=== load_store_unit ===
load_store_unit, logic cells by family:
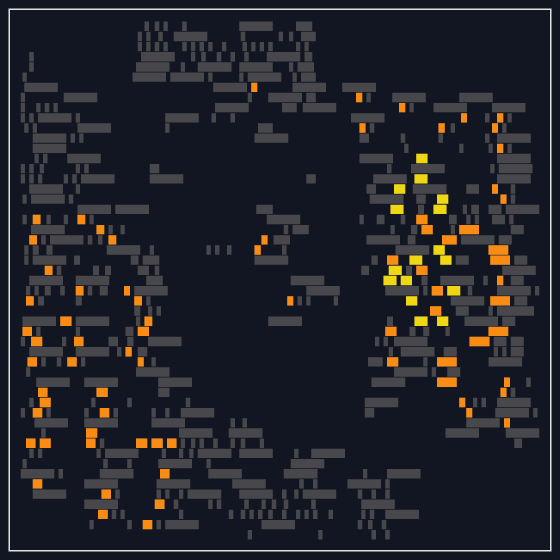

**config.mk**
```make
export PLATFORM = sky130hd
export DESIGN_NAME = load_store_unit
export DESIGN_NICKNAME = d
export VERILOG_FILES = /design/src/rtl/load_store_unit.sv
export SDC_FILE = /design/constraint.sdc
export NUM_CORES = 1
export LEC_CHECK = 0
export CAP_MARGIN = 20
export CELL_PAD_IN_SITES_DETAIL_PLACEMENT = 1
export CELL_PAD_IN_SITES_GLOBAL_PLACEMENT = 2
export CORE_MARGIN = 2
export CORE_UTILIZATION = 25
export DETAILED_ROUTE_END_ITERATION = 12
export DONT_BUFFER_PORTS = 1
export GPL_ROUTABILITY_DRIVEN = 0
export PLACE_DENSITY = 0.69
export SYNTH_ARGS = -nofsm -noshare
export SYNTH_HDL_FRONTEND = slang
export SYNTH_SLANG_ARGS = --single-unit
```
**constraint.sdc**
```tcl
create_clock -name clk -period 4.9 [get_ports clk]
set_input_delay 1.225 -clock clk [delete_from_list [all_inputs] [get_ports clk]]
set_output_delay 1.225 -clock clk [all_outputs]
set_load 0.05 [all_outputs]
```
**src/rtl/load_store_unit.sv**
```systemverilog
// MEM-stage load/store unit: one aligned bus transaction per access, load right-align.
// Optional MISALIGN_TRAP_EN: misaligned half/word accesses skip the bus and flag misalign.
module load_store_unit #(
  parameter int ADDR_W = 32
) (
  input  logic              clk,
  input  logic              rst,
  input  logic              mem_valid,
  input  logic              mem_we,
  input  logic [1:0]        mem_size,
  input  logic [ADDR_W-1:0] mem_addr,
  input  logic [31:0]       mem_wdata,
  output logic              stall,
  output logic [31:0]       DDT_from_mem,
  output logic [1:0]        read_ext_src,
  output logic              rdata_valid,
  output logic              bus_req,
  output logic              bus_we,
  output logic [ADDR_W-1:0] bus_addr,
  output logic [3:0]        bus_be,
  output logic [31:0]       bus_wdata,
  input  logic              bus_ack,
  input  logic [31:0]       bus_rdata
`ifdef MISALIGN_TRAP_EN
  ,output logic             misalign
`endif
);

  typedef enum logic [1:0] {IDLE, BUSY, DONE} state_e;

  state_e            state_q, state_d;
  logic              we_q, we_d;
  logic [1:0]        size_q, size_d;
  logic [1:0]        lo_q, lo_d;
  logic              req_q, req_d;
  logic [ADDR_W-1:0] addr_q, addr_d;
  logic [3:0]        be_q, be_d;
  logic [31:0]       wd_q, wd_d;
  logic [31:0]       ddt_q, ddt_d;
  logic [1:0]        ext_q, ext_d;

  logic [3:0]  be_c;
  logic [31:0] wd_c;
  logic [1:0]  off_c;
  logic [31:0] sh_c;
  logic [31:0] ld_c;
  logic        trap_c;

`ifdef MISALIGN_TRAP_EN
  logic mis_q, mis_d;
  assign trap_c = (mem_size == 2'b10 && mem_addr[0])
               || ((mem_size == 2'b00 || mem_size == 2'b11)
                   && mem_addr[1:0] != 2'b00);
`else
  assign trap_c = 1'b0;
`endif

  // Store lanes and enables from the incoming request
  always_comb begin
    be_c = 4'hF;
    wd_c = mem_wdata;
    if (mem_we) begin
      unique case (1'b1)
        mem_size == 2'b01: begin
          be_c = 4'b0001 << mem_addr[1:0];
          wd_c = {4{mem_wdata[7:0]}};
        end
        mem_size == 2'b10: begin
          be_c = mem_addr[1] ? 4'b1100 : 4'b0011;
          wd_c = {2{mem_wdata[15:0]}};
        end
        default: begin
          be_c = 4'hF;
          wd_c = mem_wdata;
        end
      endcase
    end
  end

  // Effective lane offset: half drops addr[0], word drops both bits
  always_comb begin
    off_c = 2'b00;
    ld_c  = 32'h0;
    unique case (1'b1)
      size_q == 2'b01: off_c = lo_q;
      size_q == 2'b10: off_c = {lo_q[1], 1'b0};
      default:         off_c = 2'b00;
    endcase
    sh_c = bus_rdata >> {off_c, 3'b000};
    unique case (1'b1)
      size_q == 2'b01: ld_c = {24'h0, sh_c[7:0]};
      size_q == 2'b10: ld_c = {16'h0, sh_c[15:0]};
      default:         ld_c = sh_c;
    endcase
  end

  always_comb begin
    state_d = state_q;
    we_d    = we_q;
    size_d  = size_q;
    lo_d    = lo_q;
    req_d   = req_q;
    addr_d  = addr_q;
    be_d    = be_q;
    wd_d    = wd_q;
    ddt_d   = ddt_q;
    ext_d   = ext_q;
    stall   = 1'b0;
`ifdef MISALIGN_TRAP_EN
    mis_d   = 1'b0;
`endif
    unique case (state_q)
      IDLE: begin
        if (mem_valid) begin
          stall  = 1'b1;
          we_d   = mem_we;
          size_d = mem_size;
          lo_d   = mem_addr[1:0];
          addr_d = {mem_addr[ADDR_W-1:2], 2'b00};
          be_d   = be_c;
          wd_d   = wd_c;
          if (trap_c) begin
            state_d = DONE;
            ddt_d   = 32'h0;
`ifdef MISALIGN_TRAP_EN
            mis_d   = 1'b1;
`endif
          end else begin
            state_d = BUSY;
            req_d   = 1'b1;
          end
        end
      end
      BUSY: begin
        stall = 1'b1;
        if (bus_ack) begin
          state_d = DONE;
          req_d   = 1'b0;
          ext_d   = (size_q == 2'b11) ? 2'b00 : size_q;
          if (!we_q) ddt_d = ld_c;
        end
      end
      DONE: state_d = IDLE;
      default: state_d = IDLE;
    endcase
  end

  always_ff @(posedge clk or posedge rst) begin
    if (rst) begin
      state_q <= IDLE;
      we_q    <= 1'b0;
      size_q  <= 2'b00;
      lo_q    <= 2'b00;
      req_q   <= 1'b0;
      addr_q  <= '0;
      be_q    <= 4'h0;
      wd_q    <= 32'h0;
      ddt_q   <= 32'h0;
      ext_q   <= 2'b00;
`ifdef MISALIGN_TRAP_EN
      mis_q   <= 1'b0;
`endif
    end else begin
      state_q <= state_d;
      we_q    <= we_d;
      size_q  <= size_d;
      lo_q    <= lo_d;
      req_q   <= req_d;
      addr_q  <= addr_d;
      be_q    <= be_d;
      wd_q    <= wd_d;
      ddt_q   <= ddt_d;
      ext_q   <= ext_d;
`ifdef MISALIGN_TRAP_EN
      mis_q   <= mis_d;
`endif
    end
  end

  assign bus_req      = req_q;
  assign bus_we       = we_q;
  assign bus_addr     = addr_q;
  assign bus_be       = be_q;
  assign bus_wdata    = wd_q;
  assign DDT_from_mem = ddt_q;
  assign read_ext_src = ext_q;
`ifdef MISALIGN_TRAP_EN
  assign misalign     = mis_q;
  assign rdata_valid  = (state_q == DONE) && !we_q && !mis_q;
`else
  assign rdata_valid  = (state_q == DONE) && !we_q;
`endif

endmodule
```
=== input_conditioner ===
[src/rtl/input_conditioner.sv]
// Per-bit pin conditioner: 2-flop synchroniser, debounce counter, registered RISE/FALL/CHANGE.
// Build option: define AUTOREPEAT_EN to add auto-repeat RISE pulses on bits selected by REPEAT_MASK.
module input_conditioner #(
  parameter int              N_IN          = 8,
  parameter int              DEB_CYCLES    = 50000,
  parameter logic [N_IN-1:0] INV_MASK      = '0,
  parameter int              REPEAT_CYCLES = 500000,
  parameter logic [N_IN-1:0] REPEAT_MASK   = N_IN'(8'h60)
) (
  input  logic            clk,
  input  logic            rst_n,
  input  logic [N_IN-1:0] raw_in,
  output logic [N_IN-1:0] clean,
  output logic [N_IN-1:0] rise,
  output logic [N_IN-1:0] fall,
  output logic            change
);

  localparam int            CW       = $clog2(DEB_CYCLES + 1);
  localparam logic [CW-1:0] DEB_LAST = CW'(DEB_CYCLES - 1);

  logic [N_IN-1:0] sync1;
  logic [N_IN-1:0] sync2;
  logic [CW-1:0]   cnt     [N_IN];
  logic [CW-1:0]   cnt_nxt [N_IN];
  logic [N_IN-1:0] differ;
  logic [N_IN-1:0] accept;
  logic [N_IN-1:0] clean_nxt;
  logic [N_IN-1:0] edge_rise;
  logic [N_IN-1:0] edge_fall;
  logic [N_IN-1:0] rep_fire;
  logic [N_IN-1:0] rise_nxt;

  // Inversion sits ahead of sync1 so the two synchroniser flops stay back to back.
  always_ff @(posedge clk or negedge rst_n) begin
    if (!rst_n) begin
      sync1 <= '0;
      sync2 <= '0;
    end else begin
      sync1 <= raw_in ^ INV_MASK;
      sync2 <= sync1;
    end
  end

  always_comb begin
    differ  = '0;
    accept  = '0;
    cnt_nxt = '{default: '0};
    for (int i = 0; i < N_IN; i++) begin
      differ[i] = sync2[i] ^ clean[i];
      accept[i] = differ[i] && (cnt[i] == DEB_LAST);
      if (!differ[i] || accept[i]) begin
        cnt_nxt[i] = '0;
      end else begin
        cnt_nxt[i] = cnt[i] + CW'(1);
      end
    end
  end

  assign clean_nxt = (clean & ~accept) | (sync2 & accept);
  assign edge_rise = accept & sync2;
  assign edge_fall = accept & ~sync2;

`ifdef AUTOREPEAT_EN
  localparam int            RW      = $clog2(REPEAT_CYCLES + 1);
  localparam logic [RW-1:0] RC_LAST = RW'(REPEAT_CYCLES - 1);

  logic [RW-1:0] rc     [N_IN];
  logic [RW-1:0] rc_nxt [N_IN];

  // Repeat timer only runs while the debounced level sits high with no edge this cycle.
  always_comb begin
    rep_fire = '0;
    rc_nxt   = '{default: '0};
    for (int i = 0; i < N_IN; i++) begin
      if (REPEAT_MASK[i] && clean[i] && !accept[i]) begin
        if (rc[i] == RC_LAST) begin
          rep_fire[i] = 1'b1;
          rc_nxt[i]   = '0;
        end else begin
          rc_nxt[i]   = rc[i] + RW'(1);
        end
      end
    end
  end

  always_ff @(posedge clk or negedge rst_n) begin
    if (!rst_n) begin
      rc <= '{default: '0};
    end else begin
      rc <= rc_nxt;
    end
  end
`else
  assign rep_fire = '0;
`endif

  assign rise_nxt = edge_rise | rep_fire;

  always_ff @(posedge clk or negedge rst_n) begin
    if (!rst_n) begin
      cnt    <= '{default: '0};
      clean  <= '0;
      rise   <= '0;
      fall   <= '0;
      change <= 1'b0;
    end else begin
      cnt    <= cnt_nxt;
      clean  <= clean_nxt;
      rise   <= rise_nxt;
      fall   <= edge_fall;
      change <= |(rise_nxt | edge_fall);
    end
  end

endmodule

[config.mk]
export PLATFORM = sky130hd
export DESIGN_NAME = input_conditioner
export DESIGN_NICKNAME = d
export VERILOG_FILES = /design/src/rtl/input_conditioner.sv
export SDC_FILE = /design/constraint.sdc
export NUM_CORES = 1
export LEC_CHECK = 0
export ABC_AREA = 1
export ABC_CLOCK_PERIOD_IN_PS = 1700
export CAP_MARGIN = 30
export CELL_PAD_IN_SITES_DETAIL_PLACEMENT = 0
export CELL_PAD_IN_SITES_GLOBAL_PLACEMENT = 2
export CORE_MARGIN = 2
export CORE_UTILIZATION = 37
export DETAILED_ROUTE_END_ITERATION = 8
export PLACE_DENSITY = 0.83
export SLEW_MARGIN = 20
export SYNTH_ARGS = -nofsm -noshare
export SYNTH_HDL_FRONTEND = slang
export SYNTH_SLANG_ARGS = --single-unit
export TNS_END_PERCENT = 20
[constraint.sdc]
create_clock -name clk -period 1.7 [get_ports clk]
set_input_delay 0.17 -clock clk [delete_from_list [all_inputs] [get_ports clk]]
set_output_delay 0.17 -clock clk [all_outputs]
set_load 0.005 [all_outputs]
=== neuron_mac ===
**config.mk**
```make
export PLATFORM = sky130hd
export DESIGN_NAME = neuron_mac
export DESIGN_NICKNAME = d
export VERILOG_FILES = /design/src/rtl/neuron_mac.sv
export SDC_FILE = /design/constraint.sdc
export NUM_CORES = 1
export LEC_CHECK = 0
export CAP_MARGIN = 20
export CORE_MARGIN = 2
export CORE_UTILIZATION = 35
export DETAILED_ROUTE_END_ITERATION = 7
export REMOVE_ABC_BUFFERS = 1
export SYNTH_ARGS = -nofsm -noshare
export SYNTH_HDL_FRONTEND = slang
export SYNTH_SLANG_ARGS = --single-unit
```
**constraint.sdc**
```tcl
create_clock -name clk_i -period 2.4 [get_ports clk_i]
set_input_delay 0.48 -clock clk_i [delete_from_list [all_inputs] [get_ports clk_i]]
set_output_delay 0.48 -clock clk_i [all_outputs]
set_load 0.01 [all_outputs]
```
**src/rtl/neuron_mac.sv**
```systemverilog
// Eight-input binary neuron: one weighted add per cycle, then a threshold compare.
// Define NEURON_MAC_LEAK_EN to carry a leaky membrane potential across transactions.
module neuron_mac #(
  parameter int WIDTH_P = 3,
  parameter int ACC_W   = WIDTH_P + 4
) (
  input  logic               clk_i,
  input  logic               rst_i,
  input  logic               valid_i,
  output logic               ready_o,
  input  logic [7:0]         in_vec_i,
  input  logic [WIDTH_P-1:0] weight_0,
  input  logic [WIDTH_P-1:0] weight_1,
  input  logic [WIDTH_P-1:0] weight_2,
  input  logic [WIDTH_P-1:0] weight_3,
  input  logic [WIDTH_P-1:0] weight_4,
  input  logic [WIDTH_P-1:0] weight_5,
  input  logic [WIDTH_P-1:0] weight_6,
  input  logic [WIDTH_P-1:0] weight_7,
  input  logic [ACC_W-1:0]   threshold_i,
  output logic               valid_o,
  input  logic               ready_i,
  output logic [ACC_W-1:0]   sum_o,
  output logic               fire_o
);

  typedef enum logic [1:0] {IDLE, ACCUM, DONE} state_t;

  state_t             state_q, state_d;
  logic [7:0]         vec_q;
  logic [WIDTH_P-1:0] w_q [8];
  logic [ACC_W-1:0]   thr_q;
  logic [ACC_W-1:0]   acc_q;
  logic [ACC_W-1:0]   acc_load;
  logic [ACC_W-1:0]   addend;
  logic [2:0]         idx_q;
  logic               accept;
  logic               fire_w;

  assign accept = valid_i && (state_q == IDLE);
  assign fire_w = (acc_q >= thr_q);

`ifdef NEURON_MAC_LEAK_EN
  logic [ACC_W-1:0] retained_q;
  logic             handshake;

  assign handshake = (state_q == DONE) && ready_i;
  assign acc_load  = retained_q >> 1;

  // A fired neuron goes refractory; otherwise its potential carries over.
  always_ff @(posedge clk_i) begin
    if (rst_i) begin
      retained_q <= '0;
    end else if (handshake) begin
      retained_q <= fire_w ? '0 : acc_q;
    end
  end
`else
  assign acc_load = '0;
`endif

  always_ff @(posedge clk_i) begin
    if (rst_i) begin
      state_q <= IDLE;
    end else begin
      state_q <= state_d;
    end
  end

  always_comb begin
    state_d = state_q;
    case (state_q)
      IDLE:    if (valid_i) state_d = ACCUM;
      ACCUM:   if (idx_q == 3'd7) state_d = DONE;
      DONE:    if (ready_i) state_d = IDLE;
      default: state_d = IDLE;
    endcase
  end

  always_comb begin
    addend = '0;
    if (vec_q[idx_q]) addend = ACC_W'(w_q[idx_q]);
  end

  // Operands are captured on accept so later input changes cannot leak in.
  always_ff @(posedge clk_i) begin
    if (rst_i) begin
      vec_q <= '0;
      thr_q <= '0;
      acc_q <= '0;
      idx_q <= '0;
      for (int k = 0; k < 8; k++) w_q[k] <= '0;
    end else if (accept) begin
      vec_q  <= in_vec_i;
      thr_q  <= threshold_i;
      acc_q  <= acc_load;
      idx_q  <= '0;
      w_q[0] <= weight_0;
      w_q[1] <= weight_1;
      w_q[2] <= weight_2;
      w_q[3] <= weight_3;
      w_q[4] <= weight_4;
      w_q[5] <= weight_5;
      w_q[6] <= weight_6;
      w_q[7] <= weight_7;
    end else if (state_q == ACCUM) begin
      acc_q <= acc_q + addend;
      idx_q <= idx_q + 3'd1;
    end
  end

  assign ready_o = !rst_i && (state_q == IDLE);
  assign valid_o = !rst_i && (state_q == DONE);
  assign sum_o   = valid_o ? acc_q : '0;
  assign fire_o  = valid_o && fire_w;

endmodule

```
=== hazard_ctrl ===
==> config.mk <==
export PLATFORM = sky130hd
export DESIGN_NAME = hazard_ctrl
export DESIGN_NICKNAME = d
export VERILOG_FILES = /design/src/rtl/hazard_ctrl.sv
export SDC_FILE = /design/constraint.sdc
export NUM_CORES = 1
export LEC_CHECK = 0
export CELL_PAD_IN_SITES_DETAIL_PLACEMENT = 0
export CELL_PAD_IN_SITES_GLOBAL_PLACEMENT = 2
export CORE_MARGIN = 3
export CORE_UTILIZATION = 29
export CTS_CLUSTER_SIZE = 20
export DETAILED_ROUTE_END_ITERATION = 10
export PLACE_DENSITY = 0.82
export SLEW_MARGIN = 20
export SYNTH_ARGS = -nofsm -noshare
export SYNTH_HDL_FRONTEND = slang
export SYNTH_SLANG_ARGS = --single-unit
==> constraint.sdc <==
create_clock -name clk -period 2.6 [get_ports clk]
set_input_delay 0.52 -clock clk [delete_from_list [all_inputs] [get_ports clk]]
set_output_delay 0.52 -clock clk [all_outputs]
set_load 0.1 [all_outputs]
==> src/rtl/hazard_ctrl.sv <==
// hazard_ctrl: pipeline hazard unit with memory freeze, branch flush, load-use stall and forwarding.
module hazard_ctrl (
  input  logic       clk,
  input  logic       rst_n,
  input  logic       id_valid,
  input  logic [4:0] id_rs1,
  input  logic [4:0] id_rs2,
  input  logic [4:0] id_rd,
  input  logic [7:0] id_ctrl,
  input  logic       ex_taken,
  input  logic       mem_ready,
  output logic       pc_write,
  output logic       ifid_write,
  output logic       ifid_flush,
  output logic [7:0] idex_ctrl,
  output logic [7:0] exmem_ctrl,
  output logic       memwb_regwrite,
  output logic       memwb_memtoreg,
  output logic [4:0] idex_rd,
  output logic [4:0] exmem_rd,
  output logic [4:0] memwb_rd,
  output logic [1:0] fwd_a,
  output logic [1:0] fwd_b,
  output logic [1:0] state,
  output logic [15:0] bubble_cnt
);
  localparam int BR = 5, MR = 4, MTR = 3, MW = 2, RW = 0;
  typedef enum logic [1:0] {RUN, LOADUSE, FLUSH, MEMWAIT} state_t;
  state_t state_q, state_d;
  logic [7:0] idex_ctrl_q, idex_ctrl_d, exmem_ctrl_q, exmem_ctrl_d;
  logic [4:0] idex_rd_q, idex_rd_d, idex_rs1_q, idex_rs1_d, idex_rs2_q, idex_rs2_d;
  logic [4:0] exmem_rd_q, exmem_rd_d, memwb_rd_q, memwb_rd_d;
  logic memwb_regwrite_q, memwb_regwrite_d, memwb_memtoreg_q, memwb_memtoreg_d;
  logic [15:0] bubble_cnt_q, bubble_cnt_d;
  logic freeze, flush, load_use, bubble;
  function automatic logic [1:0] fwd_sel(input logic [4:0] rs, input logic ex_rw,
                                         input logic [4:0] ex_rd, input logic wb_rw,
                                         input logic [4:0] wb_rd);
    return (ex_rw && ex_rd != 5'd0 && ex_rd == rs) ? 2'b10 :
           (wb_rw && wb_rd != 5'd0 && wb_rd == rs) ? 2'b01 : 2'b00;
  endfunction
  always_comb begin
    freeze   = (exmem_ctrl_q[MR] | exmem_ctrl_q[MW]) & ~mem_ready;
    flush    = ~freeze & idex_ctrl_q[BR] & ex_taken;
    load_use = ~freeze & ~flush & idex_ctrl_q[MR] & (idex_rd_q != 5'd0) & id_valid &
               (idex_rd_q == id_rs1 || idex_rd_q == id_rs2);
    bubble   = flush | load_use;
    idex_ctrl_d      = idex_ctrl_q;
    idex_rd_d        = idex_rd_q;
    idex_rs1_d       = idex_rs1_q;
    idex_rs2_d       = idex_rs2_q;
    exmem_ctrl_d     = exmem_ctrl_q;
    exmem_rd_d       = exmem_rd_q;
    memwb_regwrite_d = memwb_regwrite_q;
    memwb_memtoreg_d = memwb_memtoreg_q;
    memwb_rd_d       = memwb_rd_q;
    if (!freeze) begin
      idex_ctrl_d      = (bubble || !id_valid) ? 8'd0 : id_ctrl;
      idex_rd_d        = bubble ? 5'd0 : id_rd;
      idex_rs1_d       = bubble ? 5'd0 : id_rs1;
      idex_rs2_d       = bubble ? 5'd0 : id_rs2;
      exmem_ctrl_d     = idex_ctrl_q;
      exmem_rd_d       = idex_rd_q;
      memwb_regwrite_d = exmem_ctrl_q[RW];
      memwb_memtoreg_d = exmem_ctrl_q[MTR];
      memwb_rd_d       = exmem_rd_q;
    end
    state_d      = freeze ? MEMWAIT : flush ? FLUSH : load_use ? LOADUSE : RUN;
    bubble_cnt_d = (bubble && bubble_cnt_q != 16'hFFFF) ? bubble_cnt_q + 16'd1 : bubble_cnt_q;
  end
  always_ff @(posedge clk or negedge rst_n) begin
    if (!rst_n) begin
      state_q          <= RUN;
      idex_ctrl_q      <= '0;
      idex_rd_q        <= '0;
      idex_rs1_q       <= '0;
      idex_rs2_q       <= '0;
      exmem_ctrl_q     <= '0;
      exmem_rd_q       <= '0;
      memwb_regwrite_q <= 1'b0;
      memwb_memtoreg_q <= 1'b0;
      memwb_rd_q       <= '0;
      bubble_cnt_q     <= '0;
    end else begin
      state_q          <= state_d;
      idex_ctrl_q      <= idex_ctrl_d;
      idex_rd_q        <= idex_rd_d;
      idex_rs1_q       <= idex_rs1_d;
      idex_rs2_q       <= idex_rs2_d;
      exmem_ctrl_q     <= exmem_ctrl_d;
      exmem_rd_q       <= exmem_rd_d;
      memwb_regwrite_q <= memwb_regwrite_d;
      memwb_memtoreg_q <= memwb_memtoreg_d;
      memwb_rd_q       <= memwb_rd_d;
      bubble_cnt_q     <= bubble_cnt_d;
    end
  end
  // Enables are gated by rst_n so reset takes effect without waiting for a clock.
  assign pc_write       = rst_n & ~freeze & ~load_use;
  assign ifid_write     = rst_n & ~freeze & ~load_use;
  assign ifid_flush     = ~rst_n | flush;
  assign idex_ctrl      = idex_ctrl_q;
  assign exmem_ctrl     = exmem_ctrl_q;
  assign memwb_regwrite = memwb_regwrite_q;
  assign memwb_memtoreg = memwb_memtoreg_q;
  assign idex_rd        = idex_rd_q;
  assign exmem_rd       = exmem_rd_q;
  assign memwb_rd       = memwb_rd_q;
  assign fwd_a          = fwd_sel(idex_rs1_q, exmem_ctrl_q[RW], exmem_rd_q, memwb_regwrite_q, memwb_rd_q);
  assign fwd_b          = fwd_sel(idex_rs2_q, exmem_ctrl_q[RW], exmem_rd_q, memwb_regwrite_q, memwb_rd_q);
  assign state          = state_q;
  assign bubble_cnt     = bubble_cnt_q;
endmodule

=== segment_update_engine ===
File: src/rtl/segment_update_engine.sv
`default_nettype none
// ============================================================================
// segment_update_engine : walks every key fragment of an insert/delete request,
//   doing a read-modify-write of that fragment's SDRAM segment.
//   Optional macro SEG_ENGINE_STATS_EN adds saturating write/collision counters.
// Revision: 1.0
// ============================================================================
module segment_update_engine #(
   parameter int DATA_BITS = 10,
   parameter int FRAGMENTS = 5,
   parameter int FRAG_BITS = 3,
   parameter int IDWID     = 2,
   parameter int MASKWID   = 5,
   localparam int FRAG_WID = DATA_BITS / FRAGMENTS,
   localparam int ADDR_WID = FRAG_BITS + FRAG_WID,
   localparam int PRIOWID  = IDWID,
   localparam int SEGWID   = 2 + IDWID + MASKWID + DATA_BITS + PRIOWID
) (
   input  logic                 clk,
   input  logic                 reset_n,
   input  logic                 i_start,
   input  logic                 i_op,
   input  logic [IDWID-1:0]     i_id,
   input  logic [DATA_BITS-1:0] i_key,
   input  logic [MASKWID-1:0]   i_maskid,
   input  logic [PRIOWID-1:0]   i_priority,
   output logic                 o_busy,
   output logic                 o_done,
   output logic                 o_collision,
   output logic [ADDR_WID-1:0]  o_sdram_address,
   output logic                 o_sdram_read,
   output logic                 o_sdram_write,
   output logic [SEGWID-1:0]    o_sdram_writedata,
   input  logic                 i_sdram_waitrequest,
   input  logic                 i_sdram_readdatavalid,
   input  logic [SEGWID-1:0]    i_sdram_readdata
`ifdef SEG_ENGINE_STATS_EN
   ,
   output logic [15:0]          o_stat_writes,
   output logic [15:0]          o_stat_collisions
`endif
);

   localparam int FIELDS = SEGWID - 2;

   typedef enum logic [2:0] {
      S_IDLE    = 3'd0,
      S_RD_REQ  = 3'd1,
      S_RD_WAIT = 3'd2,
      S_COMPUTE = 3'd3,
      S_WR_REQ  = 3'd4,
      S_NEXT    = 3'd5,
      S_DONE    = 3'd6
   } state_t;

   state_t               state_q;
   logic [FRAG_BITS-1:0] frag_q;
   logic                 op_q;
   logic [IDWID-1:0]     id_q;
   logic [DATA_BITS-1:0] key_q;
   logic [MASKWID-1:0]   mask_q;
   logic [PRIOWID-1:0]   prio_q;
   logic [SEGWID-1:0]    rdata_q;

   logic [1:0]           rd_status;
   logic [IDWID-1:0]     rd_id;
   logic [PRIOWID-1:0]   rd_prio;
   logic [FIELDS-1:0]    new_fields;
   logic [SEGWID-1:0]    wr_seg_d;
   logic                 wr_need_d;
   logic                 coll_d;
   logic [FRAG_BITS-1:0] frag_inc;
   logic [FRAG_WID-1:0]  next_bits;
   logic                 last_frag;

   assign rd_status  = rdata_q[SEGWID-1 -: 2];
   assign rd_id      = rdata_q[FIELDS-1 -: IDWID];
   assign rd_prio    = rdata_q[PRIOWID-1:0];
   assign new_fields = {id_q, mask_q, key_q, prio_q};
   assign frag_inc   = frag_q + 1'b1;
   assign next_bits  = key_q[frag_inc*FRAG_WID +: FRAG_WID];
   assign last_frag  = (frag_q == FRAG_BITS'(FRAGMENTS - 1));

   // Segment update decision: status 00 empty, 01 valid, 11 collision.
   always_comb begin
      wr_seg_d  = '0;
      wr_need_d = 1'b0;
      coll_d    = 1'b0;
      if (op_q) begin
         if (rd_status != 2'b00 && rd_id == id_q) begin
            wr_need_d = 1'b1;
         end
      end else if (rd_status == 2'b00) begin
         wr_seg_d  = {2'b01, new_fields};
         wr_need_d = 1'b1;
      end else if (rd_id == id_q) begin
         wr_seg_d  = {rd_status, new_fields};
         wr_need_d = 1'b1;
         coll_d    = (rd_status == 2'b11);
      end else begin
         coll_d = 1'b1;
         if (prio_q < rd_prio) begin
            wr_seg_d  = {2'b11, new_fields};
            wr_need_d = 1'b1;
         end else begin
            wr_seg_d  = {2'b11, rdata_q[FIELDS-1:0]};
            wr_need_d = (rd_status != 2'b11);
         end
      end
   end

   always_ff @(posedge clk or negedge reset_n) begin
      if (!reset_n) begin
         state_q           <= S_IDLE;
         frag_q            <= '0;
         op_q              <= 1'b0;
         id_q              <= '0;
         key_q             <= '0;
         mask_q            <= '0;
         prio_q            <= '0;
         rdata_q           <= '0;
         o_busy            <= 1'b0;
         o_done            <= 1'b0;
         o_collision       <= 1'b0;
         o_sdram_address   <= '0;
         o_sdram_read      <= 1'b0;
         o_sdram_write     <= 1'b0;
         o_sdram_writedata <= '0;
      end else begin
         case (state_q)
            S_IDLE, S_DONE: begin
               o_done  <= 1'b0;
               state_q <= S_IDLE;
               if (i_start) begin
                  op_q            <= i_op;
                  id_q            <= i_id;
                  key_q           <= i_key;
                  mask_q          <= i_maskid;
                  prio_q          <= i_priority;
                  frag_q          <= '0;
                  o_collision     <= 1'b0;
                  o_busy          <= 1'b1;
                  o_sdram_address <= {{FRAG_BITS{1'b0}}, i_key[FRAG_WID-1:0]};
                  o_sdram_read    <= 1'b1;
                  state_q         <= S_RD_REQ;
               end
            end
            S_RD_REQ: begin
               if (!i_sdram_waitrequest) begin
                  o_sdram_read <= 1'b0;
                  state_q      <= S_RD_WAIT;
               end
            end
            S_RD_WAIT: begin
               if (i_sdram_readdatavalid) begin
                  rdata_q <= i_sdram_readdata;
                  state_q <= S_COMPUTE;
               end
            end
            S_COMPUTE: begin
               if (coll_d) begin
                  o_collision <= 1'b1;
               end
               if (wr_need_d) begin
                  o_sdram_write     <= 1'b1;
                  o_sdram_writedata <= wr_seg_d;
                  state_q           <= S_WR_REQ;
               end else begin
                  state_q <= S_NEXT;
               end
            end
            S_WR_REQ: begin
               if (!i_sdram_waitrequest) begin
                  o_sdram_write <= 1'b0;
                  state_q       <= S_NEXT;
               end
            end
            S_NEXT: begin
               if (last_frag) begin
                  o_busy  <= 1'b0;
                  o_done  <= 1'b1;
                  state_q <= S_DONE;
               end else begin
                  frag_q          <= frag_inc;
                  o_sdram_address <= {frag_inc, next_bits};
                  o_sdram_read    <= 1'b1;
                  state_q         <= S_RD_REQ;
               end
            end
            default: begin
               state_q <= S_IDLE;
            end
         endcase
      end
   end

`ifdef SEG_ENGINE_STATS_EN
   logic [15:0] stat_writes_q;
   logic [15:0] stat_colls_q;

   // Both counters advance at the compute step, once per fragment.
   always_ff @(posedge clk or negedge reset_n) begin
      if (!reset_n) begin
         stat_writes_q <= '0;
         stat_colls_q  <= '0;
      end else if (state_q == S_COMPUTE) begin
         if (wr_need_d && stat_writes_q != 16'hFFFF) begin
            stat_writes_q <= stat_writes_q + 16'd1;
         end
         if (coll_d && stat_colls_q != 16'hFFFF) begin
            stat_colls_q <= stat_colls_q + 16'd1;
         end
      end
   end

   assign o_stat_writes     = stat_writes_q;
   assign o_stat_collisions = stat_colls_q;
`endif

endmodule
`default_nettype wire

File: config.mk
export PLATFORM = sky130hd
export DESIGN_NAME = segment_update_engine
export DESIGN_NICKNAME = d
export VERILOG_FILES = /design/src/rtl/segment_update_engine.sv
export SDC_FILE = /design/constraint.sdc
export NUM_CORES = 1
export LEC_CHECK = 0
export CAP_MARGIN = 15
export CORE_MARGIN = 8
export CORE_UTILIZATION = 45
export DETAILED_ROUTE_END_ITERATION = 10
export GPL_TIMING_DRIVEN = 0
export PLACE_DENSITY_LB_ADDON = 0.12
export SLEW_MARGIN = 40
export SYNTH_ARGS = -nofsm -noshare
export SYNTH_HDL_FRONTEND = slang
export SYNTH_SLANG_ARGS = --single-unit
File: constraint.sdc
create_clock -name clk -period 1.6 [get_ports clk]
set_input_delay 0.32 -clock clk [delete_from_list [all_inputs] [get_ports clk]]
set_output_delay 0.32 -clock clk [all_outputs]
set_load 0.02 [all_outputs]

==> notes/layouts.md <==
Pictures saved along the way, in no particular order.

Logic cells by family.
shot_01.png
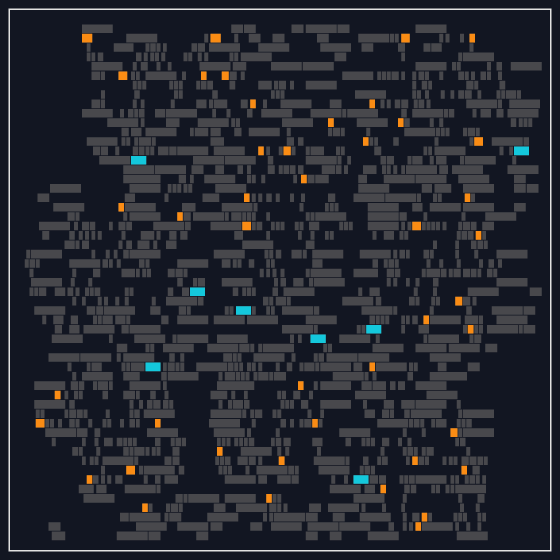
shot_02.png
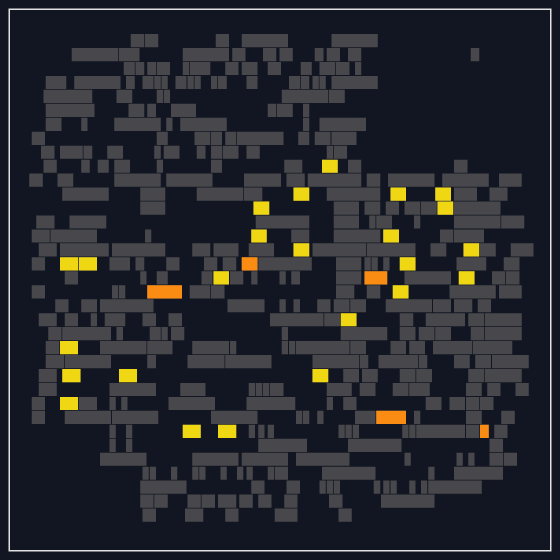
shot_03.png
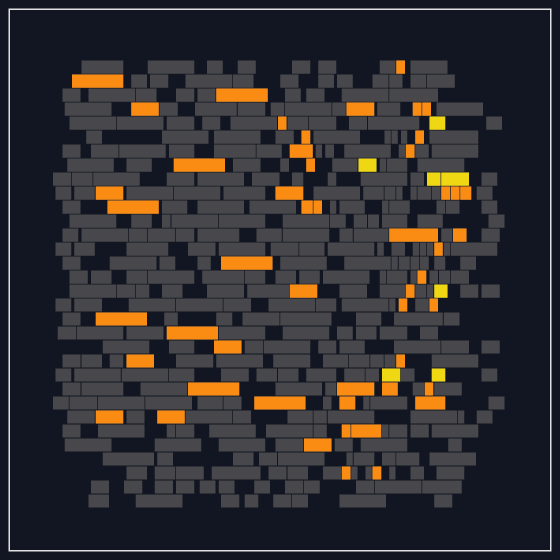
shot_04.png
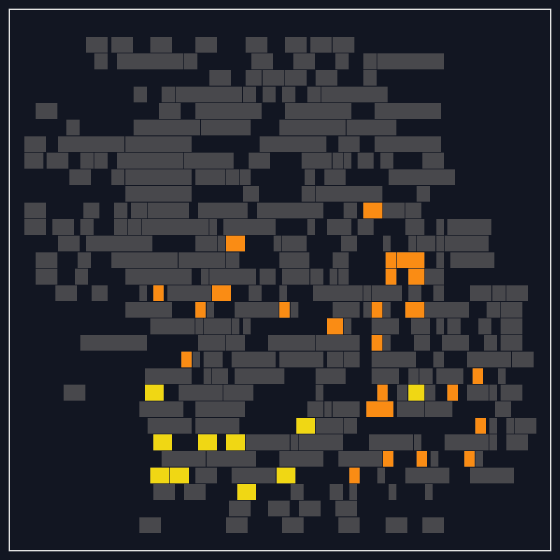
segment_update_engine: shot_03.png
neuron_mac: shot_04.png
input_conditioner: shot_01.png
hazard_ctrl: shot_02.png
Of these, most cells: shot_01.png
Of these, fewest cells: shot_04.png

neuron_mac, wires at chosen ports, followed through buffers:
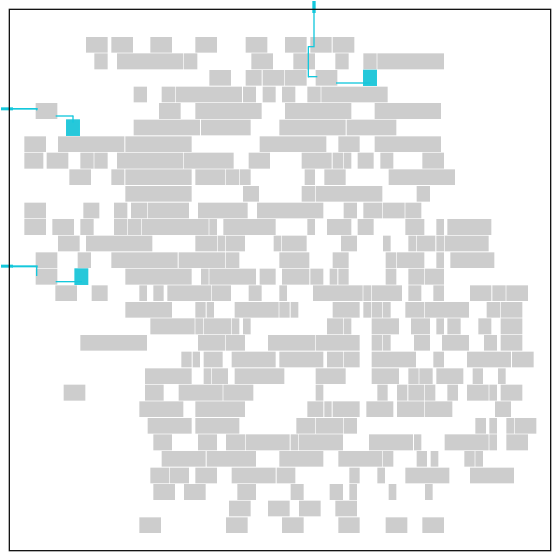
Key: cyan = `weight_5` [bits 3, direction input, edge 2 left, 1 top, end cells 3, buffers 3, wire 36.0 um]
Ports: 53
I/O Buffers: 52

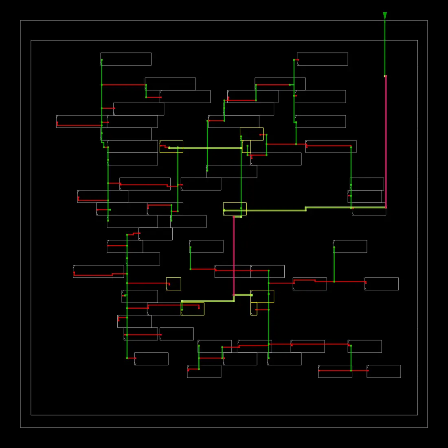
neuron_mac: clock routing
Clock net power: 0.491 mW
clkbuf count: 6
Late-Pin Clk Latency: 300 ps
flop count: 54

==> CHANGELOG.md, neuron_mac <==
## Flow update

* Status: completed
* Non-Filler Cell Area, Final at 0.00338 mm2
* Detail Placement HPWL at 3750 um
* VDD IR max at between 0.0002 and 0.00025 V
* Worst-margin pin slew at between 500 and 600 ps
* Cell Rows at 30
* Routed met1 length at 2460 um
* CP startpoint: rst_i
* Largest regs: w_q x24, vec_q x8
* Die area at between 0.007 and 0.008 mm2
* CP Max Fanout at 4
* Die Y at 88.7 um
* Arr. time, crit path at 1860 ps
* RSZ-0062 raised after global routing: no
* GR Util met3 at 0.0261
==> neuron_mac: report_power, final <==
group          internal (mW)  switching, mW
Sequential              1.02         0.0261
Clock                  0.206          0.284
Combinational          0.139         0.0940
==> neuron_mac: through the flow <==
stage	hold WS (ps)	TNS [ps]	std cells	setup WS, ps
floorplan	441	0	210	34.5
global placement	458	-1140	374	-144
detailed placement	461	-1000	374	-128
CTS	482	0	384	20.0
global route	509	0	385	5.68
finish	485	0	385	62.9
==> neuron_mac: worst max-delay path, cell delays in order <==
cell	delay, ps
dlygate4sd2_1	280
nor3b_4	260
buf_2	190
and2_1	120
clkdlybuf4s50_1	520
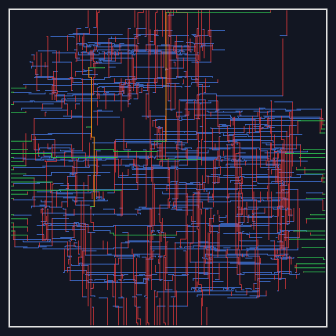
hazard_ctrl: wiring by layer
Key: red = metal 2 [wire length 3670 um]; blue = metal 1 [wire length 3940 um]; orange = metal 4 [wire length 90.9 um]; green = metal 3 [wire length 411 um]
gr usage total: 0.155
vias: 2372
WL final: 8120 um
mean routed wirelength per cell: 15.8 um

==> CHANGELOG.md, hazard_ctrl <==
## Flow update

* Seq pwr share at 0.308
* CP startpoint kind: register
* CP bufs+invs at 1
* Fillers at around 920
* Detail Placement HPWL at between 5000 and 6000 um
* Non-Filler Cell Area, Final at about 0.0043 mm2
* GR peak layer: met2
* Late-Pin Clk Latency at 330 ps
* Initial antenna violation count at 0
* GRT met2 Usage at 0.230
* Placer Congestion at between 0.7 and 0.8
* Count of cell types in the netlist at 34
* Dpl cells at 490
* Slew headroom at 0.628
* GR Util met3 at 0.0478
* Setup TNS at -126 ps
* Share of post-route cells with drive strength above 1 at 0.354
* Clkbuf count at 15
* Max Freq at 375 MHz
* Most frequent logic cell in the layout: buf_4
* Dominant cell type by area after synthesis: dfrtp_1
* Violated checks: setup timing
* Met2 Wirelength at 3670 um
* Worst hold slack at approximately 260 ps
* Yosys simple share at 0.193
* Fin nets at ~410
* Tap cells at 129
* Fp util at 0.303
* CTS max path bufs at 2
* Crit path depth at 5
* Top_reg_cell synth: dfrtp_1
* Status: finished with violations
* Setup Viol. Count Final at 2
* Setup ws final at -68.7 ps
* Floorplan Nets at 302
* Synth cell count leaders: nand2_1 (63), dfrtp_1 (61), xor2_1 (28)
* Core area at 0.00942 mm2
* Skew final at 9.55 ps
* Met1 Use GR at 0.215
* Top logic family: simple AND/OR/NAND/NOR gates
* Pwr Total at 5.08 mW
* Top Layer Used: met4
* CP peak stage delay at 540 ps
-- hazard_ctrl: final timing paths --
kind | startpoint | to | slack, ps
hold / removal | rst_n | bubble_cnt[6] | 260
hold reg to reg | memwb_memtoreg | memwb_memtoreg | 460
setup reg to reg | bubble_cnt[0] | bubble_cnt[1] | 290
min in group clk | memwb_memtoreg | memwb_memtoreg | 460
setup / recovery | exmem_rd[1] | fwd_a[0] | -70
max in group asynchronous | rst_n | exmem_ctrl[4] | 1780
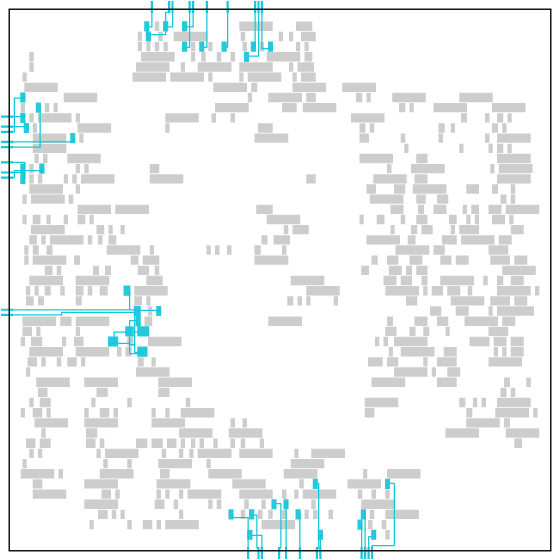
load_store_unit: wires at chosen ports, followed through buffers
Key: cyan = `mem_addr` [bits 32, direction input, edge 12 bottom, 10 left, 10 top, end cells 38, buffers 0, wire 434 um]
I/O Buffers: 0
Ports: 209

Notes on 'logic cells by family' of load_store_unit above:
Key: orange = aoi and oai cells [cells 75, most used o21ai_0]; yellow = non-inverting ao/oa cells [cells 16, where right middle]

==> CHANGELOG.md, load_store_unit <==
## Flow update

* Yosys simple share at 0.204
* Met1 Use GR at 0.176
* Dpl ws at 1680 ps
* Setup ws final at 1720 ps
* Met2 Wirelength at 7050 um
* Skew final at 7.19 ps
* Die area at 0.0209 mm2
* Worst path required time at ~3700 ps
* Final slew viol count at 0
* VDD IR max at 0.000233 V
* Synthesized area per cell at 9.32 um2
* Core area at 0.0194 mm2
* Multiplexer share at 0.0370
* Worst hold slack at between 500 and 600 ps
* Power Dens Cells at 848 mW/mm2
* Area after DPL at 0.00512 mm2
* Initial antenna violation count at 0
* Setup TNS at 0 ps
* CTS Sinks at 108
* Post-synth EDFFs at 0
* CP endpoint: stall
* Final ANT Viol Nets at 0
* Cts bufs inserted at 9
* Compound Share, Synth at 0.148
* Mean routed wirelength per cell at 19.7 um
* Clock-cell share of area at 0.0514
* Top cells, area: dfrtp_1 (55%), nand2_1 (14%), mux2i_1 (3.2%)
* Status: completed
* CTS H-tree lvls at 3
* Grt total ovfl at 0
* Count of cell types in the netlist at 36
* YS warnings at 0
* Count leader, synth: nand2_1
==> load_store_unit: metrics by stage <==
stage               cells  power, mW
finish                773       4.60
global route          773       4.88
CTS                   772       4.68
detailed placement    756       3.95
global placement      756       3.88
floorplan             530       3.63
==> load_store_unit: registers in the layout (all words and copies together) (netlist names) <==
signal and flops:
bus_wdata 32, DDT_from_mem 32, size_q 2, bus_addr 30, state_q 2, read_ext_src 2
bus_be 4, bus_we 1, lo_q 2, bus_req 1
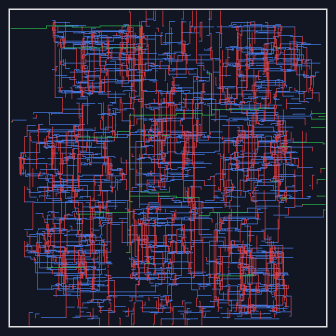
input_conditioner: wiring by layer
Key: green = metal 3 [wire length 433 um]; orange = metal 4 [wire length 179 um]; red = metal 2 [wire length 8290 um]; blue = metal 1 [wire length 8840 um]

==> CHANGELOG.md, input_conditioner <==
## Flow update

* Placer Congestion at 0.795
* R2r setup slk at 140 ps
* Count leader, synth: nor2_1
* Hold path depth at 1
* Multiplexer share at 0
* Die x size at 156 um
* Initial antenna violation count at 0
* Drt drc at 0
* Worst-margin pin slew at 498 ps
* LEAKAGE at 4.22 nW
* Share of post-route cells with drive strength above 1 at 0.114
* Post-CTS Repair Setup Buffers at 0
* CP Max Fanout at 5
* #FFs+latches synth at 169
* Seq pwr share at 0.487
* Pwr top: registers
* GR Util met3 at 0.0363
* Top cells, area: dfrtp_1 (49%), nor2_1 (10%), nand2_1 (8.0%)
* Area after DPL at around 0.0092 mm2
* Core area at approximately 0.023 mm2
* Clk root buf: clkbuf_16
* Non-Filler Cell Area, Final at 0.00988 mm2
* Detail Placement HPWL at 13100 um
* Floorplan Nets at between 1000 and 1500
* CP startpoint kind: register
* Clock share of power at 0.479
* Diodes inserted at 0
* Dominant cell type by area after synthesis: dfrtp_1
* Pwr Total at approximately 8.5 mW
* Status: completed
* Tool warnings at 26
* Async S/R FF share, synth at 1.00
input_conditioner: state kept, by name, summed over array words and instances, names as in the netlist, named ones only:
register,count
change,1
cnt,128
fall,8
rise,8
sync1,8
sync2,8
input_conditioner: final cells by class:
class | instances | area (um2) | share of cell area
clock inverter | 10 | 141 | 0.0143
sequential | 169 | 4230 | 0.428
timing repair buffer | 42 | 417 | 0.0422
multi-input combinational | 752 | 3790 | 0.384
tap | 285 | 357 | 0.0361
inverter | 123 | 462 | 0.0467
clock buffer | 22 | 484 | 0.0490
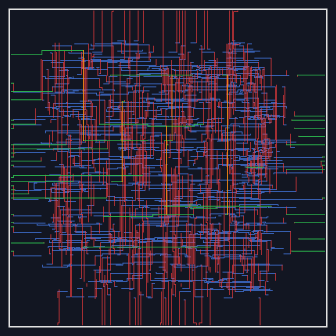
segment_update_engine: wiring by layer
Key: orange = metal 4 [wire length 154 um]; green = metal 3 [wire length 574 um]; blue = metal 1 [wire length 4130 um]; red = metal 2 [wire length 4900 um]
WL final: 9760 um
gr usage total: 0.166
vias: 2617
mean routed wirelength per cell: 19.8 um

==> CHANGELOG.md, segment_update_engine <==
## Flow update

* Status: finished with violations
* Violated checks: setup timing
* Die Y at 105 um
* Power Dens Cells at roughly 2100 mW/mm2
* Pin count of the biggest net entering global routing at 60
* Clk root buf: clkbuf_8
* Clock-cell share of area at 0.0308
* Post-CTS Resized at 76
* Setup ws final at -195 ps
* Clkbuf count at 9
* DR iter-0 viols at about 100
* Setup Viol. Count Final at 28
* Synth Seq Share at 0.527
* Top Layer Used: met4
* Combinational share of cell area at 0.369
* Final slew viol count at 0
* Tap cells at 102
* Die x size at about 100 um
-- segment_update_engine: flip-flops by register name, indices dropped and copies added, names as in the netlist --
register,count
o_sdram_writedata,21
rdata_q,21
key_q,10
mask_q,5
o_sdram_address,5
state_q,3
id_q,2
prio_q,2
o_busy,1
o_collision,1
o_done,1
o_sdram_read,1
o_sdram_write,1
op_q,1
-- segment_update_engine: power breakdown --
part           total (mW)  internal (mW)  leakage, nW  switching, mW
clock                1.28          0.557       0.0887          0.722
combinational        6.72           3.75         1.36           2.97
sequential           3.62           2.76        0.912          0.867
total                11.6           7.06         2.36           4.56

=== imem_boot_loader ===
imem_boot_loader, clock routing:
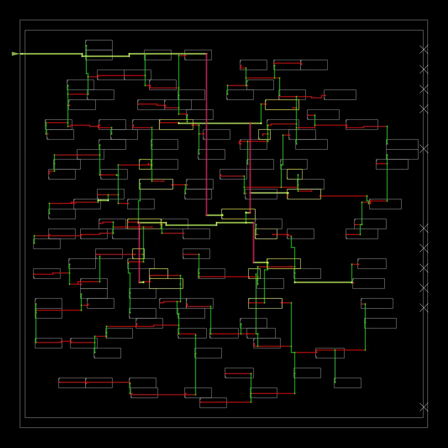

**src/rtl/imem_boot_loader_pkg.sv**
```systemverilog
// Shared definitions for the instruction-memory boot loader.
package imem_boot_loader_pkg;

  // Capacity of the instruction memory in 32-bit words (4 KB).
  localparam int unsigned IMEM_DEPTH_WORDS = 1024;

  // Canonical RISC-V NOP (addi x0, x0, 0); fetch logic can feed this
  // into the pipeline while core_rst is held.
  localparam logic [31:0] RV_NOP = 32'h0000_0013;

  // Boot loader control states.
  typedef enum logic [2:0] {
    HDR_LO = 3'd0,
    HDR_HI = 3'd1,
    LOAD   = 3'd2,
    DONE   = 3'd3,
    ERR    = 3'd4
  } boot_state_e;

endpackage

```
**src/rtl/imem_boot_loader_packer.sv**
```systemverilog
// Byte-to-word packer: gathers four stream bytes little-endian into a
// 32-bit word and presents it for exactly one cycle after the fourth byte.
module imem_boot_loader_packer (
  input  logic        clk,
  input  logic        rst,
  input  logic        byte_valid,
  input  logic [7:0]  byte_data,
  output logic [1:0]  byte_idx,
  output logic        word_valid,
  output logic [31:0] word_data
);

  logic [23:0] asm_q, asm_d;
  logic [1:0]  idx_q, idx_d;
  logic        valid_q, valid_d;
  logic [31:0] data_q, data_d;

  // Shift each byte in from the top so the first byte ends up in [7:0];
  // the fourth byte completes the word, which is then held until the next.
  always_comb begin
    asm_d   = asm_q;
    idx_d   = idx_q;
    valid_d = 1'b0;
    data_d  = data_q;
    if (byte_valid) begin
      idx_d = idx_q + 2'd1;
      if (idx_q == 2'd3) begin
        data_d  = {byte_data, asm_q};
        valid_d = 1'b1;
      end else begin
        asm_d = {byte_data, asm_q[23:8]};
      end
    end
  end

  // Assembly and output registers; reset discards any partial word.
  always_ff @(posedge clk) begin
    if (rst) begin
      asm_q   <= '0;
      idx_q   <= '0;
      valid_q <= 1'b0;
      data_q  <= '0;
    end else begin
      asm_q   <= asm_d;
      idx_q   <= idx_d;
      valid_q <= valid_d;
      data_q  <= data_d;
    end
  end

  assign byte_idx   = idx_q;
  assign word_valid = valid_q;
  assign word_data  = data_q;

endmodule

```
**src/rtl/imem_boot_loader.sv**
```systemverilog
// Boot loader: parses a length header from a byte stream, writes the
// following words into instruction memory and releases the core afterwards.
module imem_boot_loader
  import imem_boot_loader_pkg::*;
#(
  parameter int unsigned DEPTH_WORDS = IMEM_DEPTH_WORDS,
  parameter logic [31:0] BASE_ADDR   = 32'h0000_0000
) (
  input  logic        clk,
  input  logic        rst,
  input  logic        in_valid,
  output logic        in_ready,
  input  logic [7:0]  in_data,
  output logic        mem_we,
  output logic [31:0] mem_waddr,
  output logic [31:0] mem_wdata,
  output logic        core_rst,
  output logic        boot_done,
  output logic        boot_err,
  output logic [15:0] word_cnt
);

  // The whole image window must land inside the memory's index range.
  localparam longint unsigned LAST_BYTE =
    longint'(BASE_ADDR) + 64'd4 * (longint'(DEPTH_WORDS) - 64'd1);
  localparam bit PARAMS_LEGAL = (BASE_ADDR[1:0] == 2'b00) &&
                                (DEPTH_WORDS >= 1) && (DEPTH_WORDS <= 65535) &&
                                (LAST_BYTE < 64'd4 * longint'(IMEM_DEPTH_WORDS));

  generate
    if (!PARAMS_LEGAL) begin : g_param_check
      $error("imem_boot_loader: BASE_ADDR/DEPTH_WORDS exceed instruction memory");
    end
  endgenerate

  localparam logic [16:0] DEPTH_LIMIT = 17'(DEPTH_WORDS);

  boot_state_e state_q, state_d;
  logic [15:0] n_q, n_d;
  logic [15:0] word_cnt_q, word_cnt_d;
  logic [31:0] waddr_q, waddr_d;
  logic        armed_q, armed_d;

  logic        accept;
  logic        pk_byte_valid;
  logic [1:0]  pk_byte_idx;
  logic        pk_word_valid;
  logic [31:0] pk_word_data;
  logic [15:0] hdr_len;

  assign hdr_len = {in_data, n_q[7:0]};

  // Ready only after reset has been released for one edge, and in LOAD
  // only until the last word's bytes have all arrived.
  always_comb begin
    in_ready = 1'b0;
    if (armed_q) begin
      case (state_q)
        HDR_LO, HDR_HI: in_ready = 1'b1;
        LOAD:           in_ready = (word_cnt_q != n_q);
        default:        in_ready = 1'b0;
      endcase
    end
  end

  assign accept        = in_valid && in_ready;
  assign pk_byte_valid = accept && (state_q == LOAD);

  imem_boot_loader_packer u_packer (
    .clk        (clk),
    .rst        (rst),
    .byte_valid (pk_byte_valid),
    .byte_data  (in_data),
    .byte_idx   (pk_byte_idx),
    .word_valid (pk_word_valid),
    .word_data  (pk_word_data)
  );

  // Next-state logic: header capture, word counting and write addressing.
  always_comb begin
    state_d    = state_q;
    n_d        = n_q;
    word_cnt_d = word_cnt_q;
    waddr_d    = waddr_q;
    armed_d    = 1'b1;
    case (state_q)
      HDR_LO: begin
        if (accept) begin
          n_d[7:0] = in_data;
          state_d  = HDR_HI;
        end
      end
      HDR_HI: begin
        if (accept) begin
          n_d = hdr_len;
          if ({1'b0, hdr_len} > DEPTH_LIMIT) begin
            state_d = ERR;
          end else if (hdr_len == 16'd0) begin
            state_d = DONE;
          end else begin
            state_d = LOAD;
          end
        end
      end
      LOAD: begin
        if (word_cnt_q == n_q) begin
          state_d = DONE;
        end else if (accept && (pk_byte_idx == 2'd3)) begin
          word_cnt_d = word_cnt_q + 16'd1;
          waddr_d    = BASE_ADDR + {14'd0, word_cnt_q, 2'b00};
        end
      end
      DONE:    state_d = DONE;
      ERR:     state_d = ERR;
      default: state_d = HDR_LO;
    endcase
  end

  // Control registers with synchronous reset.
  always_ff @(posedge clk) begin
    if (rst) begin
      state_q    <= HDR_LO;
      n_q        <= '0;
      word_cnt_q <= '0;
      waddr_q    <= BASE_ADDR;
      armed_q    <= 1'b0;
    end else begin
      state_q    <= state_d;
      n_q        <= n_d;
      word_cnt_q <= word_cnt_d;
      waddr_q    <= waddr_d;
      armed_q    <= armed_d;
    end
  end

  assign mem_we    = pk_word_valid;
  assign mem_waddr = waddr_q;
  assign mem_wdata = pk_word_data;
  assign word_cnt  = word_cnt_q;
  assign boot_done = (state_q == DONE);
  assign boot_err  = (state_q == ERR);
  assign core_rst  = (state_q != DONE);

endmodule

```
**config.mk**
```make
export PLATFORM = sky130hd
export DESIGN_NAME = imem_boot_loader
export DESIGN_NICKNAME = d
export VERILOG_FILES = /design/src/rtl/imem_boot_loader_pkg.sv /design/src/rtl/imem_boot_loader_packer.sv /design/src/rtl/imem_boot_loader.sv
export SDC_FILE = /design/constraint.sdc
export NUM_CORES = 1
export LEC_CHECK = 0
export CAP_MARGIN = 20
export CORE_UTILIZATION = 39
export DETAILED_ROUTE_END_ITERATION = 8
export GPL_TIMING_DRIVEN = 0
export RECOVER_POWER = 100
export SYNTH_ARGS = -nofsm -noshare
export SYNTH_HDL_FRONTEND = slang
export SYNTH_SLANG_ARGS = --single-unit
export TNS_END_PERCENT = 10
```
**constraint.sdc**
```tcl
create_clock -name clk -period 2.2 [get_ports clk]
set_input_delay 0.22 -clock clk [delete_from_list [all_inputs] [get_ports clk]]
set_output_delay 0.22 -clock clk [all_outputs]
set_load 0.03 [all_outputs]
```
=== adder_stim_ctrl ===
$ cat config.mk
export PLATFORM = sky130hd
export DESIGN_NAME = adder_stim_ctrl
export DESIGN_NICKNAME = d
export VERILOG_FILES = /design/src/rtl/adder_stim_pkg.sv /design/src/rtl/adder_stim_lfsr.sv /design/src/rtl/adder_stim_ctrl.sv
export SDC_FILE = /design/constraint.sdc
export NUM_CORES = 1
export LEC_CHECK = 0
export CORE_ASPECT_RATIO = 1.75
export CORE_MARGIN = 2
export CORE_UTILIZATION = 45
export DETAILED_ROUTE_END_ITERATION = 12
export GPL_TIMING_DRIVEN = 1
export PLACE_DENSITY = 0.65
export SYNTH_ARGS = -nofsm -noshare
export SYNTH_HDL_FRONTEND = slang
export SYNTH_HIERARCHICAL = 1
export SYNTH_SLANG_ARGS = --single-unit
$ cat constraint.sdc
create_clock -name clk -period 6.3 [get_ports clk]
set_input_delay 1.575 -clock clk [delete_from_list [all_inputs] [get_ports clk]]
set_output_delay 1.575 -clock clk [all_outputs]
set_load 0.01 [all_outputs]
$ cat src/rtl/adder_stim_pkg.sv
// Shared types and helpers for the adder stimulus initiator.
// The LFSR step function is reusable by other BIST blocks.
package adder_stim_pkg;

    localparam int DATA_W = 8;
    localparam logic [15:0] LFSR_TAPS = 16'hB400;

    typedef enum logic [1:0] {
        IDLE,
        ISSUE,
        WAIT,
        DONE
    } state_e;

    function automatic logic [15:0] lfsr_next(input logic [15:0] l);
        return (l >> 1) ^ (l[0] ? LFSR_TAPS : 16'h0000);
    endfunction

endpackage

$ cat src/rtl/adder_stim_lfsr.sv
// 16-bit right-shifting Galois LFSR with synchronous load and enable.
// Load takes priority over enable.
module adder_stim_lfsr
    import adder_stim_pkg::*;
#(
    parameter logic [15:0] SEED = 16'hACE1
) (
    input  logic        clk,
    input  logic        rst_n,
    input  logic        load,
    input  logic        en,
    output logic [15:0] value
);

    logic [15:0] lfsr_q;
    logic [15:0] lfsr_d;

    always_comb begin
        lfsr_d = lfsr_q;
        if (load) begin
            lfsr_d = SEED;
        end else if (en) begin
            lfsr_d = lfsr_next(lfsr_q);
        end
    end

    always_ff @(posedge clk) begin
        if (!rst_n) begin
            lfsr_q <= SEED;
        end else begin
            lfsr_q <= lfsr_d;
        end
    end

    assign value = lfsr_q;

endmodule

$ cat src/rtl/adder_stim_ctrl.sv
// Self-checking stimulus initiator for the 8-bit adder request/response path.
// Issues LFSR operand pairs one at a time and scores each response.
module adder_stim_ctrl
    import adder_stim_pkg::*;
#(
    parameter int          NUM_VECTORS = 256,
    parameter logic [15:0] SEED        = 16'hACE1,
    parameter int          TIMEOUT     = 16
) (
    input  logic              clk,
    input  logic              rst_n,
    input  logic              start,
    output logic [DATA_W-1:0] op_a,
    output logic [DATA_W-1:0] op_b,
    output logic              req_valid,
    input  logic              req_ready,
    input  logic              rsp_valid,
    input  logic [DATA_W-1:0] rsp_sum,
    input  logic              rsp_carry,
    output logic              busy,
    output logic              done,
    output logic              pass,
    output logic [15:0]       err_count,
    output logic [15:0]       vec_count,
    output logic              timeout_seen,
    output logic [DATA_W-1:0] first_fail_a,
    output logic [DATA_W-1:0] first_fail_b
);

    localparam logic [15:0] NV      = 16'(NUM_VECTORS);
    localparam logic [15:0] TO_LAST = 16'(TIMEOUT - 1);

    state_e            state_q, state_d;
    logic [DATA_W:0]   exp_q, exp_d;
    logic [15:0]       timer_q, timer_d;
    logic [15:0]       err_q, err_d;
    logic [15:0]       vec_q, vec_d;
    logic              to_q, to_d;
    logic [DATA_W-1:0] ffa_q, ffa_d;
    logic [DATA_W-1:0] ffb_q, ffb_d;

    logic        lfsr_load;
    logic        lfsr_en;
    logic [15:0] lfsr_val;
    logic        fail;
    logic        wait_exit;

    adder_stim_lfsr #(
        .SEED(SEED)
    ) u_lfsr (
        .clk  (clk),
        .rst_n(rst_n),
        .load (lfsr_load),
        .en   (lfsr_en),
        .value(lfsr_val)
    );

    assign busy      = (state_q == ISSUE) || (state_q == WAIT);
    assign done      = (state_q == DONE);
    assign req_valid = (state_q == ISSUE);
    // Operands are quiet outside a run so reset leaves the bus at zero.
    assign op_a      = busy ? lfsr_val[15:8] : '0;
    assign op_b      = busy ? lfsr_val[7:0]  : '0;

    always_comb begin
        state_d   = state_q;
        exp_d     = exp_q;
        timer_d   = timer_q;
        err_d     = err_q;
        vec_d     = vec_q;
        to_d      = to_q;
        ffa_d     = ffa_q;
        ffb_d     = ffb_q;
        lfsr_load = 1'b0;
        lfsr_en   = 1'b0;
        fail      = 1'b0;
        wait_exit = 1'b0;

        unique case (state_q)
            IDLE, DONE: begin
                if (start) begin
                    state_d   = ISSUE;
                    err_d     = '0;
                    vec_d     = '0;
                    to_d      = 1'b0;
                    ffa_d     = '0;
                    ffb_d     = '0;
                    lfsr_load = 1'b1;
                end
            end
            ISSUE: begin
                if (req_ready) begin
                    exp_d   = {1'b0, op_a} + {1'b0, op_b};
                    timer_d = '0;
                    state_d = WAIT;
                end
            end
            WAIT: begin
                timer_d = timer_q + 16'd1;
                if (rsp_valid) begin
                    wait_exit = 1'b1;
                    fail      = ({rsp_carry, rsp_sum} != exp_q);
                end else if (timer_q == TO_LAST) begin
                    wait_exit = 1'b1;
                    fail      = 1'b1;
                    to_d      = 1'b1;
                end
            end
            default: state_d = IDLE;
        endcase

        if (fail) begin
            if (err_q != 16'hFFFF) begin
                err_d = err_q + 16'd1;
            end
            if (err_q == 16'h0000) begin
                ffa_d = op_a;
                ffb_d = op_b;
            end
        end

        if (wait_exit) begin
            lfsr_en = 1'b1;
            vec_d   = vec_q + 16'd1;
            state_d = (vec_q + 16'd1 == NV) ? DONE : ISSUE;
        end
    end

    always_ff @(posedge clk) begin
        if (!rst_n) begin
            state_q <= IDLE;
            exp_q   <= '0;
            timer_q <= '0;
            err_q   <= '0;
            vec_q   <= '0;
            to_q    <= 1'b0;
            ffa_q   <= '0;
            ffb_q   <= '0;
        end else begin
            state_q <= state_d;
            exp_q   <= exp_d;
            timer_q <= timer_d;
            err_q   <= err_d;
            vec_q   <= vec_d;
            to_q    <= to_d;
            ffa_q   <= ffa_d;
            ffb_q   <= ffb_d;
        end
    end

    assign pass         = done && (err_q == 16'h0000);
    assign err_count    = err_q;
    assign vec_count    = vec_q;
    assign timeout_seen = to_q;
    assign first_fail_a = ffa_q;
    assign first_fail_b = ffb_q;

endmodule
=== alu16_sequencer ===
File: src/rtl/alu16_sequencer.sv
// alu16_sequencer: request/response front end for the multi-cycle alu16 datapath.
// Latches one operation at a time, pulses alu_on for a single cycle, waits the
// fixed ALU latency, captures alu_out and offers it on a valid/ready response port.
// Every output is a flop, so downstream logic sees glitch-free levels.

module alu16_sequencer #(
    parameter int         LATENCY   = 16,
    parameter logic [3:0] EXP_COUNT = 4'hF
) (
    input  logic        clk,
    input  logic        rst,
    input  logic        req_valid,
    output logic        req_ready,
    input  logic [15:0] req_a,
    input  logic [15:0] req_b,
    input  logic [2:0]  req_op,
    output logic        rsp_valid,
    input  logic        rsp_ready,
    output logic [16:0] rsp_data,
    output logic        rsp_err,
    output logic        busy,
    output logic        alu_on,
    output logic [15:0] alu_ina,
    output logic [15:0] alu_inb,
    output logic [2:0]  alu_op,
    input  logic [16:0] alu_out,
    input  logic [3:0]  alu_count
);

    // Counter is sized to hold LATENCY-1; LATENCY >= 2 keeps the width non-zero.
    localparam int            CW       = (LATENCY > 2) ? $clog2(LATENCY) : 1;
    localparam logic [CW-1:0] CNT_LAST = CW'(LATENCY - 1);

    typedef enum logic [1:0] {
        IDLE   = 2'd0,
        LAUNCH = 2'd1,
        RUN    = 2'd2,
        RESP   = 2'd3
    } state_t;

    state_t        state;
    state_t        state_next;
    logic [CW-1:0] cnt;
    logic [CW-1:0] cnt_next;

    // Next values of the registered outputs.
    logic          req_ready_next;
    logic          rsp_valid_next;
    logic [16:0]   rsp_data_next;
    logic          rsp_err_next;
    logic          busy_next;
    logic          alu_on_next;
    logic [15:0]   alu_ina_next;
    logic [15:0]   alu_inb_next;
    logic [2:0]    alu_op_next;

    // State, step counter and all outputs are registered together; reset aborts any operation.
    always_ff @(posedge clk or posedge rst) begin
        if (rst) begin
            state     <= IDLE;
            cnt       <= '0;
            req_ready <= 1'b1;
            rsp_valid <= 1'b0;
            rsp_data  <= 17'h0_0000;
            rsp_err   <= 1'b0;
            busy      <= 1'b0;
            alu_on    <= 1'b0;
            alu_ina   <= 16'h0000;
            alu_inb   <= 16'h0000;
            alu_op    <= 3'b000;
        end else begin
            state     <= state_next;
            cnt       <= cnt_next;
            req_ready <= req_ready_next;
            rsp_valid <= rsp_valid_next;
            rsp_data  <= rsp_data_next;
            rsp_err   <= rsp_err_next;
            busy      <= busy_next;
            alu_on    <= alu_on_next;
            alu_ina   <= alu_ina_next;
            alu_inb   <= alu_inb_next;
            alu_op    <= alu_op_next;
        end
    end

    // Next-state and next-output decode; everything holds unless a transition changes it.
    always_comb begin
        state_next     = state;
        cnt_next       = cnt;
        req_ready_next = req_ready;
        rsp_valid_next = rsp_valid;
        rsp_data_next  = rsp_data;
        rsp_err_next   = rsp_err;
        busy_next      = busy;
        alu_on_next    = 1'b0;
        alu_ina_next   = alu_ina;
        alu_inb_next   = alu_inb;
        alu_op_next    = alu_op;

        case (state)
            IDLE: begin
                // Operands are captured only here, so req_* wiggling while busy is harmless.
                if (req_valid && req_ready) begin
                    alu_ina_next   = req_a;
                    alu_inb_next   = req_b;
                    alu_op_next    = req_op;
                    alu_on_next    = 1'b1;
                    req_ready_next = 1'b0;
                    busy_next      = 1'b1;
                    state_next     = LAUNCH;
                end else begin
                    state_next = IDLE;
                end
            end

            LAUNCH: begin
                // alu_on is high for this one cycle only; it falls at the edge that leaves LAUNCH.
                alu_on_next = 1'b0;
                cnt_next    = '0;
                state_next  = RUN;
            end

            RUN: begin
                if (cnt == CNT_LAST) begin
                    rsp_data_next  = alu_out;
                    rsp_err_next   = (alu_count != EXP_COUNT);
                    rsp_valid_next = 1'b1;
                    cnt_next       = '0;
                    state_next     = RESP;
                end else begin
                    cnt_next   = cnt + CW'(1);
                    state_next = RUN;
                end
            end

            RESP: begin
                // No bypass: req_ready only returns after the response handshake edge.
                if (rsp_ready) begin
                    rsp_valid_next = 1'b0;
                    req_ready_next = 1'b1;
                    busy_next      = 1'b0;
                    state_next     = IDLE;
                end else begin
                    state_next = RESP;
                end
            end

            default: begin
                // Unreachable encoding: fall back to the idle/reset output levels.
                state_next     = IDLE;
                cnt_next       = '0;
                req_ready_next = 1'b1;
                rsp_valid_next = 1'b0;
                busy_next      = 1'b0;
                alu_on_next    = 1'b0;
            end
        endcase
    end

endmodule

File: config.mk
export PLATFORM = sky130hd
export DESIGN_NAME = alu16_sequencer
export DESIGN_NICKNAME = d
export VERILOG_FILES = /design/src/rtl/alu16_sequencer.sv
export SDC_FILE = /design/constraint.sdc
export NUM_CORES = 1
export LEC_CHECK = 0
export CAP_MARGIN = 15
export CORE_UTILIZATION = 42
export DETAILED_ROUTE_END_ITERATION = 10
export PLACE_DENSITY = 0.91
export SLEW_MARGIN = 25
export SYNTH_ARGS = -nofsm -noshare
export SYNTH_HDL_FRONTEND = slang
export SYNTH_SLANG_ARGS = --single-unit
File: constraint.sdc
create_clock -name clk -period 2.72 [get_ports clk]
set_clock_uncertainty 0.2 [all_clocks]
set_input_delay 0.272 -clock clk [delete_from_list [all_inputs] [get_ports clk]]
set_output_delay 0.272 -clock clk [all_outputs]
set_load 0.1 [all_outputs]

==> gallery <==
Wires at chosen ports, followed through buffers.
panel A
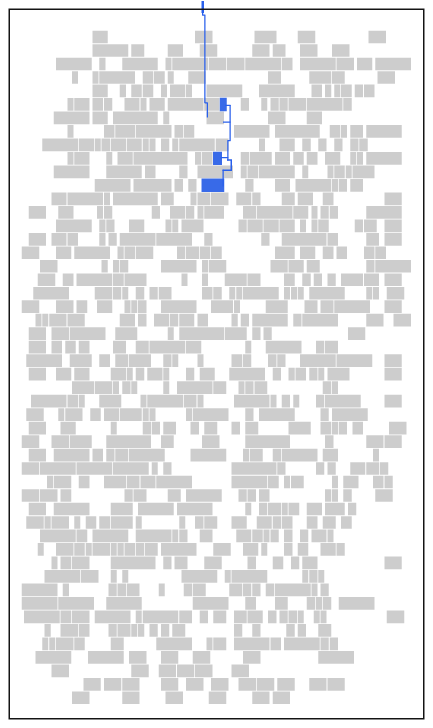
panel B
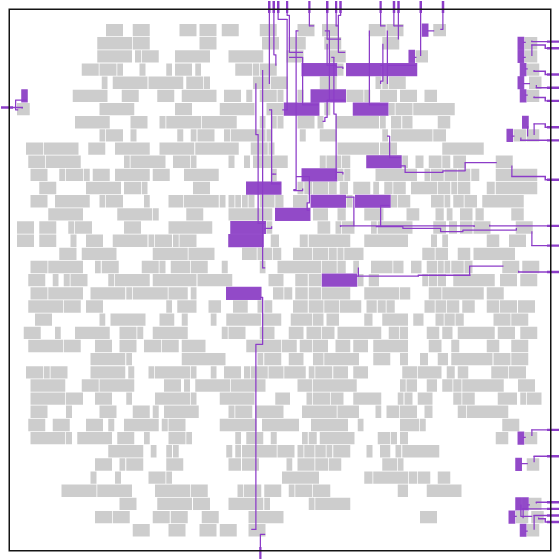
panel C
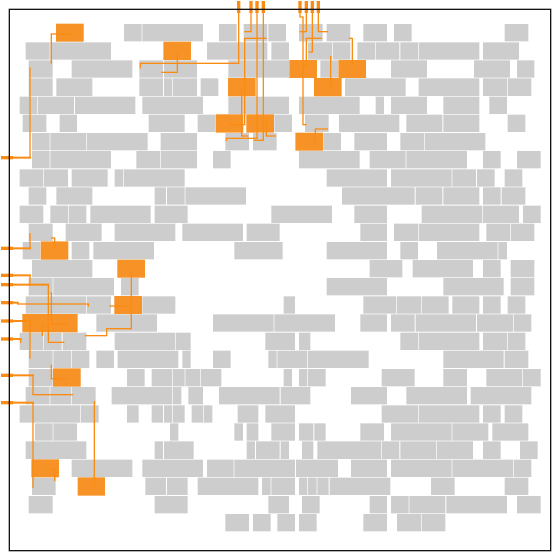
For adder_stim_ctrl, see panel A.
For alu16_sequencer, see panel C.
For imem_boot_loader, see panel B.

alu16_sequencer, logic cells by family:
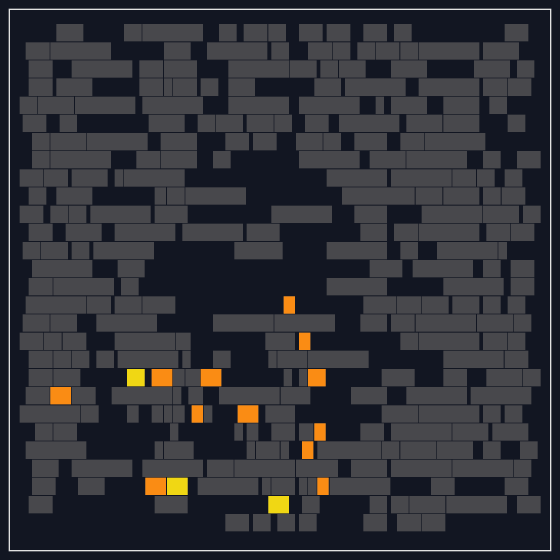
Key: orange = aoi and oai cells [cells 12, most used o21ai_0, where bottom middle]; yellow = non-inverting ao/oa cells [cells 3, most used a22o_1]
most frequent logic cell in the layout: dfrtp_1
Finished Layout Cells: 372

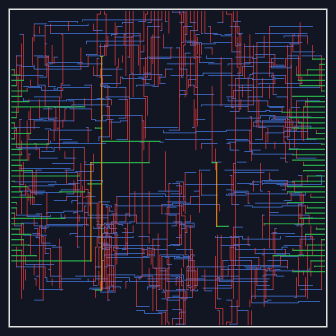
alu16_sequencer: wiring by layer
Key: blue = metal 1 [wire length 2340 um]; red = metal 2 [wire length 2620 um]; orange = metal 4 [wire length 101 um]; green = metal 3 [wire length 460 um]
mean routed wirelength per cell: 14.8 um
WL final: 5520 um

==> CHANGELOG.md, alu16_sequencer <==
## Flow update

* Status: completed
* #MultiIn Comb at about 90
* Cts bufs inserted at 9
* Diodes inserted at 0
* Post-synth EDFFs at 0
* Combinational share of cell area at 0.246
* Setup Crit Path Kind: reg2reg
* DR vias/cell at 4.94
* Final slew viol count at 0
* Pin count of the biggest net entering global routing at 35
* Worst R2R Start: state[0]
* Max Freq at 474 MHz
* Late-Pin Clk Latency at 320 ps
* Die x size at about 81 um
* YS warnings at 0
* Ports at 117
* Post-CTS Repair Setup Buffers at 0
* Placer Congestion at ~0.73
* Synthesized area per cell at 15.8 um2
* Clock-cell share of area at 0.0485
* RSZ-0062 raised after global routing: no
* Slew headroom at 0.590
* CP endpoint: alu_inb[15]
* Gate Count Post-Synth at about 170
* Top Layout Cells: dfrtp_1 (62), buf_4 (60), clkdlybuf4s50_1 (59)
* Dpl cells at 356
* Final min period at 2110 ps
* Met2 Wirelength at 2620 um
* Detail Placement HPWL at around 4100 um
* Vias at 1838
alu16_sequencer: kinds of logic after synthesis:
kind of cell,Yosys count
compound gates,15
fa+ha+maj,5
buf+inv,13
flops,63
mux,53
simple gates,17
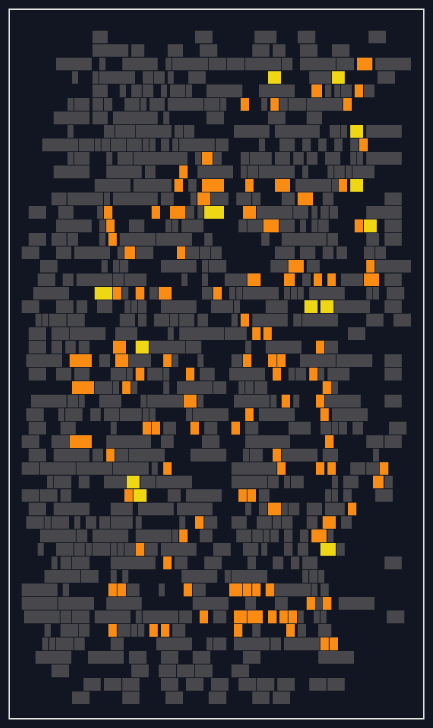
adder_stim_ctrl: logic cells by family
Key: yellow = non-inverting ao/oa cells [cells 13, most used a21o_1]; orange = aoi and oai cells [cells 107, most used a21oi_1]
Finished Layout Cells: 798
combinational share of cell area: 0.472
most frequent logic cell in the layout: dfxtp_1

==> CHANGELOG.md, adder_stim_ctrl <==
## Flow update

* GR peak layer: met2
* #FFs+latches synth at 92
* Cell Rows at 50
* Diodes inserted at 0
* Metal3 WL at 449 um
* Yosys simple share at 0.289
* Synth-to-Final Area Change at 23.7%
* Share of post-route cells with drive strength above 1 at 0.0599
* Dpl cells at between 700 and 800
* Non-Filler Cell Area, Final at 0.00613 mm2
* Clkbuf count at 9
* GRT met2 Usage at 0.404
* Fillers at a little over 1000
* Met2 Wirelength at roughly 6800 um
* Inverters at 16
* Post-synth EDFFs at 0
* NonClk Buf Share at 0.141
* Cts bufs inserted at 9
* CTS Sinks at 92
* Flop count at roughly 92
* GR Util met3 at 0.0318
* Gate Count Post-Synth at 598
* Fp util at 0.463
* Worst setup EP type: output port
* Late-Pin Clk Latency at 350 ps
* Tap cells at around 130
* Synthesized area per cell at approximately 8.3 um2
* Status: completed
* R2r setup slk at 3090 ps
* Setup ws final at 2250 ps
* # Max-Cap Violations at 0
* FF-to-FF End: exp_q[8]
* Floorplan Nets at 630
-- adder_stim_ctrl: worst max-delay path by stage --
stage                           from            end
after floorplan           state_q[0]        op_a[1]
after global placement         rst_n   err_count[5]
after detailed placement       rst_n  err_count[10]
after CTS                 state_q[0]        op_b[7]
after global routing      state_q[0]        op_a[1]
final                     state_q[0]        op_a[1]
-- adder_stim_ctrl: worst min-delay path, delay by kind of cell, from the launching register on --
family	cells	cell delay, ps
AND/OR/NAND/NOR	1	50
flip-flops	1	320
AND-OR/OR-AND	1	50
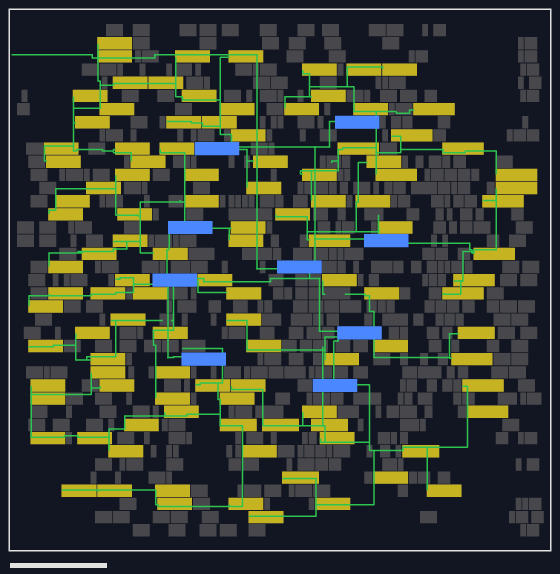
imem_boot_loader: clock wires, drivers and flops
The bar under the picture is 20 um long.
Key: green = clock wires [length 1310 um]; blue = clock drivers [count 9]; yellow = flip-flops [count 111]
Position of the flops: all over the die.

## Picture notes: 'clock routing' of imem_boot_loader
cts bufs inserted: 9
flop count: 111
Late-Pin Clk Latency: 350 ps
clkbuf count: 10

==> CHANGELOG.md, imem_boot_loader <==
## Flow update

* CTS max path bufs at 2
* CP peak stage delay at 360 ps
* FF-to-FF End: mem_waddr[13]
* Violated checks: DRC, setup timing
* Setup Viol. Count Final at 9
* R2r setup slk at -60 ps
* Finished Layout Cells at 775
* RSZ-0062 raised after global routing: yes
* Synth cell count leaders: dfxtp_1 (111), nand2_1 (97), mux2i_1 (82)
* Top Layer Used: met4
* Hold Vio Cnt, Final at 0
* Kind of cell adding the most delay to the critical path: simple AND/OR/NAND/NOR gates
* Post-layout period usage at 1.06
* Worst path required time at 1980 ps
* Compound Share, Synth at 0.0702
* CP startpoint kind: register
* Worst Hold End: u_packer.word_data[11]
* Post-CTS Repair Setup Buffers at 18
* Hold path depth at 2
* Status: finished with violations
* Met1 Use GR at 0.273
* Async S/R FF share, synth at 0
* Synth Seq Share at 0.474
* Skew final at 10.9 ps
* Setup ws final at -139 ps
* Drt drc at 11
* YS warnings at 0
* Arr. time, crit path at roughly 2100 ps
* TritonCTS clock tree: yes
* Share of post-route cells with drive strength above 1 at 0.174
* Detail Placement HPWL at 8750 um
* Multiplexer share at 0.175
* CTS H-tree lvls at 3
* Worst-margin pin slew at 625 ps
[imem_boot_loader: layout by cell type, fill, tap and decap left out, types with 4 or more instances in the layout]
cell and n:
clkdlybuf4s50_1 11, clkbuf_1 18, mux2i_1 82, nand2_1 96
nor4_2 4, dfxtp_1 90, dfxtp_2 6, inv_1 4
nand4_1 8, o31ai_1 9, or3_1 7, nor3_1 4
buf_6 7, xor2_1 14, o21ai_0 6, nand3_1 5
or4_1 12, a21oi_1 24, dlygate4sd3_1 66, clkbuf_16 10
nor2_1 24, dfxtp_4 15, conb_1 16, buf_4 41
a31o_1 7

=== boolean_bist_flat ===
boolean_bist_flat, wiring by layer:
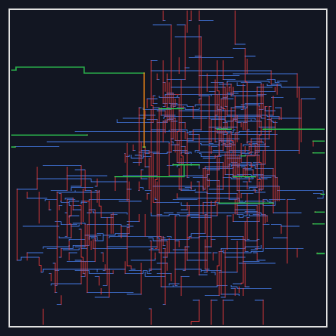

<file path="config.mk">
export PLATFORM = sky130hd
export DESIGN_NAME = boolean_bist_flat
export DESIGN_NICKNAME = d
export VERILOG_FILES = /design/src/rtl/boolean_bist_pkg.sv /design/src/rtl/boolean_bist_if.sv /design/src/rtl/boolean_bist_settle_timer.sv /design/src/rtl/boolean_bist.sv /design/src/flat_wrapper.sv
export SDC_FILE = /design/constraint.sdc
export NUM_CORES = 1
export LEC_CHECK = 0
export CAP_MARGIN = 10
export CORE_UTILIZATION = 31
export DETAILED_ROUTE_END_ITERATION = 16
export RECOVER_POWER = 100
export SLEW_MARGIN = 0
export SYNTH_ARGS = -nofsm -noshare
export SYNTH_HDL_FRONTEND = slang
export SYNTH_SLANG_ARGS = --single-unit
</file>
<file path="constraint.sdc">
create_clock -name clk -period 3 [get_ports clk]
set_input_delay 0.45 -clock clk [delete_from_list [all_inputs] [get_ports clk]]
set_output_delay 0.45 -clock clk [all_outputs]
set_load 0.02 [all_outputs]
</file>
<file path="src/rtl/boolean_bist_pkg.sv">
// Shared types and constants for the boolean_bist self-test engine.
// Holds the FSM state enum and the mismatch priority encoder.
package bist_pkg;

    typedef enum logic [1:0] {
        IDLE,
        RUN,
        DONE
    } bist_state_t;

    localparam int VEC_COUNT = 8;
    localparam int IDX_W     = 3;

    // Index of the lowest set bit; 0 when no bit is set.
    function automatic logic [IDX_W-1:0] first_set(
        input logic [VEC_COUNT-1:0] v
    );
        first_set = '0;
        for (int i = VEC_COUNT - 1; i >= 0; i--) begin
            if (v[i]) first_set = IDX_W'(i);
        end
    endfunction

endpackage

</file>
<file path="src/rtl/boolean_bist_if.sv">
// Signal bundle between the BIST engine and its host / block under test.
// slave is the engine side, master the host side.
interface boolean_bist_if;
    import bist_pkg::*;

    logic                 start;
    logic                 y_in;
    logic                 a;
    logic                 b;
    logic                 c;
    logic                 busy;
    logic                 done;
    logic                 pass;
    logic [VEC_COUNT-1:0] signature;
    logic [IDX_W-1:0]     fail_index;

    modport master (
        output start, y_in,
        input  a, b, c, busy, done, pass, signature, fail_index
    );

    modport slave (
        input  start, y_in,
        output a, b, c, busy, done, pass, signature, fail_index
    );

endinterface

</file>
<file path="src/rtl/boolean_bist_settle_timer.sv">
// Counts the cycles each stimulus vector is held.
// tick marks the last settle cycle, where y_in is captured.
module bist_settle_timer #(
    parameter int SETTLE_CYCLES = 2
) (
    input  logic clk,
    input  logic rst_n,
    input  logic enable,
    input  logic clear,
    output logic tick
);

    localparam logic [7:0] LAST = 8'(SETTLE_CYCLES - 1);

    logic [7:0] count;

    assign tick = enable && (count == LAST);

    // Free-run while enabled, wrapping to 0 on each tick.
    always_ff @(posedge clk or negedge rst_n) begin
        if (!rst_n) begin
            count <= 8'd0;
        end else if (clear) begin
            count <= 8'd0;
        end else if (enable) begin
            count <= tick ? 8'd0 : count + 8'd1;
        end
    end

endmodule

</file>
<file path="src/rtl/boolean_bist.sv">
// Exhaustive truth-table self-test for a 3-input combinational block.
// Sweeps {a,b,c}, captures y_in per vector, compares with EXPECTED.
import bist_pkg::*;

module boolean_bist #(
    parameter logic [7:0] EXPECTED      = 8'hEA,
    parameter int         SETTLE_CYCLES = 2
) (
    input logic           clk,
    input logic           rst_n,
    boolean_bist_if.slave bus
);

    bist_state_t          state;
    logic [IDX_W-1:0]     idx;
    logic [VEC_COUNT-1:0] sig_next;
    logic                 tick;

    bist_settle_timer #(
        .SETTLE_CYCLES(SETTLE_CYCLES)
    ) u_timer (
        .clk   (clk),
        .rst_n (rst_n),
        .enable(state == RUN),
        .clear (state != RUN),
        .tick  (tick)
    );

    // Signature with the current vector's response folded in.
    always_comb begin
        sig_next      = bus.signature;
        sig_next[idx] = bus.y_in;
    end

    // Sweep sequencer with registered stimulus and result outputs.
    always_ff @(posedge clk or negedge rst_n) begin
        if (!rst_n) begin
            state          <= IDLE;
            idx            <= '0;
            {bus.a, bus.b, bus.c} <= 3'b000;
            bus.busy       <= 1'b0;
            bus.done       <= 1'b0;
            bus.pass       <= 1'b0;
            bus.signature  <= '0;
            bus.fail_index <= '0;
        end else begin
            unique case (state)
                IDLE, DONE: begin
                    if (bus.start) begin
                        state          <= RUN;
                        idx            <= '0;
                        {bus.a, bus.b, bus.c} <= 3'b000;
                        bus.busy       <= 1'b1;
                        bus.done       <= 1'b0;
                        bus.pass       <= 1'b0;
                        bus.signature  <= '0;
                        bus.fail_index <= '0;
                    end
                end
                RUN: begin
                    if (tick) begin
                        bus.signature <= sig_next;
                        idx           <= idx + 1'b1;
                        {bus.a, bus.b, bus.c} <= idx + 1'b1;
                        if (idx == IDX_W'(VEC_COUNT - 1)) begin
                            state          <= DONE;
                            bus.busy       <= 1'b0;
                            bus.done       <= 1'b1;
                            bus.pass       <= (sig_next == EXPECTED);
                            bus.fail_index <= first_set(sig_next ^ EXPECTED);
                        end
                    end
                end
                default: state <= IDLE;
            endcase
        end
    end

endmodule

</file>
<file path="src/flat_wrapper.sv">
// flat-port wrapper written by rule: the top's interface ports become plain ports
module boolean_bist_flat 
#(
    parameter logic [7:0] EXPECTED      = 8'hEA,
    parameter int         SETTLE_CYCLES = 2
)
  (clk, rst_n, bus_start, bus_y_in, bus_a, bus_b, bus_c, bus_busy, bus_done, bus_pass, bus_signature, bus_fail_index);
  boolean_bist_if bus_i ();
  input logic clk;
  input logic rst_n;
  input wire logic [$bits(bus_i.start)-1:0] bus_start;
  input wire logic [$bits(bus_i.y_in)-1:0] bus_y_in;
  output wire logic [$bits(bus_i.a)-1:0] bus_a;
  output wire logic [$bits(bus_i.b)-1:0] bus_b;
  output wire logic [$bits(bus_i.c)-1:0] bus_c;
  output wire logic [$bits(bus_i.busy)-1:0] bus_busy;
  output wire logic [$bits(bus_i.done)-1:0] bus_done;
  output wire logic [$bits(bus_i.pass)-1:0] bus_pass;
  output wire logic [$bits(bus_i.signature)-1:0] bus_signature;
  output wire logic [$bits(bus_i.fail_index)-1:0] bus_fail_index;
  assign bus_i.start = bus_start;
  assign bus_i.y_in = bus_y_in;
  assign bus_a = bus_i.a;
  assign bus_b = bus_i.b;
  assign bus_c = bus_i.c;
  assign bus_busy = bus_i.busy;
  assign bus_done = bus_i.done;
  assign bus_pass = bus_i.pass;
  assign bus_signature = bus_i.signature;
  assign bus_fail_index = bus_i.fail_index;
  boolean_bist #(.EXPECTED(EXPECTED), .SETTLE_CYCLES(SETTLE_CYCLES)) u_core (.clk(clk), .rst_n(rst_n), .bus(bus_i));
endmodule
</file>
=== cpu_sequencer ===
### config.mk
export PLATFORM = sky130hd
export DESIGN_NAME = cpu_sequencer
export DESIGN_NICKNAME = d
export VERILOG_FILES = /design/src/rtl/cpu_sequencer_pkg.sv /design/src/rtl/cpu_sequencer.sv
export SDC_FILE = /design/constraint.sdc
export NUM_CORES = 1
export LEC_CHECK = 0
export ABC_AREA = 1
export CORE_AREA = 4 4 86 88
export CTS_CLUSTER_DIAMETER = 120
export DETAILED_ROUTE_END_ITERATION = 12
export DIE_AREA = 0 0 90 92
export PLACE_DENSITY_LB_ADDON = 0.3
export SLEW_MARGIN = 15
export SYNTH_ARGS = -nofsm -noshare
export SYNTH_HDL_FRONTEND = slang
export SYNTH_SLANG_ARGS = --single-unit
### constraint.sdc
create_clock -name clk_cpu -period 2.55 [get_ports clk_cpu]
set_input_delay 0.6375 -clock clk_cpu [delete_from_list [all_inputs] [get_ports clk_cpu]]
set_output_delay 0.6375 -clock clk_cpu [all_outputs]
set_load 0.005 [all_outputs]
### src/rtl/cpu_sequencer_pkg.sv
// Shared definitions for the CPU sequencer: state encodings and the width of
// the memory wait counter.
package cpu_sequencer_pkg;

  localparam int unsigned WAIT_W = 8;

  typedef enum logic [2:0] {
    ST_FETCH  = 3'd0,
    ST_DECODE = 3'd1,
    ST_EXEC   = 3'd2,
    ST_MEM    = 3'd3,
    ST_WB     = 3'd4,
    ST_HALTED = 3'd5
  } state_t;

endpackage

### src/rtl/cpu_sequencer.sv
// cpu_sequencer -- multi-cycle instruction sequencer.
// Walks each instruction through FETCH, DECODE, EXEC, optional MEM and WB,
// and stops in HALTED until reset. Every memory request is bounded by
// MEM_TIMEOUT wait cycles. If no ack arrives in that time, a bus exception
// is raised and the PC is advanced.
//
// Ports
//   clk_cpu, reset          clock; asynchronous active-high reset
//   imem_req / imem_ack     instruction fetch handshake, inst_in = fetched word
//   inst                    instruction register
//   is_load/is_store/halt   decoded flags for the current inst
//   dmem_req/dmem_we/dmem_ack  data memory handshake
//   pc_en, rf_we, bus_excp  one-cycle strobes
//   state                   current state encoding (debug)
module cpu_sequencer
  import cpu_sequencer_pkg::*;
#(
  parameter int unsigned MEM_TIMEOUT = 15
) (
  input  logic        clk_cpu,
  input  logic        reset,
  output logic        imem_req,
  input  logic        imem_ack,
  input  logic [31:0] inst_in,
  output logic [31:0] inst,
  input  logic        is_load,
  input  logic        is_store,
  output logic        dmem_req,
  output logic        dmem_we,
  input  logic        dmem_ack,
  input  logic        halt,
  output logic        pc_en,
  output logic        rf_we,
  output logic        bus_excp,
  output logic [2:0]  state
);

  localparam logic [WAIT_W-1:0] TMO = WAIT_W'(MEM_TIMEOUT);

  state_t             r_state;
  logic [31:0]        r_inst;
  logic [WAIT_W-1:0]  r_wait;

  logic w_req_i;
  logic w_req_d;
  logic w_tmo;
  logic w_wb;

  // The timeout strobe must react to an ack in the same cycle, so that a
  // late ack still wins. For that reason the strobes are decoded from the
  // registered state and the wait counter. They are not registered again.
  // imem_req is gated by reset so that it stays low while reset is applied.
  always_comb begin
    w_req_i  = (r_state == ST_FETCH) && !reset;
    w_req_d  = (r_state == ST_MEM);
    w_wb     = (r_state == ST_WB);
    w_tmo    = (r_wait == TMO) &&
               ((w_req_i && !imem_ack) || (w_req_d && !dmem_ack));
    imem_req = w_req_i;
    dmem_req = w_req_d;
    dmem_we  = w_req_d && is_store;
    pc_en    = w_wb || w_tmo;
    rf_we    = w_wb && !is_store;
    bus_excp = w_tmo;
  end

  always_ff @(posedge clk_cpu or posedge reset) begin
    if (reset) begin
      r_state <= ST_FETCH;
      r_inst  <= '0;
      r_wait  <= '0;
    end else begin
      case (r_state)
        ST_FETCH: begin
          if (imem_ack) begin
            r_inst  <= inst_in;
            r_state <= ST_DECODE;
          end else if (w_tmo) begin
            r_wait  <= '0;
          end else begin
            r_wait  <= r_wait + WAIT_W'(1);
          end
        end
        ST_DECODE: r_state <= ST_EXEC;
        ST_EXEC: begin
          r_wait  <= '0;
          r_state <= (is_load || is_store) ? ST_MEM : ST_WB;
        end
        ST_MEM: begin
          if (dmem_ack) begin
            r_state <= ST_WB;
          end else if (w_tmo) begin
            r_wait  <= '0;
            r_state <= ST_FETCH;
          end else begin
            r_wait  <= r_wait + WAIT_W'(1);
          end
        end
        ST_WB: begin
          r_wait  <= '0;
          r_state <= halt ? ST_HALTED : ST_FETCH;
        end
        ST_HALTED: r_state <= ST_HALTED;
        default: begin
          r_wait  <= '0;
          r_state <= ST_FETCH;
        end
      endcase
    end
  end

  assign inst  = r_inst;
  assign state = r_state;

endmodule

=== layer5_train_ctrl ===
==> config.mk <==
export PLATFORM = sky130hd
export DESIGN_NAME = layer5_train_ctrl
export DESIGN_NICKNAME = d
export VERILOG_FILES = /design/src/rtl/layer5_train_ctrl_pkg.sv /design/src/rtl/layer5_train_ctrl_argmax5.sv /design/src/rtl/layer5_train_ctrl.sv
export SDC_FILE = /design/constraint.sdc
export NUM_CORES = 1
export LEC_CHECK = 0
export ABC_CLOCK_PERIOD_IN_PS = 3100
export CORE_MARGIN = 5
export CORE_UTILIZATION = 46
export DETAILED_ROUTE_END_ITERATION = 10
export PLACE_DENSITY = 0.93
export SLEW_MARGIN = 20
export SYNTH_ARGS = -nofsm -noshare
export SYNTH_HDL_FRONTEND = slang
export SYNTH_SLANG_ARGS = --single-unit
==> constraint.sdc <==
create_clock -name clock -period 3.1 [get_ports clock]
set_input_delay 0.62 -clock clock [delete_from_list [all_inputs] [get_ports clock]]
set_output_delay 0.62 -clock clock [all_outputs]
set_load 0.005 [all_outputs]
==> src/rtl/layer5_train_ctrl_pkg.sv <==
// Shared types and constants for the layer-5 training sequencer.
// zero2one_t is unsigned Q1.15: 16'h8000 == 1.0.
package layer5_train_ctrl_pkg;

   localparam int CLASS_W = 3;
   localparam int N_CLASS = 5;

   typedef logic [15:0] zero2one_t;
   typedef logic signed [15:0] frac_t;
   typedef zero2one_t [N_CLASS-1:0] z5_t;

   localparam zero2one_t ZERO2ONE_ONE  = 16'h8000;
   localparam zero2one_t ZERO2ONE_ZERO = 16'h0000;
   localparam zero2one_t TARGET_HI     = 16'h7333;
   localparam zero2one_t TARGET_LO     = 16'h0CCD;

   typedef enum logic [2:0] {
      ST_IDLE,
      ST_EVAL,
      ST_SETTLE,
      ST_CAPTURE,
      ST_LEARN,
      ST_REPORT
   } l5_state_e;

endpackage

==> src/rtl/layer5_train_ctrl_argmax5.sv <==
// Combinational 5-way argmax over zero2one_t values.
// Strict '>' scan from index 0, so ties resolve to the lowest index.
module argmax5
   import layer5_train_ctrl_pkg::*;
(
   input  z5_t                i_v,
   output logic [CLASS_W-1:0] o_idx
);

   zero2one_t w_best;

   always_comb begin
      w_best = i_v[0];
      o_idx  = '0;
      for (int i = 1; i < N_CLASS; i++) begin
         if (i_v[i] > w_best) begin
            w_best = i_v[i];
            o_idx  = CLASS_W'(i);
         end
      end
   end

endmodule

==> src/rtl/layer5_train_ctrl.sv <==
// Per-sample training sequencer for the 5-neuron learning layer.
// LAYER5_SOFT_TARGET_EN: use TARGET_HI/TARGET_LO instead of 1.0/0.0 targets.
module layer5_train_ctrl
   import layer5_train_ctrl_pkg::*;
#(
   parameter int SETTLE_CYCLES = 4,
   parameter int CW            = 16
) (
   input  logic               clock,
   input  logic               reset_n,
   input  logic               s_valid,
   output logic               s_ready,
   input  logic [CLASS_W-1:0] s_label,
   input  logic               s_train,
   output logic               nl_valid,
   output logic               nl_learn,
   input  z5_t                nl_out,
   output z5_t                nl_expected,
   output logic               r_valid,
   output logic [CLASS_W-1:0] r_pred,
   output logic               r_correct,
   output logic               r_label_err,
   input  logic               stat_clear,
   output logic [CW-1:0]      stat_samples,
   output logic [CW-1:0]      stat_correct,
   output logic               busy
);

`ifdef LAYER5_SOFT_TARGET_EN
   localparam zero2one_t T_HI = TARGET_HI;
   localparam zero2one_t T_LO = TARGET_LO;
`else
   localparam zero2one_t T_HI = ZERO2ONE_ONE;
   localparam zero2one_t T_LO = ZERO2ONE_ZERO;
`endif

   localparam int SW = (SETTLE_CYCLES > 1) ? $clog2(SETTLE_CYCLES) : 1;

   l5_state_e          r_state;
   logic [SW-1:0]      r_cnt;
   logic [CLASS_W-1:0] r_label;
   logic               r_train;

   logic [CLASS_W-1:0] w_idx;
   logic [CLASS_W-1:0] w_pred;
   logic               w_lerr;
   logic               w_learn;
   logic               w_ok;
   logic               w_rep;
   z5_t                w_tgt;

   argmax5 u_argmax (
      .i_v   (nl_out),
      .o_idx (w_idx)
   );

   assign w_lerr  = r_label > CLASS_W'(N_CLASS - 1);
   assign w_learn = r_train && !w_lerr;
   // Direct CAPTURE->REPORT needs the live argmax; via LEARN it is in r_pred
   assign w_pred  = (r_state == ST_CAPTURE) ? w_idx : r_pred;
   assign w_ok    = !w_lerr && (w_pred == r_label);
   assign w_rep   = (r_state == ST_LEARN) ||
                    ((r_state == ST_CAPTURE) && !w_learn);
   assign busy    = r_state != ST_IDLE;

   always_comb begin
      w_tgt = '0;
      for (int i = 0; i < N_CLASS; i++) begin
         w_tgt[i] = (!w_lerr && r_label == CLASS_W'(i)) ? T_HI : T_LO;
      end
   end

   always_ff @(posedge clock or negedge reset_n) begin
      if (!reset_n) begin
         r_state     <= ST_IDLE;
         r_cnt       <= '0;
         r_label     <= '0;
         r_train     <= 1'b0;
         s_ready     <= 1'b0;
         nl_valid    <= 1'b0;
         nl_learn    <= 1'b0;
         nl_expected <= '0;
         r_valid     <= 1'b0;
         r_pred      <= '0;
         r_correct   <= 1'b0;
         r_label_err <= 1'b0;
      end else begin
         nl_valid <= 1'b0;
         nl_learn <= 1'b0;
         r_valid  <= 1'b0;
         if (w_rep) begin
            r_valid     <= 1'b1;
            r_correct   <= w_ok;
            r_label_err <= w_lerr;
         end
         unique case (r_state)
            ST_IDLE: begin
               if (!s_ready) begin
                  s_ready <= 1'b1;
               end else if (s_valid) begin
                  r_label  <= s_label;
                  r_train  <= s_train;
                  s_ready  <= 1'b0;
                  nl_valid <= 1'b1;
                  r_state  <= ST_EVAL;
               end
            end
            ST_EVAL: begin
               r_cnt   <= SW'(SETTLE_CYCLES - 1);
               r_state <= ST_SETTLE;
            end
            ST_SETTLE: begin
               if (r_cnt == '0) r_state <= ST_CAPTURE;
               else             r_cnt   <= r_cnt - 1'b1;
            end
            ST_CAPTURE: begin
               r_pred      <= w_idx;
               nl_expected <= w_tgt;
               if (w_learn) begin
                  nl_learn <= 1'b1;
                  r_state  <= ST_LEARN;
               end else begin
                  r_state  <= ST_REPORT;
               end
            end
            ST_LEARN: begin
               r_state <= ST_REPORT;
            end
            ST_REPORT: begin
               s_ready <= 1'b1;
               r_state <= ST_IDLE;
            end
            default: r_state <= ST_IDLE;
         endcase
      end
   end

   always_ff @(posedge clock or negedge reset_n) begin
      if (!reset_n) begin
         stat_samples <= '0;
         stat_correct <= '0;
      end else if (stat_clear) begin
         stat_samples <= '0;
         stat_correct <= '0;
      end else if (w_rep) begin
         if (stat_samples != '1) stat_samples <= stat_samples + 1'b1;
         if (w_ok && stat_correct != '1) stat_correct <= stat_correct + 1'b1;
      end
   end

endmodule


## Gallery

Clock routing.
image #1
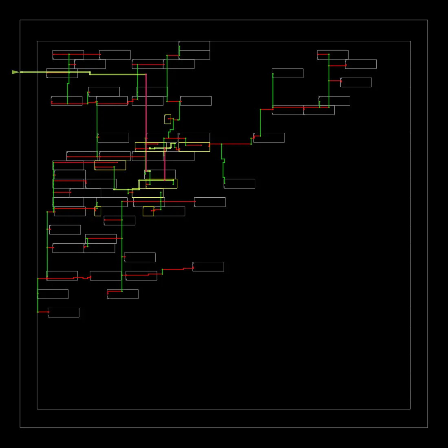
image #2
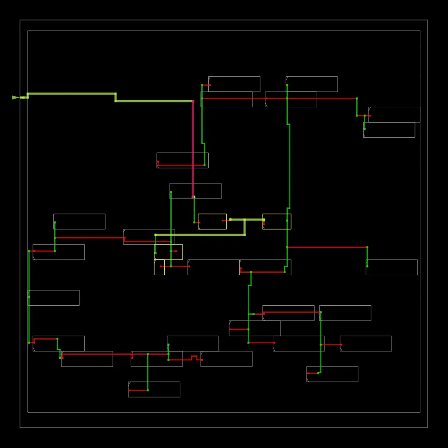
image #3
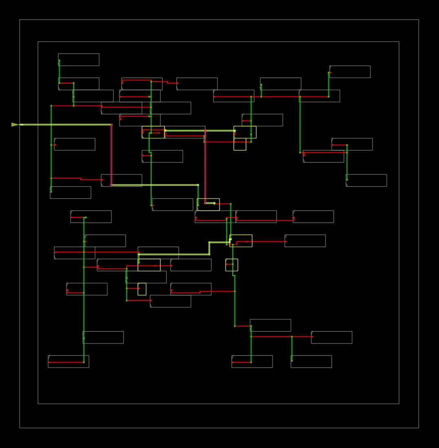
| from | picture |
|---|---|
| layer5_train_ctrl | image #1 |
| cpu_sequencer | image #3 |
| boolean_bist_flat | image #2 |

cpu_sequencer, clock wires, drivers and flops:
The bar under the picture is 20 um long.
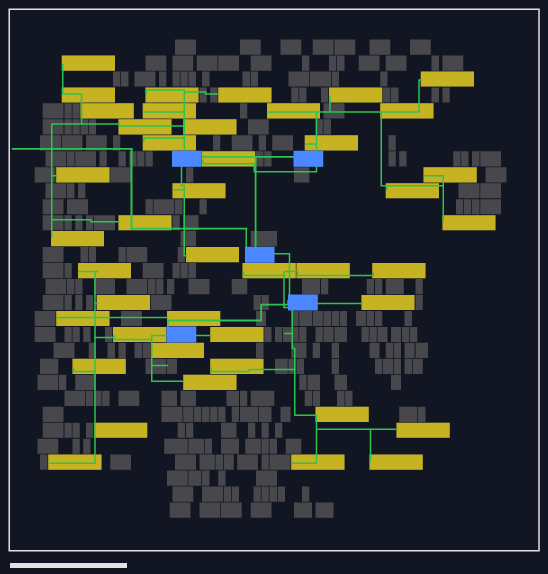
Key: blue = clock drivers [count 5]; green = clock wires [length 589 um]; yellow = flip-flops [count 43]
Position of the flops: all over the die. There are 6 routed clock nets.

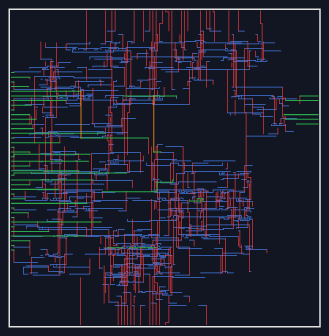
cpu_sequencer: wiring by layer
Key: blue = metal 1 [wire length 2310 um]; orange = metal 4 [wire length 29.9 um]; green = metal 3 [wire length 508 um]; red = metal 2 [wire length 2090 um]
mean routed wirelength per cell: 11.9 um
vias: 1813
WL final: 4940 um

==> CHANGELOG.md, cpu_sequencer <==
## Flow update

* Status: completed
* VDD IR max at 0.000435 V
* Clock transition at path regs at 80 ps
* Cell Rows at 30
* Hold Vio Cnt, Final at 0
* Die area at about 0.0083 mm2
* Die Y at 92 um
* Pwr Total at about 3.0 mW
* Hold path startpoint: inst[4]
* Seq pwr share at 0.383
* Worst hold slack at 481 ps
* Arr. time, crit path at 1780 ps
* Fp util at 0.296
* Top Layer Used: met4
* GRT met2 Usage at 0.180
* Post-CTS Resized at 3
* Routed met1 length at roughly 2300 um
* Worst setup EP type: output port
* Post-CTS Repair Setup Buffers at 0
* Core area at 0.00664 mm2
* Final min period at 2420 ps
* Seq area share at 0.364
* Final ANT Viol Nets at 0
* CP max stage cell: clkdlybuf4s50_1
* DR iter-0 viols at 115
* Global-route wire length before repair at 8560 um
* CP bufs+invs at 3
* Power Dens Cells at 1020 mW/mm2
* GR peak layer: met2
* NonClk Buf Share at 0.284
* Max Freq at a little over 400 MHz
* Flop count at 43
* Initial antenna violation count at 0
## cpu_sequencer: layout by cell type (no fill, tap or decap), types with 2 or more instances in the layout
master,count
nand2_1,133
clkdlybuf4s50_1,76
dfrtp_1,43
inv_1,16
nor2_1,11
nand3_1,11
buf_4,7
nand4_1,6
clkbuf_8,5
o21ai_2,3
clkinvlp_4,3
dlygate4sd2_1,3
nor2_4,2
inv_2,2
o221ai_1,2
o21ai_0,2
## cpu_sequencer: sequential cells by signal, summed over array words and instances, names as in the netlist
register / count
inst: 32
state: 3
r_wait: 8
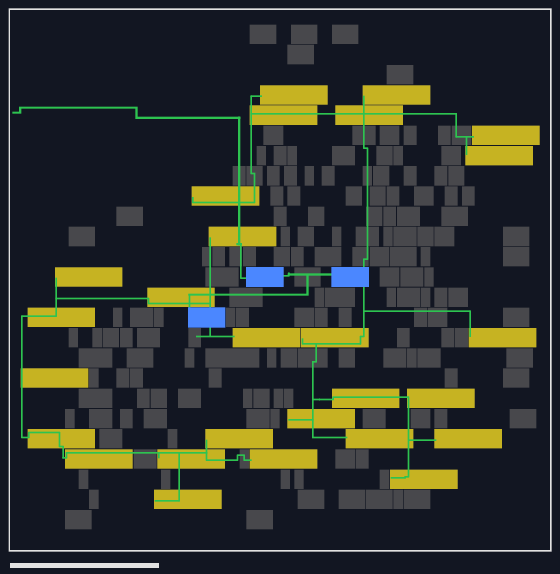
boolean_bist_flat: clock wires, drivers and flops
The bar under the picture is 20 um long.
Key: green = clock wires [length 375 um]; blue = clock drivers [count 3]; yellow = flip-flops [count 27]
Position of the flops: all over the die.
Late-Pin Clk Latency: 280 ps
Clock net power: 0.211 mW
clock share of power: 0.126
skew final: 12.5 ps

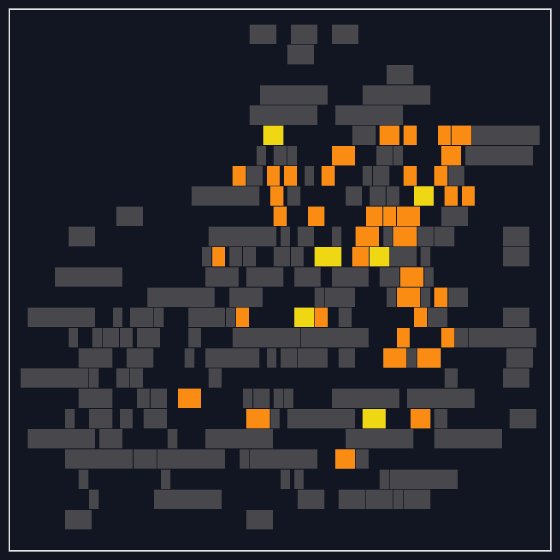
boolean_bist_flat: logic cells by family
Key: orange = aoi and oai cells [cells 38, most used o21ai_0]; yellow = non-inverting ao/oa cells [cells 6, most used a21o_1]
Finished Layout Cells: 251
most frequent logic cell in the layout: dfrtp_1

Notes on 'wiring by layer' of boolean_bist_flat above:
Key: green = metal 3 [wire length 128 um]; blue = metal 1 [wire length 1600 um]; red = metal 2 [wire length 1570 um]; orange = metal 4 [wire length 17.0 um]

==> CHANGELOG.md, boolean_bist_flat <==
## Flow update

* R2r worst-path depth at 7
* Logic area at 785 um2
* NetSw at between 0.7 and 0.8 mW
* Tool warnings at 27
* Worst Hold End: u_core.bus.busy
* Worst R2R Start: u_core.u_timer.count[1]
* Crit path depth at 7
* Synth cell count leaders: dfrtp_1 (27), nand2_1 (15), nand3_1 (14)
* Top cells, area: dfrtp_1 (44%), nand3_1 (4.5%), o21ai_0 (4.2%)
* VDD IR max at 0.000307 V
* Met2 Wirelength at 1570 um
* #FFs+latches synth at 27
* Max-area cell share at 0.437
* Seq area share at 0.370
* Share of post-route cells with drive strength above 1 at 0.0435
* Status: completed
* Post-CTS Resized at 0
* Post-Route Utilization at 0.384
* Metal3 WL at 128 um
* Final min period at 2380 ps
* Fillers at 491
* Yosys simple share at 0.227
* Post-synthesis adder-cell area fraction at 0.0324
* Comb. pwr at 0.794 mW
* Power Dens Cells at 920 mW/mm2
* Final slew viol count at 0
==> boolean_bist_flat: metal layers <==
metal / up-vias / global-route usage
li1: 637 / -
met1: 627 / 0.181
met3: 2 / 0.0331
met4: 0 / 0.0261
met2: 23 / 0.229
met5: - / 0
==> boolean_bist_flat: registers in the layout, summed over array words and instances, names as in the netlist <==
register               flops
u_core.bus.signature       8
u_core.u_timer.count       8
u_core.bus.fail_index      3
u_core.idx                 2
u_core.state               2
u_core.bus.busy            1
u_core.bus.c               1
u_core.bus.done            1
u_core.bus.pass            1
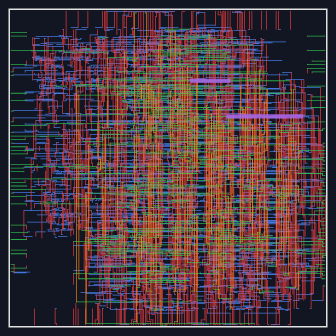
layer5_train_ctrl: wiring by layer
Key: red = metal 2 [wire length 13800 um]; blue = metal 1 [wire length 10100 um]; purple = metal 5 [wire length 41.4 um]; green = metal 3 [wire length 4170 um]; orange = metal 4 [wire length 3400 um]

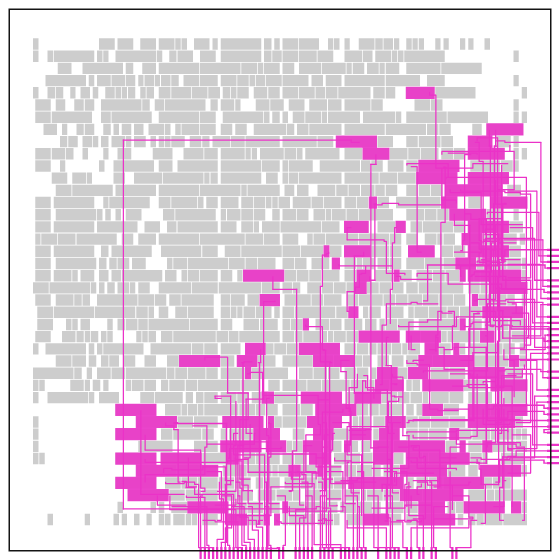
layer5_train_ctrl: wires at chosen ports, followed through buffers
Key: magenta = `nl_out` [bits 80, direction input, edge 49 bottom, 31 right, end cells 134, buffers 100, wire 4880 um]
Ports: 210
I/O Buffers: 134

==> CHANGELOG.md, layer5_train_ctrl <==
## Flow update

* Synth-to-Final Area Change at 79.5%
* Setup Viol. Count Final at 20
* CTS H-tree lvls at 2
* Violated checks: setup timing
* Flop count at ~55
* CP peak stage delay at 520 ps
* Worst path required time at around 3300 ps
* Clock net power at 0.566 mW
* Synth Cell Area at 0.00561 mm2
* Cts hold-fix bufs at 0
* GR Util met3 at 0.0978
* Hold Vio Cnt, Final at 0
* Pwr Total at 6.05 mW
* Logic pwr share at 0.744
* # Max-Cap Violations at 0
* Non-Filler Cell Area, Final at 0.0101 mm2
* Synth cell count leaders: buf_4 (75), ha_1 (66), a21oi_1 (61)
* Register area at 0.00138 mm2
* DR iter-0 viols at 997
* Status: finished with violations
* Met1 Use GR at 0.370
* Chip area in the Yosys report at 0.00561 mm2
* #FFs+latches synth at 55
* CP max stage cell: or4_4
* Detail Placement HPWL at around 14000 um
* XOR Share, Synth at 0.0187
* Post-Route Utilization at 0.839
* Setup ws final at -6340 ps
* FF-to-FF End: stat_correct[13]
* NonClk Buf Share at 0.303
* Inverters at 53
* Share of post-route cells with drive strength above 1 at 0.442
* Area after DPL at 0.00776 mm2
* Die Y at 120 um
* NetSw at 2.66 mW
[layer5_train_ctrl: worst max-delay path by stage]
stage | start | endpoint | slack (ps) | depth (start not counted)
3_3_place_gp | nl_out[14] | stat_correct[0] | -6200 | 38
3_5_place_dp | nl_out[13] | stat_correct[12] | -6370 | 38
6_report | nl_out[24] | stat_correct[10] | -6340 | 42
5_1_grt | nl_out[8] | stat_correct[10] | -6540 | 43
2_1_floorplan | nl_out[21] | stat_correct[11] | -4840 | 37
4_1_cts | nl_out[7] | stat_correct[0] | -5050 | 41

=== sram_slot_arbiter ===
sram_slot_arbiter, clock wires, drivers and flops:
The bar under the picture is 20 um long.
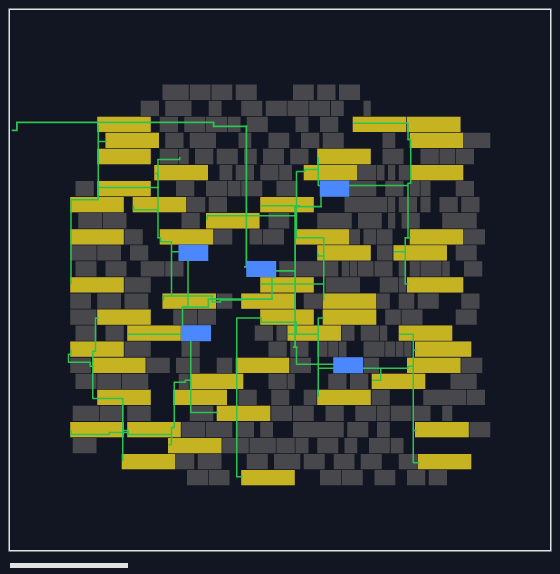

`src/rtl/sram_arb_pkg.sv`:
```
// Shared types and constants for the wave/work SRAM slot arbiter.
package sram_arb_pkg;

    typedef enum logic {
        PH_A = 1'b0,
        PH_B = 1'b1
    } phase_t;

    typedef enum logic [1:0] {
        OWN_NONE = 2'd0,
        OWN_ENG  = 2'd1,
        OWN_CPU  = 2'd2
    } owner_t;

    localparam int          SLOTS_DEF    = 16;
    localparam logic [15:0] ENG_MASK_DEF = 16'h5555;

    function automatic int slot_w(input int n);
        return (n <= 2) ? 1 : $clog2(n);
    endfunction

    localparam int SLOT_W = slot_w(SLOTS_DEF);

endpackage

```
`src/rtl/sram_slot_timer.sv`:
```
// Two-phase slot counter locked to the sound frame by SYNC rising edges.
module sram_slot_timer
    import sram_arb_pkg::*;
#(
    parameter int SLOTS = SLOTS_DEF
) (
    input  logic                       i_clk,
    input  logic                       i_rst_n,
    input  logic                       i_sync,
    output logic [slot_w(SLOTS)-1:0]   o_slot,
    output logic [slot_w(SLOTS)-1:0]   o_next_slot,
    output logic                       o_enter_a,
    output logic                       o_misalign
);

    localparam int SW = slot_w(SLOTS);

    phase_t          r_phase;
    logic [SW-1:0]   r_slot;
    logic            r_sync_d;
    logic            r_pend;
    logic            r_mis;

    logic            w_rise;
    logic            w_enter_a;
    logic [SW-1:0]   w_inc;
    logic [SW-1:0]   w_next;

    assign w_rise    = i_sync & ~r_sync_d;
    assign w_enter_a = (r_phase == PH_B);
    assign w_inc     = r_slot + SW'(1);
    assign w_next    = r_pend ? '0 : w_inc;

    always_ff @(posedge i_clk or negedge i_rst_n) begin
        if (!i_rst_n) begin
            r_phase  <= PH_A;
            r_slot   <= '0;
            r_sync_d <= 1'b0;
            r_pend   <= 1'b0;
            r_mis    <= 1'b0;
        end else begin
            r_sync_d <= i_sync;
            if (w_enter_a) begin
                r_phase <= PH_A;
                r_slot  <= w_next;
                // A forced restart that lands anywhere but the natural wrap is a frame slip
                if (r_pend && (w_inc != '0))
                    r_mis <= 1'b1;
                r_pend  <= w_rise;
            end else begin
                r_phase <= PH_B;
                if (w_rise)
                    r_pend <= 1'b1;
            end
        end
    end

    assign o_slot      = r_slot;
    assign o_next_slot = w_next;
    assign o_enter_a   = w_enter_a;
    assign o_misalign  = r_mis;

endmodule

```
`src/rtl/sram_slot_arbiter.sv`:
```
// Shares one SRAM between the voice engine and the CPU in fixed 2-clock slots;
// the engine owns masked slots, the CPU gets its own slots plus idle engine slots.
module sram_slot_arbiter
    import sram_arb_pkg::*;
#(
    parameter int               SLOTS    = SLOTS_DEF,
    parameter logic [SLOTS-1:0] ENG_MASK = ENG_MASK_DEF,
    parameter int               AW       = 11,
    parameter int               DW       = 8
) (
    input  logic                      XTAL_IN,
    input  logic                      RESET_IN,
    input  logic                      SYNC_IN,
    input  logic                      ENG_REQ_IN,
    input  logic                      ENG_WE_IN,
    input  logic [AW-1:0]             ENG_A_IN,
    input  logic [DW-1:0]             ENG_D_IN,
    output logic [DW-1:0]             ENG_D_OUT,
    output logic                      ENG_VALID_OUT,
    input  logic                      CPU_REQ_IN,
    input  logic                      CPU_WE_IN,
    input  logic [AW-1:0]             CPU_A_IN,
    input  logic [DW-1:0]             CPU_D_IN,
    output logic [DW-1:0]             CPU_D_OUT,
    output logic                      CPU_ACK_OUT,
    output logic [AW-1:0]             RAM_A_OUT,
    output logic [DW-1:0]             RAM_D_OUT,
    input  logic [DW-1:0]             RAM_D_IN,
    output logic                      RAM_D_IOM,
    output logic                      RAM_WR_OUT,
    output logic                      RAM_OE_OUT,
    output logic [slot_w(SLOTS)-1:0]  SLOT_OUT,
    output logic                      MISALIGN_OUT
);

    localparam int SW = slot_w(SLOTS);

    logic [SW-1:0]  w_slot;
    logic [SW-1:0]  w_next_slot;
    logic           w_enter_a;
    logic           w_misalign;

    sram_slot_timer #(
        .SLOTS (SLOTS)
    ) u_timer (
        .i_clk       (XTAL_IN),
        .i_rst_n     (RESET_IN),
        .i_sync      (SYNC_IN),
        .o_slot      (w_slot),
        .o_next_slot (w_next_slot),
        .o_enter_a   (w_enter_a),
        .o_misalign  (w_misalign)
    );

    owner_t         r_owner;
    logic           r_we;
    logic [AW-1:0]  r_ram_a;
    logic [DW-1:0]  r_ram_d;
    logic           r_iom;
    logic           r_wr_n;
    logic           r_oe_n;
    logic [DW-1:0]  r_eng_d;
    logic [DW-1:0]  r_cpu_d;
    logic           r_eng_valid;
    logic           r_cpu_ack;

    owner_t         w_grant;
    logic           w_cpu_elig;
    logic           w_sel_we;
    logic [AW-1:0]  w_sel_a;
    logic [DW-1:0]  w_sel_d;

    // The CPU completing at this edge sits out the slot being entered
    assign w_cpu_elig = (r_owner != OWN_CPU);

    always_comb begin
        w_grant  = OWN_NONE;
        w_sel_we = 1'b0;
        w_sel_a  = CPU_A_IN;
        w_sel_d  = CPU_D_IN;
        if (ENG_MASK[w_next_slot] && ENG_REQ_IN) begin
            w_grant  = OWN_ENG;
            w_sel_we = ENG_WE_IN;
            w_sel_a  = ENG_A_IN;
            w_sel_d  = ENG_D_IN;
        end else if (CPU_REQ_IN && w_cpu_elig) begin
            w_grant  = OWN_CPU;
            w_sel_we = CPU_WE_IN;
        end
    end

    always_ff @(posedge XTAL_IN or negedge RESET_IN) begin
        if (!RESET_IN) begin
            r_owner     <= OWN_NONE;
            r_we        <= 1'b0;
            r_ram_a     <= '0;
            r_ram_d     <= '0;
            r_iom       <= 1'b0;
            r_wr_n      <= 1'b1;
            r_oe_n      <= 1'b1;
            r_eng_d     <= '0;
            r_cpu_d     <= '0;
            r_eng_valid <= 1'b0;
            r_cpu_ack   <= 1'b0;
        end else begin
            r_eng_valid <= 1'b0;
            r_cpu_ack   <= 1'b0;
            if (w_enter_a) begin
                if (r_owner == OWN_ENG) begin
                    r_eng_valid <= 1'b1;
                    if (!r_we)
                        r_eng_d <= RAM_D_IN;
                end
                if (r_owner == OWN_CPU) begin
                    r_cpu_ack <= 1'b1;
                    if (!r_we)
                        r_cpu_d <= RAM_D_IN;
                end
                r_owner <= w_grant;
                r_we    <= w_sel_we;
                r_wr_n  <= 1'b1;
                if (w_grant != OWN_NONE) begin
                    r_ram_a <= w_sel_a;
                    r_ram_d <= w_sel_d;
                    r_iom   <= w_sel_we;
                    r_oe_n  <= w_sel_we;
                end else begin
                    r_iom  <= 1'b0;
                    r_oe_n <= 1'b1;
                end
            end else if ((r_owner != OWN_NONE) && r_we) begin
                r_wr_n <= 1'b0;
            end
        end
    end

    assign ENG_D_OUT     = r_eng_d;
    assign ENG_VALID_OUT = r_eng_valid;
    assign CPU_D_OUT     = r_cpu_d;
    assign CPU_ACK_OUT   = r_cpu_ack;
    assign RAM_A_OUT     = r_ram_a;
    assign RAM_D_OUT     = r_ram_d;
    assign RAM_D_IOM     = r_iom;
    assign RAM_WR_OUT    = r_wr_n;
    assign RAM_OE_OUT    = r_oe_n;
    assign SLOT_OUT      = w_slot;
    assign MISALIGN_OUT  = w_misalign;

endmodule

```
`config.mk`:
```
export PLATFORM = sky130hd
export DESIGN_NAME = sram_slot_arbiter
export DESIGN_NICKNAME = d
export VERILOG_FILES = /design/src/rtl/sram_arb_pkg.sv /design/src/rtl/sram_slot_timer.sv /design/src/rtl/sram_slot_arbiter.sv
export SDC_FILE = /design/constraint.sdc
export NUM_CORES = 1
export LEC_CHECK = 0
export CORE_MARGIN = 10
export CORE_UTILIZATION = 41
export CTS_CLUSTER_DIAMETER = 60
export DETAILED_ROUTE_END_ITERATION = 10
export PLACE_DENSITY_LB_ADDON = 0.3
export SLEW_MARGIN = 10
export SYNTH_ARGS = -nofsm -noshare
export SYNTH_HDL_FRONTEND = slang
export SYNTH_SLANG_ARGS = --single-unit
export TNS_END_PERCENT = 100
```
`constraint.sdc`:
```
create_clock -name XTAL_IN -period 1.6 [get_ports XTAL_IN]
set_input_delay 0.32 -clock XTAL_IN [delete_from_list [all_inputs] [get_ports XTAL_IN]]
set_output_delay 0.32 -clock XTAL_IN [all_outputs]
set_load 0.02 [all_outputs]
```
=== lock_attempt_ctrl_flat ===
==> config.mk <==
export PLATFORM = sky130hd
export DESIGN_NAME = lock_attempt_ctrl_flat
export DESIGN_NICKNAME = d
export VERILOG_FILES = /design/src/rtl/lock_pkg.sv /design/src/rtl/lock_attempt_ctrl_if.sv /design/src/rtl/lock_key_pulse.sv /design/src/rtl/lock_attempt_ctrl.sv /design/src/flat_wrapper.sv
export SDC_FILE = /design/constraint.sdc
export NUM_CORES = 1
export LEC_CHECK = 0
export ABC_AREA = 1
export CAP_MARGIN = 20
export CORE_UTILIZATION = 45
export DETAILED_ROUTE_END_ITERATION = 8
export SYNTH_ARGS = -nofsm -noshare
export SYNTH_HDL_FRONTEND = slang
export SYNTH_SLANG_ARGS = --single-unit
export TNS_END_PERCENT = 100
==> constraint.sdc <==
create_clock -name CLOCK_50 -period 3.35 [get_ports CLOCK_50]
set_clock_uncertainty 0.2 [all_clocks]
set_input_delay 0.67 -clock CLOCK_50 [delete_from_list [all_inputs] [get_ports CLOCK_50]]
set_output_delay 0.67 -clock CLOCK_50 [all_outputs]
set_load 0.01 [all_outputs]
==> src/rtl/lock_pkg.sv <==
// Shared types for the combination-lock sequencer and its display mux.
// The state encoding doubles as msg_mode so the seven-seg mux decodes it directly.
package lock_pkg;

    typedef enum logic [1:0] {
        ENTRY  = 2'd0,
        PASS   = 2'd1,
        FAIL   = 2'd2,
        LOCKED = 2'd3
    } lock_state_e;

    // Seven-seg glyph codes beyond the decimal digits.
    localparam logic [3:0] GLYPH_P     = 4'd10;
    localparam logic [3:0] GLYPH_A     = 4'd11;
    localparam logic [3:0] GLYPH_F     = 4'd12;
    localparam logic [3:0] GLYPH_L     = 4'd13;
    localparam logic [3:0] GLYPH_BLANK = 4'd15;

    // Message selector presented to the display mux for a given state.
    function automatic logic [1:0] msg_mode_of(lock_state_e s);
        return s;
    endfunction

endpackage

==> src/rtl/lock_attempt_ctrl_if.sv <==
// Key/comparator/display bundle between the lock sequencer and the board side.
// master: board keys and comparator driving the sequencer; slave: the sequencer.
interface lock_attempt_ctrl_if #(
    parameter int unsigned FAIL_W = 2
) ();

    logic              key_enter;
    logic              match;
    logic              entry_en;
    logic [1:0]        msg_mode;
    logic              scroll_tick;
    logic [FAIL_W-1:0] fail_cnt;
    logic              lockout;

    modport master (
        output key_enter,
        output match,
        input  entry_en,
        input  msg_mode,
        input  scroll_tick,
        input  fail_cnt,
        input  lockout
    );

    modport slave (
        input  key_enter,
        input  match,
        output entry_en,
        output msg_mode,
        output scroll_tick,
        output fail_cnt,
        output lockout
    );

endinterface

==> src/rtl/lock_key_pulse.sv <==
// Debounces a raw active-low key into a single registered one-cycle pulse.
// The low-level counter saturates one past the threshold so a held key
// never repeats; any high sample restarts it.
module lock_key_pulse #(
    parameter int unsigned DEBOUNCE_CYCLES = 500000
) (
    input  logic clk_i,
    input  logic rst_ni,
    input  logic key_ni,
    output logic pulse_o
);

    localparam int unsigned CntW = $clog2(DEBOUNCE_CYCLES + 2);
    localparam logic [CntW-1:0] CntHit = CntW'(DEBOUNCE_CYCLES);
    localparam logic [CntW-1:0] CntSat = CntW'(DEBOUNCE_CYCLES + 1);

    logic [CntW-1:0] cnt_q, cnt_d;
    logic            pulse_q, pulse_d;

    // Count low samples, hold at saturation, pulse once on reaching the threshold.
    always_comb begin
        cnt_d   = cnt_q;
        pulse_d = (cnt_q == CntHit);
        if (key_ni) begin
            cnt_d = '0;
        end else if (cnt_q != CntSat) begin
            cnt_d = cnt_q + CntW'(1);
        end
    end

    // Debounce state with synchronous active-low reset.
    always_ff @(posedge clk_i) begin
        if (!rst_ni) begin
            cnt_q   <= '0;
            pulse_q <= 1'b0;
        end else begin
            cnt_q   <= cnt_d;
            pulse_q <= pulse_d;
        end
    end

    assign pulse_o = pulse_q;

endmodule

==> src/rtl/lock_attempt_ctrl.sv <==
// Combination-lock attempt sequencer: debounced ENTER, pass/fail decision,
// consecutive-failure count, timed lockout and message scroll tick.
// Build option: define LOCK_ATTEMPT_SCROLL_EN to get the scroll counter and
// scroll_tick; otherwise scroll_tick is tied low (static message display).
module lock_attempt_ctrl
    import lock_pkg::*;
#(
    parameter int unsigned DEBOUNCE_CYCLES = 500000,
    parameter int unsigned SCROLL_CYCLES   = 1000000,
    parameter int unsigned LOCK_CYCLES     = 500000000,
    parameter int unsigned MAX_FAIL        = 3,
    parameter int unsigned FAIL_W          = 2
) (
    input  logic                CLOCK_50,
    input  logic                reset_n,
    lock_attempt_ctrl_if.slave  ctrl_io
);

    localparam int unsigned LockW = (LOCK_CYCLES > 1) ? $clog2(LOCK_CYCLES) : 1;
    localparam logic [LockW-1:0]  LockLast = LockW'(LOCK_CYCLES - 1);
    localparam logic [FAIL_W-1:0] FailMax  = FAIL_W'(MAX_FAIL);

    logic              enter_pulse;
    lock_state_e       state_q, state_d;
    logic [FAIL_W-1:0] fail_q, fail_d;
    logic [LockW-1:0]  lock_q, lock_d;
    logic              entry_en_q;
    logic [1:0]        msg_q;
    logic              lockout_q;

    lock_key_pulse #(
        .DEBOUNCE_CYCLES(DEBOUNCE_CYCLES)
    ) u_enter_key (
        .clk_i  (CLOCK_50),
        .rst_ni (reset_n),
        .key_ni (ctrl_io.key_enter),
        .pulse_o(enter_pulse)
    );

    // Next-state logic: match only matters on the ENTER pulse; LOCKED ignores ENTER.
    always_comb begin
        state_d = state_q;
        fail_d  = fail_q;
        lock_d  = '0;
        unique case (state_q)
            ENTRY: begin
                if (enter_pulse) begin
                    if (ctrl_io.match) begin
                        state_d = PASS;
                        fail_d  = '0;
                    end else begin
                        fail_d  = (fail_q == FailMax) ? FailMax : fail_q + FAIL_W'(1);
                        state_d = (fail_d == FailMax) ? LOCKED : FAIL;
                    end
                end
            end
            PASS, FAIL: begin
                if (enter_pulse) begin
                    state_d = ENTRY;
                end
            end
            LOCKED: begin
                if (lock_q == LockLast) begin
                    state_d = ENTRY;
                    fail_d  = '0;
                end else begin
                    lock_d = lock_q + LockW'(1);
                end
            end
            default: begin
                state_d = ENTRY;
            end
        endcase
    end

    // State, counters and registered decodes of the next state.
    always_ff @(posedge CLOCK_50) begin
        if (!reset_n) begin
            state_q    <= ENTRY;
            fail_q     <= '0;
            lock_q     <= '0;
            entry_en_q <= 1'b1;
            msg_q      <= 2'd0;
            lockout_q  <= 1'b0;
        end else begin
            state_q    <= state_d;
            fail_q     <= fail_d;
            lock_q     <= lock_d;
            entry_en_q <= (state_d == ENTRY);
            msg_q      <= msg_mode_of(state_d);
            lockout_q  <= (state_d == LOCKED);
        end
    end

`ifdef LOCK_ATTEMPT_SCROLL_EN
    localparam int unsigned ScrollW = (SCROLL_CYCLES > 1) ? $clog2(SCROLL_CYCLES) : 1;
    localparam logic [ScrollW-1:0] ScrollLast = ScrollW'(SCROLL_CYCLES - 1);

    logic [ScrollW-1:0] scroll_q, scroll_d;
    logic               tick_q, tick_d;

    // Scroll only while a message is shown; any state change restarts the count.
    always_comb begin
        scroll_d = '0;
        tick_d   = 1'b0;
        if ((state_q != ENTRY) && (state_d == state_q)) begin
            if (scroll_q == ScrollLast) begin
                tick_d = 1'b1;
            end else begin
                scroll_d = scroll_q + ScrollW'(1);
            end
        end
    end

    // Scroll counter and registered tick.
    always_ff @(posedge CLOCK_50) begin
        if (!reset_n) begin
            scroll_q <= '0;
            tick_q   <= 1'b0;
        end else begin
            scroll_q <= scroll_d;
            tick_q   <= tick_d;
        end
    end

    assign ctrl_io.scroll_tick = tick_q;
`else
    logic unused_scroll_cfg;
    assign unused_scroll_cfg   = ^SCROLL_CYCLES;
    assign ctrl_io.scroll_tick = 1'b0;
`endif

    assign ctrl_io.entry_en = entry_en_q;
    assign ctrl_io.msg_mode = msg_q;
    assign ctrl_io.fail_cnt = fail_q;
    assign ctrl_io.lockout  = lockout_q;

endmodule

==> src/flat_wrapper.sv <==
// flat-port wrapper written by rule: the top's interface ports become plain ports
module lock_attempt_ctrl_flat import lock_pkg::*;
#(
    parameter int unsigned DEBOUNCE_CYCLES = 500000,
    parameter int unsigned SCROLL_CYCLES   = 1000000,
    parameter int unsigned LOCK_CYCLES     = 500000000,
    parameter int unsigned MAX_FAIL        = 3,
    parameter int unsigned FAIL_W          = 2
)
  (CLOCK_50, reset_n, ctrl_io_key_enter, ctrl_io_match, ctrl_io_entry_en, ctrl_io_msg_mode, ctrl_io_scroll_tick, ctrl_io_fail_cnt, ctrl_io_lockout);
  lock_attempt_ctrl_if #(.FAIL_W(FAIL_W)) ctrl_io_i ();
  input  logic CLOCK_50;
  input  logic reset_n;
  input wire logic [$bits(ctrl_io_i.key_enter)-1:0] ctrl_io_key_enter;
  input wire logic [$bits(ctrl_io_i.match)-1:0] ctrl_io_match;
  output wire logic [$bits(ctrl_io_i.entry_en)-1:0] ctrl_io_entry_en;
  output wire logic [$bits(ctrl_io_i.msg_mode)-1:0] ctrl_io_msg_mode;
  output wire logic [$bits(ctrl_io_i.scroll_tick)-1:0] ctrl_io_scroll_tick;
  output wire logic [$bits(ctrl_io_i.fail_cnt)-1:0] ctrl_io_fail_cnt;
  output wire logic [$bits(ctrl_io_i.lockout)-1:0] ctrl_io_lockout;
  assign ctrl_io_i.key_enter = ctrl_io_key_enter;
  assign ctrl_io_i.match = ctrl_io_match;
  assign ctrl_io_entry_en = ctrl_io_i.entry_en;
  assign ctrl_io_msg_mode = ctrl_io_i.msg_mode;
  assign ctrl_io_scroll_tick = ctrl_io_i.scroll_tick;
  assign ctrl_io_fail_cnt = ctrl_io_i.fail_cnt;
  assign ctrl_io_lockout = ctrl_io_i.lockout;
  lock_attempt_ctrl #(.DEBOUNCE_CYCLES(DEBOUNCE_CYCLES), .SCROLL_CYCLES(SCROLL_CYCLES), .LOCK_CYCLES(LOCK_CYCLES), .MAX_FAIL(MAX_FAIL), .FAIL_W(FAIL_W)) u_core (.CLOCK_50(CLOCK_50), .reset_n(reset_n), .ctrl_io(ctrl_io_i));
endmodule
=== regfile_sb ===
File: config.mk
export PLATFORM = sky130hd
export DESIGN_NAME = regfile_sb
export DESIGN_NICKNAME = d
export VERILOG_FILES = /design/src/rtl/regfile_sb.sv
export SDC_FILE = /design/constraint.sdc
export NUM_CORES = 2
export LEC_CHECK = 0
export CAP_MARGIN = 20
export CELL_PAD_IN_SITES_DETAIL_PLACEMENT = 1
export CELL_PAD_IN_SITES_GLOBAL_PLACEMENT = 1
export CORE_MARGIN = 2
export CORE_UTILIZATION = 35
export CTS_CLUSTER_SIZE = 40
export DETAILED_ROUTE_END_ITERATION = 16
export PLACE_DENSITY_LB_ADDON = 0.1
export REMOVE_ABC_BUFFERS = 1
export SYNTH_ARGS = -nofsm -noshare
export SYNTH_HDL_FRONTEND = slang
export SYNTH_SLANG_ARGS = --single-unit
File: constraint.sdc
create_clock -name clock -period 8.2 [get_ports clock]
set_input_delay 0.82 -clock clock [delete_from_list [all_inputs] [get_ports clock]]
set_output_delay 0.82 -clock clock [all_outputs]
set_load 0.05 [all_outputs]
File: src/rtl/regfile_sb.sv
// Register file with two combinational read ports and one writeback port, plus a
// per-register busy scoreboard that tracks destinations reserved by issuing instructions.
module regfile_sb #(
    parameter int XLEN     = 32,
    parameter int NREGS    = 32,
    parameter bit ZERO_REG = 1'b1,
    parameter bit BYPASS   = 1'b1,
    localparam int AW      = $clog2(NREGS)
) (
    input  logic            clock,
    input  logic            reset_n,
    input  logic            write_enable,
    input  logic [AW-1:0]   rd_address,
    input  logic [XLEN-1:0] rd_data,
    input  logic [AW-1:0]   rs1_address,
    input  logic [AW-1:0]   rs2_address,
    output logic [XLEN-1:0] rs1_data,
    output logic [XLEN-1:0] rs2_data,
    input  logic            issue_valid,
    input  logic [AW-1:0]   issue_rd,
    output logic            rs1_busy,
    output logic            rs2_busy,
    output logic            rd_busy,
    output logic [AW:0]     pending_count
);

    logic [XLEN-1:0] regs [NREGS];
    logic [NREGS-1:0] busy;
    logic [NREGS-1:0] busy_next;
    logic [AW:0]      count_next;

    logic wr_is_zero;
    logic wr_commit;
    logic issue_commit;

    assign wr_is_zero   = ZERO_REG && (rd_address == '0);
    assign wr_commit    = reset_n && write_enable && !wr_is_zero;
    assign issue_commit = issue_valid && !(ZERO_REG && (issue_rd == '0));

    // NOTE: the storage array is cleared by reset because software-visible state must
    // read zero right after reset; without that requirement, leave memories unreset.
    always_ff @(posedge clock) begin
        if (!reset_n) begin
            for (int i = 0; i < NREGS; i++) begin
                regs[i] <= '0;
            end
        end else if (wr_commit) begin
            regs[rd_address] <= rd_data;
        end
    end

    // Release first, then reserve, so a same-cycle reservation of the released register wins.
    always_comb begin
        // NOTE: every always_comb output gets a full default before any conditional
        // assignment; a missing default on some path would infer a latch.
        busy_next = busy;
        if (write_enable) begin
            busy_next[rd_address] = 1'b0;
        end
        if (issue_commit) begin
            busy_next[issue_rd] = 1'b1;
        end
        if (ZERO_REG) begin
            busy_next[0] = 1'b0;
        end
    end

    always_comb begin
        count_next = '0;
        for (int i = 0; i < NREGS; i++) begin
            count_next = count_next + {{AW{1'b0}}, busy_next[i]};
        end
    end

    // NOTE: sequential state is assigned with <= so every register samples the values
    // from before the edge; = here would make results depend on statement order.
    always_ff @(posedge clock) begin
        if (!reset_n) begin
            busy          <= '0;
            pending_count <= '0;
        end else begin
            busy          <= busy_next;
            pending_count <= count_next;
        end
    end

    // Read ports share one description; index 0 is rs1, index 1 is rs2.
    logic [AW-1:0]   rs_address [2];
    logic [XLEN-1:0] rs_value   [2];
    logic            rs_pending [2];

    assign rs_address[0] = rs1_address;
    assign rs_address[1] = rs2_address;

    always_comb begin
        for (int p = 0; p < 2; p++) begin
            rs_value[p]   = regs[rs_address[p]];
            rs_pending[p] = busy[rs_address[p]]
                            && !(write_enable && (rd_address == rs_address[p]));
            if (BYPASS && wr_commit && (rd_address == rs_address[p])) begin
                rs_value[p] = rd_data;
            end
            if (ZERO_REG && (rs_address[p] == '0)) begin
                rs_value[p]   = '0;
                rs_pending[p] = 1'b0;
            end
        end
    end

    assign rs1_data = rs_value[0];
    assign rs2_data = rs_value[1];
    assign rs1_busy = rs_pending[0];
    assign rs2_busy = rs_pending[1];

    // WAW view of the issuing destination, masked by a same-cycle release.
    always_comb begin
        rd_busy = busy[issue_rd] && !(write_enable && (rd_address == issue_rd));
        if (ZERO_REG && (issue_rd == '0)) begin
            rd_busy = 1'b0;
        end
    end

endmodule

=== uart_tx_fifo ===
===== src/rtl/uart_pkg.sv =====
// rtl/uart_pkg.sv - shared UART frame constants and transmitter state encoding
package uart_pkg;

   typedef enum logic [1:0] {
      S_IDLE  = 2'd0,
      S_START = 2'd1,
      S_DATA  = 2'd2,
      S_STOP  = 2'd3
   } uart_state_e;

   localparam int   DATA_BITS = 8;
   localparam logic START_LVL = 1'b0;
   localparam logic STOP_LVL  = 1'b1;
   localparam logic IDLE_LVL  = 1'b1;

   function automatic logic is_last_bit(input logic [2:0] idx);
      return idx == 3'(DATA_BITS - 1);
   endfunction

endpackage


===== src/rtl/sync_fifo.sv =====
// rtl/sync_fifo.sv - single-clock FIFO with registered occupancy count
module sync_fifo #(
   parameter int AW = 4,
   parameter int DW = 8
) (
   input  logic          clk_i,
   input  logic          rst_i,
   input  logic          wr_i,
   input  logic [DW-1:0] wr_data_i,
   input  logic          rd_i,
   output logic [DW-1:0] rd_data_o,
   output logic          full_o,
   output logic          empty_o,
   output logic [AW:0]   count_o
);

   localparam int DEPTH = 1 << AW;

   logic [DW-1:0] mem_q [DEPTH];
   logic [AW-1:0] wr_ptr_q, wr_ptr_d;
   logic [AW-1:0] rd_ptr_q, rd_ptr_d;
   logic [AW:0]   count_q, count_d;
   logic          wr_ok, rd_ok;

   assign full_o    = (count_q == (AW+1)'(DEPTH));
   assign empty_o   = (count_q == '0);
   assign count_o   = count_q;
   assign rd_data_o = mem_q[rd_ptr_q];

   // A write while full is dropped even if a pop happens on the same edge.
   assign wr_ok = wr_i & ~full_o;
   assign rd_ok = rd_i & ~empty_o;

   always_comb begin
      wr_ptr_d = wr_ptr_q;
      rd_ptr_d = rd_ptr_q;
      count_d  = count_q;
      if (wr_ok) wr_ptr_d = wr_ptr_q + 1'b1;
      if (rd_ok) rd_ptr_d = rd_ptr_q + 1'b1;
      case ({wr_ok, rd_ok})
         2'b10:   count_d = count_q + 1'b1;
         2'b01:   count_d = count_q - 1'b1;
         default: count_d = count_q;
      endcase
   end

   always_ff @(posedge clk_i or posedge rst_i) begin
      if (rst_i) begin
         wr_ptr_q <= '0;
         rd_ptr_q <= '0;
         count_q  <= '0;
      end else begin
         wr_ptr_q <= wr_ptr_d;
         rd_ptr_q <= rd_ptr_d;
         count_q  <= count_d;
      end
   end

   always_ff @(posedge clk_i) begin
      if (wr_ok) mem_q[wr_ptr_q] <= wr_data_i;
   end

endmodule


===== src/rtl/uart_tx_fifo.sv =====
// rtl/uart_tx_fifo.sv - buffered 8N1 UART transmitter with internal baud divider
module uart_tx_fifo
   import uart_pkg::*;
#(
   parameter int DIV = 2604,
   parameter int AW  = 4
) (
   input  logic          CLK,
   input  logic          RST,
   input  logic [7:0]    DATA,
   input  logic          WR_EN,
   output logic          FULL,
   output logic          EMPTY,
   output logic [AW:0]   COUNT,
   output logic          BUSY,
   output logic          OVERRUN,
   output logic          TX
);

   localparam int BW = $clog2(DIV);

   uart_state_e   state_q, state_d;
   logic [BW-1:0] baud_q, baud_d;
   logic [2:0]    bit_q, bit_d;
   logic [7:0]    shift_q, shift_d;
   logic          tx_q, tx_d;
   logic          ovr_q, ovr_d;
   logic          tick, pop;
   logic [7:0]    head;

   sync_fifo #(.AW(AW), .DW(8)) u_fifo (
      .clk_i     (CLK),
      .rst_i     (RST),
      .wr_i      (WR_EN),
      .wr_data_i (DATA),
      .rd_i      (pop),
      .rd_data_o (head),
      .full_o    (FULL),
      .empty_o   (EMPTY),
      .count_o   (COUNT)
   );

   assign tick    = (baud_q == BW'(DIV - 1));
   assign BUSY    = (state_q != S_IDLE);
   assign OVERRUN = ovr_q;
   assign TX      = tx_q;
   assign ovr_d   = ovr_q | (WR_EN & FULL);

   always_comb begin
      state_d = state_q;
      baud_d  = baud_q;
      bit_d   = bit_q;
      shift_d = shift_q;
      tx_d    = tx_q;
      pop     = 1'b0;
      case (state_q)
         S_IDLE: begin
            tx_d   = IDLE_LVL;
            baud_d = '0;
            if (!EMPTY) begin
               pop     = 1'b1;
               shift_d = head;
               state_d = S_START;
               tx_d    = START_LVL;
            end
         end
         S_START: begin
            if (tick) begin
               baud_d  = '0;
               bit_d   = '0;
               state_d = S_DATA;
               tx_d    = shift_q[0];
            end else begin
               baud_d = baud_q + 1'b1;
            end
         end
         S_DATA: begin
            if (tick) begin
               baud_d  = '0;
               shift_d = shift_q >> 1;
               if (is_last_bit(bit_q)) begin
                  state_d = S_STOP;
                  tx_d    = STOP_LVL;
               end else begin
                  bit_d = bit_q + 1'b1;
                  tx_d  = shift_q[1];
               end
            end else begin
               baud_d = baud_q + 1'b1;
            end
         end
         S_STOP: begin
            if (tick) begin
               baud_d = '0;
               // Back-to-back frames: chain straight into the next start bit.
               if (!EMPTY) begin
                  pop     = 1'b1;
                  shift_d = head;
                  state_d = S_START;
                  tx_d    = START_LVL;
               end else begin
                  state_d = S_IDLE;
                  tx_d    = IDLE_LVL;
               end
            end else begin
               baud_d = baud_q + 1'b1;
            end
         end
         default: begin
            state_d = S_IDLE;
            tx_d    = IDLE_LVL;
         end
      endcase
   end

   always_ff @(posedge CLK or posedge RST) begin
      if (RST) begin
         state_q <= S_IDLE;
         baud_q  <= '0;
         bit_q   <= '0;
         shift_q <= '0;
         tx_q    <= IDLE_LVL;
         ovr_q   <= 1'b0;
      end else begin
         state_q <= state_d;
         baud_q  <= baud_d;
         bit_q   <= bit_d;
         shift_q <= shift_d;
         tx_q    <= tx_d;
         ovr_q   <= ovr_d;
      end
   end

endmodule


===== config.mk =====
export PLATFORM = sky130hd
export DESIGN_NAME = uart_tx_fifo
export DESIGN_NICKNAME = d
export VERILOG_FILES = /design/src/rtl/uart_pkg.sv /design/src/rtl/sync_fifo.sv /design/src/rtl/uart_tx_fifo.sv
export SDC_FILE = /design/constraint.sdc
export NUM_CORES = 1
export LEC_CHECK = 0
export CORE_UTILIZATION = 40
export DETAILED_ROUTE_END_ITERATION = 8
export PLACE_DENSITY = 0.56
export SKIP_CTS_REPAIR_TIMING = 1
export SYNTH_ARGS = -nofsm -noshare
export SYNTH_HDL_FRONTEND = slang
export SYNTH_HIERARCHICAL = 1
export SYNTH_SLANG_ARGS = --single-unit
export TNS_END_PERCENT = 20

===== constraint.sdc =====
create_clock -name CLK -period 6.06 [get_ports CLK]
set_input_delay 1.212 -clock CLK [delete_from_list [all_inputs] [get_ports CLK]]
set_output_delay 1.212 -clock CLK [all_outputs]
set_load 0.005 [all_outputs]

sram_slot_arbiter, wires at chosen ports, followed through buffers:
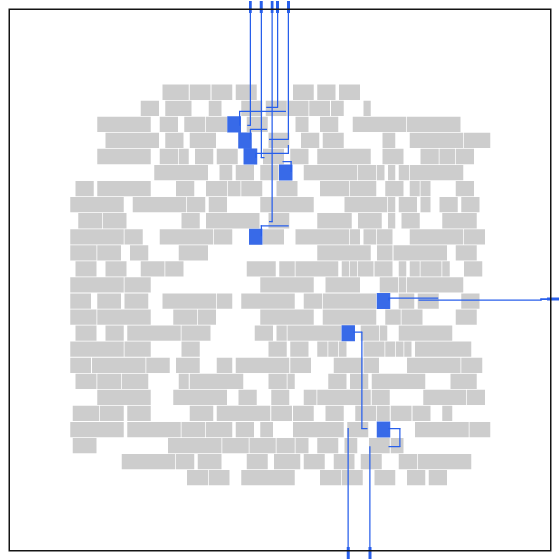
Key: blue = `ENG_D_IN` [bits 8, direction input, edge 5 top, 2 bottom, 1 right, end cells 8, buffers 8, wire 249 um]
I/O Buffers: 97
Ports: 98

## Picture notes: 'clock wires, drivers and flops' of sram_slot_arbiter
Key: blue = clock drivers [count 5]; green = clock wires [length 580 um]; yellow = flip-flops [count 51]
There are 6 routed clock nets.
skew final: 7.54 ps
Late-Pin Clk Latency: 300 ps
clock share of power: 0.186
Clock net power: 0.704 mW

==> CHANGELOG.md, sram_slot_arbiter <==
## Flow update

* Status: completed
* 1st-pass router iterations at 4
* Synth Seq Share at 0.611
* Post-Route Utilization at 0.684
* Logic pwr share at 0.361
* Top cells, area: dfrtp_1 (59%), mux2_2 (9.1%), a2bb2oi_1 (7.9%)
* VDD IR max at about 0.00086 V
* Seq pwr share at 0.453
* Drt drc at 0
* Core area at a little under 0.005 mm2
* Placer Congestion at 0.796
* Non-Filler Cell Area, Final at 0.00331 mm2
* Crit path depth at 1
* Power Dens Cells at 1140 mW/mm2
* Tool warnings at 26
* Final min period at 1540 ps
* Slew headroom at 0.754
* Post-synth EDFFs at 0
* Dpl ws at -67.1 ps
* Worst setup EP type: output port
* Multiplexer share at 0.0962
* Post-layout period usage at 0.960
* XOR Share, Synth at 0.00418
* Max Freq at 651 MHz
* CP bufs+invs at 1
* Finished Layout Cells at 332
* Die Y at 91.5 um
* Final ANT Viol Nets at 0
* P_int at 2.54 mW
* Cts hold-fix bufs at 1
* Setup Viol. Count Final at 0
## sram_slot_arbiter: area by class of cell
| type | count | area, um2 | share of cell area |
|---|---|---|---|
| clock buffer | 5 | 68.8 | 0.0208 |
| clock inverter | 3 | 15.0 | 0.00453 |
| inverter | 6 | 22.5 | 0.00680 |
| multi-input combinational | 92 | 756 | 0.228 |
| sequential | 51 | 1280 | 0.386 |
| tap | 67 | 83.8 | 0.0253 |
| timing repair buffer | 108 | 1090 | 0.329 |
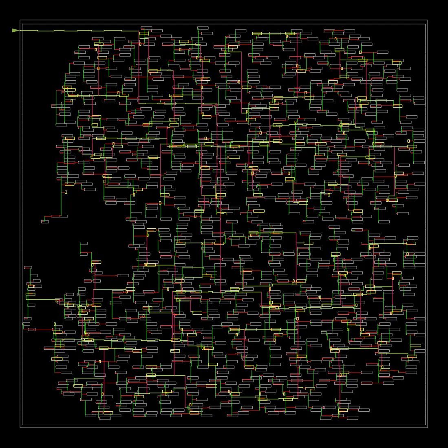
regfile_sb: clock routing
Clock net power: 5.75 mW
clkbuf count: 163
CTS Sinks: 1061
Late-Pin Clk Latency: 750 ps
skew final: 7.69 ps

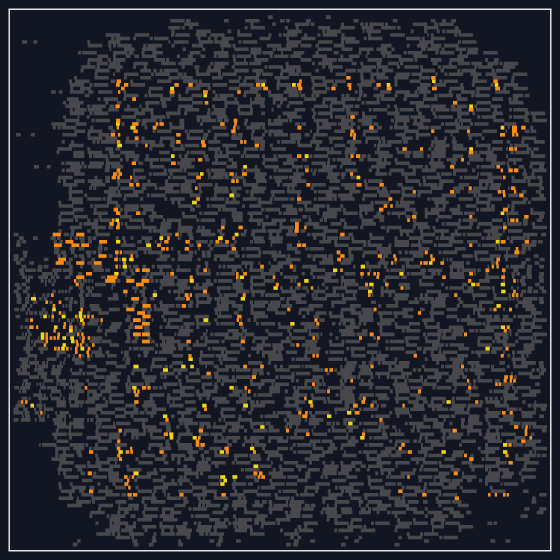
regfile_sb: logic cells by family
Key: orange = aoi and oai cells [cells 444, most used o21ai_0]; yellow = non-inverting ao/oa cells [cells 102, most used a211o_1]

==> CHANGELOG.md, regfile_sb <==
## Flow update

* Hold Vio Cnt, Final at 0
* Clock-cell share of area at 0.0618
* Gate Count Post-Synth at 4086
* Fillers at 16500
* Detail Placement HPWL at 139000 um
* Bufs w/o clock at 315
* 1st-pass router iterations at 5
* Power in sequential cells at 6.39 mW
* Final ANT Viol Nets at 0
* Top Layout Cells: edfxtp_1 (1024), and2_1 (1008), mux4_2 (431)
* Setup TNS at 0 ps
* Worst hold slack at 468 ps
* RSZ-0062 raised after global routing: no
* WL final at approximately 240000 um
* Synth-to-Final Area Change at 14.4%
* Cts bufs inserted at approximately 130
* Synthesized area per cell at 14.3 um2
* VDD IR max at 0.000219 V
* NonClk Buf Share at 0.0427
* Pin count of the biggest net entering global routing at ~80
* #FFs+latches synth at 1061
* Mean routed wirelength per cell at 37.5 um
* Placer Congestion at 0.855
* Die Y at 412 um
* Met2 Wirelength at ~110000 um
* Ports at 129
* CP Max Fanout at 11
* I/O Buffers at between 100 and 150
* Compound Share, Synth at 0.0664
* Power Dens Cells at 213 mW/mm2
* LEAKAGE at 23.0 nW
* XOR Share, Synth at 0.00270
* R2r setup slk at roughly 2800 ps
* DR vias/cell at about 6.1
* Status: completed
* Synth Cell Area at between 0.05 and 0.06 mm2
* Worst R2R Start: busy[24]
* CTS H-tree lvls at 4
* Top Layer Used: met4
regfile_sb: through the flow:
step | cell area, um2 | util | total power, mW | setup slack [ps]
floorplan | 56300 | - | 7.46 | 2070
global placement | 62500 | 0.379 | 8.53 | 842
detailed placement | 62500 | 0.379 | 8.55 | 776
CTS | 66700 | 0.404 | 14.3 | 1570
global route | 66700 | 0.404 | 14.6 | 1340
finish | 66700 | 0.404 | 14.2 | 1570
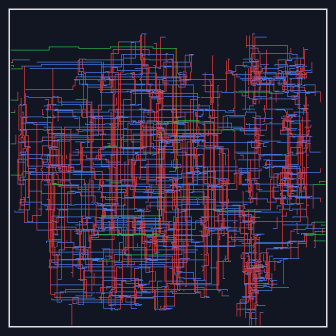
uart_tx_fifo: wiring by layer
Key: green = metal 3 [wire length 436 um]; orange = metal 4 [wire length 132 um]; blue = metal 1 [wire length 6830 um]; red = metal 2 [wire length 7320 um]

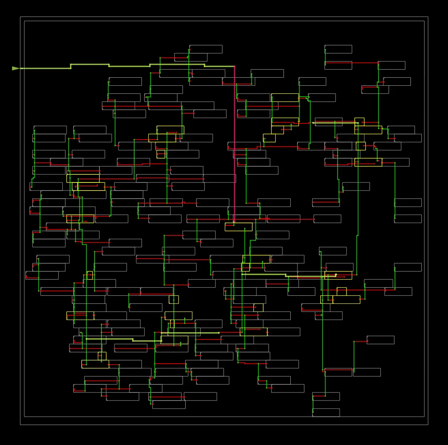
uart_tx_fifo: clock routing
Clock net power: 1.04 mW
skew final: 13.0 ps

==> CHANGELOG.md, uart_tx_fifo <==
## Flow update

* DR iter-0 viols at approximately 240
* CP max stage cell: nor2b_1
* Top Layer Used: met4
* Seq area share at 0.587
* Clkbuf count at 17
* Status: completed
* Finished Layout Cells at about 740
* Synth-to-Final Area Change at 12.6%
* Multiplexer share at 0.126
* Max Freq at 272 MHz
* Max-area cell share at 0.524
* Worst path required time at 6370 ps
* Hold Crit Class: reg2reg
* Slew headroom at 0.264
* Non-Filler Cell Area, Final at slightly above 0.008 mm2
* Floorplan Nets at 504
* Post-layout period usage at 0.606
* Cell Rows at 49
* Hold path startpoint: OVERRUN
* Setup TNS at 0 ps
* Clock share of power at 0.374
* Pwr Total at 2.78 mW
* Final ANT Viol Nets at 0
* Die x size at about 140 um
* Detail Placement HPWL at 9580 um
* Cts bufs inserted at 17
* #MultiIn Comb at between 200 and 300
* Async S/R FF share, synth at 0.238
* CP startpoint: baud_q[0]
* YS warnings at 6
==> uart_tx_fifo: sequential cells by signal (all words and copies together), names as in the netlist <==
| signal | cells |
|---|---|
| u_fifo/count_o | 5 |
| u_fifo/rd_ptr_q | 4 |
| u_fifo/wr_ptr_q | 4 |
| shift_q | 8 |
| u_fifo/mem_q | 128 |
| baud_q | 12 |
| bit_q | 3 |
| state_q | 2 |
| OVERRUN | 1 |
| TX | 1 |
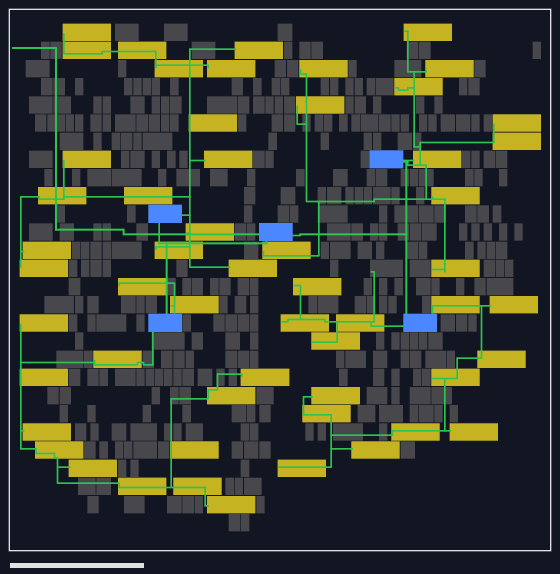
lock_attempt_ctrl_flat: clock wires, drivers and flops
The bar under the picture is 20 um long.
Key: blue = clock drivers [count 5]; yellow = flip-flops [count 55]; green = clock wires [length 670 um]
There are 6 routed clock nets.

==> CHANGELOG.md, lock_attempt_ctrl_flat <==
## Flow update

* Late-Pin Clk Latency at 310 ps
* Mean routed wirelength per cell at 11.1 um
* Worst hold slack at about 270 ps
* FF-to-FF End: u_core.lock_q[24]
* Sw frac at 0.212
* Pwr Total at 1.08 mW
* Fp util at 0.470
* Final ANT Viol Nets at 0
* Logic pwr share at 0.017
* Worst setup EP type: register
* XOR Share, Synth at 0.0282
* Synth cell count leaders: nand2_1 (80), inv_1 (56), dfxtp_1 (55)
* CP max stage cell: clkdlybuf4s50_1
* Fin nets at about 420
* CTS Sinks at between 50 and 60
* Clock transition at path regs at 100 ps
* Top reg by flops: u_core.lock_q
* Clk root buf: clkbuf_8
* Inverters at about 60
* Clock share of power at 0.375
* Share of post-route cells with drive strength above 1 at 0.0949
* Logic area at between 0.001 and 0.0015 mm2
* GRT met2 Usage at 0.309
* Synthesized area per cell at 7.05 um2
* Status: completed
* Met1 Use GR at 0.246
* NetSw at 0.228 mW
* Async S/R FF share, synth at 0
* Cell Rows at 28
* Setup ws final at 1170 ps
* RSZ-0062 raised after global routing: no
* R2r setup slk at 1180 ps
* Ys cells at 397
* Diodes inserted at 0
* Cts bufs inserted at 5
* CP cell instances: clkdlybuf4s50_1, nand3_2, inv_2, o21ai_1, a21oi_1
* TritonCTS clock tree: yes
* Largest regs: u_core.lock_q x29, u_core.u_enter_key.cnt_q x19
* Worst path required time at 3400 ps
* Cts hold-fix bufs at 0
* Hold Vio Cnt, Final at 0
* Die x size at 80.9 um
* Post-layout period usage at 0.651
* Cell class ranked first by area: combinational gates
* NonClk Buf Share at 0.0295
==> lock_attempt_ctrl_flat: how the worst min path moves through the flow <==
stage,end,cells after the start
2_1_floorplan,u_core.lock_q[0],1
3_3_place_gp,u_core.lock_q[0],1
5_1_grt,u_core.lock_q[0],1
4_1_cts,u_core.lock_q[23],1
6_report,u_core.lock_q[0],1
3_5_place_dp,u_core.lock_q[23],1
==> lock_attempt_ctrl_flat: kinds of logic after synthesis <==
family,count (synthesis)
adder cells (fa/ha/maj),6
flip-flops,55
AND/OR/NAND/NOR,203
buffers and inverters,64
XOR/XNOR,9
AND-OR/OR-AND,59
other,1


==> screenshots <==
Wiring by layer.
Plate I
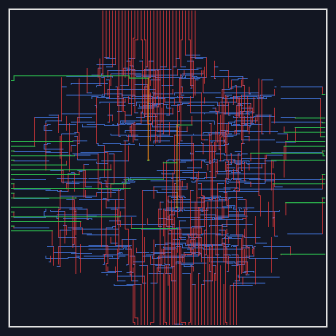
Plate II
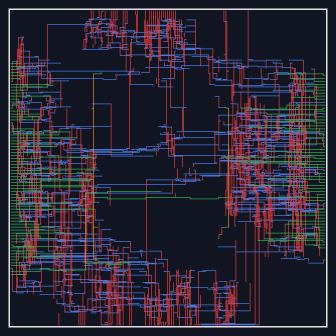
Plate III
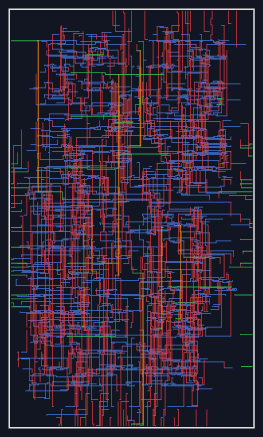
Plate IV
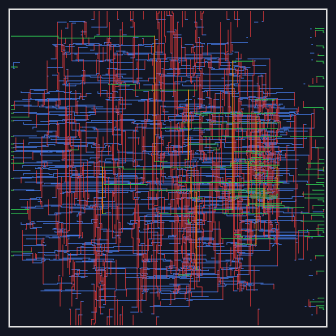
Plate V
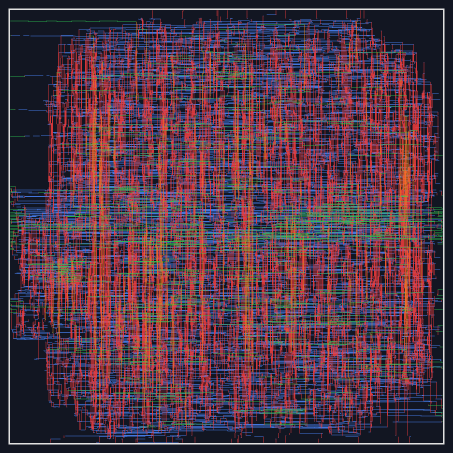
Plate VI
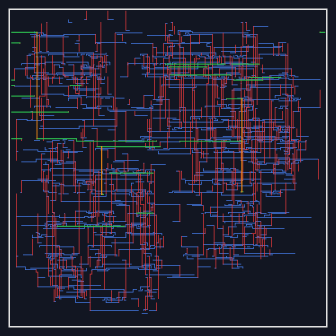
| from | picture |
|---|---|
| lock_attempt_ctrl_flat | Plate VI |
| sram_slot_arbiter | Plate I |
| load_store_unit | Plate II |
| adder_stim_ctrl | Plate III |
| imem_boot_loader | Plate IV |
| regfile_sb | Plate V |
Of these, most wire: Plate V

Key to Plate VI:
Key: orange = metal 4 [wire length 63.2 um]; green = metal 3 [wire length 199 um]; blue = metal 1 [wire length 2710 um]; red = metal 2 [wire length 2410 um]


==> gallery <==
Logic cells by family.
(a)
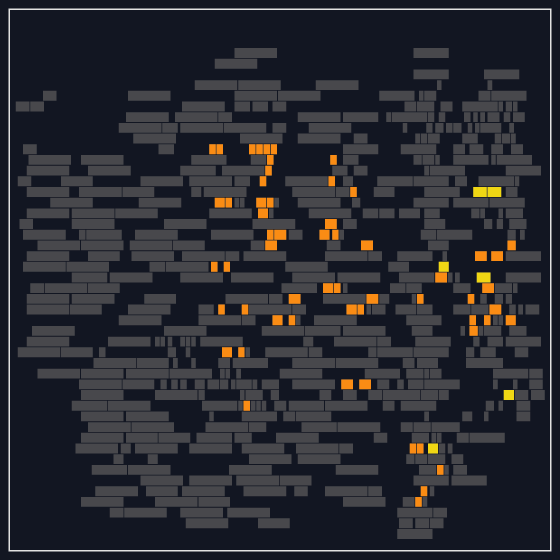
(b)
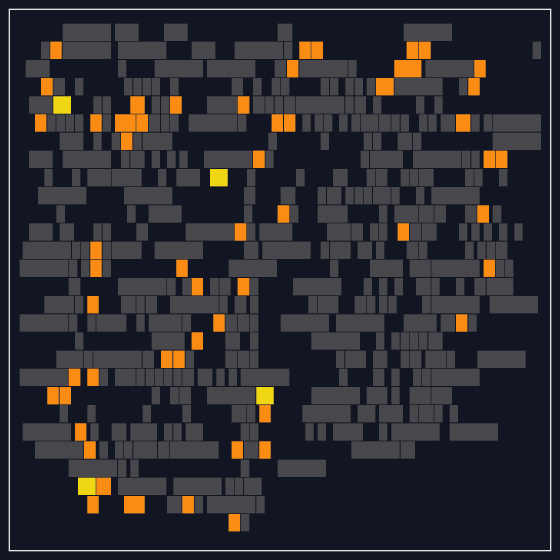
(c)
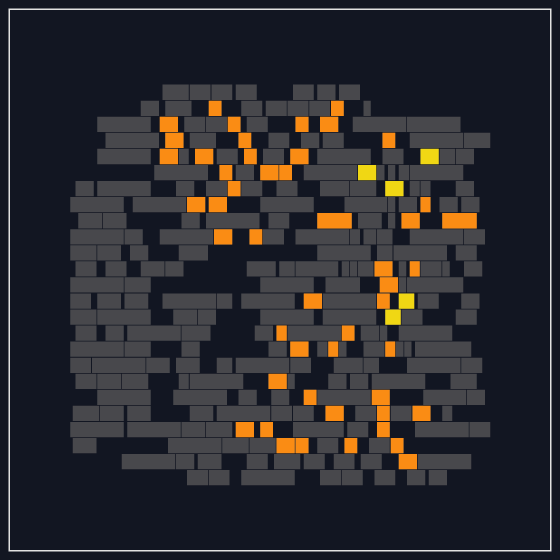
(d)
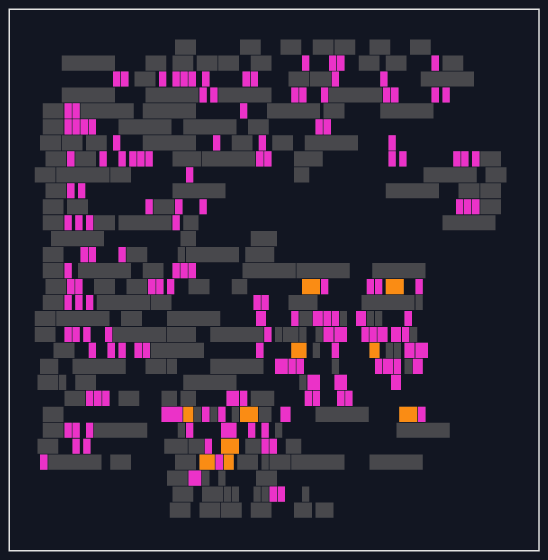
(e)
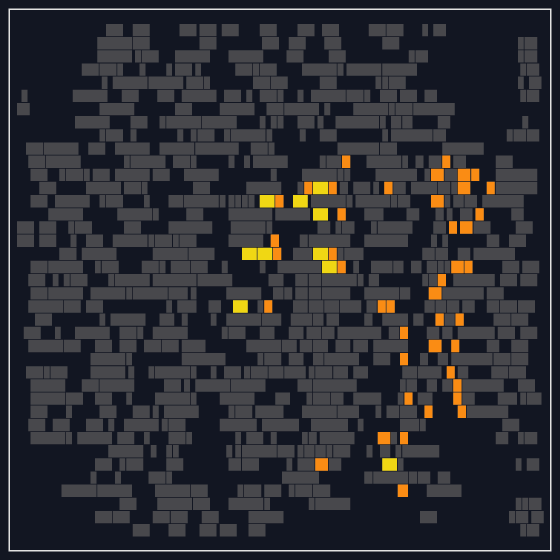
(f)
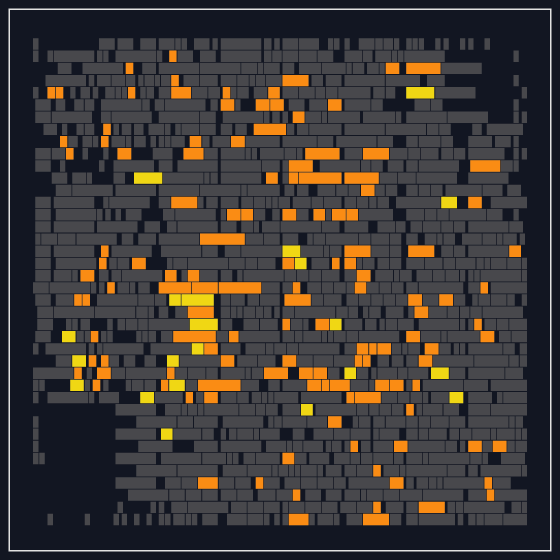
- fewest cells: (c)
| picture | from |
|---|---|
| (f) | layer5_train_ctrl |
| (b) | lock_attempt_ctrl_flat |
| (c) | sram_slot_arbiter |
| (a) | uart_tx_fifo |
| (d) | cpu_sequencer |
| (e) | imem_boot_loader |

Power figures rest on the tool's default switching activity, not on a simulated workload.
